==================== clint_trap_ctrl
clint_trap_ctrl/detail.png
The bar under the picture is 20 um long. Region (4, 4) to (54, 54) um. Cells in gray, sequential cells in the stronger gray; small squares are vias.
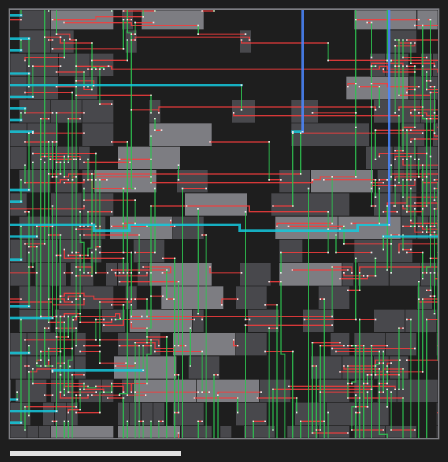

`src/rtl/clint_trap_ctrl.sv`:
```
// CLINT trap sequencer: detects ECALL/EBREAK/ext-IRQ/MRET, writes mepc/mstatus/mcause
// through the CSR write port, then redirects the PC. Define CLINT_EXT_IRQ_EN for the irq_i path.
module clint_trap_ctrl #(
  parameter logic [31:0] CAUSE_ECALL   = 32'd11,
  parameter logic [31:0] CAUSE_EBREAK  = 32'd3,
  parameter logic [31:0] CAUSE_EXT_IRQ = 32'h8000000B
) (
  input  logic        clk,
  input  logic        rst,
  input  logic        irq_i,
  input  logic [31:0] inst_i,
  input  logic [31:0] inst_addr_i,
  input  logic        jump_flag_i,
  input  logic [31:0] jump_addr_i,
  input  logic        hold_flag_i,
  input  logic        global_int_en_i,
  input  logic [31:0] csr_mtvec_i,
  input  logic [31:0] csr_mepc_i,
  input  logic [31:0] csr_mstatus_i,
  output logic        csr_we_o,
  output logic [31:0] csr_waddr_o,
  output logic [31:0] csr_wdata_o,
  output logic        hold_flag_o,
  output logic        int_assert_o,
  output logic [31:0] int_addr_o
);
  localparam logic [31:0] INST_ECALL  = 32'h00000073;
  localparam logic [31:0] INST_EBREAK = 32'h00100073;
  localparam logic [31:0] INST_MRET   = 32'h30200073;
  localparam logic [31:0] CSR_MSTATUS = 32'h300;
  localparam logic [31:0] CSR_MEPC    = 32'h341;
  localparam logic [31:0] CSR_MCAUSE  = 32'h342;

  typedef enum logic [2:0] {
    S_IDLE, S_W_MEPC, S_W_MSTATUS, S_W_MCAUSE, S_ASSERT, S_R_MSTATUS
  } state_t;

  state_t      r_state;
  logic [31:0] r_cause;
  logic [31:0] r_epc;
  logic        r_we;
  logic [31:0] r_waddr;
  logic [31:0] r_wdata;
  logic        r_int_assert;
  logic [31:0] r_int_addr;

  logic        w_sync;
  logic        w_async;
  logic        w_mret;
  logic        w_detect;
  logic [31:0] w_async_epc;
  logic [31:0] w_mstatus_trap;
  logic [31:0] w_mstatus_mret;

  assign w_sync = (inst_i == INST_ECALL) || (inst_i == INST_EBREAK);
  assign w_mret = (inst_i == INST_MRET);

`ifdef CLINT_EXT_IRQ_EN
  assign w_async     = irq_i && global_int_en_i;
  assign w_async_epc = jump_flag_i ? jump_addr_i : inst_addr_i;
`else
  logic w_unused;
  assign w_async     = 1'b0;
  assign w_async_epc = inst_addr_i;
  assign w_unused    = ^{irq_i, global_int_en_i, jump_flag_i, jump_addr_i, CAUSE_EXT_IRQ};
`endif

  assign w_detect = (r_state == S_IDLE) && !hold_flag_i && (w_sync || w_async || w_mret);

  // Trap entry: MPIE <- MIE, MIE <- 0. MRET: MIE <- MPIE, MPIE <- 1.
  assign w_mstatus_trap = {csr_mstatus_i[31:8], csr_mstatus_i[3], csr_mstatus_i[6:4], 1'b0,
                           csr_mstatus_i[2:0]};
  assign w_mstatus_mret = {csr_mstatus_i[31:8], 1'b1, csr_mstatus_i[6:4], csr_mstatus_i[7],
                           csr_mstatus_i[2:0]};

  always_ff @(posedge clk) begin
    if (rst) begin
      r_state      <= S_IDLE;
      r_cause      <= '0;
      r_epc        <= '0;
      r_we         <= 1'b0;
      r_waddr      <= '0;
      r_wdata      <= '0;
      r_int_assert <= 1'b0;
      r_int_addr   <= '0;
    end else begin
      r_we         <= 1'b0;
      r_waddr      <= '0;
      r_wdata      <= '0;
      r_int_assert <= 1'b0;
      r_int_addr   <= '0;
      case (r_state)
        S_IDLE: begin
          if (w_detect) begin
            r_we <= 1'b1;
            if (w_sync) begin
              r_state <= S_W_MEPC;
              r_cause <= (inst_i == INST_ECALL) ? CAUSE_ECALL : CAUSE_EBREAK;
              r_epc   <= inst_addr_i;
              r_waddr <= CSR_MEPC;
              r_wdata <= inst_addr_i;
            end else if (w_async) begin
              r_state <= S_W_MEPC;
              r_cause <= CAUSE_EXT_IRQ;
              r_epc   <= w_async_epc;
              r_waddr <= CSR_MEPC;
              r_wdata <= w_async_epc;
            end else begin
              r_state <= S_R_MSTATUS;
              r_waddr <= CSR_MSTATUS;
              r_wdata <= w_mstatus_mret;
            end
          end
        end
        S_W_MEPC: begin
          r_state <= S_W_MSTATUS;
          r_we    <= 1'b1;
          r_waddr <= CSR_MSTATUS;
          r_wdata <= w_mstatus_trap;
        end
        S_W_MSTATUS: begin
          r_state <= S_W_MCAUSE;
          r_we    <= 1'b1;
          r_waddr <= CSR_MCAUSE;
          r_wdata <= r_cause;
        end
        S_W_MCAUSE: begin
          r_state      <= S_ASSERT;
          r_int_assert <= 1'b1;
          r_int_addr   <= csr_mtvec_i;
        end
        S_R_MSTATUS: begin
          r_state      <= S_ASSERT;
          r_int_assert <= 1'b1;
          r_int_addr   <= csr_mepc_i;
        end
        S_ASSERT: r_state <= S_IDLE;
        default:  r_state <= S_IDLE;
      endcase
    end
  end

  // r_epc is the saved exception PC; the mepc write carries it out on the first write cycle.
  assign csr_we_o     = r_we;
  assign csr_waddr_o  = r_waddr;
  assign csr_wdata_o  = (r_state == S_W_MEPC) ? r_epc : r_wdata;
  assign int_assert_o = r_int_assert;
  assign int_addr_o   = r_int_addr;
  assign hold_flag_o  = (r_state != S_IDLE) || w_detect;
endmodule

```
`config.mk`:
```
export PLATFORM = sky130hd
export DESIGN_NAME = clint_trap_ctrl
export DESIGN_NICKNAME = d
export VERILOG_FILES = /design/src/rtl/clint_trap_ctrl.sv
export SDC_FILE = /design/constraint.sdc
export NUM_CORES = 1
export LEC_CHECK = 0
export CORE_AREA = 2 2 114 116
export CTS_BUF_LIST = sky130_fd_sc_hd__clkbuf_8 sky130_fd_sc_hd__clkbuf_16
export CTS_CLUSTER_DIAMETER = 60
export DETAILED_ROUTE_END_ITERATION = 8
export DIE_AREA = 0 0 116 118
export PLACE_DENSITY = 0.81
export SLEW_MARGIN = 25
export SYNTH_ARGS = -nofsm -noshare
export SYNTH_HDL_FRONTEND = slang
export SYNTH_SLANG_ARGS = --single-unit
```
`constraint.sdc`:
```
create_clock -name clk -period 3.25 [get_ports clk]
set_input_delay 0.65 -clock clk [delete_from_list [all_inputs] [get_ports clk]]
set_output_delay 0.65 -clock clk [all_outputs]
set_load 0.02 [all_outputs]
```
==================== state_flag_tracker_flat
==> config.mk <==
export PLATFORM = sky130hd
export DESIGN_NAME = state_flag_tracker_flat
export DESIGN_NICKNAME = d
export VERILOG_FILES = /design/src/rtl/state_flag_tracker_pkg.sv /design/src/rtl/state_flag_tracker_if.sv /design/src/rtl/state_flag_tracker_decode.sv /design/src/rtl/state_flag_tracker.sv /design/src/flat_wrapper.sv
export SDC_FILE = /design/constraint.sdc
export NUM_CORES = 1
export LEC_CHECK = 0
export CAP_MARGIN = 40
export CORE_MARGIN = 2
export CORE_UTILIZATION = 25
export CTS_CLUSTER_SIZE = 28
export DETAILED_ROUTE_END_ITERATION = 12
export GPL_TIMING_DRIVEN = 0
export SETUP_SLACK_MARGIN = 0.05
export SLEW_MARGIN = 30
export SYNTH_ARGS = -nofsm -noshare
export SYNTH_HDL_FRONTEND = slang
export SYNTH_HIERARCHICAL = 1
export SYNTH_SLANG_ARGS = --single-unit
==> constraint.sdc <==
create_clock -name clk -period 1.66 [get_ports clk]
set_clock_uncertainty 0.2 [all_clocks]
set_input_delay 0.249 -clock clk [delete_from_list [all_inputs] [get_ports clk]]
set_output_delay 0.249 -clock clk [all_outputs]
set_load 0.005 [all_outputs]
==> src/rtl/state_flag_tracker_pkg.sv <==
// Shared types and defaults for the registered state-to-flag tracker.
package state_flag_pkg;

  typedef enum logic [1:0] {
    RUN     = 2'd0,
    FAULT   = 2'd1,
    RECOVER = 2'd2
  } fsm_e;

  localparam int         DEF_SW         = 2;
  localparam int         DEF_FW         = 2;
  localparam logic [3:0] DEF_LEGAL_MASK = 4'b1011;
  localparam logic [7:0] DEF_FLAG_TABLE = 8'h0A;
  localparam logic [1:0] DEF_ERR_FLAG   = 2'b11;

  // Widest flag table the helper below can address; tables are zero-extended to it.
  localparam int TBL_MAX_W = 64;

  // Returns entry idx of a packed table of fw-bit fields, right-aligned.
  function automatic logic [31:0] tbl_entry(input logic [TBL_MAX_W-1:0] tbl,
                                            input int idx, input int fw);
    logic [TBL_MAX_W-1:0] sh;
    sh = tbl >> (idx * fw);
    return 32'(sh) & ((32'd1 << fw) - 32'd1);
  endfunction

endpackage

==> src/rtl/state_flag_tracker_if.sv <==
// Update handshake and status bundle of the state/flag tracker.
interface state_flag_tracker_if #(
  parameter int SW = 2,
  parameter int FW = 2,
  parameter int CW = 4
);
  logic          upd_valid;
  logic [SW-1:0] upd_state;
  logic          upd_ready;
  logic          err_clr;
  logic [SW-1:0] curr_state;
  logic [FW-1:0] flag;
  logic          illegal_pulse;
  logic          err_sticky;
  logic [CW-1:0] err_count;
  logic          busy;

  modport master (
    output upd_valid, upd_state, err_clr,
    input  upd_ready, curr_state, flag, illegal_pulse, err_sticky, err_count, busy
  );

  modport slave (
    input  upd_valid, upd_state, err_clr,
    output upd_ready, curr_state, flag, illegal_pulse, err_sticky, err_count, busy
  );
endinterface

==> src/rtl/state_flag_tracker_decode.sv <==
// Combinational state decode: legality bit plus table flag.
// The compare-per-entry form keeps X/Z indices illegal in simulation,
// and an illegal index always yields a zero flag, never its table entry.
module state_flag_decode
  import state_flag_pkg::*;
#(
  parameter int                    SW         = DEF_SW,
  parameter int                    FW         = DEF_FW,
  parameter logic [2**SW-1:0]      LEGAL_MASK = DEF_LEGAL_MASK,
  parameter logic [FW*(2**SW)-1:0] FLAG_TABLE = DEF_FLAG_TABLE
) (
  input  logic [SW-1:0] state_idx,
  output logic          legal,
  output logic [FW-1:0] flag
);

  // Match the index against every table slot; only legal slots may drive the flag.
  always_comb begin
    legal = 1'b0;
    flag  = '0;
    for (int i = 0; i < 2**SW; i++) begin
      if ((state_idx == SW'(i)) && LEGAL_MASK[i]) begin
        legal = 1'b1;
        flag  = FW'(tbl_entry(TBL_MAX_W'(FLAG_TABLE), i, FW));
      end
    end
  end

endmodule

==> src/rtl/state_flag_tracker.sv <==
// Registered state tracker: accepts state updates over valid/ready,
// decodes them to flags, and on an illegal update forces the safe state
// and runs a timed recovery before accepting updates again.
module state_flag_tracker
  import state_flag_pkg::*;
#(
  parameter int                    SW             = DEF_SW,
  parameter int                    FW             = DEF_FW,
  parameter logic [2**SW-1:0]      LEGAL_MASK     = DEF_LEGAL_MASK,
  parameter logic [FW*(2**SW)-1:0] FLAG_TABLE     = DEF_FLAG_TABLE,
  parameter int                    SAFE_STATE     = 0,
  parameter logic [FW-1:0]         ERR_FLAG       = DEF_ERR_FLAG,
  parameter int                    RECOVER_CYCLES = 3,
  parameter int                    CW             = 4
) (
  input logic                 clk,
  input logic                 rst_n,
  state_flag_tracker_if.slave bus
);

  localparam int            RCW       = (RECOVER_CYCLES > 1) ? $clog2(RECOVER_CYCLES) : 1;
  localparam logic [FW-1:0] SAFE_FLAG = FW'(tbl_entry(TBL_MAX_W'(FLAG_TABLE), SAFE_STATE, FW));
  localparam logic [SW-1:0] SAFE_IDX  = SW'(SAFE_STATE);
  localparam logic [RCW-1:0] RCNT_LOAD = RCW'(RECOVER_CYCLES - 1);

  fsm_e           fsm_q, fsm_d;
  logic [SW-1:0]  curr_state_q, curr_state_d;
  logic [FW-1:0]  flag_q, flag_d;
  logic           pulse_q, pulse_d;
  logic           sticky_q, sticky_d;
  logic [CW-1:0]  count_q, count_d;
  logic [RCW-1:0] rcnt_q, rcnt_d;

  logic           upd_legal;
  logic [FW-1:0]  upd_flag;

  state_flag_decode #(
    .SW         (SW),
    .FW         (FW),
    .LEGAL_MASK (LEGAL_MASK),
    .FLAG_TABLE (FLAG_TABLE)
  ) u_decode (
    .state_idx (bus.upd_state),
    .legal     (upd_legal),
    .flag      (upd_flag)
  );

  // State register; reset lands in RUN at the safe state with errors cleared.
  always_ff @(posedge clk or negedge rst_n) begin
    if (!rst_n) begin
      fsm_q        <= RUN;
      curr_state_q <= SAFE_IDX;
      flag_q       <= SAFE_FLAG;
      pulse_q      <= 1'b0;
      sticky_q     <= 1'b0;
      count_q      <= '0;
      rcnt_q       <= '0;
    end else begin
      fsm_q        <= fsm_d;
      curr_state_q <= curr_state_d;
      flag_q       <= flag_d;
      pulse_q      <= pulse_d;
      sticky_q     <= sticky_d;
      count_q      <= count_d;
      rcnt_q       <= rcnt_d;
    end
  end

  // Next-state logic: accept in RUN, then FAULT for one cycle, then count out RECOVER.
  always_comb begin
    fsm_d        = fsm_q;
    curr_state_d = curr_state_q;
    flag_d       = flag_q;
    pulse_d      = 1'b0;
    sticky_d     = bus.err_clr ? 1'b0 : sticky_q;
    count_d      = bus.err_clr ? '0 : count_q;
    rcnt_d       = rcnt_q;

    case (fsm_q)
      RUN: begin
        if (bus.upd_valid) begin
          if (upd_legal) begin
            curr_state_d = bus.upd_state;
            flag_d       = upd_flag;
          end else begin
            // An illegal accept outranks a simultaneous err_clr.
            curr_state_d = SAFE_IDX;
            flag_d       = ERR_FLAG;
            pulse_d      = 1'b1;
            sticky_d     = 1'b1;
            if (bus.err_clr)
              count_d = CW'(1);
            else if (count_q != '1)
              count_d = count_q + CW'(1);
            fsm_d        = FAULT;
          end
        end
      end
      FAULT: begin
        rcnt_d = RCNT_LOAD;
        fsm_d  = RECOVER;
      end
      RECOVER: begin
        if (rcnt_q == '0) begin
          fsm_d  = RUN;
          flag_d = SAFE_FLAG;
        end else begin
          rcnt_d = rcnt_q - RCW'(1);
        end
      end
      default: begin
        fsm_d        = RUN;
        curr_state_d = SAFE_IDX;
        flag_d       = SAFE_FLAG;
      end
    endcase
  end

  // Outputs come straight from registers; no input reaches an output combinationally.
  always_comb begin
    bus.upd_ready     = (fsm_q == RUN);
    bus.busy          = (fsm_q != RUN);
    bus.curr_state    = curr_state_q;
    bus.flag          = flag_q;
    bus.illegal_pulse = pulse_q;
    bus.err_sticky    = sticky_q;
    bus.err_count     = count_q;
  end

endmodule

==> src/flat_wrapper.sv <==
// flat-port wrapper written by rule: the top's interface ports become plain ports
module state_flag_tracker_flat import state_flag_pkg::*;
#(
  parameter int                    SW             = DEF_SW,
  parameter int                    FW             = DEF_FW,
  parameter logic [2**SW-1:0]      LEGAL_MASK     = DEF_LEGAL_MASK,
  parameter logic [FW*(2**SW)-1:0] FLAG_TABLE     = DEF_FLAG_TABLE,
  parameter int                    SAFE_STATE     = 0,
  parameter logic [FW-1:0]         ERR_FLAG       = DEF_ERR_FLAG,
  parameter int                    RECOVER_CYCLES = 3,
  parameter int                    CW             = 4
)
  (clk, rst_n, bus_upd_valid, bus_upd_state, bus_err_clr, bus_upd_ready, bus_curr_state, bus_flag, bus_illegal_pulse, bus_err_sticky, bus_err_count, bus_busy);
  state_flag_tracker_if #(.SW(SW), .FW(FW), .CW(CW)) bus_i ();
  input logic clk;
  input logic rst_n;
  input wire logic [$bits(bus_i.upd_valid)-1:0] bus_upd_valid;
  input wire logic [$bits(bus_i.upd_state)-1:0] bus_upd_state;
  input wire logic [$bits(bus_i.err_clr)-1:0] bus_err_clr;
  output wire logic [$bits(bus_i.upd_ready)-1:0] bus_upd_ready;
  output wire logic [$bits(bus_i.curr_state)-1:0] bus_curr_state;
  output wire logic [$bits(bus_i.flag)-1:0] bus_flag;
  output wire logic [$bits(bus_i.illegal_pulse)-1:0] bus_illegal_pulse;
  output wire logic [$bits(bus_i.err_sticky)-1:0] bus_err_sticky;
  output wire logic [$bits(bus_i.err_count)-1:0] bus_err_count;
  output wire logic [$bits(bus_i.busy)-1:0] bus_busy;
  assign bus_i.upd_valid = bus_upd_valid;
  assign bus_i.upd_state = bus_upd_state;
  assign bus_i.err_clr = bus_err_clr;
  assign bus_upd_ready = bus_i.upd_ready;
  assign bus_curr_state = bus_i.curr_state;
  assign bus_flag = bus_i.flag;
  assign bus_illegal_pulse = bus_i.illegal_pulse;
  assign bus_err_sticky = bus_i.err_sticky;
  assign bus_err_count = bus_i.err_count;
  assign bus_busy = bus_i.busy;
  state_flag_tracker #(.SW(SW), .FW(FW), .LEGAL_MASK(LEGAL_MASK), .FLAG_TABLE(FLAG_TABLE), .SAFE_STATE(SAFE_STATE), .ERR_FLAG(ERR_FLAG), .RECOVER_CYCLES(RECOVER_CYCLES), .CW(CW)) u_core (.clk(clk), .rst_n(rst_n), .bus(bus_i));
endmodule

## Gallery

Signal metal coverage by tile.
Plate I
The bar under the picture is 20 um long. 12 x 12 tiles, from black (low) to pale yellow (high), scaled to the fullest tile. Values are wire area over tile area, all layers added.
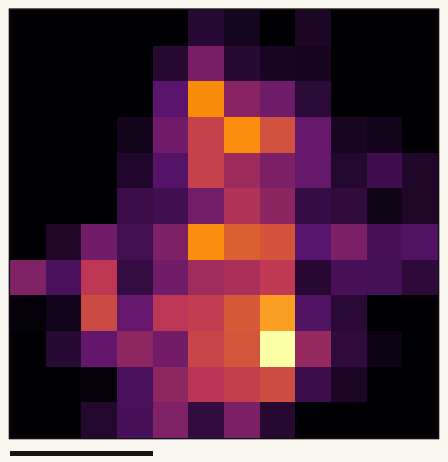
Plate II
The bar under the picture is 20 um long. 23 x 24 tiles, from black (low) to pale yellow (high), scaled to the fullest tile. Values are wire area over tile area, all layers added.
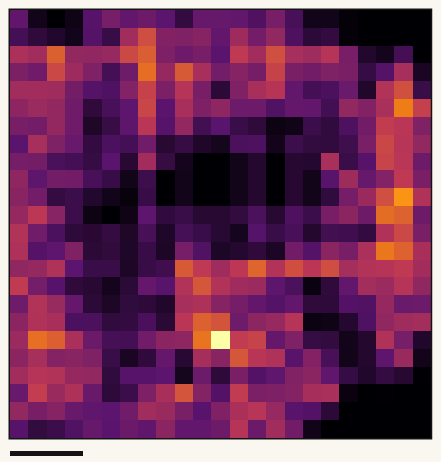
Plate I is state_flag_tracker_flat.
Plate II is clint_trap_ctrl.

state_flag_tracker_flat/placement_by_type.png
Fill, decap, tap and diode cells in gray.
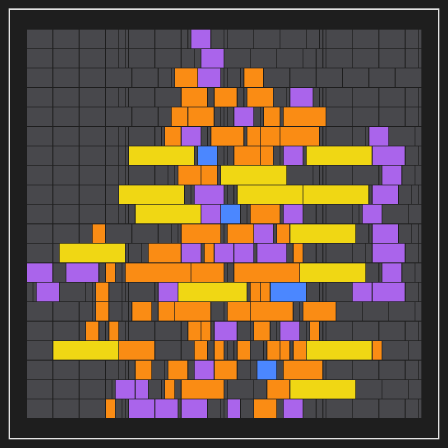
legend:
  orange:
    class: combinational and other logic
    cells: 63
    share_of_their_area: 42%
  blue:
    class: clock drivers and dummy loads
    cells: 4
    share_of_their_area: 2.9%
  purple:
    class: remaining buffers and delay cells
    cells: 39
    share_of_their_area: 27%
  yellow:
    class: sequential cells
    cells: 14
    share_of_their_area: 28%

state_flag_tracker_flat/placement.png
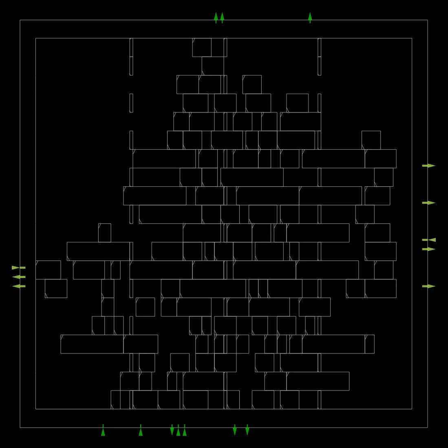
fraction of area in registers: 0.272
core area: 0.00300 mm^2

==> qor.csv, state_flag_tracker_flat <==
metric,value,unit
ys_sh_aoi,0.175,
setup_ws,-0.0448,ns
violations,negative setup slack,
syn_area,778,um^2
cap_viol_max_count,0,
die_h,59.8,um
logic_area,479,um^2
bufAreaShareNonClock,0.260,
synthTopCellsByArea,"dfrtp_1, ha_1, o21ai_0",
port_buffers,17,
synth_nets,89,
cp.depth,6,
worstMarginPinSlew,0.638,ns
logic_family,simple AND/OR/NAND/NOR gates,
ys_seq_share,0.452,
top_power_group,combinational logic,
drt-pass1-iter-count,2,
layout_top_cell,buf_4,
cts_tree,done,
clk_latency,0.29,ns
top_area_frac,0.418,
routed.top_layer,met4,
synthXorXnorAreaFrac,0,
clockBufferDepth,2,
wirelength,1970,um
signal_buffers,39,
num_vias,699,
status,"complete, but fails checks",
largest_cell_class,logic gates,
setup_viol,2,
p_leak,0.694,nW
synth_adder_area_share,0.0965,
crit_start,u_core/fsm_q[0],
state_flag_tracker_flat: path summary, 6_finish.rpt:
| check | to | slack, ns |
|---|---|---|
| max reg2reg | u_core/fsm_q[0] | -0.04 |
| max | u_core/fsm_q[0] | -0.04 |
| min | u_core/bus.curr_state[1] | 0.15 |
| min in group clk | u_core/bus.curr_state[1] | 0.22 |
| min reg2reg | u_core/rcnt_q[0] | 0.32 |
| max in group asynchronous | u_core/bus.illegal_pulse | 0.70 |
clint_trap_ctrl/placement.png
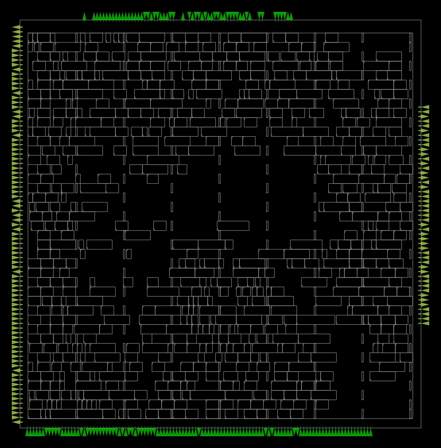
Non-Filler Instances: 826
filler instances: 1081

## Picture notes: clint_trap_ctrl/detail.png
legend:
  red:
    layer: metal 1
  cyan:
    layer: metal 3
  green:
    layer: metal 2
  blue:
    layer: metal 4
cells with their middle in the window: 168
most frequent: clkdlybuf4s50_1 (65), dfxtp_1 (22), nor2_1 (20)
sequential cells in the window: 22
netlist names of flops here include: `int_addr_o` (15), `r_state` (2)

==> qor.csv, clint_trap_ctrl <==
metric,value,unit
drt-pass1-iter-count,4,
ys_chip_area,0.00446,mm^2
die_x,116,um
cp_slowest_stage_delay,0.57,ns
clockBufferDepth,2,
crit_path_max_fanout,16,
postCtsSetupBuffers,0,
ctsResizeCount,0,
drt_drc_violations_left,0,
r2r_slack,1.10,ns
p_int,2.10,mW
p_seq_frac,0.485,
crit-reg2reg-capture,r_wdata[20],
numCtsBuffers,9,
setup_viol,0,
max_freq,0.323,GHz
p_total,2.68,mW
finalSetupTns,0,ns
place_hpwl,10100,um
fin_skew,0.00520,ns
num-clock-buffers,10,
ir_drop,0.204,mV
yosysWarnings,0,
port_buffers,234,
placed_area,0.00681,mm^2
arrival,2.44,ns
grt_pass1_vias,3990,
synthTopCellsByArea,"dfxtp_1, mux2_1, mux2i_1",
finalClockPeriodUsage,0.951,
synthDistinctLibCells,44,
status,"finished, final reports clean",
min_delay_path_depth,2,
bufAreaShareNonClock,0.343,
grt_pass1_wl,19900,um
wl_per_cell,15.7,um
dp.cells,810,
p_sw,0.575,mW
antenna_found_initial,1,
yosys_cells,430,
logic_gate_count,287,
num_vias,3922,
worstMarginPinSlew,0.768,ns
criticalPathCategory,reg -> out,
relSlewSlack,0.488,
[clint_trap_ctrl: state kept, by name, indices dropped and copies added, names as in the netlist]
register	cells
int_addr_o	32
r_epc	32
r_wdata	32
csr_waddr_o	4
r_state	3
r_cause	2
int_assert_o	1
[clint_trap_ctrl: layout by cell type, fill, tap and decap left out, types with 4 or more instances in the layout]
cell type and instances:
nor3_1 4, buf_12 4, clkbuf_16 9, a22oi_1 32, a22o_1 28, mux2_1 32, nand3_1 6, conb_1 27
dfxtp_1 105, mux2i_1 32, nand2_1 9, buf_4 5, a21oi_1 9, nor2_1 70, clkdlybuf4s50_1 232

==================== fifo_pkt_reader
fifo_pkt_reader/placement.png
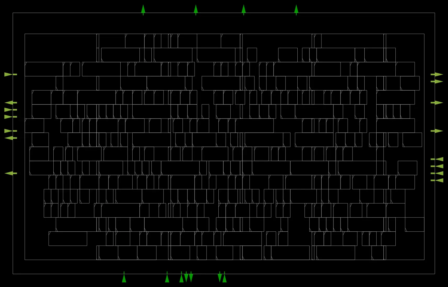

File: src/rtl/fifo_pkt_pkg.sv
// Shared types for the FIFO packet reader: FSM states and output-buffer entries.
// The entry data width is the stream width; the reader's DATA_WIDTH defaults to it.
package fifo_pkt_pkg;

    localparam int unsigned PKT_DATA_WIDTH = 8;

    typedef enum logic [1:0] {
        S_HDR  = 2'd0,
        S_DATA = 2'd1,
        S_DROP = 2'd2
    } state_t;

    typedef struct packed {
        logic [PKT_DATA_WIDTH-1:0] data;
        logic                      last;
    } buf_entry_t;

endpackage

File: src/rtl/pkt_out_buf.sv
// Two-entry FIFO-ordered output buffer presenting a valid/ready stream.
// The head entry drives the stream and only changes on a pop or a push into an empty buffer.
module pkt_out_buf
    import fifo_pkt_pkg::*;
(
    input  logic                      clk_i,
    input  logic                      rst_i,
    input  logic                      push,
    input  logic [PKT_DATA_WIDTH-1:0] data,
    input  logic                      last,
    input  logic                      ready,
    output logic [1:0]                cnt,
    output logic [PKT_DATA_WIDTH-1:0] tdata,
    output logic                      tvalid,
    output logic                      tlast
);

    buf_entry_t head;
    buf_entry_t tail;
    buf_entry_t in_entry;
    logic       pop;

    assign in_entry = '{data: data, last: last};
    assign tvalid   = (cnt != 2'd0);
    assign pop      = tvalid && ready;
    assign tdata    = head.data;
    assign tlast    = head.last;

    always_ff @(posedge clk_i) begin
        if (!rst_i) begin
            cnt  <= 2'd0;
            // NOTE: storage is reset only because tdata_o/tlast_o must read 0 out of reset.
            head <= '0;
            tail <= '0;
        end else begin
            unique case ({push, pop})
                2'b10: begin
                    if (cnt == 2'd0) head <= in_entry;
                    else             tail <= in_entry;
                    cnt <= cnt + 2'd1;
                end
                2'b01: begin
                    head <= tail;
                    cnt  <= cnt - 2'd1;
                end
                2'b11: begin
                    if (cnt == 2'd1) begin
                        head <= in_entry;
                    end else begin
                        head <= tail;
                        tail <= in_entry;
                    end
                end
                default: ;
            endcase
        end
    end

endmodule

File: src/rtl/fifo_pkt_reader.sv
// Pops length-prefixed packets from a show-ahead FIFO and frames them as a stream
// with tlast; bad lengths are flagged and their payload dropped to keep alignment.
module fifo_pkt_reader
    import fifo_pkt_pkg::*;
#(
    parameter int DATA_WIDTH = PKT_DATA_WIDTH,
    parameter int LEN_WIDTH  = 8,
    parameter int MAX_LEN    = 2**LEN_WIDTH - 1
) (
    input  logic                  clk_i,
    input  logic                  rst_i,
    input  logic                  fifo_empty_i,
    input  logic [DATA_WIDTH-1:0] fifo_rd_data_i,
    output logic                  fifo_rd_o,
    output logic [DATA_WIDTH-1:0] tdata_o,
    output logic                  tvalid_o,
    input  logic                  tready_i,
    output logic                  tlast_o,
    output logic                  pkt_done_o,
    output logic                  len_err_o,
    output logic                  busy_o
);

    localparam logic [LEN_WIDTH:0] MAX_LEN_EXT = (LEN_WIDTH+1)'(MAX_LEN);

    state_t               state;
    logic [LEN_WIDTH-1:0] cnt;
    logic [LEN_WIDTH-1:0] hdr_len;
    logic [1:0]           buf_cnt;
    logic                 hdr_too_long;
    logic                 last_word;
    logic                 buf_push;

    assign hdr_len      = fifo_rd_data_i[LEN_WIDTH-1:0];
    assign hdr_too_long = ({1'b0, hdr_len} > MAX_LEN_EXT);
    assign last_word    = (cnt == LEN_WIDTH'(1));
    assign busy_o       = (state != S_HDR) || (buf_cnt != 2'd0);

    // Pop and its status pulses come from registered state, the FIFO flags and
    // the registered buffer occupancy only, so tready_i never reaches fifo_rd_o.
    always_comb begin
        // NOTE: every output of this block gets a default first so no latch is inferred.
        fifo_rd_o  = 1'b0;
        buf_push   = 1'b0;
        pkt_done_o = 1'b0;
        len_err_o  = 1'b0;
        if (rst_i && !fifo_empty_i) begin
            unique case (state)
                S_HDR: begin
                    fifo_rd_o = 1'b1;
                    len_err_o = (hdr_len == '0) || hdr_too_long;
                end
                S_DATA: begin
                    if (buf_cnt < 2'd2) begin
                        fifo_rd_o  = 1'b1;
                        buf_push   = 1'b1;
                        pkt_done_o = last_word;
                    end
                end
                S_DROP: fifo_rd_o = 1'b1;
                default: ;
            endcase
        end
    end

    always_ff @(posedge clk_i) begin
        if (!rst_i) begin
            state <= S_HDR;
            cnt   <= '0;
        end else if (fifo_rd_o) begin
            unique case (state)
                S_HDR: begin
                    if (hdr_len != '0) begin
                        cnt   <= hdr_len;
                        state <= hdr_too_long ? S_DROP : S_DATA;
                    end
                end
                S_DATA, S_DROP: begin
                    cnt <= cnt - LEN_WIDTH'(1);
                    if (last_word) state <= S_HDR;
                end
                default: state <= S_HDR;
            endcase
        end
    end

    pkt_out_buf u_out_buf (
        .clk_i  (clk_i),
        .rst_i  (rst_i),
        .push   (buf_push),
        .data   (fifo_rd_data_i),
        .last   (last_word),
        .ready  (tready_i),
        .cnt    (buf_cnt),
        .tdata  (tdata_o),
        .tvalid (tvalid_o),
        .tlast  (tlast_o)
    );

endmodule

File: config.mk
export PLATFORM = sky130hd
export DESIGN_NAME = fifo_pkt_reader
export DESIGN_NICKNAME = d
export VERILOG_FILES = /design/src/rtl/fifo_pkt_pkg.sv /design/src/rtl/pkt_out_buf.sv /design/src/rtl/fifo_pkt_reader.sv
export SDC_FILE = /design/constraint.sdc
export NUM_CORES = 1
export LEC_CHECK = 0
export ABC_AREA = 1
export ABC_CLOCK_PERIOD_IN_PS = 2020
export CAP_MARGIN = 40
export CORE_ASPECT_RATIO = 0.6
export CORE_MARGIN = 2
export CORE_UTILIZATION = 48
export DETAILED_ROUTE_END_ITERATION = 10
export PLACE_DENSITY = 0.83
export SKIP_LAST_GASP = 1
export SLEW_MARGIN = 25
export SYNTH_ARGS = -nofsm -noshare
export SYNTH_HDL_FRONTEND = slang
export SYNTH_HIERARCHICAL = 1
export SYNTH_SLANG_ARGS = --single-unit
File: constraint.sdc
create_clock -name clk_i -period 2.02 [get_ports clk_i]
set_input_delay 0.404 -clock clk_i [delete_from_list [all_inputs] [get_ports clk_i]]
set_output_delay 0.404 -clock clk_i [all_outputs]
set_load 0.01 [all_outputs]
==================== rr_arbiter_param_flat
### src/rtl/rr_arbiter_param_if.sv
// Request/grant bundle between N masters and the round-robin arbiter.
// master: requester side; slave: arbiter side.
interface rr_arbiter_param_if #(
  parameter int unsigned N = 4
);
  localparam int unsigned IDX_W = (N > 1) ? $clog2(N) : 1;

  logic [N-1:0]     req;
  logic [N-1:0]     grant;
  logic [IDX_W-1:0] grant_idx;
  logic             grant_valid;

  modport master (
    output req,
    input  grant,
    input  grant_idx,
    input  grant_valid
  );

  modport slave (
    input  req,
    output grant,
    output grant_idx,
    output grant_valid
  );
endinterface

### src/rtl/rr_arbiter_param.sv
// N-way round-robin arbiter with registered one-hot grant, held while the owner requests.
// Define RR_ARB_TIMEOUT_EN to force rotation after MAX_HOLD cycles when others are waiting.
module rr_arbiter_param #(
  parameter int unsigned N        = 4,
  parameter int unsigned MAX_HOLD = 16
) (
  input logic               clk,
  input logic               rst,
  rr_arbiter_param_if.slave bus
);

  localparam int unsigned IDX_W = (N > 1) ? $clog2(N) : 1;

  if (N < 2 || MAX_HOLD < 2) begin : g_param_check
    $error("rr_arbiter_param: N and MAX_HOLD must both be >= 2");
  end

  typedef enum logic [0:0] {StIdle, StBusy} state_e;

  state_e           state_q, state_d;
  logic [N-1:0]     grant_q, grant_d;
  logic [IDX_W-1:0] idx_q, idx_d;
  logic [IDX_W-1:0] last_q, last_d;
  logic [N-1:0]     others;
  logic [IDX_W-1:0] pick_idle, pick_next;

`ifdef RR_ARB_TIMEOUT_EN
  localparam int unsigned HOLD_W = $clog2(MAX_HOLD);
  logic [HOLD_W-1:0] hold_q, hold_d;
`endif

  // First set bit of r scanning from+1, from+2, ... wrapping; from itself is lowest priority.
  function automatic logic [IDX_W-1:0] rr_pick(input logic [N-1:0] r,
                                               input logic [IDX_W-1:0] from);
    logic [IDX_W-1:0] pick;
    logic [IDX_W-1:0] cand;
    pick = from;
    for (int unsigned k = N; k >= 1; k--) begin
      cand = IDX_W'((32'(from) + k) % N);
      if (r[cand]) pick = cand;
    end
    return pick;
  endfunction

  function automatic logic [N-1:0] to_onehot(input logic [IDX_W-1:0] i);
    logic [N-1:0] oh;
    oh    = '0;
    oh[i] = 1'b1;
    return oh;
  endfunction

  always_comb begin
    state_d   = state_q;
    grant_d   = grant_q;
    idx_d     = idx_q;
    last_d    = last_q;
`ifdef RR_ARB_TIMEOUT_EN
    hold_d    = hold_q;
`endif
    others    = bus.req & ~grant_q;
    pick_idle = rr_pick(bus.req, last_q);
    pick_next = rr_pick(others, idx_q);

    case (state_q)
      StIdle: begin
        if (|bus.req) begin
          state_d = StBusy;
          grant_d = to_onehot(pick_idle);
          idx_d   = pick_idle;
`ifdef RR_ARB_TIMEOUT_EN
          hold_d  = '0;
`endif
        end
      end
      StBusy: begin
        if (!bus.req[idx_q]) begin
          last_d = idx_q;
          if (|others) begin
            // Hand over directly, no idle bubble.
            grant_d = to_onehot(pick_next);
            idx_d   = pick_next;
`ifdef RR_ARB_TIMEOUT_EN
            hold_d  = '0;
`endif
          end else begin
            state_d = StIdle;
            grant_d = '0;
            idx_d   = '0;
          end
        end
`ifdef RR_ARB_TIMEOUT_EN
        else if (hold_q == HOLD_W'(MAX_HOLD - 1)) begin
          // Expiry: rotate only if someone else is waiting, else restart the count.
          hold_d = '0;
          if (|others) begin
            last_d  = idx_q;
            grant_d = to_onehot(pick_next);
            idx_d   = pick_next;
          end
        end else begin
          hold_d = hold_q + HOLD_W'(1);
        end
`endif
      end
      default: begin
        state_d = StIdle;
        grant_d = '0;
        idx_d   = '0;
      end
    endcase
  end

  always_ff @(posedge clk) begin
    if (rst) begin
      state_q <= StIdle;
      grant_q <= '0;
      idx_q   <= '0;
      last_q  <= IDX_W'(N - 1);
`ifdef RR_ARB_TIMEOUT_EN
      hold_q  <= '0;
`endif
    end else begin
      state_q <= state_d;
      grant_q <= grant_d;
      idx_q   <= idx_d;
      last_q  <= last_d;
`ifdef RR_ARB_TIMEOUT_EN
      hold_q  <= hold_d;
`endif
    end
  end

  assign bus.grant       = grant_q;
  assign bus.grant_idx   = idx_q;
  assign bus.grant_valid = |grant_q;

endmodule

### src/flat_wrapper.sv
// flat-port wrapper written by rule: the top's interface ports become plain ports
module rr_arbiter_param_flat 
#(
  parameter int unsigned N        = 4,
  parameter int unsigned MAX_HOLD = 16
)
  (clk, rst, bus_req, bus_grant, bus_grant_idx, bus_grant_valid);
  rr_arbiter_param_if #(.N(N)) bus_i ();
  input logic clk;
  input logic rst;
  input wire logic [$bits(bus_i.req)-1:0] bus_req;
  output wire logic [$bits(bus_i.grant)-1:0] bus_grant;
  output wire logic [$bits(bus_i.grant_idx)-1:0] bus_grant_idx;
  output wire logic [$bits(bus_i.grant_valid)-1:0] bus_grant_valid;
  assign bus_i.req = bus_req;
  assign bus_grant = bus_i.grant;
  assign bus_grant_idx = bus_i.grant_idx;
  assign bus_grant_valid = bus_i.grant_valid;
  rr_arbiter_param #(.N(N), .MAX_HOLD(MAX_HOLD)) u_core (.clk(clk), .rst(rst), .bus(bus_i));
endmodule
### config.mk
export PLATFORM = sky130hd
export DESIGN_NAME = rr_arbiter_param_flat
export DESIGN_NICKNAME = d
export VERILOG_FILES = /design/src/rtl/rr_arbiter_param_if.sv /design/src/rtl/rr_arbiter_param.sv /design/src/flat_wrapper.sv
export SDC_FILE = /design/constraint.sdc
export NUM_CORES = 1
export LEC_CHECK = 0
export CAP_MARGIN = 20
export CELL_PAD_IN_SITES_DETAIL_PLACEMENT = 1
export CELL_PAD_IN_SITES_GLOBAL_PLACEMENT = 2
export CORE_MARGIN = 2
export CORE_UTILIZATION = 30
export CTS_CLUSTER_SIZE = 14
export DETAILED_ROUTE_END_ITERATION = 16
export PLACE_DENSITY_LB_ADDON = 0.15
export REMOVE_ABC_BUFFERS = 1
export SLEW_MARGIN = 20
export SYNTH_ARGS = -nofsm -noshare
export SYNTH_HDL_FRONTEND = slang
export SYNTH_SLANG_ARGS = --single-unit
### constraint.sdc
create_clock -name clk -period 2.15 [get_ports clk]
set_clock_uncertainty 0.05 [all_clocks]
set_input_delay 0.43 -clock clk [delete_from_list [all_inputs] [get_ports clk]]
set_output_delay 0.43 -clock clk [all_outputs]
set_load 0.05 [all_outputs]
==================== cordic_sequencer
File: src/rtl/cordic_sequencer.sv
// Iterative rotation-mode CORDIC: a quadrant fold followed by ITERATIONS micro-rotations.
// The angle on z is scaled so that 2^26 LSB = pi rad. All arithmetic wraps at 27 bits.
module cordic_sequencer #(
  parameter int unsigned ITERATIONS = 24
) (
  input  logic               clk,
  input  logic               rst,
  input  logic               start,
  input  logic               abort,
  input  logic signed [26:0] x_in,
  input  logic signed [26:0] y_in,
  input  logic signed [26:0] z_in,
  output logic               busy,
  output logic               done,
  output logic signed [26:0] x_out,
  output logic signed [26:0] y_out,
  output logic signed [26:0] z_out
);

  typedef enum logic [1:0] {StIdle, StFold, StIter, StFin} state_e;

  localparam logic [4:0]        LastIdx = 5'(ITERATIONS - 1);
  localparam logic signed [26:0] HalfPi = 27'sd33554432;

  // round(atan(2^-i) / pi * 2^26)
  function automatic logic signed [26:0] atan_lut(input logic [4:0] idx);
    logic signed [26:0] v;
    case (idx)
      5'd0:    v = 27'sd16777216;
      5'd1:    v = 27'sd9904169;
      5'd2:    v = 27'sd5233091;
      5'd3:    v = 27'sd2656399;
      5'd4:    v = 27'sd1333354;
      5'd5:    v = 27'sd667327;
      5'd6:    v = 27'sd333745;
      5'd7:    v = 27'sd166883;
      5'd8:    v = 27'sd83443;
      5'd9:    v = 27'sd41721;
      5'd10:   v = 27'sd20861;
      5'd11:   v = 27'sd10430;
      5'd12:   v = 27'sd5215;
      5'd13:   v = 27'sd2608;
      5'd14:   v = 27'sd1304;
      5'd15:   v = 27'sd652;
      5'd16:   v = 27'sd326;
      5'd17:   v = 27'sd163;
      5'd18:   v = 27'sd81;
      5'd19:   v = 27'sd41;
      5'd20:   v = 27'sd20;
      5'd21:   v = 27'sd10;
      5'd22:   v = 27'sd5;
      5'd23:   v = 27'sd3;
      5'd24:   v = 27'sd1;
      5'd25:   v = 27'sd1;
      default: v = 27'sd0;
    endcase
    return v;
  endfunction

  state_e             state_q, state_d;
  logic [4:0]         i_q, i_d;
  logic signed [26:0] x_q, x_d, y_q, y_d, z_q, z_d;
  logic signed [26:0] xo_q, xo_d, yo_q, yo_d, zo_q, zo_d;
  logic               busy_q, busy_d, done_q, done_d;
  logic signed [26:0] x_sh, y_sh, atan_i;

  always_comb begin
    state_d = state_q;
    i_d     = i_q;
    x_d     = x_q;
    y_d     = y_q;
    z_d     = z_q;
    xo_d    = xo_q;
    yo_d    = yo_q;
    zo_d    = zo_q;
    busy_d  = busy_q;
    done_d  = 1'b0;
    x_sh    = x_q >>> i_q;
    y_sh    = y_q >>> i_q;
    atan_i  = atan_lut(i_q);

    unique case (state_q)
      StIdle: begin
        if (start) begin
          x_d     = x_in;
          y_d     = y_in;
          z_d     = z_in;
          i_d     = '0;
          busy_d  = 1'b1;
          state_d = StFold;
        end
      end
      StFold: begin
        if (abort) begin
          busy_d  = 1'b0;
          state_d = StIdle;
        end else begin
          // Bring z into [-pi/2, pi/2) so the micro-rotations can converge.
          if (z_q[26:25] == 2'b01) begin
            x_d = -y_q;
            y_d = x_q;
            z_d = z_q - HalfPi;
          end else if (z_q[26:25] == 2'b10) begin
            x_d = y_q;
            y_d = -x_q;
            z_d = z_q + HalfPi;
          end
          state_d = StIter;
        end
      end
      StIter: begin
        if (abort) begin
          busy_d  = 1'b0;
          state_d = StIdle;
        end else begin
          if (z_q[26]) begin
            x_d = x_q + y_sh;
            y_d = y_q - x_sh;
            z_d = z_q + atan_i;
          end else begin
            x_d = x_q - y_sh;
            y_d = y_q + x_sh;
            z_d = z_q - atan_i;
          end
          i_d = i_q + 5'd1;
          if (i_q == LastIdx) state_d = StFin;
        end
      end
      StFin: begin
        xo_d    = x_q;
        yo_d    = y_q;
        zo_d    = z_q;
        done_d  = 1'b1;
        busy_d  = 1'b0;
        state_d = StIdle;
      end
      default: state_d = StIdle;
    endcase
  end

  always_ff @(posedge clk) begin
    if (rst) begin
      state_q <= StIdle;
      i_q     <= '0;
      x_q     <= '0;
      y_q     <= '0;
      z_q     <= '0;
      xo_q    <= '0;
      yo_q    <= '0;
      zo_q    <= '0;
      busy_q  <= 1'b0;
      done_q  <= 1'b0;
    end else begin
      state_q <= state_d;
      i_q     <= i_d;
      x_q     <= x_d;
      y_q     <= y_d;
      z_q     <= z_d;
      xo_q    <= xo_d;
      yo_q    <= yo_d;
      zo_q    <= zo_d;
      busy_q  <= busy_d;
      done_q  <= done_d;
    end
  end

  assign busy  = busy_q;
  assign done  = done_q;
  assign x_out = xo_q;
  assign y_out = yo_q;
  assign z_out = zo_q;

endmodule

File: config.mk
export PLATFORM = sky130hd
export DESIGN_NAME = cordic_sequencer
export DESIGN_NICKNAME = d
export VERILOG_FILES = /design/src/rtl/cordic_sequencer.sv
export SDC_FILE = /design/constraint.sdc
export NUM_CORES = 1
export LEC_CHECK = 0
export CORE_UTILIZATION = 60
export CTS_CLUSTER_DIAMETER = 30
export DETAILED_ROUTE_END_ITERATION = 7
export GPL_TIMING_DRIVEN = 1
export PLACE_DENSITY = 0.84
export SYNTH_ARGS = -nofsm -noshare
export SYNTH_HDL_FRONTEND = slang
export SYNTH_SLANG_ARGS = --single-unit
export TNS_END_PERCENT = 1
File: constraint.sdc
create_clock -name clk -period 6.67 [get_ports clk]
set_input_delay 1.6675 -clock clk [delete_from_list [all_inputs] [get_ports clk]]
set_output_delay 1.6675 -clock clk [all_outputs]
set_load 0.1 [all_outputs]
fifo_pkt_reader/flops_by_reg.png
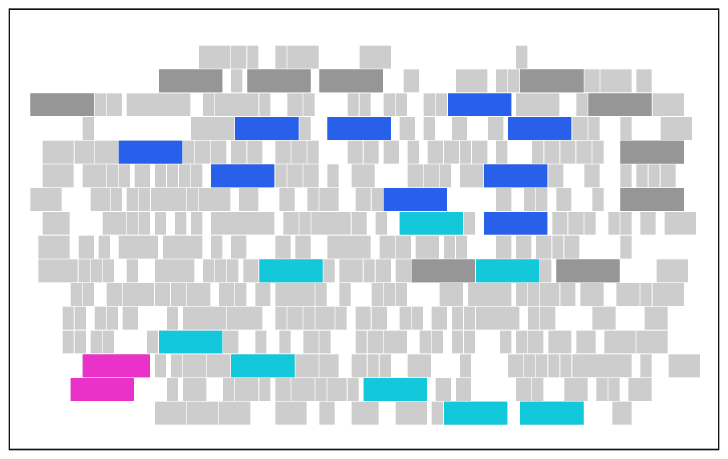
legend:
  cyan:
    signal: `cnt`
    flops: 8
  magenta:
    signal: `u_out_buf/cnt`
    flops: 2
  blue:
    signal: `u_out_buf/tail`
    flops: 9
not colored: 10

fifo_pkt_reader/wires.png
The bar under the picture is 20 um long. Two of the layers only.
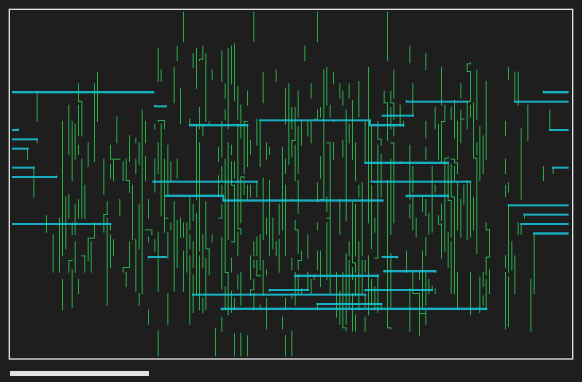
legend:
  cyan:
    layer: metal 3
    wire_length: 326 um
  green:
    layer: metal 2
    wire_length: 1850 um

## Picture notes: fifo_pkt_reader/placement.png
number of tap instances: 45
flop count: 29
Non-Filler Instances: 365
final core utilization: 0.685
fraction of area in registers: 0.254

==> qor.csv, fifo_pkt_reader <==
metric,value,unit
synthTopCellsByArea,"dfxtp_1, nand2_1, inv_1",
crit-reg2reg-capture,u_out_buf/tail[4],
setup_viol,0,
finalSetupTns,0,ns
start_kind,register,
wl_met2,1850,um
worstSetupEndpointType,primary output,
port_buffers,25,
core,0.00334,mm^2
vias_per_cell,5.04,
drt-pass1-iter-count,5,
status,"finished, final reports clean",
final-max-slew-violation-count,0,
synth-simple-area-share,0.326,
grtUsageMet2,0.372,
crit_path_max_fanout,11,
cts_tree,done,
numCtsBuffers,5,
routed.top_layer,met4,
dp.cells,357,
crit_family,buffers and inverters,
grt_max_degree,26,
htree_levels,2,
[fifo_pkt_reader: power breakdown]
| group | leakage, nW | switching [mW] | internal (mW) |
|---|---|---|---|
| registers | 0.237 | 0.0344 | 0.628 |
| logic | 0.811 | 0.294 | 0.249 |
| clock network | 0.0542 | 0.223 | 0.307 |
[fifo_pkt_reader: final cells by class]
cell class / count / share of cell area
multi-input combinational: 184 / 0.397
timing repair buffer: 50 / 0.199
clock inverter: 1 / 0.00219
tap: 45 / 0.0246
sequential: 29 / 0.254
inverter: 49 / 0.0804
clock buffer: 7 / 0.0421
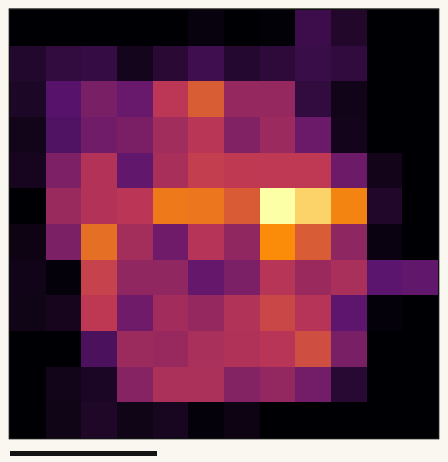
rr_arbiter_param_flat/metal_density.png
The bar under the picture is 20 um long. 12 x 12 tiles, from black (low) to pale yellow (high), scaled to the fullest tile. Values are wire area over tile area, all layers added.
densest ninth of the die: center
fullest tile: 0.61
emptiest ninth of the die: upper right
nearly empty tiles: 25%
tiles over half the peak: 13%

==> qor.csv, rr_arbiter_param_flat <==
metric,value,unit
antenna-diode-count,0,
place_hpwl,2560,um
p_seq_frac,0.263,
cp_slowest_stage_delay,0.52,ns
finalClockPeriodUsage,0.956,
numCtsBuffers,3,
status,"finished, final reports clean",
period_needed,2.06,ns
worstMarginPinSlew,0.500,ns
area_share_clock_buf_inv,0.0211,
signal_buffers,39,
flop_area,180,um^2
common_cells,"dfxtp_1, nor2_1, a21oi_1, nand2_1",
syn_area_per_cell,7.23,um^2
final-max-slew-violation-count,0,
core,0.00278,mm^2
synth_cells,122,
wl_per_cell,17.0,um
hold_path_class,reg -> reg,
finalSetupTns,0,ns
start_kind,input pin,
ys_seq_share,0.204,
bufAreaShareNonClock,0.254,
ctsHoldBuffers,0,
io_pins,13,
htree_levels,1,
die-area,0.00339,mm^2
yosys_cells,122,
crit_chain,"clkdlybuf4s50_1, buf_4, nor2_1, a21oi_1, buf_4, or3_1, a31o_1",
crit_path_max_fanout,7,
relSlewSlack,0.665,
ant_nets,0,
placed_area,0.00119,mm^2
p_sw_frac,0.460,
place_ws,-0.310,ns
logic_area,668,um^2
wirelength,3190,um
cpMostUsedCell,buf_4,
==> rr_arbiter_param_flat: layer usage <==
metal  track usage  wire length (um)
met1         0.286              1500
met2         0.318              1460
met3        0.0357               154
met4         0.103                83
met5             0                 0
==> rr_arbiter_param_flat: registers in the layout, summed over array words and instances (netlist names) <==
register,count
u_core.bus.grant_idx,2
u_core.state_q,1
u_core.last_q,2
u_core.bus.grant,4
==> rr_arbiter_param_flat: cell families after synthesis <==
| kind of cell | synth area share |
|---|---|
| buf+inv | 0.0652 |
| mux | 0.0567 |
| flops | 0.204 |
| simple gates | 0.346 |
| compound gates | 0.328 |
cordic_sequencer/placement.png
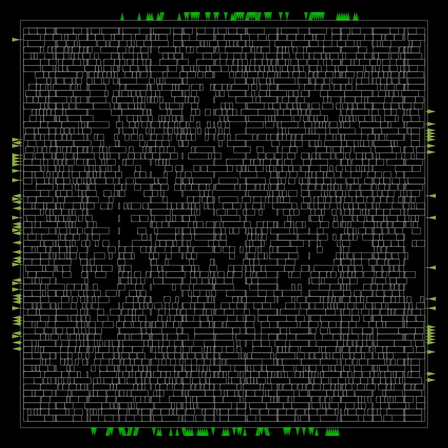
number of tap instances: 390
Non-Filler Instances: 2782

==> qor.csv, cordic_sequencer <==
metric,value,unit
htree_levels,4,
mux_share,0.160,
crit_path_max_fanout,52,
grt_setup_unrepaired,no,
crit_chain,"buf_4, mux4_2, mux2_2, mux4_2, nor2_4, nand4_2, or4_4, or4_4, and2_1, xnor2_1, ha_1, nand4_1, o31ai_1, a41oi_1, xnor2_1, a221oi_1, nor4_1",
gp_congestion,1.02,
crit_slowest_cell,dfxtp_4,
power.density,256,mW/mm^2
yosysWarnings,0,
syn_area,0.0185,mm^2
status,"finished, final reports clean",
start_kind,register,
dp.cells,2750,
comb_area_frac,0.650,
clockBufferDepth,2,
==> cordic_sequencer: final timing paths <==
kind                                 from         to  slack, ns  cells past startpoint
worst max-delay path               i_q[1]    x_q[24]       0.49                     17
worst min-delay path            z_out[22]  z_out[22]       0.49                      2
worst max register to register     i_q[1]    x_q[24]       0.49                     17
worst min register to register  z_out[22]  z_out[22]       0.49                      2
==> cordic_sequencer: layer usage <==
| layer | part of all wire | track usage |
|---|---|---|
| met5 | 0.00034 | 0 |
| met4 | 0.043 | 0.181 |
| met3 | 0.13 | 0.132 |
| met1 | 0.41 | 0.578 |
| met2 | 0.42 | 0.618 |

==================== dff_bank_rr_arbiter
--- src/rtl/dff_bank_rr_arbiter.sv ---
`default_nettype none
// ============================================================================
// Module   : dff_bank_rr_arbiter
// Brief    : Round-robin arbiter sharing one WIDTH-bit register among NREQ
//            requesters, with owner lock bursts bounded by MAX_HOLD.
// Revision : 1.0 - initial release
// ============================================================================
module dff_bank_rr_arbiter #(
  parameter  int NREQ     = 4,
  parameter  int WIDTH    = 8,
  parameter  int MAX_HOLD = 4,
  localparam int IDXW     = $clog2(NREQ),
  localparam int HCW      = ((IDXW + 1) > $clog2(MAX_HOLD + 1)) ? (IDXW + 1)
                                                                 : $clog2(MAX_HOLD + 1)
) (
  input  logic                    clk,
  input  logic                    rst_n,
  input  logic [NREQ-1:0]         req,
  input  logic [NREQ-1:0]         lock,
  input  logic [NREQ*WIDTH-1:0]   wdata,
  output logic [NREQ-1:0]         grant,
  output logic [WIDTH-1:0]        q,
  output logic                    q_valid,
  output logic [IDXW-1:0]         owner,
  output logic [HCW-1:0]          hold_cnt
);

  typedef enum logic [1:0] {
    S_IDLE   = 2'd0,
    S_GRANT  = 2'd1,
    S_LOCKED = 2'd2
  } state_t;

  localparam logic [HCW-1:0]  c_max_hold  = HCW'(MAX_HOLD);
  localparam logic [IDXW-1:0] c_owner_rst = IDXW'(NREQ - 1);
  localparam logic [IDXW:0]   c_nreq      = (IDXW + 1)'(NREQ);

  state_t           r_state,    w_state_nxt;
  logic [NREQ-1:0]  r_grant,    w_grant_nxt;
  logic [WIDTH-1:0] r_q,        w_q_nxt;
  logic             r_q_valid,  w_q_valid_nxt;
  logic [IDXW-1:0]  r_owner,    w_owner_nxt;
  logic [HCW-1:0]   r_hold_cnt, w_hold_cnt_nxt;

  logic             w_any_req;
  logic             w_lock_hit;
  logic             w_rr_found;
  logic [IDXW-1:0]  w_rr_idx;
  logic [IDXW:0]    w_sum;
  logic [IDXW-1:0]  w_winner;
  logic [WIDTH-1:0] w_sel_data;

  assign w_any_req  = |req;
  assign w_lock_hit = req[r_owner] & lock[r_owner] &
                      (r_hold_cnt < c_max_hold) & (r_state != S_IDLE);

  // Search owner+1 .. owner+NREQ (mod NREQ); the owner itself is tried last.
  always_comb begin
    w_rr_found = 1'b0;
    w_rr_idx   = r_owner;
    w_sum      = '0;
    for (int k = 1; k <= NREQ; k++) begin
      w_sum = {1'b0, r_owner} + (IDXW + 1)'(k);
      if (w_sum >= c_nreq) begin
        w_sum = w_sum - c_nreq;
      end
      if (!w_rr_found && req[w_sum[IDXW-1:0]]) begin
        w_rr_found = 1'b1;
        w_rr_idx   = w_sum[IDXW-1:0];
      end
    end
  end

  assign w_winner = w_lock_hit ? r_owner : w_rr_idx;

  // Select only the winner's slice so unknowns elsewhere never reach q.
  always_comb begin
    w_sel_data = '0;
    for (int i = 0; i < NREQ; i++) begin
      if (w_winner == IDXW'(i)) begin
        w_sel_data = wdata[i*WIDTH +: WIDTH];
      end
    end
  end

  always_comb begin
    w_state_nxt    = r_state;
    w_grant_nxt    = r_grant;
    w_q_nxt        = r_q;
    w_q_valid_nxt  = r_q_valid;
    w_owner_nxt    = r_owner;
    w_hold_cnt_nxt = r_hold_cnt;
    if (!w_any_req) begin
      w_state_nxt    = S_IDLE;
      w_grant_nxt    = '0;
      w_q_valid_nxt  = 1'b0;
      w_hold_cnt_nxt = '0;
    end else begin
      w_grant_nxt           = '0;
      w_grant_nxt[w_winner] = 1'b1;
      w_q_nxt               = w_sel_data;
      w_q_valid_nxt         = 1'b1;
      w_owner_nxt           = w_winner;
      if (w_lock_hit) begin
        w_state_nxt    = S_LOCKED;
        w_hold_cnt_nxt = r_hold_cnt + HCW'(1);
      end else begin
        w_state_nxt = S_GRANT;
        if (w_rr_idx == r_owner) begin
          w_hold_cnt_nxt = HCW'(1);
        end else begin
          w_hold_cnt_nxt = {{(HCW-1){1'b0}}, lock[w_rr_idx]};
        end
      end
    end
  end

  always_ff @(posedge clk or negedge rst_n) begin
    if (!rst_n) begin
      r_state    <= S_IDLE;
      r_grant    <= '0;
      r_q        <= '0;
      r_q_valid  <= 1'b0;
      r_owner    <= c_owner_rst;
      r_hold_cnt <= '0;
    end else begin
      r_state    <= w_state_nxt;
      r_grant    <= w_grant_nxt;
      r_q        <= w_q_nxt;
      r_q_valid  <= w_q_valid_nxt;
      r_owner    <= w_owner_nxt;
      r_hold_cnt <= w_hold_cnt_nxt;
    end
  end

  assign grant    = r_grant;
  assign q        = r_q;
  assign q_valid  = r_q_valid;
  assign owner    = r_owner;
  assign hold_cnt = r_hold_cnt;

endmodule
`default_nettype wire

--- config.mk ---
export PLATFORM = sky130hd
export DESIGN_NAME = dff_bank_rr_arbiter
export DESIGN_NICKNAME = d
export VERILOG_FILES = /design/src/rtl/dff_bank_rr_arbiter.sv
export SDC_FILE = /design/constraint.sdc
export NUM_CORES = 1
export LEC_CHECK = 0
export ABC_CLOCK_PERIOD_IN_PS = 2740
export CAP_MARGIN = 20
export CORE_MARGIN = 2
export CORE_UTILIZATION = 43
export CTS_CLUSTER_SIZE = 10
export DETAILED_ROUTE_END_ITERATION = 7
export GPL_TIMING_DRIVEN = 0
export HOLD_SLACK_MARGIN = 0.06
export PLACE_DENSITY = 0.8
export SKIP_CTS_REPAIR_TIMING = 1
export SLEW_MARGIN = 0
export SYNTH_ARGS = -nofsm -noshare
export SYNTH_HDL_FRONTEND = slang
export SYNTH_SLANG_ARGS = --single-unit
--- constraint.sdc ---
create_clock -name clk -period 2.74 [get_ports clk]
set_input_delay 0.548 -clock clk [delete_from_list [all_inputs] [get_ports clk]]
set_output_delay 0.548 -clock clk [all_outputs]
set_load 0.05 [all_outputs]
==================== h14tx_decoding_terc4
--- src/rtl/h14tx_pkg.sv ---
// ============================================================================
// Module : h14tx_pkg
// Brief  : Shared TMDS/TERC4 types, code tables and framer state encoding
// Rev    : 1.0  initial release
// ============================================================================
`default_nettype none

package h14tx_pkg;

  typedef logic [9:0] symbol_t;
  typedef logic [3:0] data_t;
  typedef logic [1:0] ctrl_t;

  // Data-island framer states
  typedef enum logic [1:0] {
    ST_CTRL   = 2'd0,
    ST_LGB    = 2'd1,
    ST_ISLAND = 2'd2,
    ST_TGB    = 2'd3
  } terc4_fsm_e;

  // Data-island guard band symbol for channels 1 and 2
  localparam symbol_t DI_GUARD = 10'b0100110011;

  // TERC4 code words, indexed by the nibble they carry
  localparam symbol_t TERC4_CODE [16] = '{
    10'b1010011100, 10'b1001100011, 10'b1011100100, 10'b1011100010,
    10'b0101110001, 10'b0100011110, 10'b0110001110, 10'b0100111100,
    10'b1011001100, 10'b0100111001, 10'b0110011100, 10'b1011000110,
    10'b1010001110, 10'b1001110001, 10'b0101100011, 10'b1011000011
  };

  // Control tokens, indexed by the {CTLn+1,CTLn} pair they carry
  localparam symbol_t CTRL_CODE [4] = '{
    10'b1101010100, 10'b0010101011, 10'b0101010100, 10'b1010101011
  };

endpackage : h14tx_pkg

`default_nettype wire

--- src/rtl/h14tx_decoding_terc4_lut.sv ---
// ============================================================================
// Module : h14tx_decoding_terc4_lut
// Brief  : Combinational symbol classifier (guard > control > TERC4)
// Rev    : 1.0  initial release
// ============================================================================
`default_nettype none

module h14tx_decoding_terc4_lut
  import h14tx_pkg::*;
(
  input  symbol_t symbol,
  output logic    is_guard,
  output logic    is_ctrl,
  output ctrl_t   ctrl,
  output logic    is_terc4,
  output data_t   data
);

  // Table search in priority order; data/ctrl stay 0 when not matched
  always_comb begin
    is_guard = (symbol == DI_GUARD);
    is_ctrl  = 1'b0;
    ctrl     = '0;
    is_terc4 = 1'b0;
    data     = '0;
    if (symbol != DI_GUARD) begin
      for (int i = 0; i < 4; i++) begin
        if (symbol == CTRL_CODE[i]) begin
          is_ctrl = 1'b1;
          ctrl    = ctrl_t'(i);
        end
      end
      if (!is_ctrl) begin
        for (int i = 0; i < 16; i++) begin
          if (symbol == TERC4_CODE[i]) begin
            is_terc4 = 1'b1;
            data     = data_t'(i);
          end
        end
      end
    end
  end

endmodule : h14tx_decoding_terc4_lut

`default_nettype wire

--- src/rtl/h14tx_decoding_terc4.sv ---
// ============================================================================
// Module : h14tx_decoding_terc4
// Brief  : TERC4 decoder and data-island framer for TMDS channels 1/2
// Rev    : 1.0  initial release
// ============================================================================
`default_nettype none

module h14tx_decoding_terc4
  import h14tx_pkg::*;
#(
  parameter int MAX_PACKETS = 18,
  parameter int ERR_CNT_W   = 16
) (
  input  logic                 clk_i,
  input  logic                 rst_ni,
  input  logic                 sym_valid_i,
  input  symbol_t              symbol_i,
  input  logic                 err_clr_i,
  output logic                 data_valid_o,
  output data_t                data_o,
  output logic                 sop_o,
  output logic                 island_o,
  output logic                 ctrl_valid_o,
  output logic [1:0]           ctrl_o,
  output logic                 guard_o,
  output logic                 island_end_o,
  output logic                 sym_err_o,
  output logic                 frame_err_o,
  output logic [ERR_CNT_W-1:0] err_cnt_o
);

  localparam int PKT_W = $clog2(MAX_PACKETS + 1);

  logic       is_guard, is_ctrl, is_terc4;
  ctrl_t      ctrl;
  data_t      nibble;

  terc4_fsm_e       state;
  logic [4:0]       sym_cnt;
  logic [PKT_W-1:0] pkt_cnt;

  logic at_boundary, pkt_full, invalid, fr_err, payload, go_tgb, end_island, err_event;

  h14tx_decoding_terc4_lut u_lut (
    .symbol   (symbol_i),
    .is_guard (is_guard),
    .is_ctrl  (is_ctrl),
    .ctrl     (ctrl),
    .is_terc4 (is_terc4),
    .data     (nibble)
  );

  // Framing decision for the current symbol in the current state
  always_comb begin
    at_boundary = (sym_cnt == 5'd0);
    pkt_full    = (pkt_cnt == PKT_W'(MAX_PACKETS));
    invalid     = !is_guard && !is_ctrl && !is_terc4;
    fr_err      = 1'b0;
    payload     = 1'b0;
    go_tgb      = 1'b0;
    end_island  = 1'b0;
    unique case (state)
      ST_CTRL:   ;
      ST_LGB:    fr_err = !is_guard;
      ST_ISLAND: begin
        // A guard only closes the island after at least one whole packet;
        // invalid symbols are still counted so alignment survives bit errors
        if (at_boundary && (pkt_cnt != '0) && is_guard) go_tgb = 1'b1;
        else if (at_boundary && pkt_full)               fr_err = 1'b1;
        else if (is_guard || is_ctrl)                   fr_err = 1'b1;
        else                                            payload = 1'b1;
      end
      ST_TGB: begin
        if (is_guard) end_island = 1'b1;
        else          fr_err     = 1'b1;
      end
      default: ;
    endcase
    err_event = sym_valid_i && (invalid || fr_err);
  end

  // Framer state, packet counters and registered symbol outputs
  always_ff @(posedge clk_i or negedge rst_ni) begin
    if (!rst_ni) begin
      state        <= ST_CTRL;
      sym_cnt      <= '0;
      pkt_cnt      <= '0;
      island_o     <= 1'b0;
      data_valid_o <= 1'b0;
      data_o       <= '0;
      sop_o        <= 1'b0;
      ctrl_valid_o <= 1'b0;
      ctrl_o       <= '0;
      guard_o      <= 1'b0;
      island_end_o <= 1'b0;
      sym_err_o    <= 1'b0;
      frame_err_o  <= 1'b0;
    end else begin
      data_valid_o <= 1'b0;
      sop_o        <= 1'b0;
      ctrl_valid_o <= 1'b0;
      guard_o      <= 1'b0;
      island_end_o <= 1'b0;
      sym_err_o    <= 1'b0;
      frame_err_o  <= 1'b0;
      if (sym_valid_i) begin
        data_o       <= is_terc4 ? nibble : '0;
        ctrl_o       <= is_ctrl ? ctrl : '0;
        ctrl_valid_o <= is_ctrl;
        guard_o      <= is_guard;
        sym_err_o    <= invalid;
        frame_err_o  <= fr_err;
        island_end_o <= end_island;
        data_valid_o <= payload;
        sop_o        <= payload && at_boundary;
        if (payload) begin
          sym_cnt <= sym_cnt + 5'd1;
          if (sym_cnt == 5'd31) pkt_cnt <= pkt_cnt + PKT_W'(1);
        end
        if (fr_err || end_island) begin
          state    <= ST_CTRL;
          island_o <= 1'b0;
        end else if (go_tgb) begin
          state <= ST_TGB;
        end else if (state == ST_CTRL && is_guard) begin
          state    <= ST_LGB;
          island_o <= 1'b1;
        end else if (state == ST_LGB) begin
          state   <= ST_ISLAND;
          sym_cnt <= '0;
          pkt_cnt <= '0;
        end
      end
    end
  end

  // Saturating error counter; a clear overrides a simultaneous error
  always_ff @(posedge clk_i or negedge rst_ni) begin
    if (!rst_ni) begin
      err_cnt_o <= '0;
    end else if (err_clr_i) begin
      err_cnt_o <= '0;
    end else if (err_event && !(&err_cnt_o)) begin
      err_cnt_o <= err_cnt_o + ERR_CNT_W'(1);
    end
  end

endmodule : h14tx_decoding_terc4

`default_nettype wire
--- config.mk ---
export PLATFORM = sky130hd
export DESIGN_NAME = h14tx_decoding_terc4
export DESIGN_NICKNAME = d
export VERILOG_FILES = /design/src/rtl/h14tx_pkg.sv /design/src/rtl/h14tx_decoding_terc4_lut.sv /design/src/rtl/h14tx_decoding_terc4.sv
export SDC_FILE = /design/constraint.sdc
export NUM_CORES = 1
export LEC_CHECK = 0
export CELL_PAD_IN_SITES_DETAIL_PLACEMENT = 1
export CELL_PAD_IN_SITES_GLOBAL_PLACEMENT = 1
export CORE_MARGIN = 5
export CORE_UTILIZATION = 40
export CTS_CLUSTER_DIAMETER = 50
export CTS_CLUSTER_SIZE = 20
export DETAILED_ROUTE_END_ITERATION = 10
export GPL_TIMING_DRIVEN = 0
export PLACE_DENSITY_LB_ADDON = 0.1
export SLEW_MARGIN = 10
export SYNTH_ARGS = -nofsm -noshare
export SYNTH_HDL_FRONTEND = slang
export SYNTH_HIERARCHICAL = 1
export SYNTH_SLANG_ARGS = --single-unit
--- constraint.sdc ---
create_clock -name clk_i -period 2.7 [get_ports clk_i]
set_input_delay 0.675 -clock clk_i [delete_from_list [all_inputs] [get_ports clk_i]]
set_output_delay 0.675 -clock clk_i [all_outputs]
set_load 0.005 [all_outputs]
==================== rr_enc_arbiter_8
$ cat src/rtl/rr_enc_arbiter_8_pkg.sv
// Shared constants for the 8-way round-robin arbiter and its priority encoders.
// FSM state codes are fixed values so debug probes and benches can compare against them.
package rr_enc_arbiter_8_pkg;

  localparam int N_REQ = 8;
  localparam int IDX_W = 3;

  typedef logic state_t;

  localparam state_t ST_IDLE = 1'b0;
  localparam state_t ST_BUSY = 1'b1;

endpackage

$ cat src/rtl/pri_enc_8_to_3.sv
// 8-to-3 priority encoder: the highest set bit wins, vld=0 when the input is all zero.
module pri_enc_8_to_3
  import rr_enc_arbiter_8_pkg::*;
(
  input  logic [N_REQ-1:0] req,
  output logic [IDX_W-1:0] idx,
  output logic             vld
);

  always_comb begin
    // NOTE: defaults first so every path assigns both outputs; otherwise a latch is inferred.
    idx = '0;
    vld = 1'b0;
    // Ascending scan: a later (higher) set bit overwrites an earlier one.
    for (int i = 0; i < N_REQ; i++) begin
      if (req[i]) begin
        idx = IDX_W'(i);
        vld = 1'b1;
      end
    end
  end

endmodule

$ cat src/rtl/rr_enc_arbiter_8.sv
// Round-robin arbiter for 8 requesters with a registered one-hot grant and a capped hold time.
// A masked and a raw priority encoder together give rotating descending-index priority.
module rr_enc_arbiter_8
  import rr_enc_arbiter_8_pkg::*;
#(
  parameter int HOLD_MAX = 4,
  parameter int CNT_W    = 8
) (
  input  logic             clk,
  input  logic             rst_n,
  input  logic [N_REQ-1:0] req,
  output logic [N_REQ-1:0] gnt,
  output logic [IDX_W-1:0] gnt_idx,
  output logic             gnt_vld
);

  state_t             state;
  state_t             state_nxt;
  logic [IDX_W-1:0]   last_idx;
  logic [CNT_W-1:0]   hold_cnt;

  logic [N_REQ-1:0]   mask;
  logic [IDX_W-1:0]   m_idx;
  logic               m_vld;
  logic [IDX_W-1:0]   r_idx;
  logic               r_vld;
  logic [IDX_W-1:0]   win_idx;
  logic               win_vld;
  logic               keep;

  logic [N_REQ-1:0]   gnt_nxt;
  logic [IDX_W-1:0]   gnt_idx_nxt;
  logic               gnt_vld_nxt;
  logic [IDX_W-1:0]   last_idx_nxt;
  logic [CNT_W-1:0]   hold_cnt_nxt;

  // Only indices below the last winner stay eligible in the masked search.
  always_comb begin
    mask = '0;
    for (int i = 0; i < N_REQ; i++) begin
      mask[i] = (IDX_W'(i) < last_idx);
    end
  end

  pri_enc_8_to_3 u_enc_masked (
    .req (req & mask),
    .idx (m_idx),
    .vld (m_vld)
  );

  pri_enc_8_to_3 u_enc_raw (
    .req (req),
    .idx (r_idx),
    .vld (r_vld)
  );

  assign win_vld = m_vld | r_vld;
  assign win_idx = m_vld ? m_idx : r_idx;

  // While busy, last_idx equals gnt_idx, so the mask above is already built from the holder.
  assign keep = (state == ST_BUSY) && req[gnt_idx] && (hold_cnt < CNT_W'(HOLD_MAX));

  // State register
  always_ff @(posedge clk or negedge rst_n) begin
    if (!rst_n) begin
      state <= ST_IDLE;
    end else begin
      // NOTE: sequential state uses non-blocking assignments so all flops update from pre-edge values.
      state <= state_nxt;
    end
  end

  // Next-state logic
  always_comb begin
    state_nxt = state;
    case (state)
      ST_IDLE: if (win_vld) state_nxt = ST_BUSY;
      ST_BUSY: if (!keep && !win_vld) state_nxt = ST_IDLE;
      default: state_nxt = ST_IDLE;
    endcase
  end

  // Output logic: next values for the registered grant, rotation pointer and hold counter.
  always_comb begin
    gnt_nxt      = gnt;
    gnt_idx_nxt  = gnt_idx;
    gnt_vld_nxt  = gnt_vld;
    last_idx_nxt = last_idx;
    hold_cnt_nxt = hold_cnt;
    if (keep) begin
      hold_cnt_nxt = hold_cnt + CNT_W'(1);
    end else if (win_vld) begin
      // Release or expiry hands over without a bubble; a lone holder is simply reselected.
      gnt_nxt      = N_REQ'(1) << win_idx;
      gnt_idx_nxt  = win_idx;
      gnt_vld_nxt  = 1'b1;
      last_idx_nxt = win_idx;
      hold_cnt_nxt = CNT_W'(1);
    end else begin
      gnt_nxt      = '0;
      gnt_idx_nxt  = '0;
      gnt_vld_nxt  = 1'b0;
      hold_cnt_nxt = '0;
    end
  end

  always_ff @(posedge clk or negedge rst_n) begin
    if (!rst_n) begin
      gnt      <= '0;
      gnt_idx  <= '0;
      gnt_vld  <= 1'b0;
      last_idx <= '0;
      hold_cnt <= '0;
    end else begin
      gnt      <= gnt_nxt;
      gnt_idx  <= gnt_idx_nxt;
      gnt_vld  <= gnt_vld_nxt;
      last_idx <= last_idx_nxt;
      hold_cnt <= hold_cnt_nxt;
    end
  end

endmodule

$ cat config.mk
export PLATFORM = sky130hd
export DESIGN_NAME = rr_enc_arbiter_8
export DESIGN_NICKNAME = d
export VERILOG_FILES = /design/src/rtl/rr_enc_arbiter_8_pkg.sv /design/src/rtl/pri_enc_8_to_3.sv /design/src/rtl/rr_enc_arbiter_8.sv
export SDC_FILE = /design/constraint.sdc
export NUM_CORES = 1
export LEC_CHECK = 0
export CAP_MARGIN = 20
export CORE_MARGIN = 4
export CORE_UTILIZATION = 25
export CTS_BUF_LIST = sky130_fd_sc_hd__clkbuf_8 sky130_fd_sc_hd__clkbuf_16
export CTS_CLUSTER_SIZE = 25
export DETAILED_ROUTE_END_ITERATION = 10
export GPL_TIMING_DRIVEN = 0
export SETUP_SLACK_MARGIN = 0.2
export SYNTH_ARGS = -nofsm -noshare
export SYNTH_HDL_FRONTEND = slang
export SYNTH_SLANG_ARGS = --single-unit
$ cat constraint.sdc
create_clock -name clk -period 2.3 [get_ports clk]
set_input_delay 0.46 -clock clk [delete_from_list [all_inputs] [get_ports clk]]
set_output_delay 0.46 -clock clk [all_outputs]
set_load 0.02 [all_outputs]
rr_enc_arbiter_8/placement_by_type.png
Fill, decap, tap and diode cells in gray.
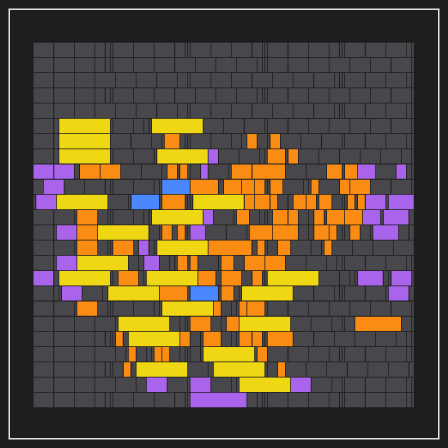
legend:
  orange:
    class: combinational and other logic
    cells: 81
    share_of_their_area: 39%
  purple:
    class: remaining buffers and delay cells
    cells: 28
    share_of_their_area: 18%
  yellow:
    class: sequential cells
    cells: 24
    share_of_their_area: 40%
  blue:
    class: clock drivers
    cells: 3
    share_of_their_area: 2.7%

==> qor.csv, rr_enc_arbiter_8 <==
metric,value,unit
final_cells,188,
grtUsageMet2,0.156,
finish.instance_area,0.00158,mm^2
p_int,1.07,mW
synthArstFlopShare,1.00,
setup_ws,0.335,ns
grt_setup_unrepaired,no,
synth_top_cell_by_count,dfrtp_1,
num_vias,1000,
syn2layout_area_growth,34.5,%
ys_sh_aoi,0.240,
min_delay_path_depth,1,
synth-simple-area-share,0.148,
route.met3.wl,160,um
status,"finished, final reports clean",
grt.met1_usage,0.135,
max_freq,0.509,GHz
die_x,76.5,um
routed.top_layer,met4,
lay_top_cells,"dfrtp_1, clkdlybuf4s50_1, a32o_1",
grt_pass1_vias,1028,
yosysWarnings,0,
rr_enc_arbiter_8: logic make-up (layout without fill, tap and decap cells):
family	after synthesis	in the layout
DFF	24	24
AOI/OAI and AO/OA	38	38
xor gates and xnor gates	1	1
other	1	5
and+or+nand+nor	28	28
adders and majority gates	1	1
muxes	4	4
buffers and inverters	9	35
rr_enc_arbiter_8: flip-flops by register name (all words and copies together), names as in the netlist:
signal / cells
gnt_vld: 1
last_idx: 3
gnt_idx: 3
gnt: 8
state: 1
hold_cnt: 8
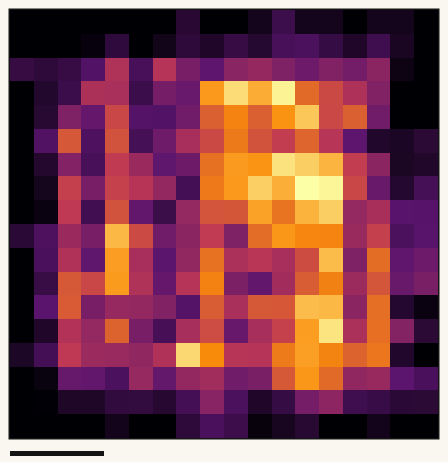
h14tx_decoding_terc4/metal_density.png
The bar under the picture is 20 um long. 18 x 18 tiles, from black (low) to pale yellow (high), scaled to the fullest tile. Values are wire area over tile area, all layers added.
tiles over half the peak: 28%
mean over tiles: 0.16
nearly empty tiles: 14%
fullest tile: 0.47
emptiest ninth of the die: upper left

==> qor.csv, h14tx_decoding_terc4 <==
metric,value,unit
status,"complete, but fails checks",
violations,negative setup slack,
ir_drop,0.393,mV
fin_skew,0.00608,ns
num_vias,2572,
ant_nets,0,
arrival,3.19,ns
nets,378,
synthArstFlopShare,1.00,
layout_top_cell,dfrtp_1,
crit-reg2reg-capture,err_cnt_o[12],
synth_cells,297,
setup_viol,16,
bufAreaShareNonClock,0.169,
whs,0.217,ns
dp.cells,415,
yosysWarnings,6,
gp_congestion,0.867,
grt_setup_unrepaired,yes,
port_buffers,40,
top_regs,"err_cnt_o (16), pkt_cnt (5), sym_cnt (5)",
drive_above_1_share,0.251,
logic_area,0.00179,mm^2
synth_nets,318,
setup_ws,-0.303,ns
drt_drc_violations_left,0,
ctsHoldBuffers,0,
worstMarginPinSlew,0.733,ns
die_h,91.5,um
cts_tree,done,
antenna-diode-count,0,
grt_pass1_vias,2657,
hold_path_class,in -> async,
synth_adder_area_share,0.0329,
syn_area_per_cell,8.95,um^2
ys_sh_aoi,0.145,
final-max-slew-violation-count,0,
yosys_cells,297,
place_ws,-1.29,ns
==> h14tx_decoding_terc4: power breakdown <==
part | leakage (nW) | switching (mW) | internal, mW | total [mW]
registers | 0.557 | 0.0594 | 0.679 | 0.738
clock network | 0.0504 | 0.244 | 0.275 | 0.519
logic | 0.874 | 0.175 | 0.149 | 0.324
total | 1.48 | 0.478 | 1.10 | 1.58
==> h14tx_decoding_terc4: timing repair <==
| item | 4_1_cts | 5_1_grt |
|---|---|---|
| resized | 66 | 34 |
| setup endpoints to repair | 33 | 24 |
| gates cloned | 2 | 0 |
| buffers inserted | 9 | 1 |
| pin swaps | 17 | 24 |
dff_bank_rr_arbiter/wires.png
The bar under the picture is 20 um long. Two of the layers only.
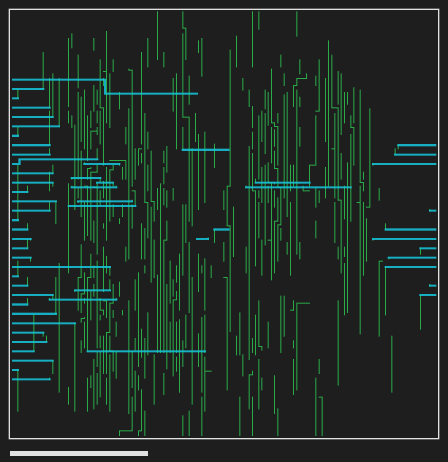
legend:
  green:
    layer: metal 2
    wire_length: 1910 um
  cyan:
    layer: metal 3
    wire_length: 331 um

==> qor.csv, dff_bank_rr_arbiter <==
metric,value,unit
logic_gate_count,120,
cts_tree,done,
period_needed,2.61,ns
clk_pin_slew,0.13,ns
p_comb_frac,0.708,
synth_top_cell_by_count,nor2_1,
area_share_clock_buf_inv,0.0172,
r2r_slack,0.41,ns
synthTopCellsByArea,"dfrtp_1, mux2i_1, o21ai_0",
signal_buffers,71,
top_area_frac,0.310,
final_cells,265,
drt-pass1-iter-count,4,
logic_area,837,um^2
crit_path_max_fanout,10,
ys_sh_aoi,0.264,
grt_usage,0.210,
worstSetupEndpointType,register,
pg_clk,0.174,mW
lay_top_cells,"clkdlybuf4s50_1, nor2_1, dfrtp_1",
seq_cell_power,0.504,mW
vias_per_cell,5.68,
wirelength,3960,um
largest_register_ffs,8,
ys.flops,20,
start_kind,input pin,
cts_sinks,20,
antenna_found_initial,0,
max_freq,0.384,GHz
seq_cells,20,
grt_setup_unrepaired,no,
status,"finished, final reports clean",
crit_chain,"clkdlybuf4s50_1, nand3_1, a21bo_1, a31oi_2, clkbuf_1, o21ai_0, o311ai_0, mux2i_1",
finish.utilization,0.642,
comb_area_frac,0.397,
crit-reg2reg-capture,q[3],
placed_area,0.00207,mm^2
grt_pass1_wl,6720,um
finalSetupTns,0,ns
[dff_bank_rr_arbiter: critical path: cells and delay by family]
family | cells | cell delay, ns
AND/OR/NAND/NOR | 1 | 0.15
buffers and inverters | 2 | 1.00
multiplexers | 1 | 0.17
AND-OR/OR-AND | 4 | 0.91
[dff_bank_rr_arbiter: per-layer routing]
layer / global-route usage / up-vias
li1: - / 716
met4: 0.0500 / 0
met2: 0.389 / 71
met3: 0.0399 / 4
met1: 0.252 / 714
met5: 0 / -

==================== neuron_mac_act
neuron_mac_act/metal_density.png
The bar under the picture is 20 um long. 23 x 28 tiles, from black (low) to pale yellow (high), scaled to the fullest tile. Values are wire area over tile area, all layers added.
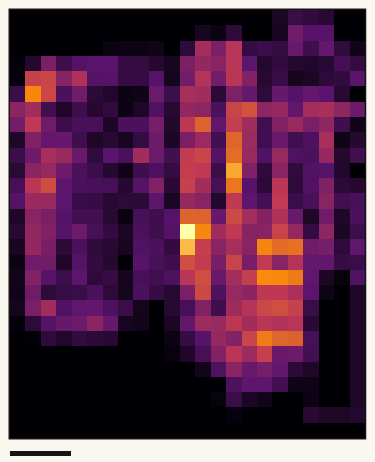

**config.mk**
```make
export PLATFORM = sky130hd
export DESIGN_NAME = neuron_mac_act
export DESIGN_NICKNAME = d
export VERILOG_FILES = /design/src/rtl/neuron_mac_act.sv
export SDC_FILE = /design/constraint.sdc
export NUM_CORES = 1
export LEC_CHECK = 0
export CAP_MARGIN = 10
export CORE_AREA = 2 2 114 138
export CTS_BUF_LIST = sky130_fd_sc_hd__clkbuf_4 sky130_fd_sc_hd__clkbuf_8
export CTS_CLUSTER_SIZE = 25
export DETAILED_ROUTE_END_ITERATION = 7
export DIE_AREA = 0 0 116 140
export DONT_BUFFER_PORTS = 1
export GPL_ROUTABILITY_DRIVEN = 0
export GPL_TIMING_DRIVEN = 0
export PLACE_DENSITY = 0.59
export SLEW_MARGIN = 30
export SYNTH_ARGS = -nofsm -noshare
export SYNTH_HDL_FRONTEND = slang
export SYNTH_SLANG_ARGS = --single-unit
```
**constraint.sdc**
```tcl
create_clock -name clk -period 5.6 [get_ports clk]
set_clock_uncertainty 0.15 [all_clocks]
set_input_delay 1.12 -clock clk [delete_from_list [all_inputs] [get_ports clk]]
set_output_delay 1.12 -clock clk [all_outputs]
set_load 0.01 [all_outputs]
```
**src/rtl/neuron_mac_act.sv**
```systemverilog
// Sequential MAC neuron stage: accumulates signed 8x8 products, scales and saturates the
// sum into an 11-bit activation-LUT address, and captures the ROM result one read later.
module neuron_mac_act #(
  parameter int unsigned ACC_W = 24,
  parameter int unsigned SHIFT = 4
) (
  input  logic        clk,
  input  logic        rst_n,
  input  logic        in_valid,
  output logic        in_ready,
  input  logic [7:0]  in_a,
  input  logic [7:0]  in_w,
  input  logic        in_last,
  output logic [10:0] rom_addr,
  input  logic [7:0]  rom_q,
  output logic [7:0]  act_out,
  output logic        act_valid,
  output logic        busy
);

  localparam int unsigned ADDR_W = 11;
  localparam int unsigned DATA_W = 8;
  localparam int unsigned PROD_W = 16;

  localparam logic signed [ACC_W-1:0] L_ACC_MAX = {1'b0, {(ACC_W-1){1'b1}}};
  localparam logic signed [ACC_W-1:0] L_ACC_MIN = {1'b1, {(ACC_W-1){1'b0}}};
  localparam logic signed [ACC_W-1:0] L_S_MAX   = ACC_W'(1023);
  localparam logic signed [ACC_W-1:0] L_S_MIN   = ACC_W'(-1024);

  typedef enum logic [2:0] {
    S_IDLE,
    S_ACCUM,
    S_SAT,
    S_ROMRD,
    S_CAP
  } state_t;

  state_t                    r_state, w_state_next;
  logic signed [ACC_W-1:0]   r_acc, w_acc_next;
  logic [ADDR_W-1:0]         r_rom_addr, w_rom_addr_next;
  logic [DATA_W-1:0]         r_act_out, w_act_out_next;
  logic                      r_act_valid, w_act_valid_next;

  logic                      w_accept;
  logic signed [PROD_W-1:0]  w_a_ext, w_w_ext, w_prod;
  logic signed [ACC_W-1:0]   w_prod_ext;
  logic signed [ACC_W:0]     w_sum;
  logic signed [ACC_W-1:0]   w_sum_sat;
  logic signed [ACC_W-1:0]   w_shr;
  logic [ADDR_W-1:0]         w_clamp;

  assign in_ready  = rst_n & ((r_state == S_IDLE) | (r_state == S_ACCUM));
  assign busy      = (r_state != S_IDLE);
  assign rom_addr  = r_rom_addr;
  assign act_out   = r_act_out;
  assign act_valid = r_act_valid;
  assign w_accept  = in_valid & in_ready;

  // Signed product and saturating accumulate (one extra sum bit detects overflow)
  assign w_a_ext    = {{(PROD_W-DATA_W){in_a[DATA_W-1]}}, in_a};
  assign w_w_ext    = {{(PROD_W-DATA_W){in_w[DATA_W-1]}}, in_w};
  assign w_prod     = w_a_ext * w_w_ext;
  assign w_prod_ext = ACC_W'(w_prod);
  assign w_sum      = (ACC_W+1)'(r_acc) + (ACC_W+1)'(w_prod_ext);
  assign w_sum_sat  = (w_sum[ACC_W] != w_sum[ACC_W-1]) ?
                      (w_sum[ACC_W] ? L_ACC_MIN : L_ACC_MAX) : w_sum[ACC_W-1:0];

  // Scale and clamp to the signed 11-bit address range
  assign w_shr   = r_acc >>> SHIFT;
  assign w_clamp = (w_shr > L_S_MAX) ? 11'h3FF :
                   (w_shr < L_S_MIN) ? 11'h400 : w_shr[ADDR_W-1:0];

  always_ff @(posedge clk or negedge rst_n) begin
    if (!rst_n) begin
      r_state     <= S_IDLE;
      r_acc       <= '0;
      r_rom_addr  <= '0;
      r_act_out   <= '0;
      r_act_valid <= 1'b0;
    end else begin
      r_state     <= w_state_next;
      r_acc       <= w_acc_next;
      r_rom_addr  <= w_rom_addr_next;
      r_act_out   <= w_act_out_next;
      r_act_valid <= w_act_valid_next;
    end
  end

  always_comb begin
    w_state_next     = r_state;
    w_acc_next       = r_acc;
    w_rom_addr_next  = r_rom_addr;
    w_act_out_next   = r_act_out;
    w_act_valid_next = 1'b0;
    case (r_state)
      S_IDLE: begin
        if (w_accept) begin
          w_acc_next   = w_prod_ext;
          w_state_next = in_last ? S_SAT : S_ACCUM;
        end
      end
      S_ACCUM: begin
        if (w_accept) begin
          w_acc_next   = w_sum_sat;
          w_state_next = in_last ? S_SAT : S_ACCUM;
        end
      end
      S_SAT: begin
        // Offset binary: adding 1024 to a signed 11-bit value flips its MSB
        w_rom_addr_next = {~w_clamp[ADDR_W-1], w_clamp[ADDR_W-2:0]};
        w_state_next    = S_ROMRD;
      end
      S_ROMRD: begin
        w_state_next = S_CAP;
      end
      S_CAP: begin
        w_act_out_next   = rom_q;
        w_act_valid_next = 1'b1;
        w_state_next     = S_IDLE;
      end
      default: begin
        w_state_next = S_IDLE;
      end
    endcase
  end

endmodule

```
==================== seg_scan_ctrl_flat
==> config.mk <==
export PLATFORM = sky130hd
export DESIGN_NAME = seg_scan_ctrl_flat
export DESIGN_NICKNAME = d
export VERILOG_FILES = /design/src/rtl/seg_scan_ctrl_pkg.sv /design/src/rtl/seg_scan_ctrl_if.sv /design/src/rtl/seg_scan_ctrl_lz.sv /design/src/rtl/seg_scan_ctrl.sv /design/src/flat_wrapper.sv
export SDC_FILE = /design/constraint.sdc
export NUM_CORES = 1
export LEC_CHECK = 0
export ABC_CLOCK_PERIOD_IN_PS = 2300
export CAP_MARGIN = 25
export CORE_ASPECT_RATIO = 1.75
export CORE_MARGIN = 3
export CORE_UTILIZATION = 50
export CTS_CLUSTER_SIZE = 20
export DETAILED_ROUTE_END_ITERATION = 10
export PLACE_DENSITY = 0.69
export SETUP_SLACK_MARGIN = 0.02
export SYNTH_ARGS = -nofsm -noshare
export SYNTH_HDL_FRONTEND = slang
export SYNTH_SLANG_ARGS = --single-unit
==> constraint.sdc <==
create_clock -name clk -period 2.3 [get_ports clk]
set_input_delay 0.575 -clock clk [delete_from_list [all_inputs] [get_ports clk]]
set_output_delay 0.575 -clock clk [all_outputs]
set_load 0.05 [all_outputs]
==> src/rtl/seg_scan_ctrl_pkg.sv <==
// Shared types, timing defaults and elaboration helpers for the seven-segment scan controller.
package seg_scan_pkg;

  localparam int unsigned DEF_NUM_DIGITS   = 4;
  localparam int unsigned DEF_SCAN_DIV     = 50000;
  localparam int unsigned DEF_GUARD_CYCLES = 500;

  typedef enum logic {
    ST_GUARD = 1'b0,
    ST_ON    = 1'b1
  } scan_state_e;

  // Bits needed to count 0..value-1; never less than one bit.
  function automatic int unsigned clog2(input int unsigned value);
    int unsigned width;
    width = 1;
    while ((64'd1 << width) < 64'(value)) width++;
    return width;
  endfunction

  function automatic int unsigned max2(input int unsigned a, input int unsigned b);
    return (a > b) ? a : b;
  endfunction

endpackage

==> src/rtl/seg_scan_ctrl_if.sv <==
// Display-word load handshake between the value producer and the scan controller.
interface seg_scan_ctrl_if
  import seg_scan_pkg::*;
#(
  parameter int unsigned NUM_DIGITS = DEF_NUM_DIGITS
);
  logic                    load_valid;
  logic                    load_ready;
  logic [4*NUM_DIGITS-1:0] load_value;
  logic [NUM_DIGITS-1:0]   load_dp;

  modport master (output load_valid, output load_value, output load_dp, input load_ready);
  modport slave  (input load_valid, input load_value, input load_dp, output load_ready);
endinterface

==> src/rtl/seg_scan_ctrl_lz.sv <==
// Leading-zero blanking mask: digit k blanks when it and every more significant nibble are zero.
module seg_lz_mask
  import seg_scan_pkg::*;
#(
  parameter int unsigned NUM_DIGITS = DEF_NUM_DIGITS
) (
  input  logic [4*NUM_DIGITS-1:0] word,
  input  logic                    blank_en,
  output logic [NUM_DIGITS-1:0]   lz_c
);

  logic zero_run;

  // Walk from the most significant digit down; digit 0 is never blanked.
  always_comb begin
    lz_c     = '0;
    zero_run = 1'b1;
    for (int k = NUM_DIGITS - 1; k > 0; k--) begin
      zero_run = zero_run & (word[4*k +: 4] == 4'h0);
      lz_c[k]  = blank_en & zero_run;
    end
  end

endmodule

==> src/rtl/seg_scan_ctrl.sv <==
// Time-multiplexed seven-segment scan controller with double-buffered display word
// and an all-off guard interval between digits.
module seg_scan_ctrl
  import seg_scan_pkg::*;
#(
  parameter int unsigned NUM_DIGITS   = DEF_NUM_DIGITS,
  parameter int unsigned SCAN_DIV     = DEF_SCAN_DIV,
  parameter int unsigned GUARD_CYCLES = DEF_GUARD_CYCLES
) (
  input  logic                  clk,
  input  logic                  rst_n,
  input  logic                  disp_en,
  input  logic                  lz_blank_en,
  seg_scan_ctrl_if.slave        ld,
  output logic [3:0]            hex_out,
  output logic                  seg_blank,
  output logic                  dp_out,
  output logic [NUM_DIGITS-1:0] digit_en,
  output logic                  frame_done
);

  localparam int unsigned CNT_W  = clog2(max2(SCAN_DIV, GUARD_CYCLES));
  localparam int unsigned IDX_W  = clog2(NUM_DIGITS);
  localparam int unsigned WORD_W = 4 * NUM_DIGITS;

  localparam logic [CNT_W-1:0] ON_LAST    = CNT_W'(SCAN_DIV - 1);
  localparam logic [CNT_W-1:0] GUARD_LAST = CNT_W'(GUARD_CYCLES - 1);
  localparam logic [IDX_W-1:0] IDX_LAST   = IDX_W'(NUM_DIGITS - 1);

  scan_state_e           state;
  logic [CNT_W-1:0]      cnt;
  logic [IDX_W-1:0]      idx;
  logic [WORD_W-1:0]     active;
  logic [NUM_DIGITS-1:0] active_dp;
  logic [WORD_W-1:0]     pend;
  logic [NUM_DIGITS-1:0] pend_dp;
  logic [NUM_DIGITS-1:0] lz_c;
  logic                  slot_end;
  logic                  frame_end;

  seg_lz_mask #(.NUM_DIGITS(NUM_DIGITS)) u_lz (
    .word     (active),
    .blank_en (lz_blank_en),
    .lz_c     (lz_c)
  );

  assign slot_end  = (state == ST_ON) ? (cnt == ON_LAST) : (cnt == GUARD_LAST);
  assign frame_end = disp_en && (state == ST_ON) && slot_end && (idx == IDX_LAST);

  // load_ready doubles as the pending-empty flag; transfers only at frame ends or while dark.
  always_ff @(posedge clk or negedge rst_n) begin
    if (!rst_n) begin
      ld.load_ready <= 1'b1;
      pend          <= '0;
      pend_dp       <= '0;
      active        <= '0;
      active_dp     <= '0;
    end else if (ld.load_valid && ld.load_ready) begin
      pend          <= ld.load_value;
      pend_dp       <= ld.load_dp;
      ld.load_ready <= 1'b0;
    end else if (!ld.load_ready && (frame_end || !disp_en)) begin
      active        <= pend;
      active_dp     <= pend_dp;
      ld.load_ready <= 1'b1;
    end
  end

  // Scan FSM: GUARD (all dark) alternates with ON (one digit lit).
  always_ff @(posedge clk or negedge rst_n) begin
    if (!rst_n) begin
      state      <= ST_GUARD;
      cnt        <= '0;
      idx        <= '0;
      digit_en   <= '0;
      hex_out    <= '0;
      seg_blank  <= 1'b1;
      dp_out     <= 1'b0;
      frame_done <= 1'b0;
    end else begin
      frame_done <= 1'b0;
      if (!disp_en) begin
        state     <= ST_GUARD;
        cnt       <= '0;
        idx       <= '0;
        digit_en  <= '0;
        seg_blank <= 1'b1;
        dp_out    <= 1'b0;
      end else if (!slot_end) begin
        cnt <= cnt + CNT_W'(1);
      end else begin
        cnt <= '0;
        if (state == ST_GUARD) begin
          state     <= ST_ON;
          digit_en  <= NUM_DIGITS'(1) << idx;
          hex_out   <= active[{idx, 2'b00} +: 4];
          dp_out    <= active_dp[idx];
          seg_blank <= lz_c[idx];
        end else begin
          state     <= ST_GUARD;
          digit_en  <= '0;
          seg_blank <= 1'b1;
          dp_out    <= 1'b0;
          if (idx == IDX_LAST) begin
            idx        <= '0;
            frame_done <= 1'b1;
          end else begin
            idx <= idx + IDX_W'(1);
          end
        end
      end
    end
  end

endmodule

==> src/flat_wrapper.sv <==
// flat-port wrapper written by rule: the top's interface ports become plain ports
module seg_scan_ctrl_flat import seg_scan_pkg::*;
#(
  parameter int unsigned NUM_DIGITS   = DEF_NUM_DIGITS,
  parameter int unsigned SCAN_DIV     = DEF_SCAN_DIV,
  parameter int unsigned GUARD_CYCLES = DEF_GUARD_CYCLES
)
  (clk, rst_n, disp_en, lz_blank_en, hex_out, seg_blank, dp_out, digit_en, frame_done, ld_load_valid, ld_load_value, ld_load_dp, ld_load_ready);
  seg_scan_ctrl_if #(.NUM_DIGITS(NUM_DIGITS)) ld_i ();
  input  logic clk;
  input  logic rst_n;
  input  logic disp_en;
  input  logic lz_blank_en;
  output logic [3:0] hex_out;
  output logic seg_blank;
  output logic dp_out;
  output logic [NUM_DIGITS-1:0] digit_en;
  output logic frame_done;
  input wire logic [$bits(ld_i.load_valid)-1:0] ld_load_valid;
  input wire logic [$bits(ld_i.load_value)-1:0] ld_load_value;
  input wire logic [$bits(ld_i.load_dp)-1:0] ld_load_dp;
  output wire logic [$bits(ld_i.load_ready)-1:0] ld_load_ready;
  assign ld_i.load_valid = ld_load_valid;
  assign ld_i.load_value = ld_load_value;
  assign ld_i.load_dp = ld_load_dp;
  assign ld_load_ready = ld_i.load_ready;
  seg_scan_ctrl #(.NUM_DIGITS(NUM_DIGITS), .SCAN_DIV(SCAN_DIV), .GUARD_CYCLES(GUARD_CYCLES)) u_core (.clk(clk), .rst_n(rst_n), .disp_en(disp_en), .lz_blank_en(lz_blank_en), .ld(ld_i), .hex_out(hex_out), .seg_blank(seg_blank), .dp_out(dp_out), .digit_en(digit_en), .frame_done(frame_done));
endmodule
seg_scan_ctrl_flat/placement_by_type.png
Fill, decap, tap and diode cells in gray.
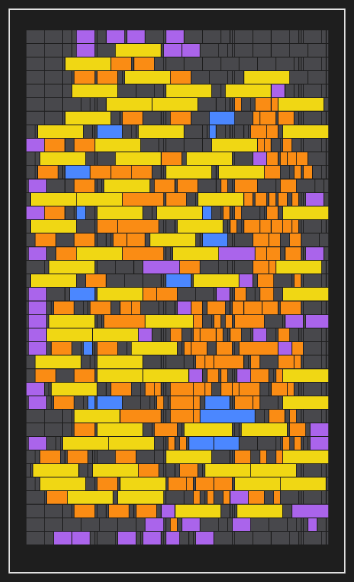
legend:
  yellow:
    class: sequential cells
    cells: 71
    share_of_their_area: 46%
  orange:
    class: combinational and other logic
    cells: 171
    share_of_their_area: 36%
  purple:
    class: remaining buffers and delay cells
    cells: 50
    share_of_their_area: 13%
  blue:
    class: clock drivers and dummy loads
    cells: 16
    share_of_their_area: 4.9%

==> qor.csv, seg_scan_ctrl_flat <==
metric,value,unit
status,"finished, final reports clean",
cp_slowest_stage_delay,0.47,ns
num_vias,2192,
ys_seq_share,0.546,
final_cells,388,
finish.utilization,0.634,
fin_skew,0.0118,ns
hold_viol_final,0,
post-synth-top-area-cell,dfrtp_1,
mux_share,0.205,
io_pins,37,
synth_adder_area_share,0.0192,
comb_area_frac,0.348,
tool_warnings,30,
crit_start,u_core.cnt[0],
wl_per_cell,16.2,um
busiest_layer,met2,
whs,0.233,ns
antenna_found_initial,0,
die_x,67.0,um
placed_area,0.00375,mm^2
top_area_frac,0.530,
ys_chip_area,0.00326,mm^2
grt.met1_usage,0.202,
ys_sh_aoi,0.0464,
synth_cells,257,
seg_scan_ctrl_flat: worst max-delay path, delay by kind of cell, from the launching register on:
family | cells | cell delay (ns)
flip-flops | 1 | 0.37
buffers and inverters | 1 | 0.24
AND-OR/OR-AND | 1 | 0.27
adder cells (fa/ha/maj) | 1 | 0.24
AND/OR/NAND/NOR | 3 | 0.97
seg_scan_ctrl_flat: repair_timing:
action | in CTS | in global routing
setup endpoints to repair | 0 | 29
resized | 0 | 3
hold buffers | 0 | 0
setup buffers | 0 | 1
neuron_mac_act/detail.png
The bar under the picture is 20 um long. Region (4, 10) to (54, 60) um. Cells in gray, sequential cells in the stronger gray; small squares are vias.
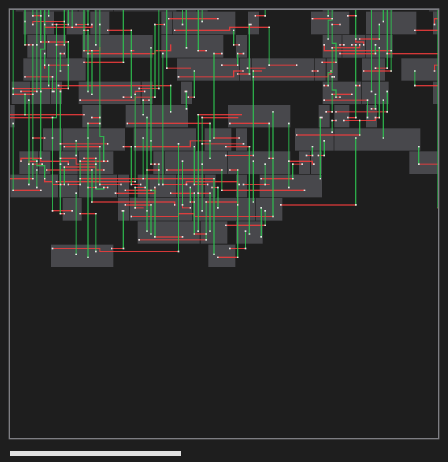
legend:
  red:
    layer: metal 1
  green:
    layer: metal 2
sequential cells in the window: 0
cells with their middle in the window: 75
most frequent: inv_1 (19), fa_1 (18), and2_1 (9)

neuron_mac_act/placement.png
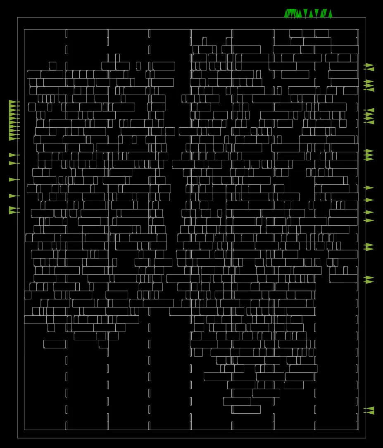
final core utilization: 0.475
flop count: 47
core area: 0.0148 mm^2
filler instances: 1438

## Picture notes: neuron_mac_act/metal_density.png
emptiest ninth of the die: lower left
densest ninth of the die: center
mean over tiles: 0.14
tiles over half the peak: 8.2%

==> qor.csv, neuron_mac_act <==
metric,value,unit
violations,negative setup slack,
flop_area,0.00118,mm^2
logic_area,0.00480,mm^2
setup_ws,-1.25,ns
layout_top_cell,inv_1,
placed_area,0.00630,mm^2
drtIter0Drc,175,
wl_met2,7260,um
grt_setup_unrepaired,yes,
busiest_layer,met2,
grtUsageMet2,0.316,
setup_viol,24,
ctsHoldBuffers,0,
cpMostUsedCell,fa_1,
grt_pass1_wl,23600,um
route.met3.wl,534,um
max_freq,0.146,GHz
cp.depth,27,
die-area,0.0162,mm^2
lay_top_cells,"inv_1, nand2_1, fa_1",
htree_levels,2,
status,"complete, but fails checks",
arrival,6.89,ns
routed.top_layer,met4,
nets,850,
neuron_mac_act: registers in the layout, summed over array words and instances (netlist names):
| register | cells |
|---|---|
| r_acc | 24 |
| act_out | 8 |
| r_state | 3 |
| rom_addr | 11 |
| act_valid | 1 |
neuron_mac_act: synthesized netlist by cell type (all sizes together), types with 6 or more instances:
library cell,instances
xor2,13
inv,95
nand2,62
nor2,41
o21ai,47
a211oi,6
fa,56
o211ai,6
nor4,6
mux2,10
nor3,7
ha,54
xnor2,24
clkbuf,11
and2,48
a21o,10
a21oi,49
dfrtp,47
nand3,16
nor2b,8

==> notes/layouts.md <==
Pictures saved along the way, in no particular order.

Register map, names as in the netlist.
panel A
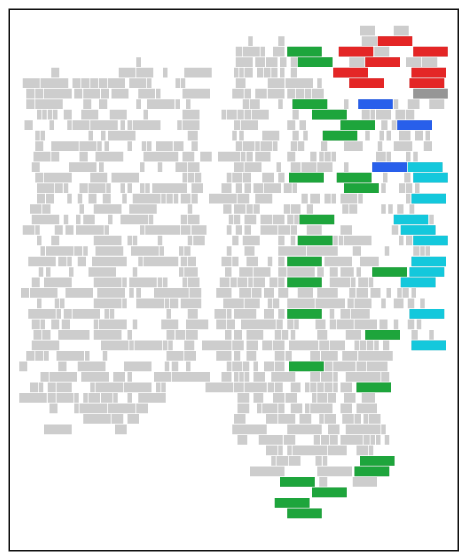
panel B
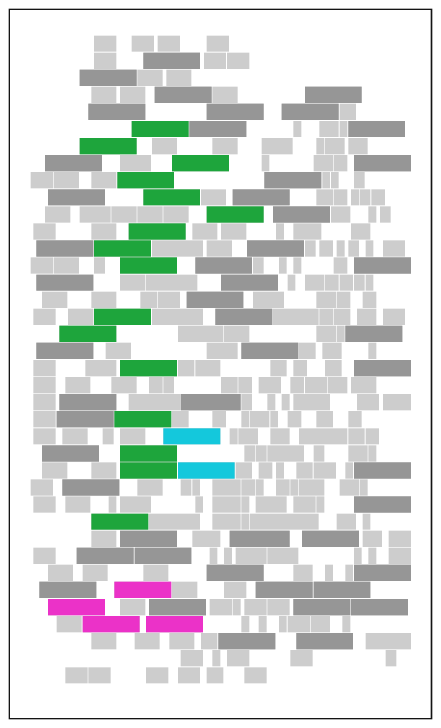
The one with the most sequential cells is panel B.
The one with the most cells is panel A.
| picture | from |
|---|---|
| panel B | seg_scan_ctrl_flat |
| panel A | neuron_mac_act |

Key to panel A:
legend:
  green:
    signal: `r_acc`
    flops: 24
  blue:
    signal: `r_state`
    flops: 3
  red:
    signal: `act_out`
    flops: 8
    where: upper right
  cyan:
    signal: `rom_addr`
    flops: 11
    where: middle right
not colored: 1


==================== seg_status_display
### src/rtl/seg_pkg.sv
// Shared status encodings, glyph patterns and digit decoding for the 7-segment status display.
package seg_pkg;

  typedef enum logic [1:0] {
    CHOSE_BOARD  = 2'b00,
    GAMING       = 2'b01,
    GAME_INITIAL = 2'b10,
    WINNED       = 2'b11
  } game_status_e;

  // Segment order is {dp,g,f,e,d,c,b,a}, active-high.
  localparam logic [7:0] GLYPH_C     = 8'h39;
  localparam logic [7:0] GLYPH_P     = 8'h73;
  localparam logic [7:0] GLYPH_DASH  = 8'h40;
  localparam logic [7:0] GLYPH_D     = 8'h5E;
  localparam logic [7:0] GLYPH_BLANK = 8'h00;

  function automatic logic [7:0] digit_to_seg(input logic [3:0] value);
    logic [7:0] seg;
    case (value)
      4'd0:    seg = 8'h3F;
      4'd1:    seg = 8'h06;
      4'd2:    seg = 8'h5B;
      4'd3:    seg = 8'h4F;
      4'd4:    seg = 8'h66;
      4'd5:    seg = 8'h6D;
      4'd6:    seg = 8'h7D;
      4'd7:    seg = 8'h07;
      4'd8:    seg = 8'h7F;
      4'd9:    seg = 8'h6F;
      default: seg = GLYPH_BLANK;
    endcase
    return seg;
  endfunction

  function automatic logic [7:0] status_to_seg(input logic [1:0] status);
    logic [7:0] seg;
    case (game_status_e'(status))
      CHOSE_BOARD:  seg = GLYPH_C;
      GAMING:       seg = GLYPH_P;
      GAME_INITIAL: seg = GLYPH_DASH;
      WINNED:       seg = GLYPH_D;
      default:      seg = GLYPH_BLANK;
    endcase
    return seg;
  endfunction

endpackage

### src/rtl/seg_status_display_bin2bcd_seq.sv
// Sequential 6-bit binary to 2-digit BCD converter (shift-add-3, one bit per cycle).
module bin2bcd_seq (
  input  logic       sys_clk,
  input  logic       rst,
  input  logic       start,
  input  logic [5:0] bin,
  output logic       busy,
  output logic       done,
  output logic [7:0] bcd
);

  logic [2:0]  cnt_q, cnt_d;
  logic [13:0] sr_q, sr_d;
  logic        busy_q, busy_d;
  logic [13:0] adj;

  always_comb begin
    adj = sr_q;
    if (adj[13:10] >= 4'd5) adj[13:10] = adj[13:10] + 4'd3;
    if (adj[9:6] >= 4'd5)   adj[9:6]   = adj[9:6] + 4'd3;
  end

  // After six shifts the BCD field is complete; done is the last busy cycle.
  assign done = busy_q && (cnt_q == 3'd6);
  assign busy = busy_q;
  assign bcd  = sr_q[13:6];

  always_comb begin
    busy_d = busy_q;
    cnt_d  = cnt_q;
    sr_d   = sr_q;
    if (busy_q) begin
      if (done) begin
        busy_d = 1'b0;
        cnt_d  = 3'd0;
      end else begin
        sr_d  = {adj[12:0], 1'b0};
        cnt_d = cnt_q + 3'd1;
      end
    end else if (start) begin
      busy_d = 1'b1;
      cnt_d  = 3'd0;
      sr_d   = {8'd0, bin};
    end
  end

  always_ff @(posedge sys_clk) begin
    if (!rst) begin
      busy_q <= 1'b0;
      cnt_q  <= 3'd0;
      sr_q   <= 14'd0;
    end else begin
      busy_q <= busy_d;
      cnt_q  <= cnt_d;
      sr_q   <= sr_d;
    end
  end

endmodule

### src/rtl/seg_status_display.sv
// 8-digit multiplexed 7-segment status display: board number, game status glyph, step count.
module seg_status_display
  import seg_pkg::*;
#(
  parameter int unsigned SLOT_CYCLES  = 100000,
  parameter int unsigned BLANK_CYCLES = 16
) (
  input  logic       sys_clk,
  input  logic       rst,
  input  logic [5:0] step_number,
  input  logic [4:0] board_num,
  input  logic [1:0] game_status,
  output logic [7:0] seg_en,
  output logic [7:0] seg_out,
  output logic       bcd_busy
);

  localparam int unsigned PreW = (SLOT_CYCLES > 1) ? $clog2(SLOT_CYCLES) : 1;
  localparam logic [PreW-1:0] PreLast  = PreW'(SLOT_CYCLES - 1);
  localparam logic [PreW-1:0] PreBlank = PreW'(BLANK_CYCLES);

  logic [5:0]      board_ext;
  logic [5:0]      step_shadow_q, step_shadow_d, board_shadow_q, board_shadow_d;
  logic            step_start, board_start, step_busy, board_busy, step_done, board_done;
  logic [7:0]      step_bcd, board_bcd;
  logic [7:0]      disp_step_q, disp_step_d, disp_board_q, disp_board_d;
  logic [PreW-1:0] pre_q, pre_d;
  logic [2:0]      idx_q, idx_d;
  logic [7:0]      seg_en_q, seg_en_d, seg_out_q, seg_out_d;

  assign board_ext   = {1'b0, board_num};
  assign step_start  = !step_busy && (step_number != step_shadow_q);
  assign board_start = !board_busy && (board_ext != board_shadow_q);

  bin2bcd_seq u_step_bcd (
    .sys_clk (sys_clk),
    .rst     (rst),
    .start   (step_start),
    .bin     (step_number),
    .busy    (step_busy),
    .done    (step_done),
    .bcd     (step_bcd)
  );

  bin2bcd_seq u_board_bcd (
    .sys_clk (sys_clk),
    .rst     (rst),
    .start   (board_start),
    .bin     (board_ext),
    .busy    (board_busy),
    .done    (board_done),
    .bcd     (board_bcd)
  );

  assign bcd_busy = step_busy | board_busy;
  assign seg_en   = seg_en_q;
  assign seg_out  = seg_out_q;

  always_comb begin
    step_shadow_d  = step_start  ? step_number : step_shadow_q;
    board_shadow_d = board_start ? board_ext   : board_shadow_q;
    disp_step_d    = step_done   ? step_bcd    : disp_step_q;
    disp_board_d   = board_done  ? board_bcd   : disp_board_q;

    pre_d = pre_q + PreW'(1);
    idx_d = idx_q;
    if (pre_q == PreLast) begin
      pre_d = '0;
      idx_d = idx_q + 3'd1;
    end

    seg_en_d = (pre_d < PreBlank) ? 8'd0 : (8'd1 << idx_d);

    // Glyph follows the next-state display so a completed conversion shows on its done edge.
    case (idx_d)
      3'd0:    seg_out_d = digit_to_seg(disp_step_d[3:0]);
      3'd1:    seg_out_d = digit_to_seg(disp_step_d[7:4]);
      3'd4:    seg_out_d = status_to_seg(game_status);
      3'd6:    seg_out_d = digit_to_seg(disp_board_d[3:0]);
      3'd7:    seg_out_d = digit_to_seg(disp_board_d[7:4]);
      default: seg_out_d = GLYPH_BLANK;
    endcase
  end

  always_ff @(posedge sys_clk) begin
    if (!rst) begin
      step_shadow_q  <= 6'd0;
      board_shadow_q <= 6'd0;
      disp_step_q    <= 8'd0;
      disp_board_q   <= 8'd0;
      pre_q          <= '0;
      idx_q          <= 3'd0;
      seg_en_q       <= 8'd0;
      seg_out_q      <= 8'd0;
    end else begin
      step_shadow_q  <= step_shadow_d;
      board_shadow_q <= board_shadow_d;
      disp_step_q    <= disp_step_d;
      disp_board_q   <= disp_board_d;
      pre_q          <= pre_d;
      idx_q          <= idx_d;
      seg_en_q       <= seg_en_d;
      seg_out_q      <= seg_out_d;
    end
  end

endmodule

### config.mk
export PLATFORM = sky130hd
export DESIGN_NAME = seg_status_display
export DESIGN_NICKNAME = d
export VERILOG_FILES = /design/src/rtl/seg_pkg.sv /design/src/rtl/seg_status_display_bin2bcd_seq.sv /design/src/rtl/seg_status_display.sv
export SDC_FILE = /design/constraint.sdc
export NUM_CORES = 1
export LEC_CHECK = 0
export ABC_AREA = 1
export CAP_MARGIN = 20
export CORE_ASPECT_RATIO = 0.8
export CORE_MARGIN = 4
export CORE_UTILIZATION = 44
export DETAILED_ROUTE_END_ITERATION = 10
export DONT_BUFFER_PORTS = 1
export MAX_ROUTING_LAYER = met4
export PLACE_DENSITY = 0.55
export SYNTH_ARGS = -nofsm -noshare
export SYNTH_HDL_FRONTEND = slang
export SYNTH_SLANG_ARGS = --single-unit
### constraint.sdc
create_clock -name sys_clk -period 2.7 [get_ports sys_clk]
set_input_delay 0.54 -clock sys_clk [delete_from_list [all_inputs] [get_ports sys_clk]]
set_output_delay 0.54 -clock sys_clk [all_outputs]
set_load 0.02 [all_outputs]
==================== dmem_arbiter
<file path="config.mk">
export PLATFORM = sky130hd
export DESIGN_NAME = dmem_arbiter
export DESIGN_NICKNAME = d
export VERILOG_FILES = /design/src/rtl/dmem_arbiter.sv
export SDC_FILE = /design/constraint.sdc
export NUM_CORES = 1
export LEC_CHECK = 0
export ABC_CLOCK_PERIOD_IN_PS = 4750
export CAP_MARGIN = 20
export CORE_UTILIZATION = 30
export CTS_CLUSTER_SIZE = 24
export DETAILED_ROUTE_END_ITERATION = 10
export PLACE_DENSITY = 0.66
export REMOVE_ABC_BUFFERS = 1
export SLEW_MARGIN = 15
export SYNTH_ARGS = -nofsm -noshare
export SYNTH_HDL_FRONTEND = slang
export SYNTH_SLANG_ARGS = --single-unit
</file>
<file path="constraint.sdc">
create_clock -name clk -period 4.75 [get_ports clk]
set_clock_uncertainty 0.15 [all_clocks]
set_input_delay 0.7125 -clock clk [delete_from_list [all_inputs] [get_ports clk]]
set_output_delay 0.7125 -clock clk [all_outputs]
set_load 0.01 [all_outputs]
</file>
<file path="src/rtl/dmem_arbiter.sv">
// rtl/dmem_arbiter.sv - two-port data memory arbiter with RMW byte/half stores and load extension
// Optional DMEM_ARB_ROUND_ROBIN_EN: alternate winner on simultaneous requests (default: port 0 priority).
module dmem_arbiter #(
  parameter int DM_ADDRESS = 9,
  parameter int DATA_W     = 32
) (
  input  logic                  clk,
  input  logic                  reset_n,
  input  logic                  p0_req,
  input  logic                  p0_we,
  input  logic [2:0]            p0_funct3,
  input  logic [DM_ADDRESS-1:0] p0_addr,
  input  logic [DATA_W-1:0]     p0_wdata,
  output logic                  p0_gnt,
  output logic                  p0_done,
  output logic [DATA_W-1:0]     p0_rdata,
  output logic                  p0_err,
  input  logic                  p1_req,
  input  logic                  p1_we,
  input  logic [2:0]            p1_funct3,
  input  logic [DM_ADDRESS-1:0] p1_addr,
  input  logic [DATA_W-1:0]     p1_wdata,
  output logic                  p1_gnt,
  output logic                  p1_done,
  output logic [DATA_W-1:0]     p1_rdata,
  output logic                  p1_err,
  output logic [DM_ADDRESS-1:0] mem_addr,
  output logic [DATA_W-1:0]     mem_wdata,
  output logic [3:0]            mem_wr,
  input  logic [DATA_W-1:0]     mem_rdata
);

  typedef enum logic [2:0] {IDLE, RD, CAP, WR, DONE} state_t;

  state_t                state, state_nx;
  logic                  any_req;
  logic                  win_nx;
  logic                  win_q;
  logic                  we_q;
  logic [2:0]            f3_q;
  logic [DM_ADDRESS-1:0] addr_q;
  logic [DATA_W-1:0]     wdata_q;
  logic [DATA_W-1:0]     merged_q;
  logic                  err_q;
  logic                  gnt0_q, gnt1_q;
  logic [DATA_W-1:0]     rdata0_q, rdata1_q;

  logic                  sel_we;
  logic [2:0]            sel_f3;
  logic [DM_ADDRESS-1:0] sel_addr;
  logic [DATA_W-1:0]     sel_wdata;
  logic                  sel_err;
  logic [DATA_W-1:0]     lane;
  logic [DATA_W-1:0]     load_ext;
  logic [DATA_W-1:0]     merged;

  assign any_req = p0_req | p1_req;

`ifdef DMEM_ARB_ROUND_ROBIN_EN
  logic last_q;

  // Reset points at port 1 so port 0 takes the first contested grant.
  always_ff @(posedge clk) begin
    if (!reset_n)
      last_q <= 1'b1;
    else if (state == IDLE && any_req)
      last_q <= win_nx;
  end

  assign win_nx = (p0_req && p1_req) ? ~last_q : p1_req;
`else
  assign win_nx = p1_req && !p0_req;
`endif

  function automatic logic access_err(input logic we, input logic [2:0] f3, input logic [1:0] a);
    logic bad;
    if (we)
      bad = f3[2] || (f3[1:0] == 2'b11);
    else
      bad = (f3 == 3'b011) || (f3 == 3'b110) || (f3 == 3'b111);
    if (f3[1:0] == 2'b01 && a[0])
      bad = 1'b1;
    if (f3[1:0] == 2'b10 && a != 2'b00)
      bad = 1'b1;
    return bad;
  endfunction

  always_comb begin
    sel_we    = win_nx ? p1_we     : p0_we;
    sel_f3    = win_nx ? p1_funct3 : p0_funct3;
    sel_addr  = win_nx ? p1_addr   : p0_addr;
    sel_wdata = win_nx ? p1_wdata  : p0_wdata;
    sel_err   = access_err(sel_we, sel_f3, sel_addr[1:0]);
  end

  // Halves are always 2-aligned here, so the byte-lane shift also selects the half.
  always_comb begin
    lane = mem_rdata >> {addr_q[1:0], 3'b000};
    case (f3_q)
      3'b000:  load_ext = {{24{lane[7]}}, lane[7:0]};
      3'b100:  load_ext = {24'd0, lane[7:0]};
      3'b001:  load_ext = {{16{lane[15]}}, lane[15:0]};
      3'b101:  load_ext = {16'd0, lane[15:0]};
      default: load_ext = mem_rdata;
    endcase
  end

  always_comb begin
    merged = mem_rdata;
    if (f3_q[1:0] == 2'b00)
      merged[{addr_q[1:0], 3'b000} +: 8] = wdata_q[7:0];
    else
      merged[{addr_q[1], 4'b0000} +: 16] = wdata_q[15:0];
  end

  always_comb begin
    state_nx = state;
    case (state)
      IDLE: begin
        if (any_req) begin
          if (sel_err)
            state_nx = DONE;
          else if (sel_we && sel_f3[1:0] == 2'b10)
            state_nx = WR;
          else
            state_nx = RD;
        end
      end
      RD:      state_nx = CAP;
      CAP:     state_nx = we_q ? WR : DONE;
      WR:      state_nx = DONE;
      DONE:    state_nx = IDLE;
      default: state_nx = IDLE;
    endcase
  end

  always_ff @(posedge clk) begin
    if (!reset_n) begin
      state    <= IDLE;
      win_q    <= 1'b0;
      we_q     <= 1'b0;
      f3_q     <= 3'b000;
      addr_q   <= '0;
      wdata_q  <= '0;
      merged_q <= '0;
      err_q    <= 1'b0;
      gnt0_q   <= 1'b0;
      gnt1_q   <= 1'b0;
      rdata0_q <= '0;
      rdata1_q <= '0;
    end else begin
      state  <= state_nx;
      gnt0_q <= 1'b0;
      gnt1_q <= 1'b0;
      case (state)
        IDLE: begin
          if (any_req) begin
            win_q   <= win_nx;
            we_q    <= sel_we;
            f3_q    <= sel_f3;
            addr_q  <= sel_addr;
            wdata_q <= sel_wdata;
            err_q   <= sel_err;
            gnt0_q  <= ~win_nx;
            gnt1_q  <= win_nx;
            if (sel_err && !win_nx) rdata0_q <= '0;
            if (sel_err &&  win_nx) rdata1_q <= '0;
          end
        end
        CAP: begin
          if (we_q)
            merged_q <= merged;
          else if (win_q)
            rdata1_q <= load_ext;
          else
            rdata0_q <= load_ext;
        end
        default: ;
      endcase
    end
  end

  assign p0_gnt    = gnt0_q;
  assign p1_gnt    = gnt1_q;
  assign p0_done   = (state == DONE) && !win_q;
  assign p1_done   = (state == DONE) &&  win_q;
  assign p0_err    = p0_done && err_q;
  assign p1_err    = p1_done && err_q;
  assign p0_rdata  = rdata0_q;
  assign p1_rdata  = rdata1_q;
  assign mem_addr  = {addr_q[DM_ADDRESS-1:2], 2'b00};
  assign mem_wdata = (f3_q[1:0] == 2'b10) ? wdata_q : merged_q;
  assign mem_wr    = (state == WR) ? 4'b1111 : 4'b0000;

endmodule

</file>
==================== mux_scan_sequencer_flat
`src/rtl/mux_scan_sequencer_pkg.sv`:
```
// mux_scan_pkg: shared state encoding and parameter limits for the mux scan sequencer
package mux_scan_pkg;
    typedef logic state_t;
    localparam state_t ST_IDLE = 1'b0;
    localparam state_t ST_SCAN = 1'b1;
    localparam int DWELL_MIN = 1;
endpackage

```
`src/rtl/mux_scan_sequencer_if.sv`:
```
// mux_scan_sequencer_if: valid/ready frame stream carrying one sample bit per channel
interface mux_scan_sequencer_if #(
    parameter int N_CH = 4
);
    logic [N_CH-1:0] sample_out;
    logic            valid;
    logic            ready;
    modport master(output sample_out, valid, input ready);
    modport slave(input sample_out, valid, output ready);
endinterface

```
`src/rtl/mux_scan_sequencer_dwell_ctr.sv`:
```
// mux_scan_dwell_ctr: loadable down-counter that times how long each select value is held
module mux_scan_dwell_ctr
    import mux_scan_pkg::*;
#(
    parameter int DWELL = 2
) (
    input  logic clk,
    input  logic rst_n,
    input  logic load,
    input  logic en,
    output logic zero
);
    localparam int D = DWELL < DWELL_MIN ? DWELL_MIN : DWELL;
    localparam int W = D > 1 ? $clog2(D) : 1;
    logic [W-1:0] cnt;
    always_ff @(posedge clk or negedge rst_n) begin
        if (!rst_n) cnt <= '0;
        else if (load) cnt <= W'(D - 1);
        else if (en && !zero) cnt <= cnt - W'(1);
    end
    assign zero = cnt == '0;
endmodule

```
`src/rtl/mux_scan_sequencer.sv`:
```
// mux_scan_sequencer: sweeps the mux select lines and emits one sampled frame per sweep
module mux_scan_sequencer
    import mux_scan_pkg::*;
#(
    parameter int SEL_W = 2,
    parameter int DWELL = 2
) (
    input  logic                 clk,
    input  logic                 rst_n,
    input  logic                 start,
    input  logic                 continuous,
    input  logic                 y_in,
    output logic [SEL_W-1:0]     sel,
    output logic                 busy,
    output logic                 overrun,
    mux_scan_sequencer_if.master stream
);
    localparam int N_CH = 2 ** SEL_W;
    state_t state, state_d;
    logic [SEL_W-1:0] sel_d;
    logic [N_CH-2:0] shadow, shadow_d;
    logic [N_CH-1:0] sample, sample_d;
    logic valid, valid_d, busy_d, overrun_d;
    logic zero, load, go, last, step, frame_end, scan;
    assign scan = state == ST_SCAN;
    assign go = !scan && start;
    assign last = sel == SEL_W'(N_CH - 1);
    assign step = scan && zero && !last;
    assign frame_end = scan && zero && last;
    assign load = go || step || (frame_end && continuous);
    mux_scan_dwell_ctr #(.DWELL(DWELL)) u_dwell (
        .clk  (clk),
        .rst_n(rst_n),
        .load (load),
        .en   (scan),
        .zero (zero)
    );
    always_ff @(posedge clk or negedge rst_n) begin
        if (!rst_n) begin
            state   <= ST_IDLE;
            sel     <= '0;
            shadow  <= '0;
            sample  <= '0;
            valid   <= 1'b0;
            busy    <= 1'b0;
            overrun <= 1'b0;
        end else begin
            state   <= state_d;
            sel     <= sel_d;
            shadow  <= shadow_d;
            sample  <= sample_d;
            valid   <= valid_d;
            busy    <= busy_d;
            overrun <= overrun_d;
        end
    end
    always_comb state_d = !scan ? (start ? ST_SCAN : ST_IDLE) : (frame_end && !continuous ? ST_IDLE : ST_SCAN);
    // A frame landing on the accepting edge keeps valid high without flagging overrun
    always_comb begin
        sel_d = go || frame_end ? '0 : step ? sel + SEL_W'(1) : sel;
        for (int k = 0; k < N_CH - 1; k++) shadow_d[k] = step && sel == SEL_W'(k) ? y_in : shadow[k];
        sample_d = frame_end ? {y_in, shadow} : sample;
        valid_d = frame_end || (valid && !stream.ready);
        busy_d = !scan ? start : !(frame_end && !continuous);
        overrun_d = !go && (overrun || (frame_end && valid && !stream.ready));
    end
    assign stream.sample_out = sample;
    assign stream.valid = valid;
endmodule

```
`src/flat_wrapper.sv`:
```
// flat-port wrapper written by rule: the top's interface ports become plain ports
module mux_scan_sequencer_flat import mux_scan_pkg::*;
#(
    parameter int SEL_W = 2,
    parameter int DWELL = 2
)
  (clk, rst_n, start, continuous, y_in, sel, busy, overrun, stream_sample_out, stream_valid, stream_ready);
  mux_scan_sequencer_if #(.N_CH(4)) stream_i ();
  input  logic clk;
  input  logic rst_n;
  input  logic start;
  input  logic continuous;
  input  logic y_in;
  output logic [SEL_W-1:0] sel;
  output logic busy;
  output logic overrun;
  output wire logic [$bits(stream_i.sample_out)-1:0] stream_sample_out;
  output wire logic [$bits(stream_i.valid)-1:0] stream_valid;
  input wire logic [$bits(stream_i.ready)-1:0] stream_ready;
  assign stream_sample_out = stream_i.sample_out;
  assign stream_valid = stream_i.valid;
  assign stream_i.ready = stream_ready;
  mux_scan_sequencer #(.SEL_W(SEL_W), .DWELL(DWELL)) u_core (.clk(clk), .rst_n(rst_n), .start(start), .continuous(continuous), .y_in(y_in), .sel(sel), .busy(busy), .overrun(overrun), .stream(stream_i));
endmodule
```
`config.mk`:
```
export PLATFORM = sky130hd
export DESIGN_NAME = mux_scan_sequencer_flat
export DESIGN_NICKNAME = d
export VERILOG_FILES = /design/src/rtl/mux_scan_sequencer_pkg.sv /design/src/rtl/mux_scan_sequencer_if.sv /design/src/rtl/mux_scan_sequencer_dwell_ctr.sv /design/src/rtl/mux_scan_sequencer.sv /design/src/flat_wrapper.sv
export SDC_FILE = /design/constraint.sdc
export NUM_CORES = 1
export LEC_CHECK = 0
export CAP_MARGIN = 10
export CORE_MARGIN = 5
export CORE_UTILIZATION = 44
export CTS_BUF_LIST = sky130_fd_sc_hd__clkbuf_8
export DETAILED_ROUTE_END_ITERATION = 8
export PLACE_DENSITY = 0.86
export SLEW_MARGIN = 10
export SYNTH_ARGS = -nofsm -noshare
export SYNTH_HDL_FRONTEND = slang
export SYNTH_SLANG_ARGS = --single-unit
```
`constraint.sdc`:
```
create_clock -name clk -period 1.3 [get_ports clk]
set_input_delay 0.26 -clock clk [delete_from_list [all_inputs] [get_ports clk]]
set_output_delay 0.26 -clock clk [all_outputs]
set_load 0.05 [all_outputs]
```
==================== tt_sweep_capture
## src/rtl/tt_sweep_capture.sv

```systemverilog
// rtl/tt_sweep_capture.sv - truth-table capture of an external 7-input function
// Sweeps x over 0..127, samples f_in after SETTLE cycles per vector, and counts mismatches against exp_tt.
module tt_sweep_capture #(
   parameter int SETTLE = 1
) (
   input  logic         clk,
   input  logic         rst_n,
   input  logic         start,
   input  logic [127:0] exp_tt,
   input  logic         f_in,
   output logic [6:0]   x,
   output logic         busy,
   output logic [127:0] tt_out,
   output logic         tt_valid,
   input  logic         tt_ready,
   output logic [7:0]   mism_cnt,
   output logic [6:0]   first_mism,
   output logic         mism_any
);

   typedef enum logic [1:0] {IDLE, SWEEP, HOLD} state_t;

   localparam logic [3:0] SETTLE_LAST = 4'(SETTLE - 1);
   localparam logic [7:0] MISM_MAX    = 8'd128;

   state_t         state_q, state_d;
   logic [6:0]     x_q;
   logic [3:0]     cnt_q;
   logic [127:0]   exp_q;
   logic [127:0]   tt_q;
   logic [7:0]     mism_q;
   logic [6:0]     first_q;
   logic           sample;

   // Sample edge: the last of the SETTLE hold cycles for the current vector.
   assign sample = (state_q == SWEEP) && (cnt_q == SETTLE_LAST);

   always_ff @(posedge clk) begin
      if (!rst_n) begin
         state_q <= IDLE;
      end else begin
         state_q <= state_d;
      end
   end

   always_comb begin
      state_d = state_q;
      case (state_q)
         IDLE:    if (start) state_d = SWEEP;
         SWEEP:   if (sample && (x_q == 7'd127)) state_d = HOLD;
         HOLD:    if (tt_ready) state_d = IDLE;
         default: state_d = IDLE;
      endcase
   end

   always_ff @(posedge clk) begin
      if (!rst_n) begin
         x_q     <= '0;
         cnt_q   <= '0;
         exp_q   <= '0;
         tt_q    <= '0;
         mism_q  <= '0;
         first_q <= '0;
      end else begin
         case (state_q)
            IDLE: begin
               if (start) begin
                  exp_q   <= exp_tt;
                  tt_q    <= '0;
                  mism_q  <= '0;
                  first_q <= '0;
                  x_q     <= '0;
                  cnt_q   <= '0;
               end
            end
            SWEEP: begin
               if (sample) begin
                  tt_q[x_q] <= f_in;
                  if (f_in != exp_q[x_q]) begin
                     if (mism_q != MISM_MAX) mism_q <= mism_q + 8'd1;
                     if (mism_q == 8'd0) first_q <= x_q;
                  end
                  // 7-bit increment wraps 127 -> 0 as the sweep ends.
                  x_q   <= x_q + 7'd1;
                  cnt_q <= '0;
               end else begin
                  cnt_q <= cnt_q + 4'd1;
               end
            end
            default: ;
         endcase
      end
   end

   assign x          = x_q;
   assign busy       = (state_q != IDLE);
   assign tt_valid   = (state_q == HOLD);
   assign tt_out     = tt_q;
   assign mism_cnt   = mism_q;
   assign first_mism = first_q;
   assign mism_any   = (mism_q != 8'd0);

endmodule

```

## config.mk

```make
export PLATFORM = sky130hd
export DESIGN_NAME = tt_sweep_capture
export DESIGN_NICKNAME = d
export VERILOG_FILES = /design/src/rtl/tt_sweep_capture.sv
export SDC_FILE = /design/constraint.sdc
export NUM_CORES = 1
export LEC_CHECK = 0
export CORE_MARGIN = 4
export CORE_UTILIZATION = 30
export CTS_CLUSTER_DIAMETER = 120
export DETAILED_ROUTE_END_ITERATION = 16
export PLACE_DENSITY_LB_ADDON = 0.1
export SETUP_SLACK_MARGIN = 0.2
export SYNTH_ARGS = -nofsm -noshare
export SYNTH_HDL_FRONTEND = slang
export SYNTH_SLANG_ARGS = --single-unit
```

## constraint.sdc

```tcl
create_clock -name clk -period 2.3 [get_ports clk]
set_input_delay 0.345 -clock clk [delete_from_list [all_inputs] [get_ports clk]]
set_output_delay 0.345 -clock clk [all_outputs]
set_load 0.02 [all_outputs]
```

seg_status_display/placement.png
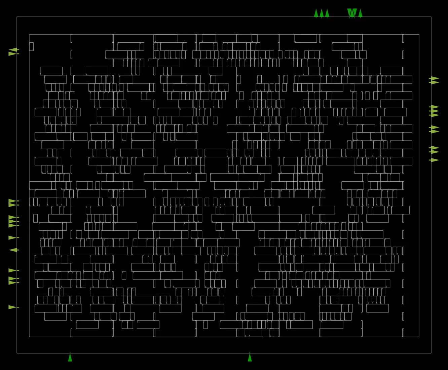
flop count: 98
row count: 37
Non-Filler Instances: 1057
filler instances: 1365
number of tap instances: 175

seg_status_display/detail.png
The bar under the picture is 20 um long. Region (9, 3) to (59, 53) um. Cells in gray, sequential cells in the stronger gray; small squares are vias.
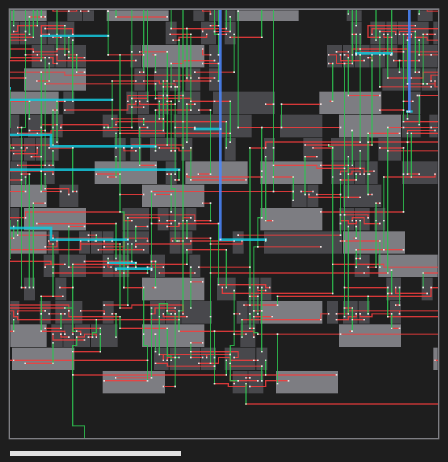
legend:
  cyan:
    layer: metal 3
  green:
    layer: metal 2
  red:
    layer: metal 1
  blue:
    layer: metal 4
sequential cells in the window: 23
netlist names of flops here include: `u_board_bcd.sr_q` (8), `board_shadow_q` (5), `step_shadow_q` (5)
most frequent: nand2_1 (29), dfxtp_1 (23), nor2_1 (22)
cells with their middle in the window: 146

==> qor.csv, seg_status_display <==
metric,value,unit
status,"finished, final reports clean",
r2r_slack,0.28,ns
min_delay_path_depth,2,
synth_cells,882,
cp_slowest_stage_delay,0.42,ns
start_kind,register,
cp_num_buf_inv,3,
min_to,board_shadow_q[2],
crit_chain,"inv_1, ha_1, nand3_4, o21ai_1, inv_1, ha_1, inv_1, nand2_1, nand3_1, o21ai_0, nand3_1, nand3_1, nor2_1, nor2_1",
synthTopCellsByArea,"dfxtp_1, nand2_1, ha_1",
drt_drc_violations_left,0,
whs,0.331,ns
logic_gate_count,633,
grt_pass1_vias,4856,
comb_area_frac,0.527,
ant_nets,0,
root_buffer,clkbuf_16,
drt-pass1-iter-count,6,
p_leak,3.04,nW
synth_nets,936,
ys_seq_share,0.330,
tool_warnings,52,
-- seg_status_display: flip-flops by register name, indices dropped and copies added, names as in the netlist --
register and count:
seg_out 7, disp_board_q 8, u_board_bcd.cnt_q 3, pre_q 17
u_step_bcd.busy 1, disp_step_q 8, idx_q 3, u_step_bcd.sr_q 14
seg_en 8, board_shadow_q 5, u_board_bcd.busy 1, step_shadow_q 6
u_step_bcd.cnt_q 3, u_board_bcd.sr_q 14
mux_scan_sequencer_flat/flops_by_reg.png
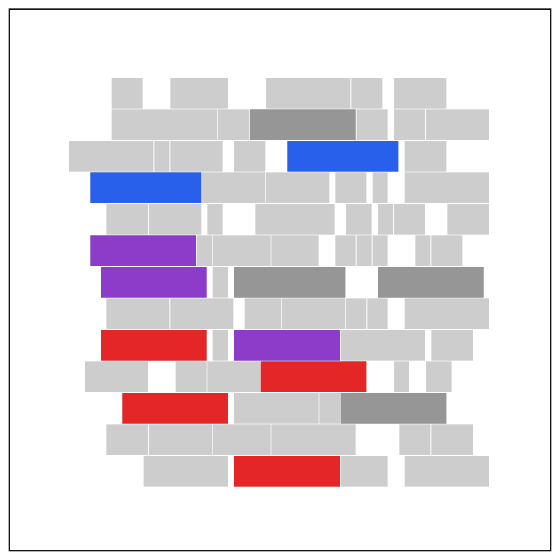
legend:
  blue:
    signal: `u_core.sel`
    flops: 2
  red:
    signal: `u_core.stream.sample_out`
    flops: 4
  purple:
    signal: `u_core.shadow`
    flops: 3
not colored: 4

==> qor.csv, mux_scan_sequencer_flat <==
metric,value,unit
status,"complete, but fails checks",
violations,negative setup slack,
core,0.00128,mm^2
yosys_cells,47,
reg2reg_depth,4,
p_seq_frac,0.265,
grt_pass1_wl,2770,um
setup_viol,7,
fin_skew,0.00469,ns
die_x,46.6,um
logic_gate_count,30,
setup_ws,-0.0962,ns
hold_viol_final,0,
clockBufferDepth,2,
num-clock-buffers,3,
## mux_scan_sequencer_flat: registers in the layout (all words and copies together), names as in the netlist
register	cells
u_core.u_dwell.cnt	1
u_core.overrun	1
u_core.shadow	3
u_core.stream.valid	1
u_core.sel	2
u_core.stream.sample_out	4
u_core.busy	1
## mux_scan_sequencer_flat: logic make-up (layout without fill, tap and decap cells)
family	count (synthesis)	count (layout)	share of synthesized area
compound gates	6	6	0.0614
fa+ha+maj	4	4	0.0847
buf+inv	4	33	0.0254
flops	13	13	0.551
mux	8	8	0.153
simple gates	12	12	0.125
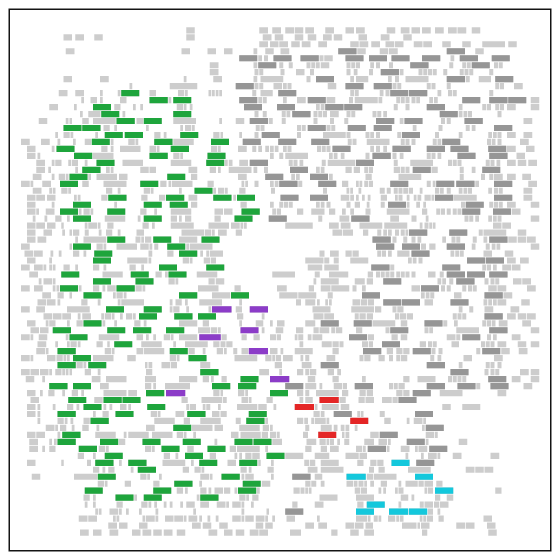
tt_sweep_capture/flops_by_reg.png
legend:
  purple:
    signal: `x`
    flops: 7
    where: center
  red:
    signal: `cnt_q`
    flops: 4
    where: bottom center
  cyan:
    signal: `mism_cnt`
    flops: 8
    where: lower right
  green:
    signal: `exp_q`
    flops: 128

==> qor.csv, tt_sweep_capture <==
metric,value,unit
grt-ovfl-total,0,
synth_nets,1594,
num-clock-buffers,45,
grtUsageMet2,0.324,
ys_chip_area,0.0123,mm^2
crit_required,2.72,ns
htree_levels,2,
arrival,3.05,ns
drtIter0Drc,799,
place_hpwl,30500,um
postCtsSetupBuffers,5,
placed_area,0.0162,mm^2
status,"complete, but fails checks",
synthXorXnorAreaFrac,0.00427,
final-max-slew-violation-count,0,
holdCritStartpoint,rst_n,
drt_drc_violations_left,0,
die_h,211,um
setup_ws,-0.323,ns
wl_met2,21600,um
clk_latency,0.51,ns
violations,negative setup slack,
ctsResizeCount,26,
taps,525,
crit_start,x[0],
synth_cells,1456,
period_needed,2.62,ns
syn2layout_area_growth,43.7,%
setup_viol,16,
antenna-diode-count,0,
routed.top_layer,met4,
ys.flops,284,
relSlewSlack,0.589,
lay_top_cells,"nand2_1, dfxtp_1, clkdlybuf4s50_1",
wl_met1,19900,um
-- tt_sweep_capture: where the power goes --
part / internal, mW / total, mW / switching [mW]
logic: 0.692 / 1.50 / 0.813
registers: 5.11 / 5.21 / 0.104
clock network: 3.30 / 5.38 / 2.08
-- tt_sweep_capture: worst register-to-register path: stages (launching register included) --
cell      delay (ns)
dfxtp_4         0.42
buf_4           0.18
mux4_2          0.50
mux2i_1         0.16
a22oi_1         0.10
nand2_1         0.12
and4_4          0.27
mux2_4          0.34
or3_1           0.31
a21boi_1        0.13
dmem_arbiter/placement.png
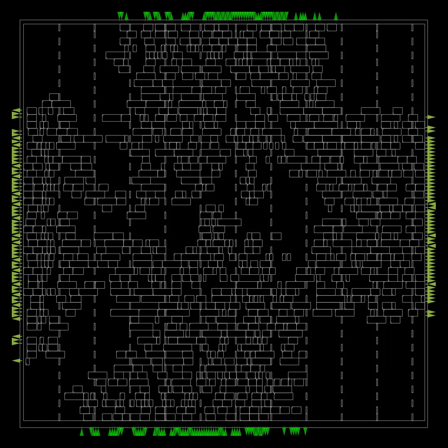
row count: 57
flop count: 148
number of tap instances: 324
Non-Filler Instances: 1354
final core utilization: 0.434

==> qor.csv, dmem_arbiter <==
metric,value,unit
area_share_clock_buf_inv,0.0602,
wl_met1,10600,um
antenna_found_initial,1,
crit_required,3.89,ns
tool_warnings,29,
antenna-diode-count,1,
worstSetupEndpointType,primary output,
cts_tree,done,
grt-ovfl-total,0,
finalSetupTns,0,ns
placed_area,0.00990,mm^2
grt_pass1_wl,36300,um
layout_top_cell,clkdlybuf4s50_1,
r2r_slack,1.71,ns
p_leak,4.66,nW
synthTopCellsByArea,"dfxtp_1, mux2i_1, nand2_1",
ctsResizeCount,0,
inverters,6,
start_kind,register,
min_delay_path_depth,2,
ant_nets,0,
reg2reg_depth,6,
top_power_group,clock,
use_met3,0.0425,
die_x,159,um
cap_viol_max_count,0,
grt_setup_unrepaired,no,
finish.instance_area,0.0106,mm^2
grt.met1_usage,0.243,
logic_gate_count,593,
ir_drop,0.203,mV
p_seq_frac,0.377,
synthArstFlopShare,0,
status,"finished, final reports clean",
cts_sinks,148,
flop_area,0.00296,mm^2
worstMarginPinSlew,0.904,ns
common_cells,"nand2_1, dfxtp_1, mux2i_1",
==> dmem_arbiter: logic make-up (layout without fill, tap and decap cells) <==
logic type                 after synthesis  count (layout)  synth area share
AOI/OAI and AO/OA                      162             162             0.188
adders and majority gates                5               5           0.00842
buffers and inverters                   87             288            0.0623
DFF                                    148             148             0.399
muxes                                  109             109             0.154
other                                    1               3          0.000505
and+or+nand+nor                        315             315             0.188
==> dmem_arbiter: worst max-delay path: stages (launching register included) <==
cell	delay, ns
dfxtp_1	0.34
clkinv_1	0.11
nor2_4	0.49
buf_4	0.35
mux2_2	0.36
clkdlybuf4s50_1	0.50

==================== aes_ctr_slice_reg
aes_ctr_slice_reg/placement.png
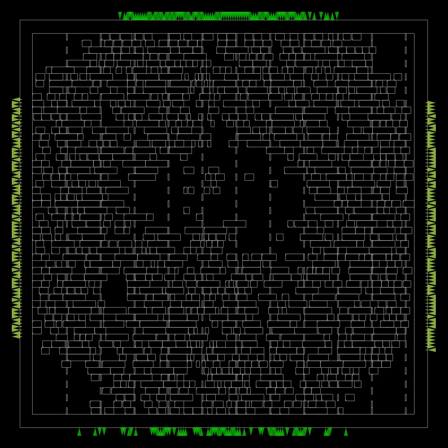

==> src/rtl/aes_ctr_slice_reg.sv <==
`default_nettype none
// ============================================================================
// aes_ctr_slice_reg : AES-CTR counter storage and slice-increment sequencing.
// Optional watchdog: define AES_CTR_SLICE_REG_TIMEOUT_EN.  Revision: 1.0
// ============================================================================
module aes_ctr_slice_reg #(
   parameter  int NumSlices = 8,
   parameter  int SliceSize = 16,
   localparam int IdxWidth  = $clog2(NumSlices),
   localparam int CtrWidth  = NumSlices * SliceSize
) (
   input  logic                 clk_i,
   input  logic                 rst_ni,
   input  logic                 iv_load_i,
   input  logic [CtrWidth-1:0]  iv_i,
   input  logic                 incr_req_i,
   output logic                 incr_ack_o,
   output logic [CtrWidth-1:0]  ctr_o,
   output logic                 fsm_incr_o,
   input  logic                 fsm_ready_i,
   input  logic                 fsm_alert_i,
   input  logic [IdxWidth-1:0]  slice_idx_i,
   output logic [SliceSize-1:0] slice_o,
   input  logic [SliceSize-1:0] slice_i,
   input  logic                 slice_we_i,
   output logic                 err_o
);

   typedef enum logic [1:0] {
      S_IDLE  = 2'b00,
      S_WAIT  = 2'b01,
      S_ERROR = 2'b10
   } state_e;

   state_e              r_state;
   logic [CtrWidth-1:0] r_ctr;
   logic                r_saw_busy;
   logic                r_err;

   logic w_in_idle;
   logic w_in_wait;
   logic w_bad_state;
   logic w_done_raw;
   logic w_timeout;
   logic w_err;
   logic w_launch;
   logic w_done;

   assign w_in_idle   = (r_state == S_IDLE);
   assign w_in_wait   = (r_state == S_WAIT);
   assign w_bad_state = !(r_state inside {S_IDLE, S_WAIT, S_ERROR});
   // Completion needs a busy cycle first so a stale ready cannot ack.
   assign w_done_raw  = w_in_wait && r_saw_busy && fsm_ready_i;

`ifdef AES_CTR_SLICE_REG_TIMEOUT_EN
   localparam int c_WDOG_LIMIT = NumSlices + 4;
   localparam int c_WDOG_W     = $clog2(c_WDOG_LIMIT + 1);

   logic [c_WDOG_W-1:0] r_wdog;

   always_ff @(posedge clk_i or negedge rst_ni) begin
      if (!rst_ni) begin
         r_wdog <= '0;
      end else if (w_launch) begin
         r_wdog <= '0;
      end else if (w_in_wait) begin
         r_wdog <= r_wdog + 1'b1;
      end
   end

   assign w_timeout = w_in_wait && !w_done_raw &&
                      (r_wdog == c_WDOG_W'(c_WDOG_LIMIT - 1));
`else
   assign w_timeout = 1'b0;
`endif

   assign w_err = fsm_alert_i
                | (w_in_idle && slice_we_i)
                | (w_in_wait && iv_load_i)
                | w_bad_state
                | w_timeout;

   assign w_launch = w_in_idle && !iv_load_i && incr_req_i && !w_err;
   assign w_done   = w_done_raw && !w_err;

   always_ff @(posedge clk_i or negedge rst_ni) begin
      if (!rst_ni) begin
         r_state    <= S_IDLE;
         r_ctr      <= '0;
         r_saw_busy <= 1'b0;
         r_err      <= 1'b0;
      end else if (w_err) begin
         r_state <= S_ERROR;
         r_err   <= 1'b1;
      end else begin
         case (r_state)
            S_IDLE: begin
               if (iv_load_i) begin
                  r_ctr <= iv_i;
               end else if (incr_req_i) begin
                  r_state    <= S_WAIT;
                  r_saw_busy <= 1'b0;
               end
            end
            S_WAIT: begin
               if (!fsm_ready_i) begin
                  r_saw_busy <= 1'b1;
               end
               if (slice_we_i) begin
                  r_ctr[int'(slice_idx_i) * SliceSize +: SliceSize] <= slice_i;
               end
               if (w_done) begin
                  r_state <= S_IDLE;
               end
            end
            default: begin
               r_state <= S_ERROR;
            end
         endcase
      end
   end

   assign ctr_o      = r_ctr;
   assign slice_o    = r_ctr[int'(slice_idx_i) * SliceSize +: SliceSize];
   assign fsm_incr_o = w_launch;
   assign incr_ack_o = w_done;
   assign err_o      = r_err;

endmodule
`default_nettype wire
==> config.mk <==
export PLATFORM = sky130hd
export DESIGN_NAME = aes_ctr_slice_reg
export DESIGN_NICKNAME = d
export VERILOG_FILES = /design/src/rtl/aes_ctr_slice_reg.sv
export SDC_FILE = /design/constraint.sdc
export NUM_CORES = 1
export LEC_CHECK = 0
export CELL_PAD_IN_SITES_DETAIL_PLACEMENT = 0
export CELL_PAD_IN_SITES_GLOBAL_PLACEMENT = 1
export CORE_MARGIN = 5
export CORE_UTILIZATION = 30
export DETAILED_ROUTE_END_ITERATION = 6
export PLACE_DENSITY = 0.75
export SETUP_SLACK_MARGIN = 0.02
export SYNTH_ARGS = -nofsm -noshare
export SYNTH_HDL_FRONTEND = slang
export SYNTH_SLANG_ARGS = --single-unit
==> constraint.sdc <==
create_clock -name clk_i -period 1.7 [get_ports clk_i]
set_input_delay 0.255 -clock clk_i [delete_from_list [all_inputs] [get_ports clk_i]]
set_output_delay 0.255 -clock clk_i [all_outputs]
set_load 0.01 [all_outputs]
==================== muldiv_iter_unit
## config.mk

```make
export PLATFORM = sky130hd
export DESIGN_NAME = muldiv_iter_unit
export DESIGN_NICKNAME = d
export VERILOG_FILES = /design/src/rtl/muldiv_iter_unit.sv
export SDC_FILE = /design/constraint.sdc
export NUM_CORES = 1
export LEC_CHECK = 0
export ABC_AREA = 0
export ABC_CLOCK_PERIOD_IN_PS = 5900
export CAP_MARGIN = 20
export CORE_UTILIZATION = 46
export CTS_BUF_LIST = sky130_fd_sc_hd__clkbuf_4 sky130_fd_sc_hd__clkbuf_8
export CTS_CLUSTER_SIZE = 16
export DETAILED_ROUTE_END_ITERATION = 10
export PLACE_DENSITY = 0.67
export SLEW_MARGIN = 25
export SYNTH_ARGS = -nofsm -noshare
export SYNTH_HDL_FRONTEND = slang
export SYNTH_SLANG_ARGS = --single-unit
export TNS_END_PERCENT = 20
```

## constraint.sdc

```tcl
create_clock -name clk -period 5.9 [get_ports clk]
set_input_delay 1.18 -clock clk [delete_from_list [all_inputs] [get_ports clk]]
set_output_delay 1.18 -clock clk [all_outputs]
set_load 0.02 [all_outputs]
```

## src/rtl/muldiv_iter_unit.sv

```systemverilog
// muldiv_iter_unit: shared iterative RV M multiply/divide engine retiring DBITS bits per cycle.
// Optional MULDIV_FAST_MUL_EN: multiplies use a combinational full-width product instead of iterating.
module muldiv_iter_unit #(
    parameter int XLEN  = 32,
    parameter int DBITS = 1
) (
    input  logic            clk,
    input  logic            rst,
    input  logic            enable,
    input  logic            clear,
    input  logic [2:0]      op,
    input  logic [XLEN-1:0] rdata1,
    input  logic [XLEN-1:0] rdata2,
    output logic            busy,
    output logic            ready,
    output logic [XLEN-1:0] result
);
    localparam int N  = XLEN / DBITS;
    localparam int CW = $clog2(N + 1);
    localparam logic [XLEN-1:0] MOST_NEG = {1'b1, {(XLEN-1){1'b0}}};

    typedef enum logic [2:0] {IDLE, PREP, ITER, FIX, DONE} state_t;
    state_t state, state_nxt;

    logic [2:0]      op_q;
    logic [XLEN-1:0] a_q, b_q;
    logic [XLEN-1:0] acc_hi, acc_lo, opnd_b;
    logic            neg_res;
    logic [CW-1:0]   count;

    logic            is_div, a_signed, b_signed, sa, sb;
    logic            div_zero, div_ovf, special;
    logic [XLEN-1:0] abs_a, abs_b, special_res;

    // Operand decode works on the latched operands during PREP.
    assign is_div   = op_q[2];
    assign a_signed = (op_q == 3'd1) || (op_q == 3'd2) || (op_q == 3'd4) || (op_q == 3'd6);
    assign b_signed = (op_q == 3'd1) || (op_q == 3'd4) || (op_q == 3'd6);
    assign sa       = a_signed & a_q[XLEN-1];
    assign sb       = b_signed & b_q[XLEN-1];
    assign abs_a    = sa ? -a_q : a_q;
    assign abs_b    = sb ? -b_q : b_q;
    assign div_zero = is_div && (b_q == '0);
    assign div_ovf  = is_div && !op_q[0] && (a_q == MOST_NEG) && (b_q == '1);
    assign special  = div_zero || div_ovf;
    assign special_res = div_zero ? (op_q[1] ? a_q : '1)
                                  : (op_q[1] ? '0 : MOST_NEG);

`ifdef MULDIV_FAST_MUL_EN
    localparam bit FAST_MUL = 1'b1;
    logic signed [2*XLEN-1:0] fast_a, fast_b, fast_prod;
    assign fast_a    = {{XLEN{a_signed & a_q[XLEN-1]}}, a_q};
    assign fast_b    = {{XLEN{b_signed & b_q[XLEN-1]}}, b_q};
    assign fast_prod = fast_a * fast_b;
`else
    localparam bit FAST_MUL = 1'b0;
`endif

    logic [XLEN+DBITS-1:0] pp, msum;
    logic [XLEN:0]         trial;
    logic [XLEN-1:0]       rem_w, quo_w;

    // One cycle of work: DBITS shift-add multiply steps, or DBITS restoring divide steps.
    always_comb begin
        pp = '0;
        for (int j = 0; j < DBITS; j++)
            if (acc_lo[j]) pp = pp + ({{DBITS{1'b0}}, opnd_b} << j);
        msum  = {{DBITS{1'b0}}, acc_hi} + pp;
        rem_w = acc_hi;
        quo_w = acc_lo;
        trial = '0;
        for (int i = 0; i < DBITS; i++) begin
            trial = {rem_w, quo_w[XLEN-1]};
            if (trial >= {1'b0, opnd_b}) begin
                trial = trial - {1'b0, opnd_b};
                quo_w = {quo_w[XLEN-2:0], 1'b1};
            end else begin
                quo_w = {quo_w[XLEN-2:0], 1'b0};
            end
            rem_w = trial[XLEN-1:0];
        end
    end

    logic [2*XLEN-1:0] full;
    logic [XLEN-1:0]   qr, fix_res;

    always_comb begin
        full = {acc_hi, acc_lo};
        if (neg_res) full = -full;
        qr = op_q[1] ? acc_hi : acc_lo;
        if (neg_res) qr = -qr;
        if (is_div)
            fix_res = qr;
        else if (op_q == 3'd0)
            fix_res = full[XLEN-1:0];
        else
            fix_res = full[2*XLEN-1:XLEN];
    end

    always_ff @(posedge clk or negedge rst) begin
        if (!rst) state <= IDLE;
        else      state <= state_nxt;
    end

    always_comb begin
        state_nxt = state;
        case (state)
            IDLE: if (enable) state_nxt = PREP;
            PREP: begin
                if (special)                 state_nxt = DONE;
                else if (FAST_MUL && !is_div) state_nxt = FIX;
                else                         state_nxt = ITER;
            end
            ITER: if (count == CW'(1)) state_nxt = FIX;
            FIX:  state_nxt = DONE;
            DONE: state_nxt = IDLE;
            default: state_nxt = IDLE;
        endcase
        if (clear) state_nxt = IDLE;
    end

    // A flush freezes every register, so result keeps its last delivered value.
    always_ff @(posedge clk or negedge rst) begin
        if (!rst) begin
            op_q    <= '0;
            a_q     <= '0;
            b_q     <= '0;
            acc_hi  <= '0;
            acc_lo  <= '0;
            opnd_b  <= '0;
            neg_res <= 1'b0;
            count   <= '0;
            result  <= '0;
        end else if (!clear) begin
            case (state)
                IDLE: begin
                    if (enable) begin
                        op_q <= op;
                        a_q  <= rdata1;
                        b_q  <= rdata2;
                    end
                end
                PREP: begin
                    acc_hi  <= '0;
                    acc_lo  <= abs_a;
                    opnd_b  <= abs_b;
                    neg_res <= (is_div && op_q[1]) ? sa : (sa ^ sb);
                    count   <= CW'(N);
                    if (special) result <= special_res;
`ifdef MULDIV_FAST_MUL_EN
                    if (!is_div) begin
                        {acc_hi, acc_lo} <= fast_prod;
                        neg_res          <= 1'b0;
                    end
`endif
                end
                ITER: begin
                    count <= count - CW'(1);
                    if (is_div) begin
                        acc_hi <= rem_w;
                        acc_lo <= quo_w;
                    end else begin
                        acc_hi <= msum[XLEN+DBITS-1:DBITS];
                        acc_lo <= {msum[DBITS-1:0], acc_lo[XLEN-1:DBITS]};
                    end
                end
                FIX: result <= fix_res;
                default: ;
            endcase
        end
    end

    assign busy  = (state != IDLE);
    assign ready = (state == DONE);

endmodule

```

==================== tx_ipv4
===== src/rtl/tx_ipv4.sv =====
// rtl/tx_ipv4.sv - IPv4 transmit framer: 20-byte header generation followed by payload forwarding
//
// Build option: define TX_IPV4_CSUM_EN to compute the header checksum (adds CSUM and
// FOLD states, 11 extra cycles of start latency). Without it the checksum field is 0.
//
// Ports:
//   TX_CLK, rst_n      clock, synchronous active-low reset
//   func_en            block enable; all state and outputs hold while low
//   ip_addr            local source address, latched at an accepted start
//   tx_dst_ip, tx_protocol, tx_tos, tx_payload_len, tx_start
//                      send request, fields latched when tx_start is accepted
//   tx_busy            high from accepted start until the packet completes
//   tx_err             one-cycle pulse when a start is rejected for length
//   tx_ipv4_irq        one-cycle pulse after the last byte has been accepted
//   tx_udp_data_v/tx_udp_data/tx_udp_ready      payload byte input handshake
//   tx_ipv4_data_v/tx_ipv4_data/tx_ipv4_ready   framed byte output handshake
module tx_ipv4 #(
  parameter int          OCT         = 8,
  parameter logic [7:0]  TTL         = 8'h40,
  parameter logic [15:0] MAX_PAYLOAD = 16'd1480
) (
  input  logic           TX_CLK,
  input  logic           rst_n,
  input  logic           func_en,
  input  logic [31:0]    ip_addr,
  input  logic [31:0]    tx_dst_ip,
  input  logic [7:0]     tx_protocol,
  input  logic [7:0]     tx_tos,
  input  logic [15:0]    tx_payload_len,
  input  logic           tx_start,
  output logic           tx_busy,
  output logic           tx_err,
  output logic           tx_ipv4_irq,
  input  logic           tx_udp_data_v,
  input  logic [OCT-1:0] tx_udp_data,
  output logic           tx_udp_ready,
  output logic           tx_ipv4_data_v,
  output logic [OCT-1:0] tx_ipv4_data,
  input  logic           tx_ipv4_ready
);

  typedef enum logic [2:0] {
    S_IDLE,
    S_CSUM,
    S_FOLD,
    S_HEADER,
    S_DATA,
    S_DONE
  } state_t;

  state_t      state;
  logic [31:0] src_q;
  logic [31:0] dst_q;
  logic [7:0]  proto_q;
  logic [7:0]  tos_q;
  logic [15:0] tot_q;
  logic [15:0] cnt_q;
  logic [15:0] id_q;
  logic [15:0] csum_q;
  logic [4:0]  byte_idx;
  logic [3:0]  hidx;
  logic [15:0] hword;
  logic [7:0]  hbyte;
  logic        out_load;
  logic        udp_take;

`ifdef TX_IPV4_CSUM_EN
  logic [19:0] acc_q;
  logic [3:0]  word_idx;
  logic [16:0] fold1;
  logic [15:0] fold2;

  // End-around carry: the 4-bit overflow is added back, and the carry that
  // this addition may produce is added back once more.
  assign fold1 = {1'b0, acc_q[15:0]} + {13'd0, acc_q[19:16]};
  assign fold2 = fold1[15:0] + {15'd0, fold1[16]};

  // The same word mux serves the checksum walk and the byte serialiser.
  assign hidx = (state == S_CSUM) ? word_idx : byte_idx[4:1];
`else
  assign hidx = byte_idx[4:1];
`endif

  // csum_q is cleared at start, so word 5 contributes 0 to its own sum.
  always_comb begin
    hword = 16'h0000;
    case (hidx)
      4'd0:    hword = 16'h4500 | {8'h00, tos_q};
      4'd1:    hword = tot_q;
      4'd2:    hword = id_q;
      4'd3:    hword = 16'h4000;
      4'd4:    hword = {TTL, proto_q};
      4'd5:    hword = csum_q;
      4'd6:    hword = src_q[31:16];
      4'd7:    hword = src_q[15:0];
      4'd8:    hword = dst_q[31:16];
      4'd9:    hword = dst_q[15:0];
      default: hword = 16'h0000;
    endcase
  end

  assign hbyte    = byte_idx[0] ? hword[7:0] : hword[15:8];
  // Output register may take a new byte when empty or when its byte leaves now.
  assign out_load = !tx_ipv4_data_v || tx_ipv4_ready;
  // No payload is pulled once the counted length has been taken.
  assign tx_udp_ready = func_en && (state == S_DATA) && (cnt_q != 16'd0) && out_load;
  assign udp_take     = tx_udp_data_v && tx_udp_ready;

  always_ff @(posedge TX_CLK) begin
    if (!rst_n) begin
      state          <= S_IDLE;
      tx_busy        <= 1'b0;
      tx_err         <= 1'b0;
      tx_ipv4_irq    <= 1'b0;
      tx_ipv4_data_v <= 1'b0;
      tx_ipv4_data   <= '0;
      src_q          <= 32'd0;
      dst_q          <= 32'd0;
      proto_q        <= 8'd0;
      tos_q          <= 8'd0;
      tot_q          <= 16'd0;
      cnt_q          <= 16'd0;
      id_q           <= 16'd0;
      csum_q         <= 16'd0;
      byte_idx       <= 5'd0;
`ifdef TX_IPV4_CSUM_EN
      acc_q          <= 20'd0;
      word_idx       <= 4'd0;
`endif
    end else if (func_en) begin
      tx_err      <= 1'b0;
      tx_ipv4_irq <= 1'b0;
      case (state)
        S_IDLE: begin
          if (tx_start) begin
            if (tx_payload_len > MAX_PAYLOAD) begin
              tx_err <= 1'b1;
            end else begin
              src_q    <= ip_addr;
              dst_q    <= tx_dst_ip;
              proto_q  <= tx_protocol;
              tos_q    <= tx_tos;
              tot_q    <= tx_payload_len + 16'd20;
              cnt_q    <= tx_payload_len;
              csum_q   <= 16'd0;
              byte_idx <= 5'd0;
              tx_busy  <= 1'b1;
`ifdef TX_IPV4_CSUM_EN
              acc_q    <= 20'd0;
              word_idx <= 4'd0;
              state    <= S_CSUM;
`else
              state    <= S_HEADER;
`endif
            end
          end
        end

`ifdef TX_IPV4_CSUM_EN
        S_CSUM: begin
          acc_q    <= acc_q + {4'd0, hword};
          word_idx <= word_idx + 4'd1;
          if (word_idx == 4'd9) state <= S_FOLD;
        end

        S_FOLD: begin
          csum_q <= ~fold2;
          state  <= S_HEADER;
        end
`endif

        S_HEADER: begin
          if (out_load) begin
            tx_ipv4_data   <= hbyte;
            tx_ipv4_data_v <= 1'b1;
            byte_idx       <= byte_idx + 5'd1;
            if (byte_idx == 5'd19) state <= S_DATA;
          end
        end

        S_DATA: begin
          if (out_load) begin
            if (udp_take) begin
              tx_ipv4_data   <= tx_udp_data;
              tx_ipv4_data_v <= 1'b1;
              cnt_q          <= cnt_q - 16'd1;
            end else begin
              tx_ipv4_data_v <= 1'b0;
            end
            // With the count exhausted, out_load means the last byte is gone.
            if (cnt_q == 16'd0) state <= S_DONE;
          end
        end

        S_DONE: begin
          tx_ipv4_irq <= 1'b1;
          tx_busy     <= 1'b0;
          id_q        <= id_q + 16'd1;
          state       <= S_IDLE;
        end

        default: state <= S_IDLE;
      endcase
    end
  end

endmodule


===== config.mk =====
export PLATFORM = sky130hd
export DESIGN_NAME = tx_ipv4
export DESIGN_NICKNAME = d
export VERILOG_FILES = /design/src/rtl/tx_ipv4.sv
export SDC_FILE = /design/constraint.sdc
export NUM_CORES = 1
export LEC_CHECK = 0
export ABC_AREA = 0
export CAP_MARGIN = 10
export CORE_UTILIZATION = 58
export CTS_CLUSTER_DIAMETER = 40
export DETAILED_ROUTE_END_ITERATION = 8
export HOLD_SLACK_MARGIN = 0.06
export MAX_ROUTING_LAYER = met4
export PLACE_DENSITY = 0.86
export SLEW_MARGIN = 20
export SYNTH_ARGS = -nofsm -noshare
export SYNTH_HDL_FRONTEND = slang
export SYNTH_SLANG_ARGS = --single-unit

===== constraint.sdc =====
create_clock -name TX_CLK -period 7.21 [get_ports TX_CLK]
set_clock_uncertainty 0.15 [all_clocks]
set_input_delay 1.8025 -clock TX_CLK [delete_from_list [all_inputs] [get_ports TX_CLK]]
set_output_delay 1.8025 -clock TX_CLK [all_outputs]
set_load 0.05 [all_outputs]

==================== marquee_loader
`src/rtl/marquee_loader.sv`:
```
// marquee_loader
//   Assembles a sequence of 4-bit digits, entered one at a time from switches
//   with a bouncy push button, into an N-bit word that drives a marquee.
//
//   Ports
//     sys_clk    in   1            single clock, rising edge
//     sys_rst    in   1            asynchronous, active-high reset
//     btn_load   in   1            raw load button (bouncy, asynchronous)
//     btn_clr    in   1            raw clear button (asynchronous)
//     nibble     in   4            digit to append (asynchronous)
//     run        in   1            run switch (asynchronous)
//     seq        out  N            assembled sequence, newest digit at [3:0]
//     digit_cnt  out  clog2(N/4)+1 digits loaded, saturating at N/4
//     seq_valid  out  1            registered, high when digit_cnt == N/4
//     enable     out  1            shift enable for the downstream marquee
//
//   Build option
//     LOADER_AUTOSTART_EN  when defined, enable = seq_valid and run is unused.
module marquee_loader #(
  parameter int N          = 32,
  parameter int DEB_CYCLES = 1_000_000
) (
  input  logic                  sys_clk,
  input  logic                  sys_rst,
  input  logic                  btn_load,
  input  logic                  btn_clr,
  input  logic [3:0]            nibble,
  input  logic                  run,
  output logic [N-1:0]          seq,
  output logic [$clog2(N/4):0]  digit_cnt,
  output logic                  seq_valid,
  output logic                  enable
);

  localparam int CW = $clog2(N/4) + 1;
  localparam int DW = (DEB_CYCLES > 1) ? $clog2(DEB_CYCLES) : 1;
  localparam logic [DW-1:0] DEB_LAST = DW'(DEB_CYCLES - 1);
  localparam logic [CW-1:0] FULL     = CW'(N / 4);

  typedef enum logic [1:0] {IDLE, PRESS, HELD, RELEASE} state_t;

  // Two-flop synchronizers
  logic       r_load_s1, r_load_s2;
  logic       r_clr_s1, r_clr_s2;
  logic [3:0] r_nib_s1, r_nib_s2;

  always_ff @(posedge sys_clk or posedge sys_rst) begin
    if (sys_rst) begin
      r_load_s1 <= 1'b0;
      r_load_s2 <= 1'b0;
      r_clr_s1  <= 1'b0;
      r_clr_s2  <= 1'b0;
      r_nib_s1  <= '0;
      r_nib_s2  <= '0;
    end else begin
      r_load_s1 <= btn_load;
      r_load_s2 <= r_load_s1;
      r_clr_s1  <= btn_clr;
      r_clr_s2  <= r_clr_s1;
      r_nib_s1  <= nibble;
      r_nib_s2  <= r_nib_s1;
    end
  end

  // Load-button debounce FSM
  state_t          r_state, w_state_nxt;
  logic [DW-1:0]   r_cnt, w_cnt_nxt;
  logic            w_load_pulse;

  always_ff @(posedge sys_clk or posedge sys_rst) begin
    if (sys_rst) begin
      r_state <= IDLE;
      r_cnt   <= '0;
    end else begin
      r_state <= w_state_nxt;
      r_cnt   <= w_cnt_nxt;
    end
  end

  always_comb begin
    w_state_nxt  = r_state;
    w_cnt_nxt    = r_cnt;
    w_load_pulse = 1'b0;
    unique case (r_state)
      IDLE: begin
        if (r_load_s2) begin
          w_state_nxt = PRESS;
          w_cnt_nxt   = '0;
        end
      end
      PRESS: begin
        if (!r_load_s2) begin
          w_state_nxt = IDLE;
        end else if (r_cnt == DEB_LAST) begin
          // Only exit from PRESS to HELD, so one pulse per accepted press.
          w_state_nxt  = HELD;
          w_load_pulse = 1'b1;
        end else begin
          w_cnt_nxt = r_cnt + 1'b1;
        end
      end
      HELD: begin
        if (!r_load_s2) begin
          w_state_nxt = RELEASE;
          w_cnt_nxt   = '0;
        end
      end
      RELEASE: begin
        if (r_load_s2) begin
          w_state_nxt = HELD;
        end else if (r_cnt == DEB_LAST) begin
          w_state_nxt = IDLE;
        end else begin
          w_cnt_nxt = r_cnt + 1'b1;
        end
      end
      default: w_state_nxt = IDLE;
    endcase
  end

  // Sequence assembly; clear takes priority over a coincident load.
  logic [N-1:0]  r_seq;
  logic [CW-1:0] r_digit_cnt;
  logic          r_seq_valid;
  logic [CW-1:0] w_cnt_inc;

  assign w_cnt_inc = r_digit_cnt + 1'b1;

  always_ff @(posedge sys_clk or posedge sys_rst) begin
    if (sys_rst) begin
      r_seq       <= '0;
      r_digit_cnt <= '0;
      r_seq_valid <= 1'b0;
    end else if (r_clr_s2) begin
      r_seq       <= '0;
      r_digit_cnt <= '0;
      r_seq_valid <= 1'b0;
    end else if (w_load_pulse) begin
      r_seq <= {r_seq[N-5:0], r_nib_s2};
      if (r_digit_cnt != FULL) begin
        r_digit_cnt <= w_cnt_inc;
        r_seq_valid <= (w_cnt_inc == FULL);
      end
    end
  end

  assign seq       = r_seq;
  assign digit_cnt = r_digit_cnt;
  assign seq_valid = r_seq_valid;

`ifdef LOADER_AUTOSTART_EN
  assign enable = r_seq_valid;
`else
  logic r_run_s1, r_run_s2;

  always_ff @(posedge sys_clk or posedge sys_rst) begin
    if (sys_rst) begin
      r_run_s1 <= 1'b0;
      r_run_s2 <= 1'b0;
    end else begin
      r_run_s1 <= run;
      r_run_s2 <= r_run_s1;
    end
  end

  assign enable = r_run_s2 & r_seq_valid;
`endif

endmodule

```
`config.mk`:
```
export PLATFORM = sky130hd
export DESIGN_NAME = marquee_loader
export DESIGN_NICKNAME = d
export VERILOG_FILES = /design/src/rtl/marquee_loader.sv
export SDC_FILE = /design/constraint.sdc
export NUM_CORES = 1
export LEC_CHECK = 0
export CAP_MARGIN = 20
export CORE_ASPECT_RATIO = 0.75
export CORE_MARGIN = 2
export CORE_UTILIZATION = 54
export DETAILED_ROUTE_END_ITERATION = 10
export PLACE_DENSITY = 0.79
export SLEW_MARGIN = 20
export SYNTH_ARGS = -nofsm -noshare
export SYNTH_HDL_FRONTEND = slang
export SYNTH_SLANG_ARGS = --single-unit
```
`constraint.sdc`:
```
create_clock -name sys_clk -period 2.8 [get_ports sys_clk]
set_clock_uncertainty 0.15 [all_clocks]
set_input_delay 0.42 -clock sys_clk [delete_from_list [all_inputs] [get_ports sys_clk]]
set_output_delay 0.42 -clock sys_clk [all_outputs]
set_load 0.02 [all_outputs]
```
muldiv_iter_unit/wires.png
The bar under the picture is 50 um long. Two of the layers only.
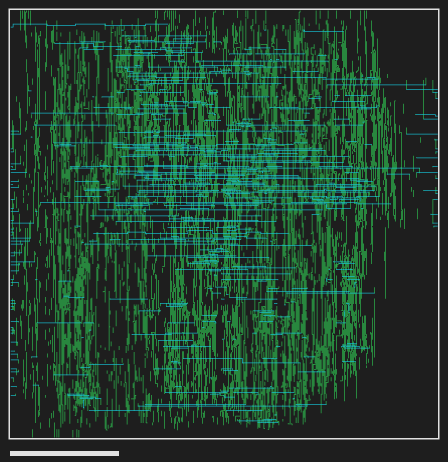
legend:
  green:
    layer: metal 2
    wire_length: 25.1 mm
  cyan:
    layer: metal 3
    wire_length: 5920 um

muldiv_iter_unit/placement.png
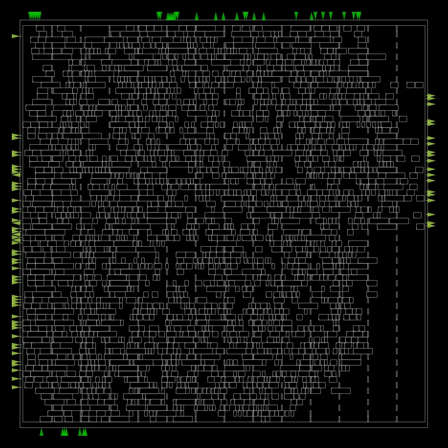
row count: 70
flop count: 205
number of tap instances: 468
core area: 0.0368 mm^2

==> qor.csv, muldiv_iter_unit <==
metric,value,unit
status,"finished, final reports clean",
htree_levels,2,
pwr-share-clk,0.146,
p_comb,6.57,mW
pg_clk,1.63,mW
min_delay_path_depth,2,
route.met3.wl,5920,um
clk_latency,0.62,ns
clk_pin_slew,0.06,ns
finalSetupTns,0,ns
whs,0.466,ns
logic_area,0.0113,mm^2
antenna_found_initial,2,
reg2reg_depth,12,
p_leak,8.22,nW
ctsResizeCount,0,
synth-main-ff-cell,dfrtp_1,
cp_slowest_stage_delay,0.53,ns
place_hpwl,43700,um
drt_drc_violations_left,0,
placed_area,0.0186,mm^2
grt_pass1_wl,93600,um
crit_path_max_fanout,20,
cts_tree,done,
crit_slowest_cell,a211oi_1,
wl_per_cell,22.5,um
crit_family,AND-OR/OR-AND gates,
criticalPathCategory,reg -> reg,
postCtsSetupBuffers,0,
port_buffers,104,
vias_per_cell,6.27,
syn_area_per_cell,8.02,um^2
die-area,0.0383,mm^2
synthTopCellsByArea,"dfrtp_1, o21ai_0, xnor2_1",
syn_area,0.0173,mm^2
hold_viol_final,0,
p_seq_frac,0.263,
busiest_layer,met2,
seq_share,0.264,
top_power_group,combinational logic,
numCtsBuffers,41,
relSlewSlack,0.285,
[muldiv_iter_unit: logic make-up (layout without fill, tap and decap cells)]
| group | count (synthesis) | in the layout | synth area share |
|---|---|---|---|
| muxes | 144 | 144 | 0.0886 |
| xor gates and xnor gates | 201 | 201 | 0.102 |
| buffers and inverters | 217 | 270 | 0.0491 |
| adders and majority gates | 73 | 73 | 0.0537 |
| AOI/OAI and AO/OA | 642 | 642 | 0.227 |
| and+or+nand+nor | 672 | 672 | 0.182 |
| DFF | 205 | 205 | 0.297 |
aes_ctr_slice_reg/metal_density.png
The bar under the picture is 50 um long. 33 x 33 tiles, from black (low) to pale yellow (high), scaled to the fullest tile. Values are wire area over tile area, all layers added.
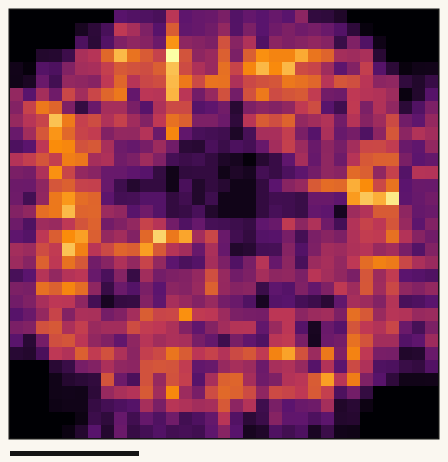
fullest tile: 0.59
mean over tiles: 0.21
nearly empty tiles: 7.8%
tiles over half the peak: 24%

aes_ctr_slice_reg/placement_by_type.png
Fill, decap, tap and diode cells in gray.
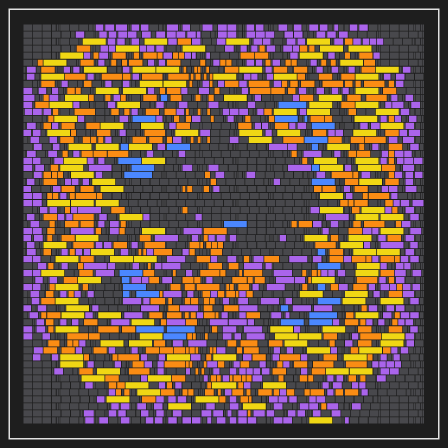
legend:
  orange:
    class: combinational and other logic
    cells: 409
    share_of_their_area: 32%
  purple:
    class: remaining buffers and delay cells
    cells: 544
    share_of_their_area: 39%
  blue:
    class: clock drivers and dummy loads
    cells: 32
    share_of_their_area: 4.9%
  yellow:
    class: sequential cells
    cells: 132
    share_of_their_area: 25%

About aes_ctr_slice_reg/placement.png:
final core utilization: 0.576
filler instances: 2136
flop count: 132
number of tap instances: 324
row count: 57

==> qor.csv, aes_ctr_slice_reg <==
metric,value,unit
wl_per_cell,25.0,um
pg_clk,4.20,mW
vias_per_cell,5.44,
ys_seq_share,0.453,
layout_top_cell,buf_4,
largest_cell_class,non-clock buffers,
die_x,166,um
status,"complete, but fails checks",
grt_setup_unrepaired,yes,
p_comb,2.01,mW
crit-reg2reg-launch,r_state[0],
ys_chip_area,0.00730,mm^2
setup_viol,57,
drtIter0Drc,543,
setup_ws,-0.182,ns
finalClockPeriodUsage,1.11,
violations,negative setup slack,
cp_slowest_stage_delay,0.54,ns
final-max-slew-violation-count,0,
syn2layout_area_growth,90.2,%
## aes_ctr_slice_reg: per-stage QoR
| stage | area (um^2) | cells | setup TNS (ns) | hold slack, ns | utilization |
|---|---|---|---|---|---|
| finish | 13900 | 1441 | -3.21 | 0.347 | 0.576 |
| detailed placement | 12200 | 1370 | -86.83 | 0.227 | 0.506 |
| global route | 13900 | 1441 | -8.79 | 0.370 | 0.576 |
| global placement | 12200 | 1370 | -84.82 | 0.216 | 0.506 |
| floorplan | 7460 | 616 | -22.58 | -0.0406 | - |
| CTS | 12900 | 1419 | -2.66 | 0.347 | 0.535 |
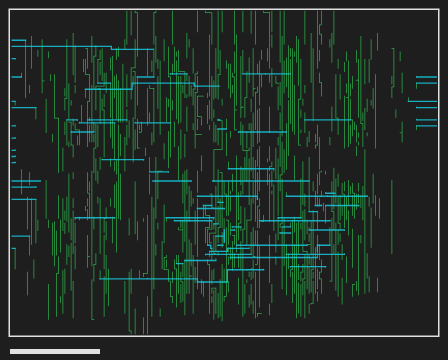
marquee_loader/wires.png
The bar under the picture is 20 um long. Two of the layers only.
legend:
  cyan:
    layer: metal 3
    wire_length: 508 um
  green:
    layer: metal 2
    wire_length: 3670 um

==> qor.csv, marquee_loader <==
metric,value,unit
nFillCells,446,
cp_num_buf_inv,1,
htree_levels,3,
p_sw_frac,0.253,
clk_latency,0.35,ns
power.density,469,mW/mm^2
vias_per_cell,6.11,
ant_nets,0,
post-synth-top-area-cell,dfrtp_1,
die-area,0.00688,mm^2
min_to,r_run_s2,
drt-pass1-iter-count,5,
crit_end,seq[10],
antenna_found_initial,0,
syn2layout_area_growth,23.7,%
drt_drc_violations_left,0,
fp_util,0.569,
yosysWarnings,0,
ctsHoldBuffers,0,
period_needed,2.57,ns
start_kind,register,
rows,24,
synth-main-ff-cell,dfrtp_1,
criticalPathCategory,reg -> reg,
synthTopCellsByArea,"dfrtp_1, a21oi_1, nand3_1",
status,"finished, final reports clean",
cap_viol_max_count,0,
setup_ws,0.227,ns
p_int,1.46,mW
largest_cell_class,sequential cells,
synth_cells,348,
syn_area_per_cell,9.66,um^2
signal_buffers,60,
synth_nets,361,
place_ws,0.240,ns
syn_area,0.00336,mm^2
crit_family,simple AND/OR/NAND/NOR gates,
holdCritStartpoint,r_run_s1,
worstMarginPinSlew,0.672,ns
grt_setup_unrepaired,no,
ctsResizeCount,0,
p_leak,1.71,nW
bufAreaShareNonClock,0.142,
crit_start,r_cnt[8],
marquee_loader: cells by family (layout without fill, tap and decap cells):
kind of cell	after synthesis	count (layout)	share of synthesized area
muxes	7	7	0.0219
DFF	73	73	0.543
and+or+nand+nor	124	124	0.203
xor gates and xnor gates	4	4	0.0104
adders and majority gates	4	4	0.0149
AOI/OAI and AO/OA	105	105	0.172
buffers and inverters	31	84	0.0353
marquee_loader: per-layer routing:
layer	GRT usage	vias up
met5	0	-
met4	0.0773	0
met3	0.0561	13
met2	0.373	127
met1	0.378	1414
li1	-	1371
tx_ipv4/flops_by_reg.png
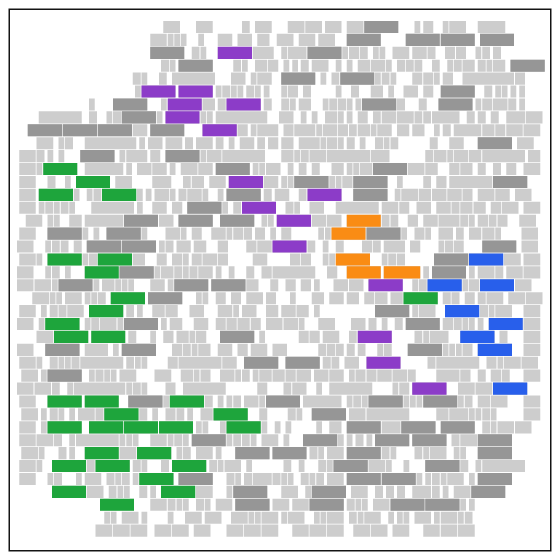
legend:
  green:
    signal: `src_q`
    flops: 32
  purple:
    signal: `tot_q`
    flops: 16
  blue:
    signal: `tx_ipv4_data`
    flops: 8
    where: middle right
  orange:
    signal: `byte_idx`
    flops: 5
not colored: 87

==> qor.csv, tx_ipv4 <==
metric,value,unit
status,"finished, final reports clean",
arrival,3.56,ns
die_h,114,um
cpMostUsedCell,clkdlybuf4s50_1,
grt_setup_unrepaired,no,
taps,168,
grt_pass1_wl,32600,um
logic_family,simple AND/OR/NAND/NOR gates,
criticalPathCategory,in -> out,
dp.cells,1156,
grt_max_degree,99,
clk_latency,0.43,ns
period_needed,5.51,ns
grt-ovfl-total,0,
p_seq_frac,0.438,
mux_share,0.0518,
clk_pin_slew,0.06,ns
num_vias,7159,
inverters,10,
postCtsSetupBuffers,0,
synth_cells,932,
grtUsageMet2,0.509,
common_cells,"nand2_1, dfxtp_1, a21oi_1",
## tx_ipv4: power groups by stage
stage | logic [mW] | registers (mW) | clock network (mW)
floorplan | 0.0339 | 0.841 | 0
global placement | 0.108 | 0.840 | 0
detailed placement | 0.108 | 0.840 | 0
CTS | 0.109 | 0.822 | 0.948
global route | 0.118 | 0.822 | 0.984
finish | 0.110 | 0.822 | 0.943
## tx_ipv4: stage by stage
stage | setup slack [ns] | total power [mW]
floorplan | 2.74 | 0.874
global placement | 1.74 | 0.948
detailed placement | 1.71 | 0.949
CTS | 1.71 | 1.88
global route | 1.60 | 1.92
finish | 1.70 | 1.88

## Gallery

Close-up of the layout.
shot_01.png
The bar under the picture is 20 um long. Region (3, 3) to (53, 53) um. Cells in gray, sequential cells in the stronger gray; small squares are vias.
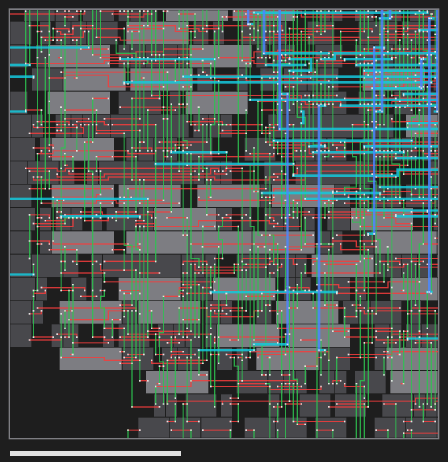
shot_02.png
The bar under the picture is 20 um long. Region (24, 24) to (74, 74) um. Cells in gray, sequential cells in the stronger gray; small squares are vias.
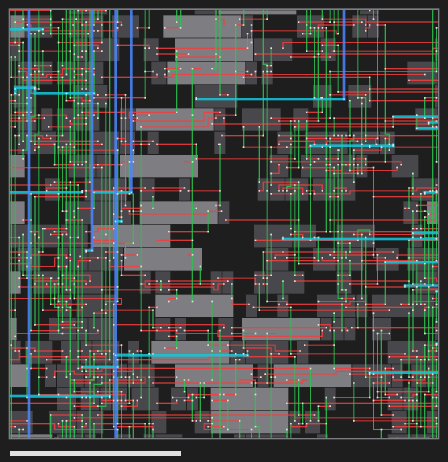
shot_03.png
The bar under the picture is 20 um long. Region (16, 16) to (66, 66) um. Cells in gray, sequential cells in the stronger gray; small squares are vias.
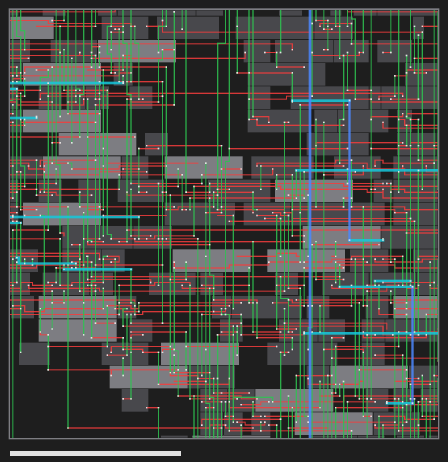
- smallest die: shot_01.png
- largest die: shot_02.png
shot_01.png: tx_ipv4
shot_02.png: muldiv_iter_unit
shot_03.png: aes_ctr_slice_reg

Key to shot_02.png:
legend:
  blue:
    layer: metal 4
  cyan:
    layer: metal 3
  red:
    layer: metal 1
  green:
    layer: metal 2
cells with their middle in the window: 174
netlist names of flops here include: `opnd_b` (15)
sequential cells in the window: 15
most frequent: nand2_1 (18), o21ai_0 (18)


==================== regfile
regfile/placement.png
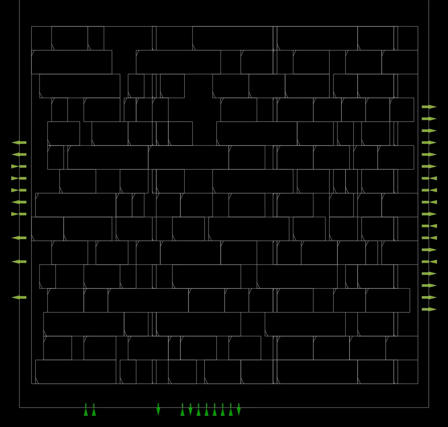

===== src/rtl/def.svh =====
`ifndef DATA_WIDTH
`define DATA_WIDTH 4
`endif


===== src/rtl/regfile.sv =====
// regfile: A/B/OUT/PC registers with carry flag and ALU operand mux.
// Optional halt input enabled by defining REGFILE_HALT_EN.
`include "def.svh"
module regfile (
  input  logic                   clk,
  input  logic                   n_reset,
`ifdef REGFILE_HALT_EN
  input  logic                   halt,
`endif
  input  logic [1:0]             sel,
  input  logic [3:0]             load,
  input  logic                   jnc,
  input  logic [`DATA_WIDTH-1:0] in_port,
  input  logic [`DATA_WIDTH-1:0] alu_out,
  input  logic                   alu_c,
  output logic [`DATA_WIDTH-1:0] ain,
  output logic [`DATA_WIDTH-1:0] a_q,
  output logic [`DATA_WIDTH-1:0] b_q,
  output logic [`DATA_WIDTH-1:0] out_port,
  output logic [`DATA_WIDTH-1:0] pc,
  output logic                   c_flag
);
  logic run;
  logic pc_load;
`ifdef REGFILE_HALT_EN
  assign run = !halt;
`else
  assign run = 1'b1;
`endif
  // jnc looks at the carry flag held before this edge
  assign pc_load = load[3] && (!jnc || !c_flag);
  always_comb
    ain = sel == 2'b00 ? a_q :
          sel == 2'b01 ? b_q :
          sel == 2'b10 ? in_port : '0;
  always_ff @(posedge clk or negedge n_reset)
    if (!n_reset) begin
      a_q      <= '0;
      b_q      <= '0;
      out_port <= '0;
      pc       <= '0;
      c_flag   <= 1'b0;
    end else if (run) begin
      if (load[0]) a_q <= alu_out;
      if (load[1]) b_q <= alu_out;
      if (load[2]) out_port <= alu_out;
      pc <= pc_load ? alu_out : pc + 1'b1;
      if (|load) c_flag <= alu_c;
    end
endmodule


===== config.mk =====
export PLATFORM = sky130hd
export DESIGN_NAME = regfile
export DESIGN_NICKNAME = d
export VERILOG_FILES = /design/src/rtl/regfile.sv
export VERILOG_INCLUDE_DIRS = /design/src /design/src/rtl
export SDC_FILE = /design/constraint.sdc
export NUM_CORES = 1
export LEC_CHECK = 0
export CORE_UTILIZATION = 38
export DETAILED_ROUTE_END_ITERATION = 10
export HOLD_SLACK_MARGIN = 0.15
export PLACE_DENSITY = 0.77
export SLEW_MARGIN = 10
export SYNTH_ARGS = -nofsm -noshare
export SYNTH_HDL_FRONTEND = slang
export SYNTH_SLANG_ARGS = --single-unit

===== constraint.sdc =====
create_clock -name clk -period 1.1 [get_ports clk]
set_input_delay 0.22 -clock clk [delete_from_list [all_inputs] [get_ports clk]]
set_output_delay 0.22 -clock clk [all_outputs]
set_load 0.02 [all_outputs]

==================== l_msu_seq_flat
$ cat src/rtl/l_msu_seq_if.sv
// Term/result bus of the saturating multiply-subtract accumulator.
// result_rnd exists only when MSU_ROUND_EN is defined.
interface l_msu_seq_if;
  logic        start;
  logic [31:0] init;
  logic        in_valid;
  logic        in_ready;
  logic [15:0] var1;
  logic [15:0] var2;
  logic        last;
  logic        done;
  logic [31:0] result;
  logic        overflow;
`ifdef MSU_ROUND_EN
  logic [15:0] result_rnd;
`endif

  modport slave (
    input  start, init, in_valid, var1, var2, last,
    output in_ready, done, result, overflow
`ifdef MSU_ROUND_EN
    , output result_rnd
`endif
  );

  modport master (
    output start, init, in_valid, var1, var2, last,
    input  in_ready, done, result, overflow
`ifdef MSU_ROUND_EN
    , input result_rnd
`endif
  );
endinterface

$ cat src/rtl/l_msu_seq.sv
// Sequential G.729 L_msu: result = init - sum(L_mult(var1,var2)), saturating each step.
// Optional MSU_ROUND_EN adds result_rnd = extract_h(L_add(result, 0x8000)).
//
// state   | meaning
// IDLE    | waiting for start, in_ready=0
// RUN     | accepting one term per clock
// FLUSH   | last product in flight to the accumulator
// DONE    | one-cycle done pulse, result final
module l_msu_seq #(
  parameter int MAX_TERMS = 40,
  parameter int CNT_W     = 6
) (
  input logic        clock,
  input logic        reset,
  l_msu_seq_if.slave bus
);
  localparam logic [1:0] S_IDLE  = 2'd0;
  localparam logic [1:0] S_RUN   = 2'd1;
  localparam logic [1:0] S_FLUSH = 2'd2;
  localparam logic [1:0] S_DONE  = 2'd3;

  logic [1:0]       state_q, state_d;
  logic [31:0]      acc_q, acc_d;
  logic [31:0]      prod_q, prod_d;
  logic             p_vld_q, p_vld_d;
  logic             ovf_q, ovf_d;
  logic [CNT_W-1:0] cnt_q, cnt_d;

  logic             accept;
  logic [CNT_W-1:0] cnt_inc;
  logic [31:0]      mult_full;
  logic [31:0]      mult_res;
  logic             mult_sat;
  logic [31:0]      diff;
  logic             sub_sat;
  logic [31:0]      sub_res;

  assign accept  = bus.in_valid && (state_q == S_RUN);
  assign cnt_inc = cnt_q + CNT_W'(1);

  // Only -1 * -1 (0x8000 squared) overflows after the doubling shift.
  assign mult_full = {{16{bus.var1[15]}}, bus.var1} * {{16{bus.var2[15]}}, bus.var2};
  assign mult_sat  = (bus.var1 == 16'h8000) && (bus.var2 == 16'h8000);
  assign mult_res  = mult_sat ? 32'h7FFF_FFFF : {mult_full[30:0], 1'b0};

  assign diff    = acc_q - prod_q;
  assign sub_sat = (acc_q[31] != prod_q[31]) && (diff[31] != acc_q[31]);
  assign sub_res = sub_sat ? (acc_q[31] ? 32'h8000_0000 : 32'h7FFF_FFFF) : diff;

  always_comb begin
    state_d = state_q;
    acc_d   = acc_q;
    prod_d  = prod_q;
    p_vld_d = 1'b0;
    ovf_d   = ovf_q;
    cnt_d   = cnt_q;

    if (p_vld_q) begin
      acc_d = sub_res;
      if (sub_sat) ovf_d = 1'b1;
    end

    case (state_q)
      S_IDLE: begin
        if (bus.start) begin
          acc_d   = bus.init;
          ovf_d   = 1'b0;
          cnt_d   = '0;
          state_d = S_RUN;
        end
      end
      S_RUN: begin
        if (accept) begin
          prod_d  = mult_res;
          p_vld_d = 1'b1;
          cnt_d   = cnt_inc;
          if (mult_sat) ovf_d = 1'b1;
          // Reaching MAX_TERMS ends the run, so the counter can never wrap.
          if (bus.last || (cnt_inc == CNT_W'(MAX_TERMS))) state_d = S_FLUSH;
        end
      end
      S_FLUSH: begin
        if (p_vld_q) state_d = S_DONE;
      end
      default: state_d = S_IDLE;
    endcase
  end

  always_ff @(posedge clock) begin
    if (reset) begin
      state_q <= S_IDLE;
      acc_q   <= '0;
      prod_q  <= '0;
      p_vld_q <= 1'b0;
      ovf_q   <= 1'b0;
      cnt_q   <= '0;
    end else begin
      state_q <= state_d;
      acc_q   <= acc_d;
      prod_q  <= prod_d;
      p_vld_q <= p_vld_d;
      ovf_q   <= ovf_d;
      cnt_q   <= cnt_d;
    end
  end

  assign bus.in_ready = (state_q == S_RUN);
  assign bus.done     = (state_q == S_DONE);
  assign bus.result   = acc_q;
  assign bus.overflow = ovf_q;

`ifdef MSU_ROUND_EN
  logic [31:0] rnd_sum;
  logic        rnd_sat;

  // Adding a positive constant can only overflow upward.
  assign rnd_sum        = acc_q + 32'h0000_8000;
  assign rnd_sat        = !acc_q[31] && rnd_sum[31];
  assign bus.result_rnd = rnd_sat ? 16'h7FFF : rnd_sum[31:16];
`endif
endmodule
$ cat src/flat_wrapper.sv
// flat-port wrapper written by rule: the top's interface ports become plain ports
module l_msu_seq_flat 
#(
  parameter int MAX_TERMS = 40,
  parameter int CNT_W     = 6
)
  (clock, reset, bus_start, bus_init, bus_in_valid, bus_var1, bus_var2, bus_last, bus_in_ready, bus_done, bus_result, bus_overflow);
  l_msu_seq_if bus_i ();
  input logic clock;
  input logic reset;
  input wire logic [$bits(bus_i.start)-1:0] bus_start;
  input wire logic [$bits(bus_i.init)-1:0] bus_init;
  input wire logic [$bits(bus_i.in_valid)-1:0] bus_in_valid;
  input wire logic [$bits(bus_i.var1)-1:0] bus_var1;
  input wire logic [$bits(bus_i.var2)-1:0] bus_var2;
  input wire logic [$bits(bus_i.last)-1:0] bus_last;
  output wire logic [$bits(bus_i.in_ready)-1:0] bus_in_ready;
  output wire logic [$bits(bus_i.done)-1:0] bus_done;
  output wire logic [$bits(bus_i.result)-1:0] bus_result;
  output wire logic [$bits(bus_i.overflow)-1:0] bus_overflow;
  assign bus_i.start = bus_start;
  assign bus_i.init = bus_init;
  assign bus_i.in_valid = bus_in_valid;
  assign bus_i.var1 = bus_var1;
  assign bus_i.var2 = bus_var2;
  assign bus_i.last = bus_last;
  assign bus_in_ready = bus_i.in_ready;
  assign bus_done = bus_i.done;
  assign bus_result = bus_i.result;
  assign bus_overflow = bus_i.overflow;
  l_msu_seq #(.MAX_TERMS(MAX_TERMS), .CNT_W(CNT_W)) u_core (.clock(clock), .reset(reset), .bus(bus_i));
endmodule
$ cat config.mk
export PLATFORM = sky130hd
export DESIGN_NAME = l_msu_seq_flat
export DESIGN_NICKNAME = d
export VERILOG_FILES = /design/src/rtl/l_msu_seq_if.sv /design/src/rtl/l_msu_seq.sv /design/src/flat_wrapper.sv
export SDC_FILE = /design/constraint.sdc
export NUM_CORES = 1
export LEC_CHECK = 0
export CAP_MARGIN = 0
export CELL_PAD_IN_SITES_DETAIL_PLACEMENT = 1
export CELL_PAD_IN_SITES_GLOBAL_PLACEMENT = 2
export CORE_UTILIZATION = 38
export CTS_CLUSTER_DIAMETER = 30
export DETAILED_ROUTE_END_ITERATION = 8
export HOLD_SLACK_MARGIN = 0.08
export PLACE_DENSITY_LB_ADDON = 0.15
export SETUP_SLACK_MARGIN = 0.5
export SLEW_MARGIN = 0
export SYNTH_ARGS = -nofsm -noshare
export SYNTH_HDL_FRONTEND = slang
export SYNTH_SLANG_ARGS = --single-unit
$ cat constraint.sdc
create_clock -name clock -period 10.26 [get_ports clock]
set_clock_uncertainty 0.2 [all_clocks]
set_input_delay 2.052 -clock clock [delete_from_list [all_inputs] [get_ports clock]]
set_output_delay 2.052 -clock clock [all_outputs]
set_load 0.01 [all_outputs]
==================== turn_controller
## src/rtl/turn_controller.sv

```systemverilog
// Chess-clock game sequencer: turn/pause FSM, Fischer increment bursts,
// BCD full-move counter and timeout result latch.
module turn_controller #(
    parameter int unsigned INC_SECONDS = 3
) (
    input  logic        CLK,
    input  logic        CLR,
    input  logic        CE,
    input  logic        START,
    input  logic        SELECT,
    input  logic        STOP,
    input  logic        OVERFLOW1,
    input  logic        OVERFLOW2,
    output logic        Enable_p1,
    output logic        Enable_p2,
    output logic        INC_p1,
    output logic        INC_p2,
    output logic [11:0] MOVES,
    output logic        END,
    output logic [1:0]  WINNER,
    output logic [2:0]  STATE
);

    typedef enum logic [2:0] {
        StIdle  = 3'd0,
        StRunP1 = 3'd1,
        StRunP2 = 3'd2,
        StInc   = 3'd3,
        StPause = 3'd4,
        StDone  = 3'd5
    } state_e;

    localparam logic [3:0] INC_CNT = 4'(INC_SECONDS);
    localparam bit         INC_EN  = (INC_SECONDS != 0);

    state_e      state;
    logic        start_prev;
    logic        select_prev;
    logic [3:0]  burst_cnt;
    logic        saved_p2;
    logic        inc1_q;
    logic        inc2_q;
    logic        start_edge;
    logic        select_edge;
    logic        run_p2;
    logic        own_ovf;
    logic [11:0] moves_next;

    assign start_edge  = START & ~start_prev;
    assign select_edge = SELECT & ~select_prev;
    assign run_p2      = (state == StRunP2);
    assign own_ovf     = run_p2 ? OVERFLOW2 : OVERFLOW1;

    // Gating by CE keeps a pulse frozen across CE=0 cycles from being seen twice.
    assign INC_p1 = inc1_q & CE;
    assign INC_p2 = inc2_q & CE;
    assign STATE  = state;

    always_comb begin
        moves_next = MOVES;
        if (MOVES[3:0] != 4'd9) begin
            moves_next[3:0] = MOVES[3:0] + 4'd1;
        end else begin
            moves_next[3:0] = 4'd0;
            if (MOVES[7:4] != 4'd9) begin
                moves_next[7:4] = MOVES[7:4] + 4'd1;
            end else begin
                moves_next[7:4] = 4'd0;
                moves_next[11:8] = (MOVES[11:8] == 4'd9) ? 4'd0 : MOVES[11:8] + 4'd1;
            end
        end
    end

    always_ff @(posedge CLK or negedge CLR) begin
        if (!CLR) begin
            state       <= StIdle;
            start_prev  <= 1'b0;
            select_prev <= 1'b0;
            burst_cnt   <= 4'd0;
            saved_p2    <= 1'b0;
            inc1_q      <= 1'b0;
            inc2_q      <= 1'b0;
            Enable_p1   <= 1'b0;
            Enable_p2   <= 1'b0;
            MOVES       <= 12'h000;
            END         <= 1'b0;
            WINNER      <= 2'b00;
        end else if (CE) begin
            start_prev  <= START;
            select_prev <= SELECT;
            inc1_q      <= 1'b0;
            inc2_q      <= 1'b0;
            case (state)
                StIdle: begin
                    Enable_p1 <= 1'b0;
                    Enable_p2 <= 1'b0;
                    if (start_edge) begin
                        state     <= StRunP1;
                        Enable_p1 <= 1'b1;
                    end
                end
                StRunP1, StRunP2: begin
                    if (own_ovf) begin
                        state     <= StDone;
                        Enable_p1 <= 1'b0;
                        Enable_p2 <= 1'b0;
                        END       <= 1'b1;
                        WINNER    <= run_p2 ? 2'b01 : 2'b10;
                    end else if (STOP) begin
                        state     <= StPause;
                        Enable_p1 <= 1'b0;
                        Enable_p2 <= 1'b0;
                        saved_p2  <= run_p2;
                    end else if (select_edge) begin
                        if (run_p2) begin
                            MOVES <= moves_next;
                        end
                        if (INC_EN) begin
                            state     <= StInc;
                            burst_cnt <= INC_CNT;
                            saved_p2  <= run_p2;
                            Enable_p1 <= 1'b0;
                            Enable_p2 <= 1'b0;
                        end else begin
                            state     <= run_p2 ? StRunP1 : StRunP2;
                            Enable_p1 <= run_p2;
                            Enable_p2 <= ~run_p2;
                        end
                    end
                end
                StInc: begin
                    if (burst_cnt != 4'd0) begin
                        burst_cnt <= burst_cnt - 4'd1;
                        inc1_q    <= ~saved_p2;
                        inc2_q    <= saved_p2;
                    end else begin
                        state     <= saved_p2 ? StRunP1 : StRunP2;
                        Enable_p1 <= saved_p2;
                        Enable_p2 <= ~saved_p2;
                    end
                end
                StPause: begin
                    if (!STOP) begin
                        state     <= saved_p2 ? StRunP2 : StRunP1;
                        Enable_p1 <= ~saved_p2;
                        Enable_p2 <= saved_p2;
                    end
                end
                StDone: begin
                    if (start_edge) begin
                        state  <= StIdle;
                        END    <= 1'b0;
                        WINNER <= 2'b00;
                        MOVES  <= 12'h000;
                    end
                end
                default: begin
                    state     <= StIdle;
                    Enable_p1 <= 1'b0;
                    Enable_p2 <= 1'b0;
                end
            endcase
        end
    end

endmodule

```

## config.mk

```make
export PLATFORM = sky130hd
export DESIGN_NAME = turn_controller
export DESIGN_NICKNAME = d
export VERILOG_FILES = /design/src/rtl/turn_controller.sv
export SDC_FILE = /design/constraint.sdc
export NUM_CORES = 1
export LEC_CHECK = 0
export ABC_AREA = 1
export CORE_AREA = 2 2 80 98
export CTS_BUF_LIST = sky130_fd_sc_hd__clkbuf_2
export DETAILED_ROUTE_END_ITERATION = 10
export DIE_AREA = 0 0 82 100
export GPL_TIMING_DRIVEN = 0
export PLACE_DENSITY = 0.4
export REMOVE_ABC_BUFFERS = 1
export SKIP_CTS_REPAIR_TIMING = 1
export SYNTH_ARGS = -nofsm -noshare
export SYNTH_HDL_FRONTEND = slang
export SYNTH_SLANG_ARGS = --single-unit
export TNS_END_PERCENT = 10
```

## constraint.sdc

```tcl
create_clock -name CLK -period 4 [get_ports CLK]
set_input_delay 0.8 -clock CLK [delete_from_list [all_inputs] [get_ports CLK]]
set_output_delay 0.8 -clock CLK [all_outputs]
set_load 0.02 [all_outputs]
```

regfile/wires.png
The bar under the picture is 10 um long. Two of the layers only.
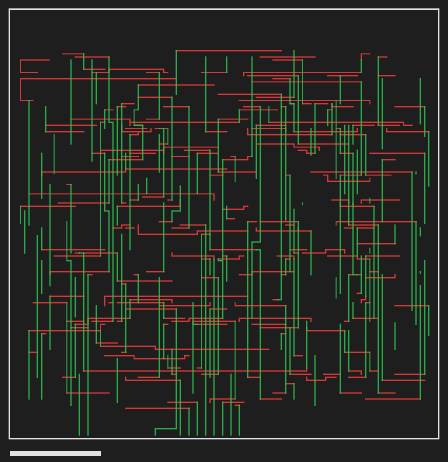
legend:
  green:
    layer: metal 2
    wire_length: 1120 um
  red:
    layer: metal 1
    wire_length: 826 um

About regfile/placement.png:
final core utilization: 0.799
row count: 15
flop count: 17

==> qor.csv, regfile <==
metric,value,unit
flop_area,428,um^2
die_x,46.8,um
relSlewSlack,0.851,
synthDistinctLibCells,14,
grt_pass1_wl,3400,um
wl_per_cell,14.2,um
numCtsBuffers,3,
cts_sinks,17,
common_cells,"dfrtp_1, mux2_2, nand2_1, o21ai_0, mux2i_1",
drt-pass1-iter-count,2,
final_cells,146,
post-synth-top-area-cell,dfrtp_1,
status,"complete, but fails checks",
ys.flops,17,
setup_ws,-0.228,ns
hold_viol_final,0,
drtIter0Drc,1,
nFillCells,124,
crit_chain,"mux2i_1, o21ai_1, buf_4",
logic_area,379,um^2
port_buffers,38,
drt_drc_violations_left,0,
fp_util,0.423,
io_pins,39,
top_area_frac,0.558,
worstSetupEndpointType,primary output,
placed_area,0.00133,mm^2
area_share_clock_buf_inv,0.0182,
setup_viol,14,
synth_nets,76,
logic_gate_count,39,
violations,negative setup slack,
[regfile: cells by family (layout without fill, tap and decap cells)]
group	count (synthesis)	in the layout	synth area share
AND-OR/OR-AND	8	8	0.0706
XOR/XNOR	2	2	0.0230
adder cells (fa/ha/maj)	1	1	0.0164
buffers and inverters	1	65	0.00656
flip-flops	17	17	0.558
multiplexers	18	18	0.259
AND/OR/NAND/NOR	10	10	0.0657
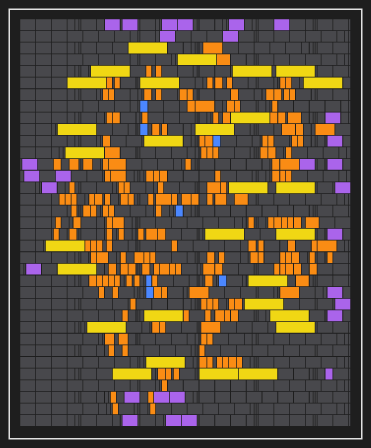
turn_controller/placement_by_type.png
Fill, decap, tap and diode cells in gray.
legend:
  yellow:
    class: sequential cells
    cells: 29
    share_of_their_area: 35%
  purple:
    class: remaining buffers and delay cells
    cells: 29
    share_of_their_area: 14%
  blue:
    class: clock drivers and dummy loads
    cells: 7
    share_of_their_area: 1.6%
  orange:
    class: combinational and other logic
    cells: 209
    share_of_their_area: 49%

==> qor.csv, turn_controller <==
metric,value,unit
crit_start,CE,
cts_sinks,29,
crit_slowest_cell,clkdlybuf4s50_1,
place_hpwl,3230,um
route.met3.wl,160,um
synthXorXnorAreaFrac,0.0296,
htree_levels,2,
wirelength,4290,um
drt_drc_violations_left,0,
clk_pin_slew,0.15,ns
gp_congestion,0.731,
hold_path_class,in -> async,
whs,0.465,ns
criticalPathCategory,in -> out,
root_buffer,clkbuf_2,
drive_above_1_share,0.0693,
cp.depth,4,
fp_util,0.241,
cpMostUsedCell,clkdlybuf4s50_1,
die_x,82,um
arrival,2.33,ns
max_freq,0.319,GHz
nets,290,
cp_slowest_stage_delay,0.78,ns
crit-reg2reg-launch,STATE[2],
status,"finished, final reports clean",
wl_met1,1940,um
synthArstFlopShare,1.00,
port_buffers,29,
==> turn_controller: layout make-up <==
type | count | area [um^2]
clock buffers | 6 | 30.0
clock inverters | 1 | 3.75
fillers | 829 | 5170
inverters | 30 | 113
multi-input cells | 179 | 910
flip-flops and latches | 29 | 726
well taps | 92 | 115
repair buffers | 29 | 285
==> turn_controller: per-layer routing <==
metal	up-vias	GRT usage
met5	-	0
met4	0	0.0462
met3	7	0.0288
met2	29	0.199
met1	755	0.150
li1	834	-
==> turn_controller: flip-flops by register name, indices dropped and copies added, names as in the netlist, 2 cells and up <==
register	cells
burst_cnt	4
MOVES	12
WINNER	2
STATE	3
l_msu_seq_flat/placement_by_type.png
Fill, decap, tap and diode cells in gray.
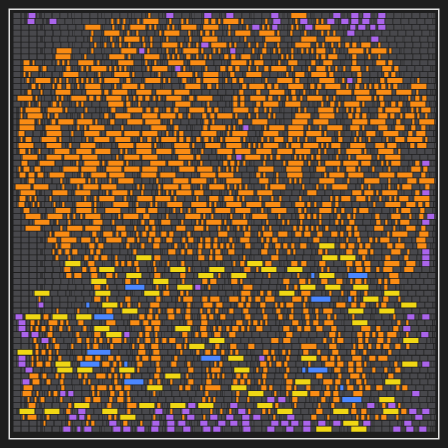
legend:
  yellow:
    class: sequential cells
    cells: 74
    share_of_their_area: 9.5%
  orange:
    class: combinational and other logic
    cells: 1541
    share_of_their_area: 81%
  blue:
    class: clock drivers and dummy loads
    cells: 16
    share_of_their_area: 1.8%
  purple:
    class: remaining buffers and delay cells
    cells: 119
    share_of_their_area: 7.3%

l_msu_seq_flat/detail.png
The bar under the picture is 20 um long. Region (24, 24) to (74, 74) um. Cells in gray, sequential cells in the stronger gray; small squares are vias.
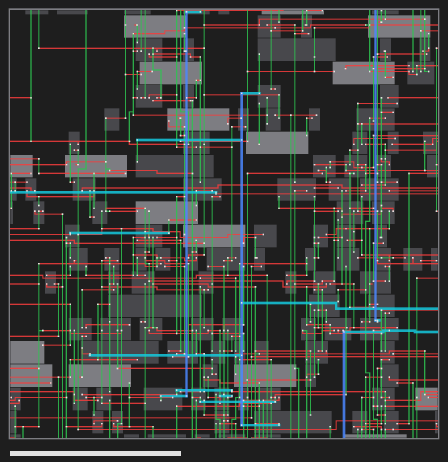
legend:
  green:
    layer: metal 2
  blue:
    layer: metal 4
  red:
    layer: metal 1
  cyan:
    layer: metal 3
cells with their middle in the window: 109
most frequent: dfxtp_1 (13), inv_1 (10), nor2_1 (9)
netlist names of flops here include: `u_core.prod_q` (6), `u_core.bus.result` (3), `u_core.cnt_q` (2)
sequential cells in the window: 13

==> qor.csv, l_msu_seq_flat <==
metric,value,unit
cp.depth,21,
ys.flops,74,
min_delay_path_depth,2,
antenna-diode-count,0,
wl_per_cell,17.9,um
rows,71,
status,"finished, final reports clean",
ant_nets,0,
crit_end,u_core.prod_q[31],
crit-reg2reg-capture,u_core.bus.result[16],
nets,2188,
grt_max_degree,85,
finalClockPeriodUsage,0.884,
synthArstFlopShare,0,
ys_seq_share,0.103,
-- l_msu_seq_flat: per-layer routing --
layer  global-route usage  part of all wire  routed length (um)
met5                    0                 0                   0
met4               0.0422             0.017                 685
met3               0.0198             0.018                 718
met2                0.395              0.52               21100
met1                0.289              0.44               18000

==================== serial_subtractor
serial_subtractor/placement.png
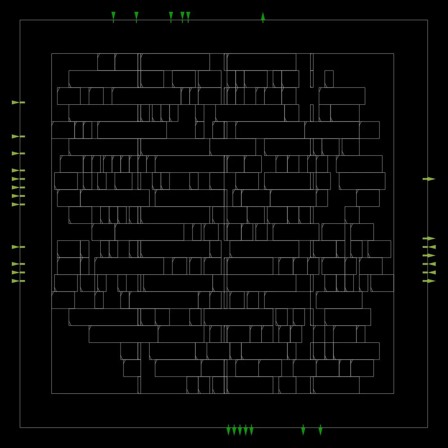

`config.mk`:
```
export PLATFORM = sky130hd
export DESIGN_NAME = serial_subtractor
export DESIGN_NICKNAME = d
export VERILOG_FILES = /design/src/rtl/serial_arith_pkg.sv /design/src/rtl/serial_subtractor_full_subtractor.sv /design/src/rtl/serial_subtractor.sv
export SDC_FILE = /design/constraint.sdc
export NUM_CORES = 1
export LEC_CHECK = 0
export CAP_MARGIN = 10
export CORE_MARGIN = 5
export CORE_UTILIZATION = 58
export CTS_BUF_LIST = sky130_fd_sc_hd__clkbuf_2 sky130_fd_sc_hd__clkbuf_4 sky130_fd_sc_hd__clkbuf_8
export DETAILED_ROUTE_END_ITERATION = 10
export PLACE_DENSITY = 0.87
export SETUP_SLACK_MARGIN = 0.15
export SLEW_MARGIN = 20
export SYNTH_ARGS = -nofsm -noshare
export SYNTH_HDL_FRONTEND = slang
export SYNTH_SLANG_ARGS = --single-unit
```
`constraint.sdc`:
```
create_clock -name clk -period 8.2 [get_ports clk]
set_input_delay 2.46 -clock clk [delete_from_list [all_inputs] [get_ports clk]]
set_output_delay 2.46 -clock clk [all_outputs]
set_load 0.1 [all_outputs]
```
`src/rtl/serial_arith_pkg.sv`:
```
// Shared definitions for the bit-serial arithmetic blocks (subtractor now, adder later).
// State encodings are fixed so both blocks present the same handshake sequencing.
package serial_arith_pkg;

    localparam int WIDTH_MAX = 32;

    typedef enum logic [1:0] {
        ST_IDLE  = 2'd0,
        ST_SHIFT = 2'd1,
        ST_DONE  = 2'd2
    } state_t;

endpackage

```
`src/rtl/serial_subtractor_full_subtractor.sv`:
```
// One-bit subtractor cells: half_subtractor and a full_subtractor built from two of them.
// diff = a ^ b ^ bin, bout = (~a & b) | (~(a ^ b) & bin).
module half_subtractor (
    input  logic x,
    input  logic y,
    output logic d,
    output logic bo
);

    assign d  = x ^ y;
    assign bo = ~x & y;

endmodule

module full_subtractor (
    input  logic a,
    input  logic b,
    input  logic bin,
    output logic diff,
    output logic bout
);

    logic d1;
    logic b1;
    logic b2;

    half_subtractor u_hs0 (
        .x  (a),
        .y  (b),
        .d  (d1),
        .bo (b1)
    );

    half_subtractor u_hs1 (
        .x  (d1),
        .y  (bin),
        .d  (diff),
        .bo (b2)
    );

    assign bout = b1 | b2;

endmodule

```
`src/rtl/serial_subtractor.sv`:
```
// Bit-serial a - b, LSB first, one full-subtractor cell and a registered borrow.
// Operands in and result out on valid/ready handshakes; one operation in flight at a time.
module serial_subtractor
    import serial_arith_pkg::*;
#(
    parameter int WIDTH = 8
) (
    input  logic             clk,
    input  logic             rst,
    input  logic             in_valid,
    output logic             in_ready,
    input  logic [WIDTH-1:0] a,
    input  logic [WIDTH-1:0] b,
    output logic             out_valid,
    input  logic             out_ready,
    output logic [WIDTH-1:0] diff,
    output logic             borrow,
    output logic             ovf
);

    // WIDTH+1 states of headroom so the terminal compare cannot wrap, even at WIDTH=1
    localparam int CW = $clog2(WIDTH + 1);

    state_t                 state;
    logic [CW-1:0]          cnt;
    logic [WIDTH-1:0]       a_sh;
    logic [WIDTH-1:0]       b_sh;
    logic [WIDTH-1:0]       res;
    logic [WIDTH-1:0]       res_next;
    logic                   bor_ff;
    logic                   cell_d;
    logic                   cell_bo;

    full_subtractor u_cell (
        .a    (a_sh[0]),
        .b    (b_sh[0]),
        .bin  (bor_ff),
        .diff (cell_d),
        .bout (cell_bo)
    );

    always_comb begin
        res_next            = res >> 1;
        res_next[WIDTH-1]   = cell_d;
    end

    always_ff @(posedge clk) begin
        if (rst) begin
            state     <= ST_IDLE;
            cnt       <= '0;
            in_ready  <= 1'b0;
            out_valid <= 1'b0;
            diff      <= '0;
            borrow    <= 1'b0;
            ovf       <= 1'b0;
        end else begin
            case (state)
                ST_IDLE: begin
                    in_ready <= 1'b1;
                    if (in_valid && in_ready) begin
                        a_sh     <= a;
                        b_sh     <= b;
                        bor_ff   <= 1'b0;
                        res      <= '0;
                        cnt      <= '0;
                        in_ready <= 1'b0;
                        state    <= ST_SHIFT;
                    end
                end
                ST_SHIFT: begin
                    a_sh   <= a_sh >> 1;
                    b_sh   <= b_sh >> 1;
                    bor_ff <= cell_bo;
                    res    <= res_next;
                    cnt    <= cnt + 1'b1;
                    // On the last bit a_sh[0]/b_sh[0] are the operand sign bits and cell_d the result sign
                    if (cnt == CW'(WIDTH - 1)) begin
                        diff      <= res_next;
                        borrow    <= cell_bo;
                        ovf       <= (a_sh[0] ^ b_sh[0]) & (cell_d ^ a_sh[0]);
                        out_valid <= 1'b1;
                        state     <= ST_DONE;
                    end
                end
                ST_DONE: begin
                    if (out_ready) begin
                        out_valid <= 1'b0;
                        in_ready  <= 1'b1;
                        state     <= ST_IDLE;
                    end
                end
                default: begin
                    in_ready  <= 1'b0;
                    out_valid <= 1'b0;
                    state     <= ST_IDLE;
                end
            endcase
        end
    end

endmodule

```
==================== mem_write_arb
==> src/rtl/mem_write_arb_pkg.sv <==
// rtl/mem_write_arb_pkg.sv - shared constants for the posted-write arbiter
//
// Purpose: FIFO depth default, FIFO occupancy counter width helper and
// requester index constants used by mem_write_arb and wr_fifo.
// Ports: none (package).

package mem_write_arb_pkg;

  localparam int DEPTH_DEFAULT = 2;

  localparam int REQ0_IDX = 0;
  localparam int REQ1_IDX = 1;
  localparam int NUM_REQ  = 2;

  // Counter must represent 0..DEPTH inclusive, hence the extra bit.
  function automatic int cnt_width(input int depth);
    return $clog2(depth) + 1;
  endfunction

  localparam int CNT_W_DEFAULT = cnt_width(DEPTH_DEFAULT);

endpackage

==> src/rtl/wr_fifo.sv <==
// rtl/wr_fifo.sv - posted-write FIFO holding address/data pairs for one requester
//
// Purpose: DEPTH-entry circular buffer of {addr, data}. The caller only
// pushes when count < DEPTH and only pops when count > 0.
// Ports:
//   clk, rst             clock, asynchronous active-high reset
//   push, push_addr/data enqueue one entry
//   pop                  dequeue the head entry
//   head_addr/head_data  current head entry
//   count                registered occupancy
//   count_next           occupancy after this cycle's push/pop

module wr_fifo
  import mem_write_arb_pkg::*;
#(
  parameter int DBITS = 32,
  parameter int ABITS = 11,
  parameter int DEPTH = DEPTH_DEFAULT,
  localparam int CNT_W = cnt_width(DEPTH)
) (
  input  logic             clk,
  input  logic             rst,
  input  logic             push,
  input  logic [ABITS-1:0] push_addr,
  input  logic [DBITS-1:0] push_data,
  input  logic             pop,
  output logic [ABITS-1:0] head_addr,
  output logic [DBITS-1:0] head_data,
  output logic [CNT_W-1:0] count,
  output logic [CNT_W-1:0] count_next
);

  localparam int PTR_W = (DEPTH > 1) ? $clog2(DEPTH) : 1;

  logic [ABITS-1:0] addr_q [DEPTH];
  logic [ABITS-1:0] addr_d [DEPTH];
  logic [DBITS-1:0] data_q [DEPTH];
  logic [DBITS-1:0] data_d [DEPTH];
  logic [PTR_W-1:0] wr_ptr_q, wr_ptr_d;
  logic [PTR_W-1:0] rd_ptr_q, rd_ptr_d;
  logic [CNT_W-1:0] count_q, count_d;

  // Pointers wrap at DEPTH, which need not be a power of two.
  function automatic logic [PTR_W-1:0] ptr_inc(input logic [PTR_W-1:0] p);
    return (p == PTR_W'(DEPTH - 1)) ? '0 : p + PTR_W'(1);
  endfunction

  always_comb begin
    addr_d   = addr_q;
    data_d   = data_q;
    wr_ptr_d = wr_ptr_q;
    rd_ptr_d = rd_ptr_q;
    count_d  = count_q;
    if (push) begin
      addr_d[wr_ptr_q] = push_addr;
      data_d[wr_ptr_q] = push_data;
      wr_ptr_d         = ptr_inc(wr_ptr_q);
    end
    if (pop) begin
      rd_ptr_d = ptr_inc(rd_ptr_q);
    end
    case ({push, pop})
      2'b10:   count_d = count_q + CNT_W'(1);
      2'b01:   count_d = count_q - CNT_W'(1);
      default: count_d = count_q;
    endcase
  end

  always_ff @(posedge clk or posedge rst) begin
    if (rst) begin
      for (int i = 0; i < DEPTH; i++) begin
        addr_q[i] <= '0;
        data_q[i] <= '0;
      end
      wr_ptr_q <= '0;
      rd_ptr_q <= '0;
      count_q  <= '0;
    end else begin
      addr_q   <= addr_d;
      data_q   <= data_d;
      wr_ptr_q <= wr_ptr_d;
      rd_ptr_q <= rd_ptr_d;
      count_q  <= count_d;
    end
  end

  assign head_addr  = addr_q[rd_ptr_q];
  assign head_data  = data_q[rd_ptr_q];
  assign count      = count_q;
  assign count_next = count_d;

endmodule

==> src/rtl/mem_write_arb.sv <==
// rtl/mem_write_arb.sv - two-requester round-robin posted-write memory arbiter
//
// Purpose: buffers writes from two requesters in per-requester FIFOs and
// drains them round-robin, one registered memory write per cycle.
// Ports:
//   CLK, RESET            clock, asynchronous active-high reset
//   REQ0/1, ADDR0/1, DATA0/1  write requests (accepted when REQn & RDYn)
//   RDY0/1                FIFO n not full (from registered count)
//   MWE, MADDR, MDIN      registered memory write port
//   IDLE                  both FIFOs empty and MWE low (registered)

module mem_write_arb
  import mem_write_arb_pkg::*;
#(
  parameter int DBITS = 32,
  parameter int ABITS = 11,
  parameter int DEPTH = DEPTH_DEFAULT
) (
  input  logic             CLK,
  input  logic             RESET,
  input  logic             REQ0,
  input  logic             REQ1,
  input  logic [ABITS-1:0] ADDR0,
  input  logic [ABITS-1:0] ADDR1,
  input  logic [DBITS-1:0] DATA0,
  input  logic [DBITS-1:0] DATA1,
  output logic             RDY0,
  output logic             RDY1,
  output logic             MWE,
  output logic [ABITS-1:0] MADDR,
  output logic [DBITS-1:0] MDIN,
  output logic             IDLE
);

  localparam int CNT_W = cnt_width(DEPTH);

  logic [CNT_W-1:0] cnt0, cnt1, cnt0_next, cnt1_next;
  logic [ABITS-1:0] head_addr0, head_addr1;
  logic [DBITS-1:0] head_data0, head_data1;
  logic             push0, push1, pop0, pop1;
  logic             gnt_valid, gnt_idx;

  logic             mwe_q, mwe_d;
  logic [ABITS-1:0] maddr_q, maddr_d;
  logic [DBITS-1:0] mdin_q, mdin_d;
  logic             last_q, last_d;
  logic             idle_q, idle_d;

  // Full is judged on the registered count, so a pop in the same cycle
  // never frees a slot for a push.
  assign RDY0  = (cnt0 < CNT_W'(DEPTH));
  assign RDY1  = (cnt1 < CNT_W'(DEPTH));
  assign push0 = REQ0 & RDY0;
  assign push1 = REQ1 & RDY1;

  wr_fifo #(.DBITS(DBITS), .ABITS(ABITS), .DEPTH(DEPTH)) u_fifo0 (
    .clk        (CLK),
    .rst        (RESET),
    .push       (push0),
    .push_addr  (ADDR0),
    .push_data  (DATA0),
    .pop        (pop0),
    .head_addr  (head_addr0),
    .head_data  (head_data0),
    .count      (cnt0),
    .count_next (cnt0_next)
  );

  wr_fifo #(.DBITS(DBITS), .ABITS(ABITS), .DEPTH(DEPTH)) u_fifo1 (
    .clk        (CLK),
    .rst        (RESET),
    .push       (push1),
    .push_addr  (ADDR1),
    .push_data  (DATA1),
    .pop        (pop1),
    .head_addr  (head_addr1),
    .head_data  (head_data1),
    .count      (cnt1),
    .count_next (cnt1_next)
  );

  always_comb begin
    gnt_valid = (cnt0 != '0) || (cnt1 != '0);
    // Both pending: the one not served last wins. Otherwise whichever is pending.
    if ((cnt0 != '0) && (cnt1 != '0)) begin
      gnt_idx = ~last_q;
    end else begin
      gnt_idx = (cnt1 != '0);
    end
    pop0 = gnt_valid && (gnt_idx == 1'(REQ0_IDX));
    pop1 = gnt_valid && (gnt_idx == 1'(REQ1_IDX));

    mwe_d   = gnt_valid;
    maddr_d = maddr_q;
    mdin_d  = mdin_q;
    last_d  = last_q;
    if (gnt_valid) begin
      maddr_d = gnt_idx ? head_addr1 : head_addr0;
      mdin_d  = gnt_idx ? head_data1 : head_data0;
      last_d  = gnt_idx;
    end
    idle_d = (cnt0_next == '0) && (cnt1_next == '0) && !mwe_d;
  end

  always_ff @(posedge CLK or posedge RESET) begin
    if (RESET) begin
      mwe_q   <= 1'b0;
      maddr_q <= '0;
      mdin_q  <= '0;
      last_q  <= 1'(REQ1_IDX);
      idle_q  <= 1'b1;
    end else begin
      mwe_q   <= mwe_d;
      maddr_q <= maddr_d;
      mdin_q  <= mdin_d;
      last_q  <= last_d;
      idle_q  <= idle_d;
    end
  end

  assign MWE   = mwe_q;
  assign MADDR = maddr_q;
  assign MDIN  = mdin_q;
  assign IDLE  = idle_q;

endmodule

==> config.mk <==
export PLATFORM = sky130hd
export DESIGN_NAME = mem_write_arb
export DESIGN_NICKNAME = d
export VERILOG_FILES = /design/src/rtl/mem_write_arb_pkg.sv /design/src/rtl/wr_fifo.sv /design/src/rtl/mem_write_arb.sv
export SDC_FILE = /design/constraint.sdc
export NUM_CORES = 1
export LEC_CHECK = 0
export CAP_MARGIN = 10
export CORE_MARGIN = 3
export CORE_UTILIZATION = 55
export CTS_CLUSTER_DIAMETER = 40
export DETAILED_ROUTE_END_ITERATION = 16
export PLACE_DENSITY = 0.88
export SLEW_MARGIN = 25
export SYNTH_ARGS = -nofsm -noshare
export SYNTH_HDL_FRONTEND = slang
export SYNTH_SLANG_ARGS = --single-unit
==> constraint.sdc <==
create_clock -name CLK -period 9.6 [get_ports CLK]
set_input_delay 2.4 -clock CLK [delete_from_list [all_inputs] [get_ports CLK]]
set_output_delay 2.4 -clock CLK [all_outputs]
set_load 0.1 [all_outputs]
==================== red_seq
<file path="src/rtl/red_seq.sv">
// Byte-lane reduction sequencer: accumulates the four sign-extended byte lanes
// of two latched 16-bit operands through the shared ALU adder over four cycles.
module red_seq (
   input  logic        clk,
   input  logic        rst,
   input  logic        start,
   input  logic        chain,
   input  logic [15:0] rs,
   input  logic [15:0] rt,
   output logic        busy,
   output logic        done,
   output logic [15:0] result,
   output logic [15:0] add_a,
   output logic [15:0] add_b,
   output logic        add_padd,
   output logic        add_sub,
   output logic        add_red,
   input  logic [15:0] add_sum
);

   localparam int unsigned DW = 16;
   localparam int unsigned LW = 8;

   typedef enum logic [2:0] {IDLE, S0, S1, S2, S3, DONE} state_t;

   state_t        state;
   logic [DW-1:0] acc;
   logic [DW-1:0] op_rs;
   logic [DW-1:0] op_rt;

   function automatic logic [DW-1:0] sext(input logic [LW-1:0] b);
      return {{(DW-LW){b[LW-1]}}, b};
   endfunction

   // Wrapping adds only; packed/subtract modes are never requested.
   assign add_padd = 1'b0;
   assign add_sub  = 1'b0;

   // Adder operands are registered one step ahead so they are valid for the whole state.
   always_ff @(posedge clk or posedge rst) begin
      if (rst) begin
         state   <= IDLE;
         acc     <= '0;
         op_rs   <= '0;
         op_rt   <= '0;
         result  <= '0;
         busy    <= 1'b0;
         done    <= 1'b0;
         add_a   <= '0;
         add_b   <= '0;
         add_red <= 1'b0;
      end else begin
         case (state)
            IDLE, DONE: begin
               done <= 1'b0;
               if (start) begin
                  op_rs   <= rs;
                  op_rt   <= rt;
                  acc     <= chain ? result : '0;
                  add_a   <= chain ? result : '0;
                  add_b   <= sext(rs[LW-1:0]);
                  add_red <= 1'b1;
                  busy    <= 1'b1;
                  state   <= S0;
               end else begin
                  add_a   <= '0;
                  add_b   <= '0;
                  add_red <= 1'b0;
                  busy    <= 1'b0;
                  state   <= IDLE;
               end
            end
            S0: begin
               acc   <= add_sum;
               add_a <= add_sum;
               add_b <= sext(op_rs[DW-1:LW]);
               state <= S1;
            end
            S1: begin
               acc   <= add_sum;
               add_a <= add_sum;
               add_b <= sext(op_rt[LW-1:0]);
               state <= S2;
            end
            S2: begin
               acc   <= add_sum;
               add_a <= add_sum;
               add_b <= sext(op_rt[DW-1:LW]);
               state <= S3;
            end
            S3: begin
               acc     <= add_sum;
               result  <= add_sum;
               add_a   <= '0;
               add_b   <= '0;
               add_red <= 1'b0;
               busy    <= 1'b0;
               done    <= 1'b1;
               state   <= DONE;
            end
            default: begin
               add_a   <= '0;
               add_b   <= '0;
               add_red <= 1'b0;
               busy    <= 1'b0;
               done    <= 1'b0;
               state   <= IDLE;
            end
         endcase
      end
   end

endmodule

</file>
<file path="config.mk">
export PLATFORM = sky130hd
export DESIGN_NAME = red_seq
export DESIGN_NICKNAME = d
export VERILOG_FILES = /design/src/rtl/red_seq.sv
export SDC_FILE = /design/constraint.sdc
export NUM_CORES = 1
export LEC_CHECK = 0
export CORE_ASPECT_RATIO = 0.5
export CORE_MARGIN = 2
export CORE_UTILIZATION = 40
export CTS_CLUSTER_DIAMETER = 40
export CTS_CLUSTER_SIZE = 10
export DETAILED_ROUTE_END_ITERATION = 8
export GPL_ROUTABILITY_DRIVEN = 0
export PLACE_DENSITY = 0.84
export SLEW_MARGIN = 5
export SYNTH_ARGS = -nofsm -noshare
export SYNTH_HDL_FRONTEND = slang
export SYNTH_SLANG_ARGS = --single-unit
</file>
<file path="constraint.sdc">
create_clock -name clk -period 4.5 [get_ports clk]
set_input_delay 1.125 -clock clk [delete_from_list [all_inputs] [get_ports clk]]
set_output_delay 1.125 -clock clk [all_outputs]
set_load 0.01 [all_outputs]
</file>
==================== output_unit_fsm
===== src/rtl/output_unit_fsm.sv =====
// output_unit_fsm: per-output-port controller of a mesh router.
// Round-robin arbitration between input units, packet-level port lock,
// a registered output stage and credit-based flow control.
module output_unit_fsm #(
  parameter int NUM_IN    = 5,
  parameter int FLIT_W    = 32,
  parameter int BUF_DEPTH = 4
) (
  input  logic                           clk,
  input  logic                           reset_n,
  input  logic [NUM_IN-1:0]              i_req,
  output logic [NUM_IN-1:0]              o_grant,
  input  logic [NUM_IN*FLIT_W-1:0]       i_flit,
  input  logic [NUM_IN-1:0]              i_flit_valid,
  output logic [NUM_IN-1:0]              o_ready,
  output logic [FLIT_W-1:0]              o_flit,
  output logic                           o_flit_valid,
  input  logic                           i_credit,
  output logic [1:0]                     o_state,
  output logic [$clog2(NUM_IN)-1:0]      o_owner,
  output logic [$clog2(BUF_DEPTH+1)-1:0] o_credits,
  output logic                           o_credit_err,
  output logic                           o_proto_err
);

  localparam int OWNER_W = $clog2(NUM_IN);
  localparam int CRED_W  = $clog2(BUF_DEPTH + 1);
  localparam logic [CRED_W-1:0]  CRED_MAX = CRED_W'(BUF_DEPTH);
  localparam logic [OWNER_W-1:0] LAST_IDX = OWNER_W'(NUM_IN - 1);
  localparam logic [OWNER_W:0]   NUM_IN_W = (OWNER_W + 1)'(NUM_IN);
  localparam logic [1:0]         T_BODY   = 2'b01;
  localparam logic [1:0]         T_TAIL   = 2'b10;

  typedef enum logic [1:0] {
    S_IDLE    = 2'b00,
    S_ACTIVE  = 2'b01,
    S_WAITING = 2'b10
  } state_t;

  state_t              state_q, state_d;
  logic [OWNER_W-1:0]  owner_q, owner_d;
  logic [OWNER_W-1:0]  rr_ptr_q, rr_ptr_d;
  logic [CRED_W-1:0]   credits_q, credits_d;
  logic [FLIT_W-1:0]   flit_q, flit_d;
  logic                flit_valid_q, flit_valid_d;
  logic                credit_err_q, credit_err_d;
  logic                proto_err_q, proto_err_d;
  logic                first_q, first_d;   // next accepted flit opens the packet

  // Unpack the flattened flit bus so the owner can be selected by index.
  logic [FLIT_W-1:0] flit_arr [NUM_IN];
  for (genvar gi = 0; gi < NUM_IN; gi++) begin : g_unpack
    assign flit_arr[gi] = i_flit[gi*FLIT_W +: FLIT_W];
  end

  // Candidate gi is the input gi positions after the round-robin pointer.
  logic [OWNER_W:0]   cand_sum [NUM_IN];
  logic [OWNER_W-1:0] cand_idx [NUM_IN];
  logic [NUM_IN-1:0]  cand_req;
  for (genvar gi = 0; gi < NUM_IN; gi++) begin : g_cand
    assign cand_sum[gi] = {1'b0, rr_ptr_q} + (OWNER_W + 1)'(gi);
    assign cand_idx[gi] = (cand_sum[gi] >= NUM_IN_W) ? OWNER_W'(cand_sum[gi] - NUM_IN_W)
                                                     : cand_sum[gi][OWNER_W-1:0];
    assign cand_req[gi] = i_req[cand_idx[gi]];
  end

  logic               grant_found;
  logic [OWNER_W-1:0] grant_idx;

  // Pick the requester closest to the pointer; scanning downwards lets the lowest offset win.
  always_comb begin
    grant_found = 1'b0;
    grant_idx   = '0;
    for (int i = NUM_IN - 1; i >= 0; i--) begin
      if (cand_req[i]) begin
        grant_found = 1'b1;
        grant_idx   = cand_idx[i];
      end
    end
  end

  // Switch ack is combinational and only issued while the port is free.
  always_comb begin
    o_grant = '0;
    if (state_q == S_IDLE && grant_found) o_grant[grant_idx] = 1'b1;
  end

  logic              ready_any;
  logic              accept;
  logic [FLIT_W-1:0] owner_flit;
  logic [1:0]        owner_type;

  assign ready_any  = (state_q == S_ACTIVE) && (credits_q != '0);
  assign owner_flit = flit_arr[owner_q];
  assign owner_type = owner_flit[FLIT_W-2 -: 2];
  assign accept     = ready_any && i_flit_valid[owner_q];

  // Only the owning input may push flits, and only with a downstream slot free.
  always_comb begin
    o_ready = '0;
    if (ready_any) o_ready[owner_q] = 1'b1;
  end

  // Credit counter: consume on accept, return on i_credit, saturate and flag overflow.
  always_comb begin
    credits_d    = credits_q;
    credit_err_d = credit_err_q;
    if (accept && !i_credit) begin
      credits_d = credits_q - 1'b1;
    end else if (!accept && i_credit) begin
      if (credits_q == CRED_MAX) credit_err_d = 1'b1;
      else                       credits_d    = credits_q + 1'b1;
    end
  end

  // Output stage, protocol check and port state, all judged on the post-update credit count.
  always_comb begin
    state_d      = state_q;
    owner_d      = owner_q;
    rr_ptr_d     = rr_ptr_q;
    first_d      = first_q;
    proto_err_d  = proto_err_q;
    flit_d       = flit_q;
    flit_valid_d = accept;
    if (accept) begin
      flit_d  = owner_flit;
      first_d = 1'b0;
      if (first_q && (owner_type == T_BODY || owner_type == T_TAIL)) proto_err_d = 1'b1;
    end
    case (state_q)
      S_IDLE: begin
        if (grant_found) begin
          owner_d  = grant_idx;
          rr_ptr_d = (grant_idx == LAST_IDX) ? '0 : grant_idx + 1'b1;
          first_d  = 1'b1;
          state_d  = (credits_d == '0) ? S_WAITING : S_ACTIVE;
        end
      end
      S_ACTIVE: begin
        // TAIL and HEAD_TAIL both carry the high type bit.
        if (accept && owner_type[1])  state_d = S_IDLE;
        else if (credits_d == '0)     state_d = S_WAITING;
      end
      S_WAITING: begin
        if (credits_d != '0) state_d = S_ACTIVE;
      end
      default: state_d = S_IDLE;
    endcase
  end

  // All state registers; reset abandons any packet in flight.
  always_ff @(posedge clk) begin
    if (!reset_n) begin
      state_q      <= S_IDLE;
      owner_q      <= '0;
      rr_ptr_q     <= '0;
      credits_q    <= CRED_MAX;
      flit_q       <= '0;
      flit_valid_q <= 1'b0;
      credit_err_q <= 1'b0;
      proto_err_q  <= 1'b0;
      first_q      <= 1'b0;
    end else begin
      state_q      <= state_d;
      owner_q      <= owner_d;
      rr_ptr_q     <= rr_ptr_d;
      credits_q    <= credits_d;
      flit_q       <= flit_d;
      flit_valid_q <= flit_valid_d;
      credit_err_q <= credit_err_d;
      proto_err_q  <= proto_err_d;
      first_q      <= first_d;
    end
  end

  assign o_state      = state_q;
  assign o_owner      = owner_q;
  assign o_credits    = credits_q;
  assign o_flit       = flit_q;
  assign o_flit_valid = flit_valid_q;
  assign o_credit_err = credit_err_q;
  assign o_proto_err  = proto_err_q;

endmodule


===== config.mk =====
export PLATFORM = sky130hd
export DESIGN_NAME = output_unit_fsm
export DESIGN_NICKNAME = d
export VERILOG_FILES = /design/src/rtl/output_unit_fsm.sv
export SDC_FILE = /design/constraint.sdc
export NUM_CORES = 1
export LEC_CHECK = 0
export CELL_PAD_IN_SITES_DETAIL_PLACEMENT = 0
export CELL_PAD_IN_SITES_GLOBAL_PLACEMENT = 2
export CORE_UTILIZATION = 23
export CTS_BUF_LIST = sky130_fd_sc_hd__clkbuf_2
export DETAILED_ROUTE_END_ITERATION = 7
export PLACE_DENSITY = 0.9
export SLEW_MARGIN = 20
export SYNTH_ARGS = -nofsm -noshare
export SYNTH_HDL_FRONTEND = slang
export SYNTH_SLANG_ARGS = --single-unit

===== constraint.sdc =====
create_clock -name clk -period 8 [get_ports clk]
set_input_delay 2 -clock clk [delete_from_list [all_inputs] [get_ports clk]]
set_output_delay 2 -clock clk [all_outputs]
set_load 0.01 [all_outputs]

==================== uart_rx
==> src/rtl/uart_pkg.sv <==
// uart_pkg: shared UART state encodings, frame defaults and sizing helper.
package uart_pkg;

    localparam logic [1:0] S0_Idle  = 2'd0;
    localparam logic [1:0] S1_Start = 2'd1;
    localparam logic [1:0] S2_Data  = 2'd2;
    localparam logic [1:0] S3_Stop  = 2'd3;

    localparam int DEF_DATA_BITS  = 8;
    localparam int DEF_OVERSAMPLE = 16;

    // Counter width for values 0..n-1, never narrower than one bit.
    function automatic int cnt_width(input int n);
        return (n > 2) ? $clog2(n) : 1;
    endfunction

endpackage

==> src/rtl/uart_sync.sv <==
// uart_sync: two-flop synchronizer for an asynchronous input, reset to RST_VAL.
module uart_sync #(
    parameter logic RST_VAL = 1'b1
) (
    input  logic i_clk,
    input  logic i_rst_n,
    input  logic i_d,
    output logic o_q
);

    logic meta;

    always_ff @(posedge i_clk or negedge i_rst_n) begin
        if (!i_rst_n) {o_q, meta} <= {RST_VAL, RST_VAL};
        else {o_q, meta} <= {meta, i_d};
    end

endmodule

==> src/rtl/uart_rx.sv <==
// uart_rx: 8N1 receiver with oversampled start validation, centre sampling
// and stop-bit error reporting.
module uart_rx
    import uart_pkg::*;
#(
    parameter int OVERSAMPLE = DEF_OVERSAMPLE,
    parameter int DATA_BITS  = DEF_DATA_BITS
) (
    input  logic                 i_clk,
    input  logic                 i_rst_n,
    input  logic                 i_signal,
    input  logic                 i_srx,
    output logic                 o_Rx_valid,
    output logic [DATA_BITS-1:0] o_Rx_data,
    output logic                 o_frame_err,
    output logic                 o_busy
);

    localparam int CW = cnt_width(OVERSAMPLE);
    localparam int BW = cnt_width(DATA_BITS);

    logic [1:0]           state, state_nx;
    logic                 rx_s;
    logic [CW-1:0]        cnt;
    logic [BW-1:0]        bit_cnt;
    logic [DATA_BITS-1:0] sh;
    logic [DATA_BITS:0]   sh_nx;
    logic                 at_mid, at_end, last_bit;
    logic                 cnt_clr, bit_clr, shift, stop_smp;

    uart_sync #(.RST_VAL(1'b1)) u_sync (
        .i_clk  (i_clk),
        .i_rst_n(i_rst_n),
        .i_d    (i_srx),
        .o_q    (rx_s)
    );

    assign at_mid   = cnt == CW'(OVERSAMPLE / 2 - 1);
    assign at_end   = cnt == CW'(OVERSAMPLE - 1);
    assign last_bit = bit_cnt == BW'(DATA_BITS - 1);
    assign sh_nx    = {rx_s, sh};

    always_ff @(posedge i_clk or negedge i_rst_n) begin
        if (!i_rst_n) state <= S0_Idle;
        else state <= state_nx;
    end

    always_comb begin
        state_nx = state;
        if (i_signal)
            case (state)
                S0_Idle:  state_nx = rx_s ? S0_Idle : S1_Start;
                S1_Start: if (at_mid) state_nx = rx_s ? S0_Idle : S2_Data;
                S2_Data:  if (at_end && last_bit) state_nx = S3_Stop;
                S3_Stop:  if (at_end) state_nx = S0_Idle;
                default:  state_nx = S0_Idle;
            endcase
    end

    // Tick-qualified strobes that steer the counters and the shifter.
    always_comb begin
        o_busy   = state != S0_Idle;
        bit_clr  = i_signal && state == S1_Start && at_mid;
        shift    = i_signal && state == S2_Data && at_end;
        stop_smp = i_signal && state == S3_Stop && at_end;
        cnt_clr  = state == S0_Idle || bit_clr || at_end;
    end

    always_ff @(posedge i_clk or negedge i_rst_n) begin
        if (!i_rst_n) begin
            cnt         <= '0;
            bit_cnt     <= '0;
            sh          <= '0;
            o_Rx_data   <= '0;
            o_Rx_valid  <= 1'b0;
            o_frame_err <= 1'b0;
        end else begin
            o_Rx_valid  <= stop_smp && rx_s;
            o_frame_err <= stop_smp && !rx_s;
            if (i_signal) cnt <= cnt_clr ? '0 : cnt + 1'b1;
            if (bit_clr) bit_cnt <= '0;
            else if (shift && !last_bit) bit_cnt <= bit_cnt + 1'b1;
            if (shift) sh <= sh_nx[DATA_BITS:1];
            if (stop_smp && rx_s) o_Rx_data <= sh;
        end
    end

endmodule

==> config.mk <==
export PLATFORM = sky130hd
export DESIGN_NAME = uart_rx
export DESIGN_NICKNAME = d
export VERILOG_FILES = /design/src/rtl/uart_pkg.sv /design/src/rtl/uart_sync.sv /design/src/rtl/uart_rx.sv
export SDC_FILE = /design/constraint.sdc
export NUM_CORES = 1
export LEC_CHECK = 0
export ABC_AREA = 1
export CAP_MARGIN = 20
export CORE_MARGIN = 5
export CORE_UTILIZATION = 50
export CTS_CLUSTER_SIZE = 8
export DETAILED_ROUTE_END_ITERATION = 7
export GPL_TIMING_DRIVEN = 1
export PLACE_DENSITY = 0.73
export SLEW_MARGIN = 20
export SYNTH_ARGS = -nofsm -noshare
export SYNTH_HDL_FRONTEND = slang
export SYNTH_SLANG_ARGS = --single-unit
==> constraint.sdc <==
create_clock -name i_clk -period 1.5 [get_ports i_clk]
set_input_delay 0.3 -clock i_clk [delete_from_list [all_inputs] [get_ports i_clk]]
set_output_delay 0.3 -clock i_clk [all_outputs]
set_load 0.1 [all_outputs]
output_unit_fsm/detail.png
The bar under the picture is 20 um long. Region (9, 9) to (59, 59) um. Cells in gray, sequential cells in the stronger gray; small squares are vias.
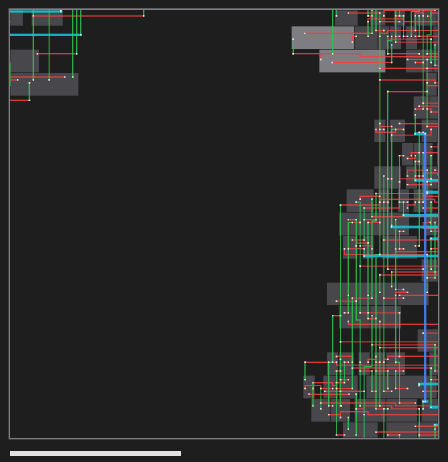
legend:
  red:
    layer: metal 1
  green:
    layer: metal 2
  cyan:
    layer: metal 3
  blue:
    layer: metal 4
netlist names of flops here include: `o_owner` (1), `rr_ptr_q` (1)
cells with their middle in the window: 54
most frequent: nor2_1 (11), clkdlybuf4s50_1 (5)
sequential cells in the window: 2

==> qor.csv, output_unit_fsm <==
metric,value,unit
status,"finished, final reports clean",
grt_setup_unrepaired,no,
ctsResizeCount,0,
wl_per_cell,18.5,um
grt-ovfl-total,0,
cp_slowest_stage_delay,0.60,ns
setup_viol,0,
hold_path_class,reg -> reg,
cap_viol_max_count,0,
synthDistinctLibCells,80,
vias_per_cell,5.07,
die_x,135,um
layout_top_cell,clkdlybuf4s50_1,
synthXorXnorAreaFrac,0.0192,
numCtsBuffers,5,
top_area_frac,0.233,
synth_nets,634,
clockBufferDepth,2,
antenna-diode-count,1,
gp_congestion,0.902,
start_kind,input pin,
placed_area,0.00647,mm^2
crit_chain,"clkdlybuf4s50_1, nor2_1, mux4_2, o41ai_2, nor3_1, nand4_1, and2_1, nand2_2, nor2_1, and2_1, clkdlybuf4s50_1",
finalClockPeriodUsage,0.896,
yosysWarnings,0,
crit_path_max_fanout,7,
mux_share,0.215,
syn2layout_area_growth,61.4,%
wl_met2,7860,um
arrival,5.17,ns
fin_skew,0.0401,ns
htree_levels,2,
clk_latency,0.44,ns
nFillCells,1719,
final_cells,877,
use_met3,0.0383,
period_needed,7.17,ns
relSlewSlack,0.400,
output_unit_fsm: worst paths after layout:
path,depth (start not counted),to,from,slack (ns)
min reg2reg,2,first_q,first_q,0.47
min,2,first_q,first_q,0.47
max reg2reg,13,rr_ptr_q[2],rr_ptr_q[1],4.14
max,11,o_grant[3],i_req[1],0.83
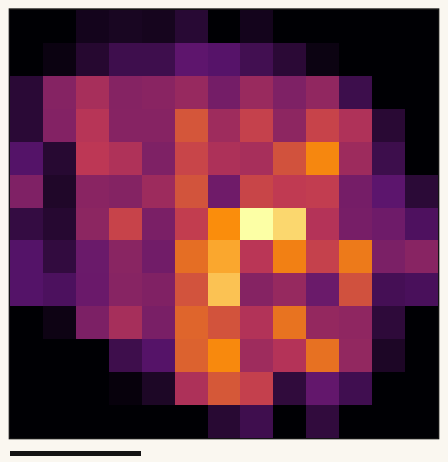
serial_subtractor/metal_density.png
The bar under the picture is 20 um long. 13 x 13 tiles, from black (low) to pale yellow (high), scaled to the fullest tile. Values are wire area over tile area, all layers added.
nearly empty tiles: 23%
mean over tiles: 0.13
emptiest ninth of the die: lower left

## Picture notes: serial_subtractor/placement.png
filler instances: 222
fraction of area in registers: 0.503
final core utilization: 0.721
Non-Filler Instances: 236

==> qor.csv, serial_subtractor <==
metric,value,unit
status,"finished, final reports clean",
top_area_frac,0.408,
synthXorXnorAreaFrac,0.00495,
r2r_slack,6.41,ns
busiest_layer,met2,
drtIter0Drc,128,
nets,225,
syn_area,0.00177,mm^2
max_freq,0.227,GHz
arrival,1.95,ns
lay_top_cells,"nand2_1, clkdlybuf4s50_1, edfxtp_1",
vias_per_cell,5.71,
grt.met1_usage,0.189,
hold_path_class,reg -> reg,
crit_chain,clkdlybuf4s50_1,
htree_levels,2,
yosysWarnings,0,
crit-reg2reg-capture,res[6],
edf_count,24,
grtUsageMet2,0.331,
drt-pass1-iter-count,4,
core,0.00298,mm^2
postCtsSetupBuffers,0,
syn2layout_area_growth,21.4,%
finalSetupTns,0,ns
rows,20,
ys_sh_aoi,0.103,
clk_latency,0.35,ns
io_pins,32,
worstMarginPinSlew,0.982,ns
fp_util,0.594,
cts_sinks,42,
clockBufferDepth,2,
finish.instance_area,0.00215,mm^2
synth_adder_area_share,0.0255,
## serial_subtractor: area by class of cell
class / count / area [um^2] / share of cell area
Multi-Input combinational cell: 117 / 628 / 0.293
Inverter: 3 / 11.3 / 0.00524
Sequential cell: 42 / 1080 / 0.503
Clock buffer: 8 / 60.1 / 0.0280
Timing Repair Buffer: 33 / 325 / 0.152
Tap cell: 33 / 41.3 / 0.0192
## serial_subtractor: flip-flops by register name, summed over array words and instances, names as in the netlist
register and flops:
a_sh 8, b_sh 8, bor_ff 1, borrow 1, cnt 4, diff 8, in_ready 1, out_valid 1
ovf 1, res 7, state 2
red_seq/placement_by_type.png
Fill, decap, tap and diode cells in gray.
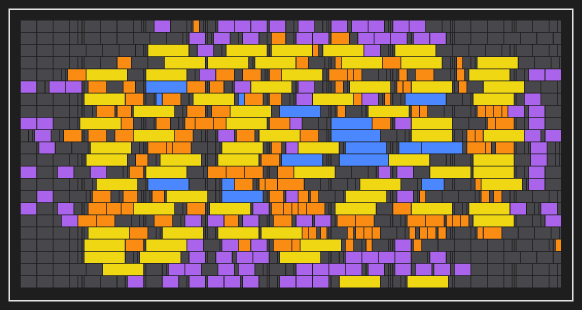
legend:
  purple:
    class: remaining buffers and delay cells
    cells: 106
    share_of_their_area: 25%
  blue:
    class: clock drivers and dummy loads
    cells: 16
    share_of_their_area: 7.9%
  orange:
    class: combinational and other logic
    cells: 133
    share_of_their_area: 25%
  yellow:
    class: sequential cells
    cells: 69
    share_of_their_area: 42%

==> qor.csv, red_seq <==
metric,value,unit
seq_cells,69,
whs,0.486,ns
fin_skew,0.00274,ns
synthXorXnorAreaFrac,0.00592,
inverters,2,
grt.met1_usage,0.200,
synthArstFlopShare,1.00,
synth_top_cell_by_count,dfrtp_1,
ys_seq_share,0.584,
num-clock-buffers,13,
cp_num_buf_inv,1,
layout_top_cell,clkdlybuf4s50_1,
synth-main-ff-cell,dfrtp_1,
status,"finished, final reports clean",
common_cells,"dfrtp_1, mux2_2, a21oi_1, nand2_1, nand3_1",
ys_chip_area,0.00296,mm^2
io_pins,105,
logic_gate_count,131,
clockBufferDepth,2,
top_area_frac,0.584,
wl_met2,3720,um
worstSetupEndpointType,primary output,
grt_pass1_wl,11100,um
setup_viol,0,
postCtsSetupBuffers,0,
port_buffers,102,
post-synth-top-area-cell,dfrtp_1,
hold_path_class,reg -> reg,
wl_per_cell,16.3,um
arrival,1.39,ns
syn2layout_area_growth,44.4,%
hold_viol_final,0,
ys_sh_aoi,0.0901,
synth_cells,230,
largest_cell_class,sequential cells,
nets,371,
drtIter0Drc,121,
synthDistinctLibCells,27,
flop_area,0.00173,mm^2
busiest_layer,met2,
worstMarginPinSlew,0.963,ns
htree_levels,3,
red_seq: worst max path at each step:
stage	start	end	cells past startpoint
5_1_grt	add_b[14]	add_b[13]	1
4_1_cts	add_b[14]	add_b[13]	1
3_5_place_dp	start	op_rt[5]	5
2_1_floorplan	rst	add_a[0]	1
3_3_place_gp	start	op_rt[1]	5
6_report	add_b[14]	add_b[13]	1
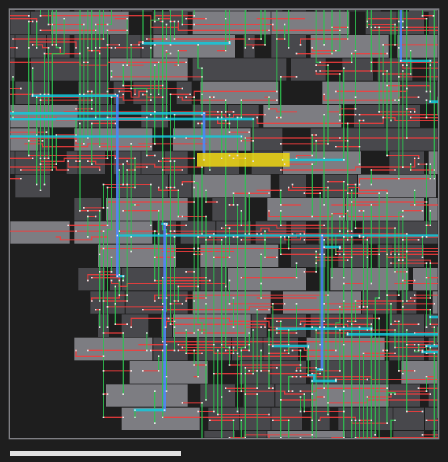
mem_write_arb/detail.png
The bar under the picture is 20 um long. Region (10, 10) to (60, 60) um. Cells in gray, sequential cells in the stronger gray; small squares are vias.
legend:
  green:
    layer: metal 2
  red:
    layer: metal 1
  cyan:
    layer: metal 3
  blue:
    layer: metal 4
  yellow:
    layer: metal 5
most frequent: dfrtp_1 (31), mux2_2 (28), mux2i_1 (12)
sequential cells in the window: 34
netlist names of flops here include: `u_fifo1.addr_q` (15), `u_fifo1.data_q` (6), `MDIN` (2)
cells with their middle in the window: 131

==> qor.csv, mem_write_arb <==
metric,value,unit
cap_viol_max_count,0,
worstMarginPinSlew,1.03,ns
io_pins,137,
final-max-slew-violation-count,0,
min_delay_path_depth,1,
min_to,u_fifo0.data_q[60],
antenna_found_initial,1,
common_cells,"dfrtp_1, mux2_2, mux2i_1",
finalSetupTns,0,ns
synth_nets,786,
setup_ws,4.87,ns
grt_pass1_wl,37800,um
fp_util,0.563,
cts_sinks,226,
routed.top_layer,met5,
nets,912,
status,"finished, final reports clean",
==> mem_write_arb: worst max-delay path by stage <==
stage                          start               end  slack (ns)
floorplan                      RESET          MADDR[0]        1.01
global placement               RESET  u_fifo1.rd_ptr_q        4.94
detailed placement             RESET  u_fifo1.rd_ptr_q        4.84
CTS                 u_fifo1.count[1]              RDY1        4.86
global route        u_fifo1.count[1]              RDY1        4.82
finish              u_fifo1.count[1]              RDY1        4.87
==> mem_write_arb: worst register-to-register path, cell delays in order (launching register included) <==
cell and delay [ns]:
dfrtp_1 0.42, or2_2 0.79, and2_2 0.95, ha_1 0.42
nor2_1 0.15, xnor2_1 0.13
uart_rx/placement_by_type.png
Fill, decap, tap and diode cells in gray.
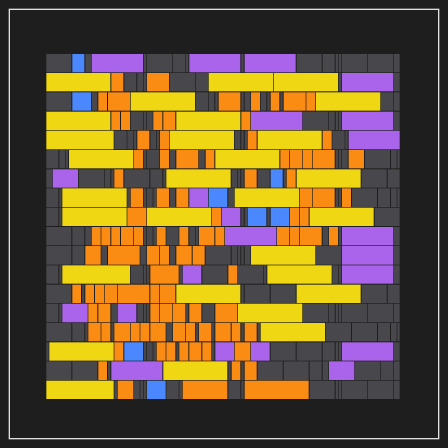
legend:
  purple:
    class: remaining buffers and delay cells
    cells: 22
    share_of_their_area: 20%
  yellow:
    class: sequential cells
    cells: 29
    share_of_their_area: 44%
  blue:
    class: clock drivers and dummy loads
    cells: 8
    share_of_their_area: 3.3%
  orange:
    class: combinational and other logic
    cells: 100
    share_of_their_area: 33%

==> qor.csv, uart_rx <==
metric,value,unit
use_met3,0.0532,
clk_latency,0.33,ns
lay_top_cells,"nand2_1, dfrtp_1, inv_1, buf_12, o21ai_0",
clk_pin_slew,0.10,ns
rows,18,
synthXorXnorAreaFrac,0.00686,
whs,0.317,ns
synthTopCellsByArea,"dfrtp_1, nand2_1, o21ai_2",
status,"finished, final reports clean",
max_freq,0.695,GHz
seq_share,0.430,
finalSetupTns,0,ns
logic_family,simple AND/OR/NAND/NOR gates,
synth_adder_area_share,0.0294,
layout_top_cell,nand2_1,
area_share_clock_buf_inv,0.0324,
-- uart_rx: worst min path at each step --
| stage | cells past startpoint | slack, ns | end | from |
|---|---|---|---|---|
| floorplan | 0 | 0.004 | asynchronous set/reset pin | i_rst_n |
| global placement | 0 | 0.35 | u_sync.o_q | u_sync.meta |
| detailed placement | 0 | 0.36 | u_sync.o_q | u_sync.meta |
| CTS | 2 | 0.31 | o_Rx_data[1] | i_rst_n |
| global route | 2 | 0.33 | o_Rx_data[1] | i_rst_n |
| finish | 2 | 0.32 | o_Rx_valid | i_rst_n |

==> layout pictures side by side <==
Register map, names as in the netlist.
image #1
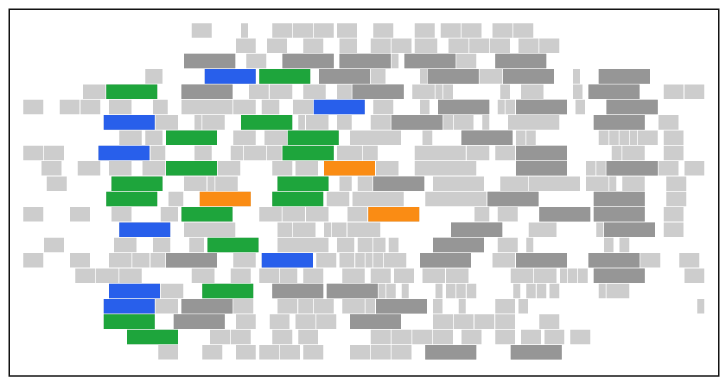
image #2
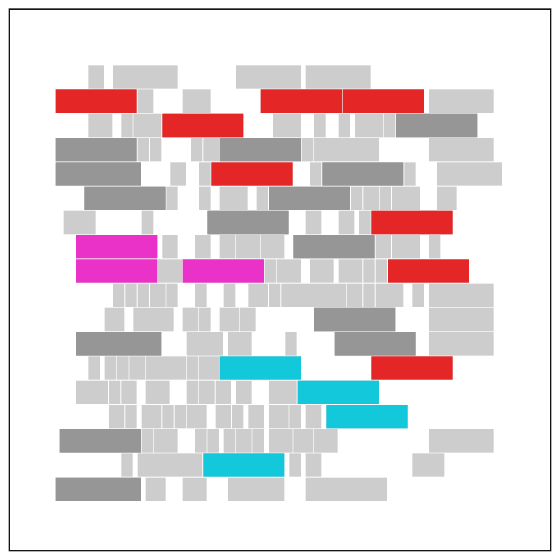
image #3
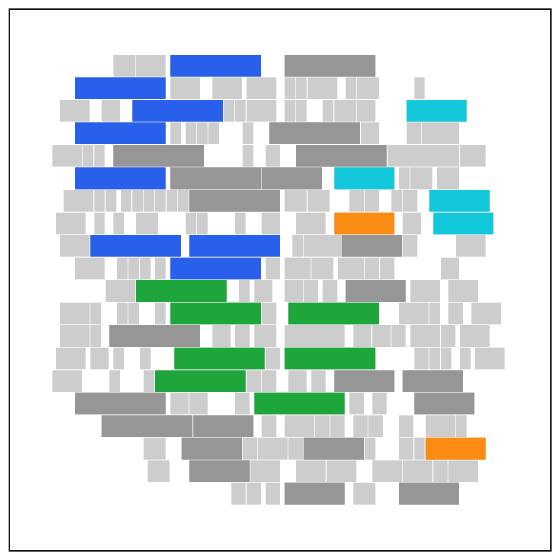
image #4
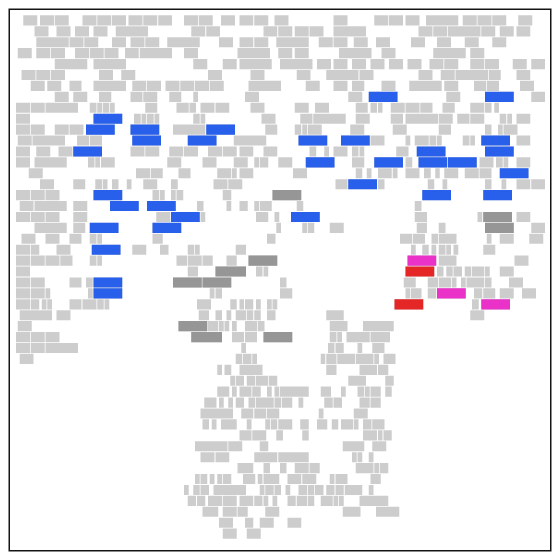
image #5
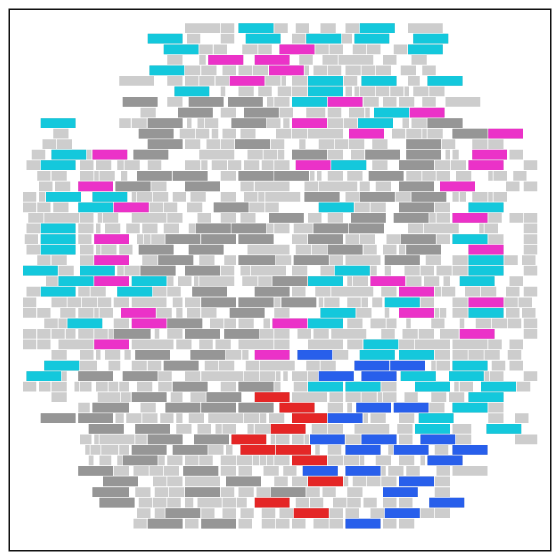
- image #2 = uart_rx
- image #4 = output_unit_fsm
- image #5 = mem_write_arb
- image #3 = serial_subtractor
- image #1 = red_seq
The one with the fewest cells is image #2.
The one with the fewest sequential cells is image #2.


==================== pipe_hazard_ctrl
pipe_hazard_ctrl/placement_by_type.png
Fill, decap, tap and diode cells in gray.
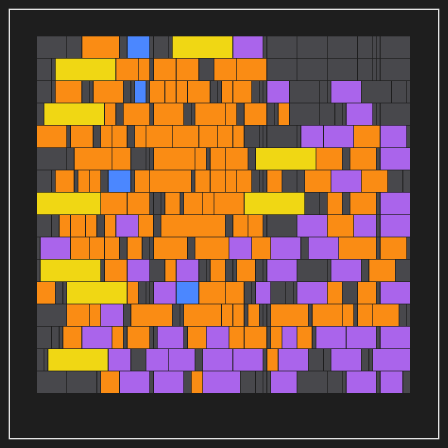
--- src/rtl/pipe_hazard_ctrl.sv ---
// Stall/flush sequencer beside id_stage: load-use hazard, mul/div start/wait/kill, redirect and trap flushes.
// Latency: all control outputs are combinational on the current state and inputs; state/counter update on the next edge.
// Backpressure: freezes IF (and ID/EX during mul/div) via stall outputs; stalls drop in the same cycle md_done arrives.
module pipe_hazard_ctrl #(
  parameter int RF_AW      = 5,
  parameter int MD_TIMEOUT = 40,
  parameter int TRAP_FLUSH = 2
) (
  input  logic             clk,
  input  logic             rst_n,
  input  logic             id_valid,
  input  logic             id_rs1_used,
  input  logic             id_rs2_used,
  input  logic [RF_AW-1:0] id_rf_raddr1,
  input  logic [RF_AW-1:0] id_rf_raddr2,
  input  logic             id_is_md_inst,
  input  logic             ex_is_load,
  input  logic [RF_AW-1:0] ex_rd_addr,
  input  logic             md_done,
  input  logic             bj_redirect,
  input  logic             trap_take,
  input  logic             mret_take,
  output logic             ld_risk,
  output logic             stall_if,
  output logic             stall_id,
  output logic             flush_if2id,
  output logic             flush_id2ex,
  output logic             md_start,
  output logic             md_kill,
  output logic             md_timeout,
  output logic [1:0]       state_o
);

  typedef enum logic [1:0] {
    ST_RUN     = 2'd0,
    ST_MD_WAIT = 2'd1,
    ST_TRAP    = 2'd2
  } state_e;

  // Counter reload values; the counter is 6 bits wide and saturates.
  localparam logic [5:0] TRAP_CNT = 6'(TRAP_FLUSH - 1);
  localparam logic [5:0] MD_LAST  = 6'(MD_TIMEOUT - 1);

  state_e     state_q, state_d;
  logic [5:0] cnt_q, cnt_d;
  logic       md_timeout_q, md_timeout_d;

  logic hazard;
  logic ld_risk_c, stall_if_c, stall_id_c, flush_if2id_c, flush_id2ex_c;
  logic md_start_c, md_kill_c;
  logic trap_any;

  // Load-use hazard: ID reads a register that the load now in EX has not yet produced.
  always_comb begin
    hazard = ex_is_load & id_valid & (ex_rd_addr != '0) &
             ((id_rs1_used & (id_rf_raddr1 == ex_rd_addr)) |
              (id_rs2_used & (id_rf_raddr2 == ex_rd_addr)));
  end

  assign trap_any = trap_take | mret_take;

  // Next-state and control decode; priority is trap/mret > redirect > md issue > load-use.
  always_comb begin
    state_d       = state_q;
    cnt_d         = cnt_q;
    md_timeout_d  = md_timeout_q;
    ld_risk_c     = 1'b0;
    stall_if_c    = 1'b0;
    stall_id_c    = 1'b0;
    flush_if2id_c = 1'b0;
    flush_id2ex_c = 1'b0;
    md_start_c    = 1'b0;
    md_kill_c     = 1'b0;
    case (state_q)
      ST_RUN: begin
        ld_risk_c = hazard;
        if (trap_any) begin
          flush_if2id_c = 1'b1;
          flush_id2ex_c = 1'b1;
          cnt_d         = TRAP_CNT;
          state_d       = ST_TRAP;
        end else if (bj_redirect) begin
          flush_if2id_c = 1'b1;
          flush_id2ex_c = 1'b1;
        end else if (id_is_md_inst) begin
          md_start_c = 1'b1;
          stall_if_c = 1'b1;
          stall_id_c = 1'b1;
          cnt_d      = '0;
          state_d    = ST_MD_WAIT;
        end else if (hazard) begin
          // One bubble into EX while the load completes.
          stall_if_c    = 1'b1;
          flush_id2ex_c = 1'b1;
        end
      end
      ST_MD_WAIT: begin
        // Redirects are ignored here: EX is frozen behind the mul/div.
        if (trap_any) begin
          md_kill_c     = 1'b1;
          flush_if2id_c = 1'b1;
          flush_id2ex_c = 1'b1;
          cnt_d         = TRAP_CNT;
          state_d       = ST_TRAP;
        end else if (md_done) begin
          cnt_d   = '0;
          state_d = ST_RUN;
        end else if (cnt_q == MD_LAST) begin
          md_kill_c    = 1'b1;
          md_timeout_d = 1'b1;
          cnt_d        = '0;
          state_d      = ST_RUN;
        end else begin
          stall_if_c = 1'b1;
          stall_id_c = 1'b1;
          cnt_d      = (cnt_q == 6'h3f) ? cnt_q : cnt_q + 6'd1;
        end
      end
      ST_TRAP: begin
        flush_if2id_c = 1'b1;
        flush_id2ex_c = 1'b1;
        if (trap_take) begin
          cnt_d = TRAP_CNT;
        end else if (cnt_q == '0) begin
          state_d = ST_RUN;
        end else begin
          cnt_d = cnt_q - 6'd1;
        end
      end
      default: begin
        state_d = ST_RUN;
        cnt_d   = '0;
      end
    endcase
  end

  // State, counter and sticky timeout flag; reset wins over everything, no kill on reset.
  always_ff @(posedge clk) begin
    if (!rst_n) begin
      state_q      <= ST_RUN;
      cnt_q        <= '0;
      md_timeout_q <= 1'b0;
    end else begin
      state_q      <= state_d;
      cnt_q        <= cnt_d;
      md_timeout_q <= md_timeout_d;
    end
  end

  // Outputs are forced low while reset is held so nothing escapes before the first edge.
  assign ld_risk     = rst_n & ld_risk_c;
  assign stall_if    = rst_n & stall_if_c;
  assign stall_id    = rst_n & stall_id_c;
  assign flush_if2id = rst_n & flush_if2id_c;
  assign flush_id2ex = rst_n & flush_id2ex_c;
  assign md_start    = rst_n & md_start_c;
  assign md_kill     = rst_n & md_kill_c;
  assign md_timeout  = rst_n & md_timeout_q;
  assign state_o     = rst_n ? state_q : 2'd0;

endmodule

--- config.mk ---
export PLATFORM = sky130hd
export DESIGN_NAME = pipe_hazard_ctrl
export DESIGN_NICKNAME = d
export VERILOG_FILES = /design/src/rtl/pipe_hazard_ctrl.sv
export SDC_FILE = /design/constraint.sdc
export NUM_CORES = 1
export LEC_CHECK = 0
export CORE_MARGIN = 3
export CORE_UTILIZATION = 45
export DETAILED_ROUTE_END_ITERATION = 6
export PLACE_DENSITY = 0.81
export SETUP_SLACK_MARGIN = 0.02
export SLEW_MARGIN = 20
export SYNTH_ARGS = -nofsm -noshare
export SYNTH_HDL_FRONTEND = slang
export SYNTH_SLANG_ARGS = --single-unit
--- constraint.sdc ---
create_clock -name clk -period 3.1 [get_ports clk]
set_input_delay 0.62 -clock clk [delete_from_list [all_inputs] [get_ports clk]]
set_output_delay 0.62 -clock clk [all_outputs]
set_load 0.005 [all_outputs]
==> qor.csv <==
metric,value,unit
crit-reg2reg-launch,state_q[0],
flop_area,181,um^2
common_cells,"nor2_1, nand2_1, dfxtp_1, inv_1, xor2_1",
p_seq_frac,0.347,
io_pins,36,
drtIter0Drc,34,
holdCritStartpoint,md_timeout_q,
p_comb,0.161,mW
synthTopCellsByArea,"dfxtp_1, xor2_1, nor2_1",
grt_usage,0.244,
crit_path_max_fanout,3,
p_sw_frac,0.353,
crit-reg2reg-capture,cnt_q[2],
cts_sinks,9,
whs,0.504,ns
status,"finished, final reports clean",
final-max-slew-violation-count,0,
inverters,9,
r2r_slack,1.02,ns
antenna-diode-count,0,
antenna_found_initial,0,
tool_warnings,28,
fp_util,0.483,
crit_end,stall_if,
synth-main-ff-cell,dfxtp_1,
p_total,0.402,mW
post-synth-top-area-cell,dfxtp_1,
layout_top_cell,clkdlybuf4s50_1,
start_kind,input pin,
clk_pin_slew,0.07,ns
grt_pass1_vias,1135,
About pipe_hazard_ctrl/placement_by_type.png:
legend:
  purple:
    class: remaining buffers and delay cells
    cells: 48
    share_of_their_area: 31%
  blue:
    class: clock drivers and dummy loads
    cells: 4
    share_of_their_area: 1.9%
  yellow:
    class: sequential cells
    cells: 9
    share_of_their_area: 13%
  orange:
    class: combinational and other logic
    cells: 113
    share_of_their_area: 54%

repair_timing:
item / in CTS / in global routing
pin swaps: 3 / 0
setup endpoints to repair: 4 / 5
hold buffers: 0 / 0
resized: 18 / 6
critical path, cell delays in order:
cell	delay, ns
clkdlybuf4s50_1	0.44
xor2_1	0.19
nor4_2	0.27
nand3_1	0.10
a221o_1	0.40
o31ai_1	0.21
buf_2	0.16
per-stage QoR:
step                       util  cells
after detailed placement  0.705    197
after floorplan               -    128
final                     0.729    201
after CTS                 0.718    201
after global placement    0.705    197
after global routing      0.729    201


==> notes/layouts.md <==
Pictures saved along the way, in no particular order.

Wiring by layer.
(a)
The bar under the picture is 20 um long. Two of the layers only.
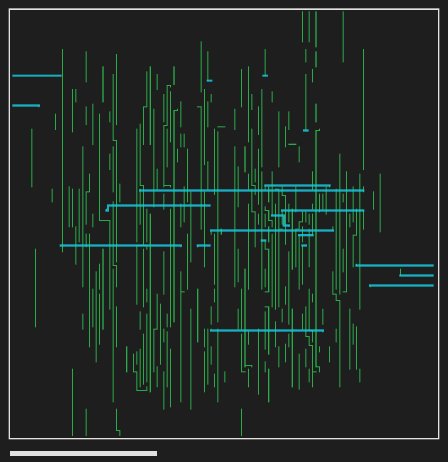
(b)
The bar under the picture is 20 um long. Two of the layers only.
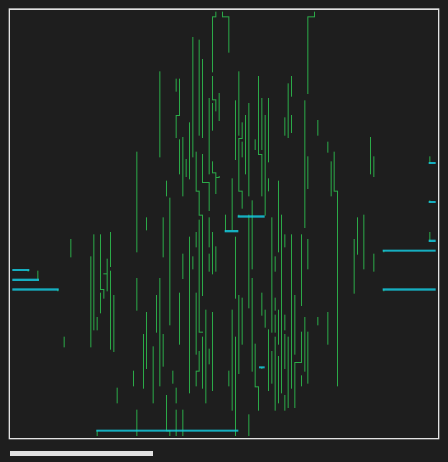
(c)
The bar under the picture is 10 um long. Two of the layers only.
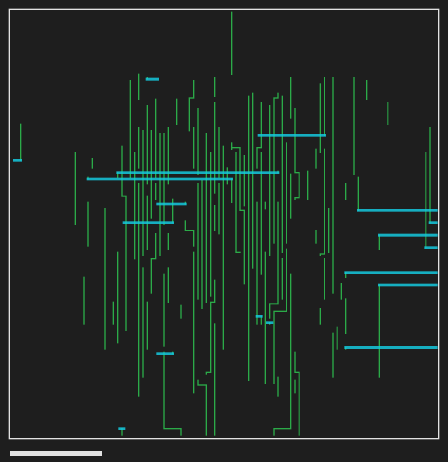
(d)
The bar under the picture is 20 um long. Two of the layers only.
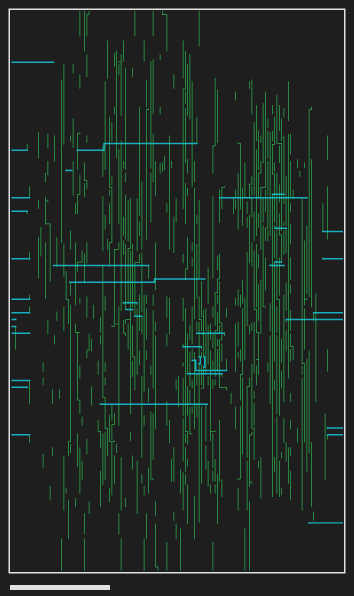
(e)
The bar under the picture is 20 um long. Two of the layers only.
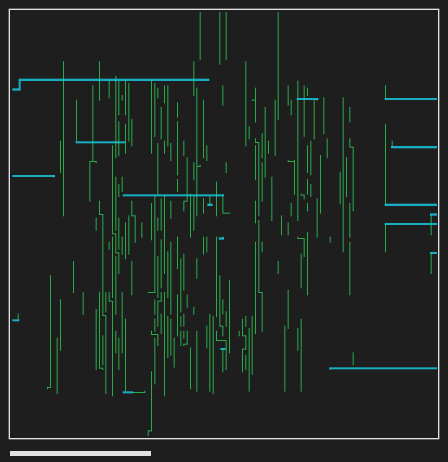
(f)
The bar under the picture is 20 um long. Two of the layers only.
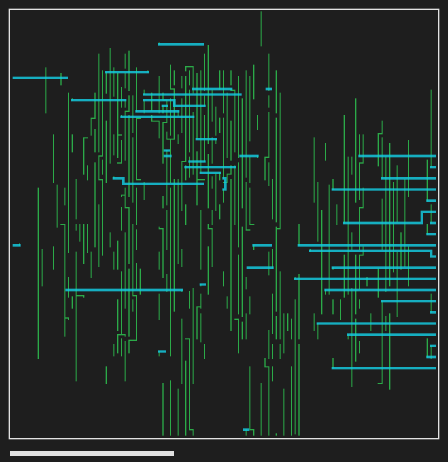
- most wire: (d)
- smallest die: (c)
- uart_rx = (e)
- rr_arbiter_param_flat = (a)
- seg_scan_ctrl_flat = (d)
- mux_scan_sequencer_flat = (c)
- state_flag_tracker_flat = (b)
- pipe_hazard_ctrl = (f)

Key to (d):
legend:
  cyan:
    layer: metal 3
    wire_length: 236 um
  green:
    layer: metal 2
    wire_length: 3490 um


==> gallery <==
Close-up of the layout.
picture 1
The bar under the picture is 20 um long. Region (0, 0) to (50, 50) um. Cells in gray, sequential cells in the stronger gray; small squares are vias.
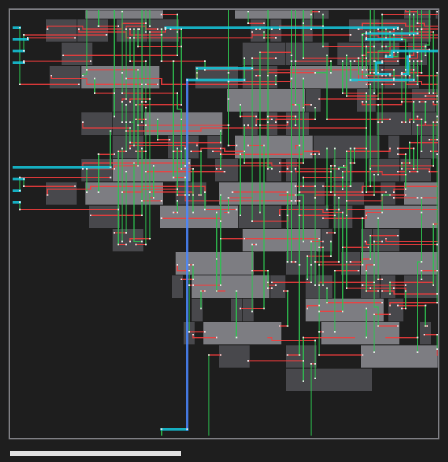
picture 2
The bar under the picture is 20 um long. Region (19, 19) to (69, 69) um. Cells in gray, sequential cells in the stronger gray; small squares are vias.
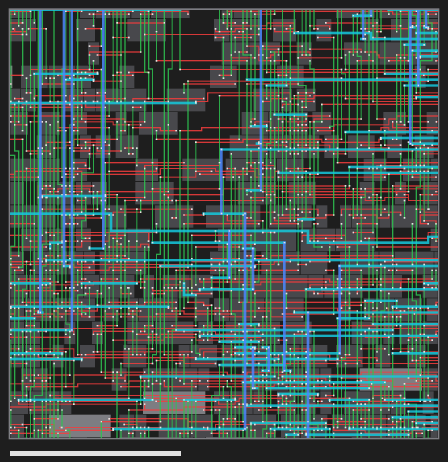
picture 3
The bar under the picture is 20 um long. Region (15, 15) to (65, 65) um. Cells in gray, sequential cells in the stronger gray; small squares are vias.
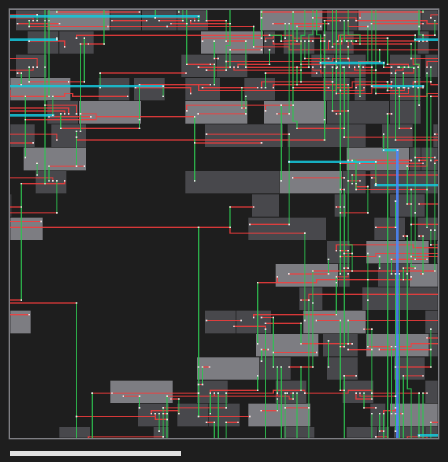
picture 4
The bar under the picture is 20 um long. Region (0, 0) to (50, 50) um. Cells in gray, sequential cells in the stronger gray; small squares are vias.
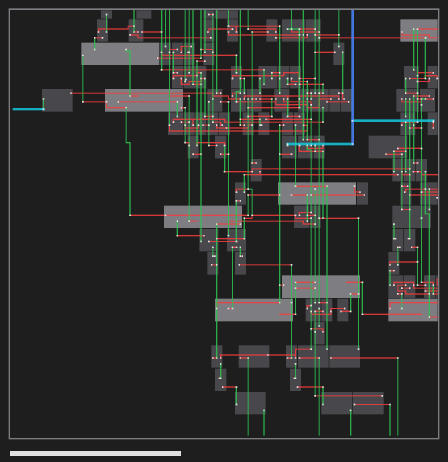
picture 5
The bar under the picture is 20 um long. Region (28, 28) to (78, 78) um. Cells in gray, sequential cells in the stronger gray; small squares are vias.
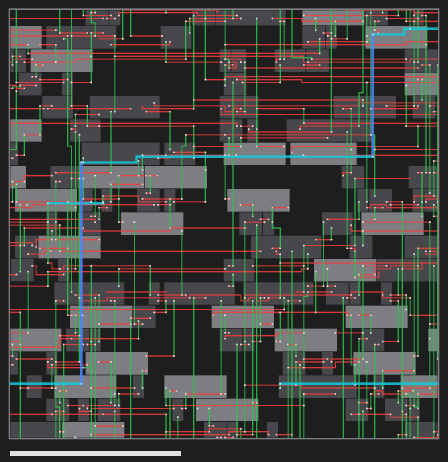
picture 6
The bar under the picture is 20 um long. Region (0, 0) to (50, 50) um. Cells in gray, sequential cells in the stronger gray; small squares are vias.
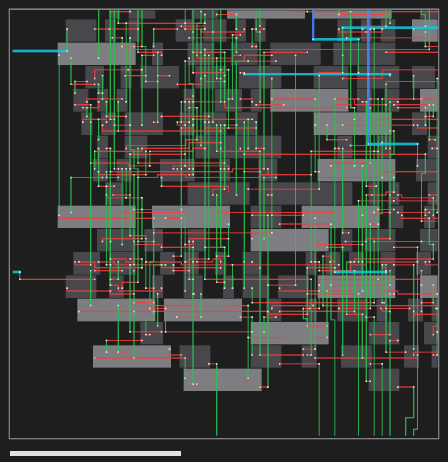
tt_sweep_capture: picture 5
cordic_sequencer: picture 2
dmem_arbiter: picture 3
turn_controller: picture 4
rr_enc_arbiter_8: picture 1
h14tx_decoding_terc4: picture 6
Of these, smallest die: picture 1

Key to picture 6:
legend:
  cyan:
    layer: metal 3
  blue:
    layer: metal 4
  red:
    layer: metal 1
  green:
    layer: metal 2
cells with their middle in the window: 110
netlist names of flops here include: `data_o` (3), `pkt_cnt` (2), `state` (2)
most frequent: dfrtp_1 (14), clkdlybuf4s50_1 (11), o21ai_0 (10)
sequential cells in the window: 14

Power figures rest on the tool's default switching activity, not on a simulated workload.
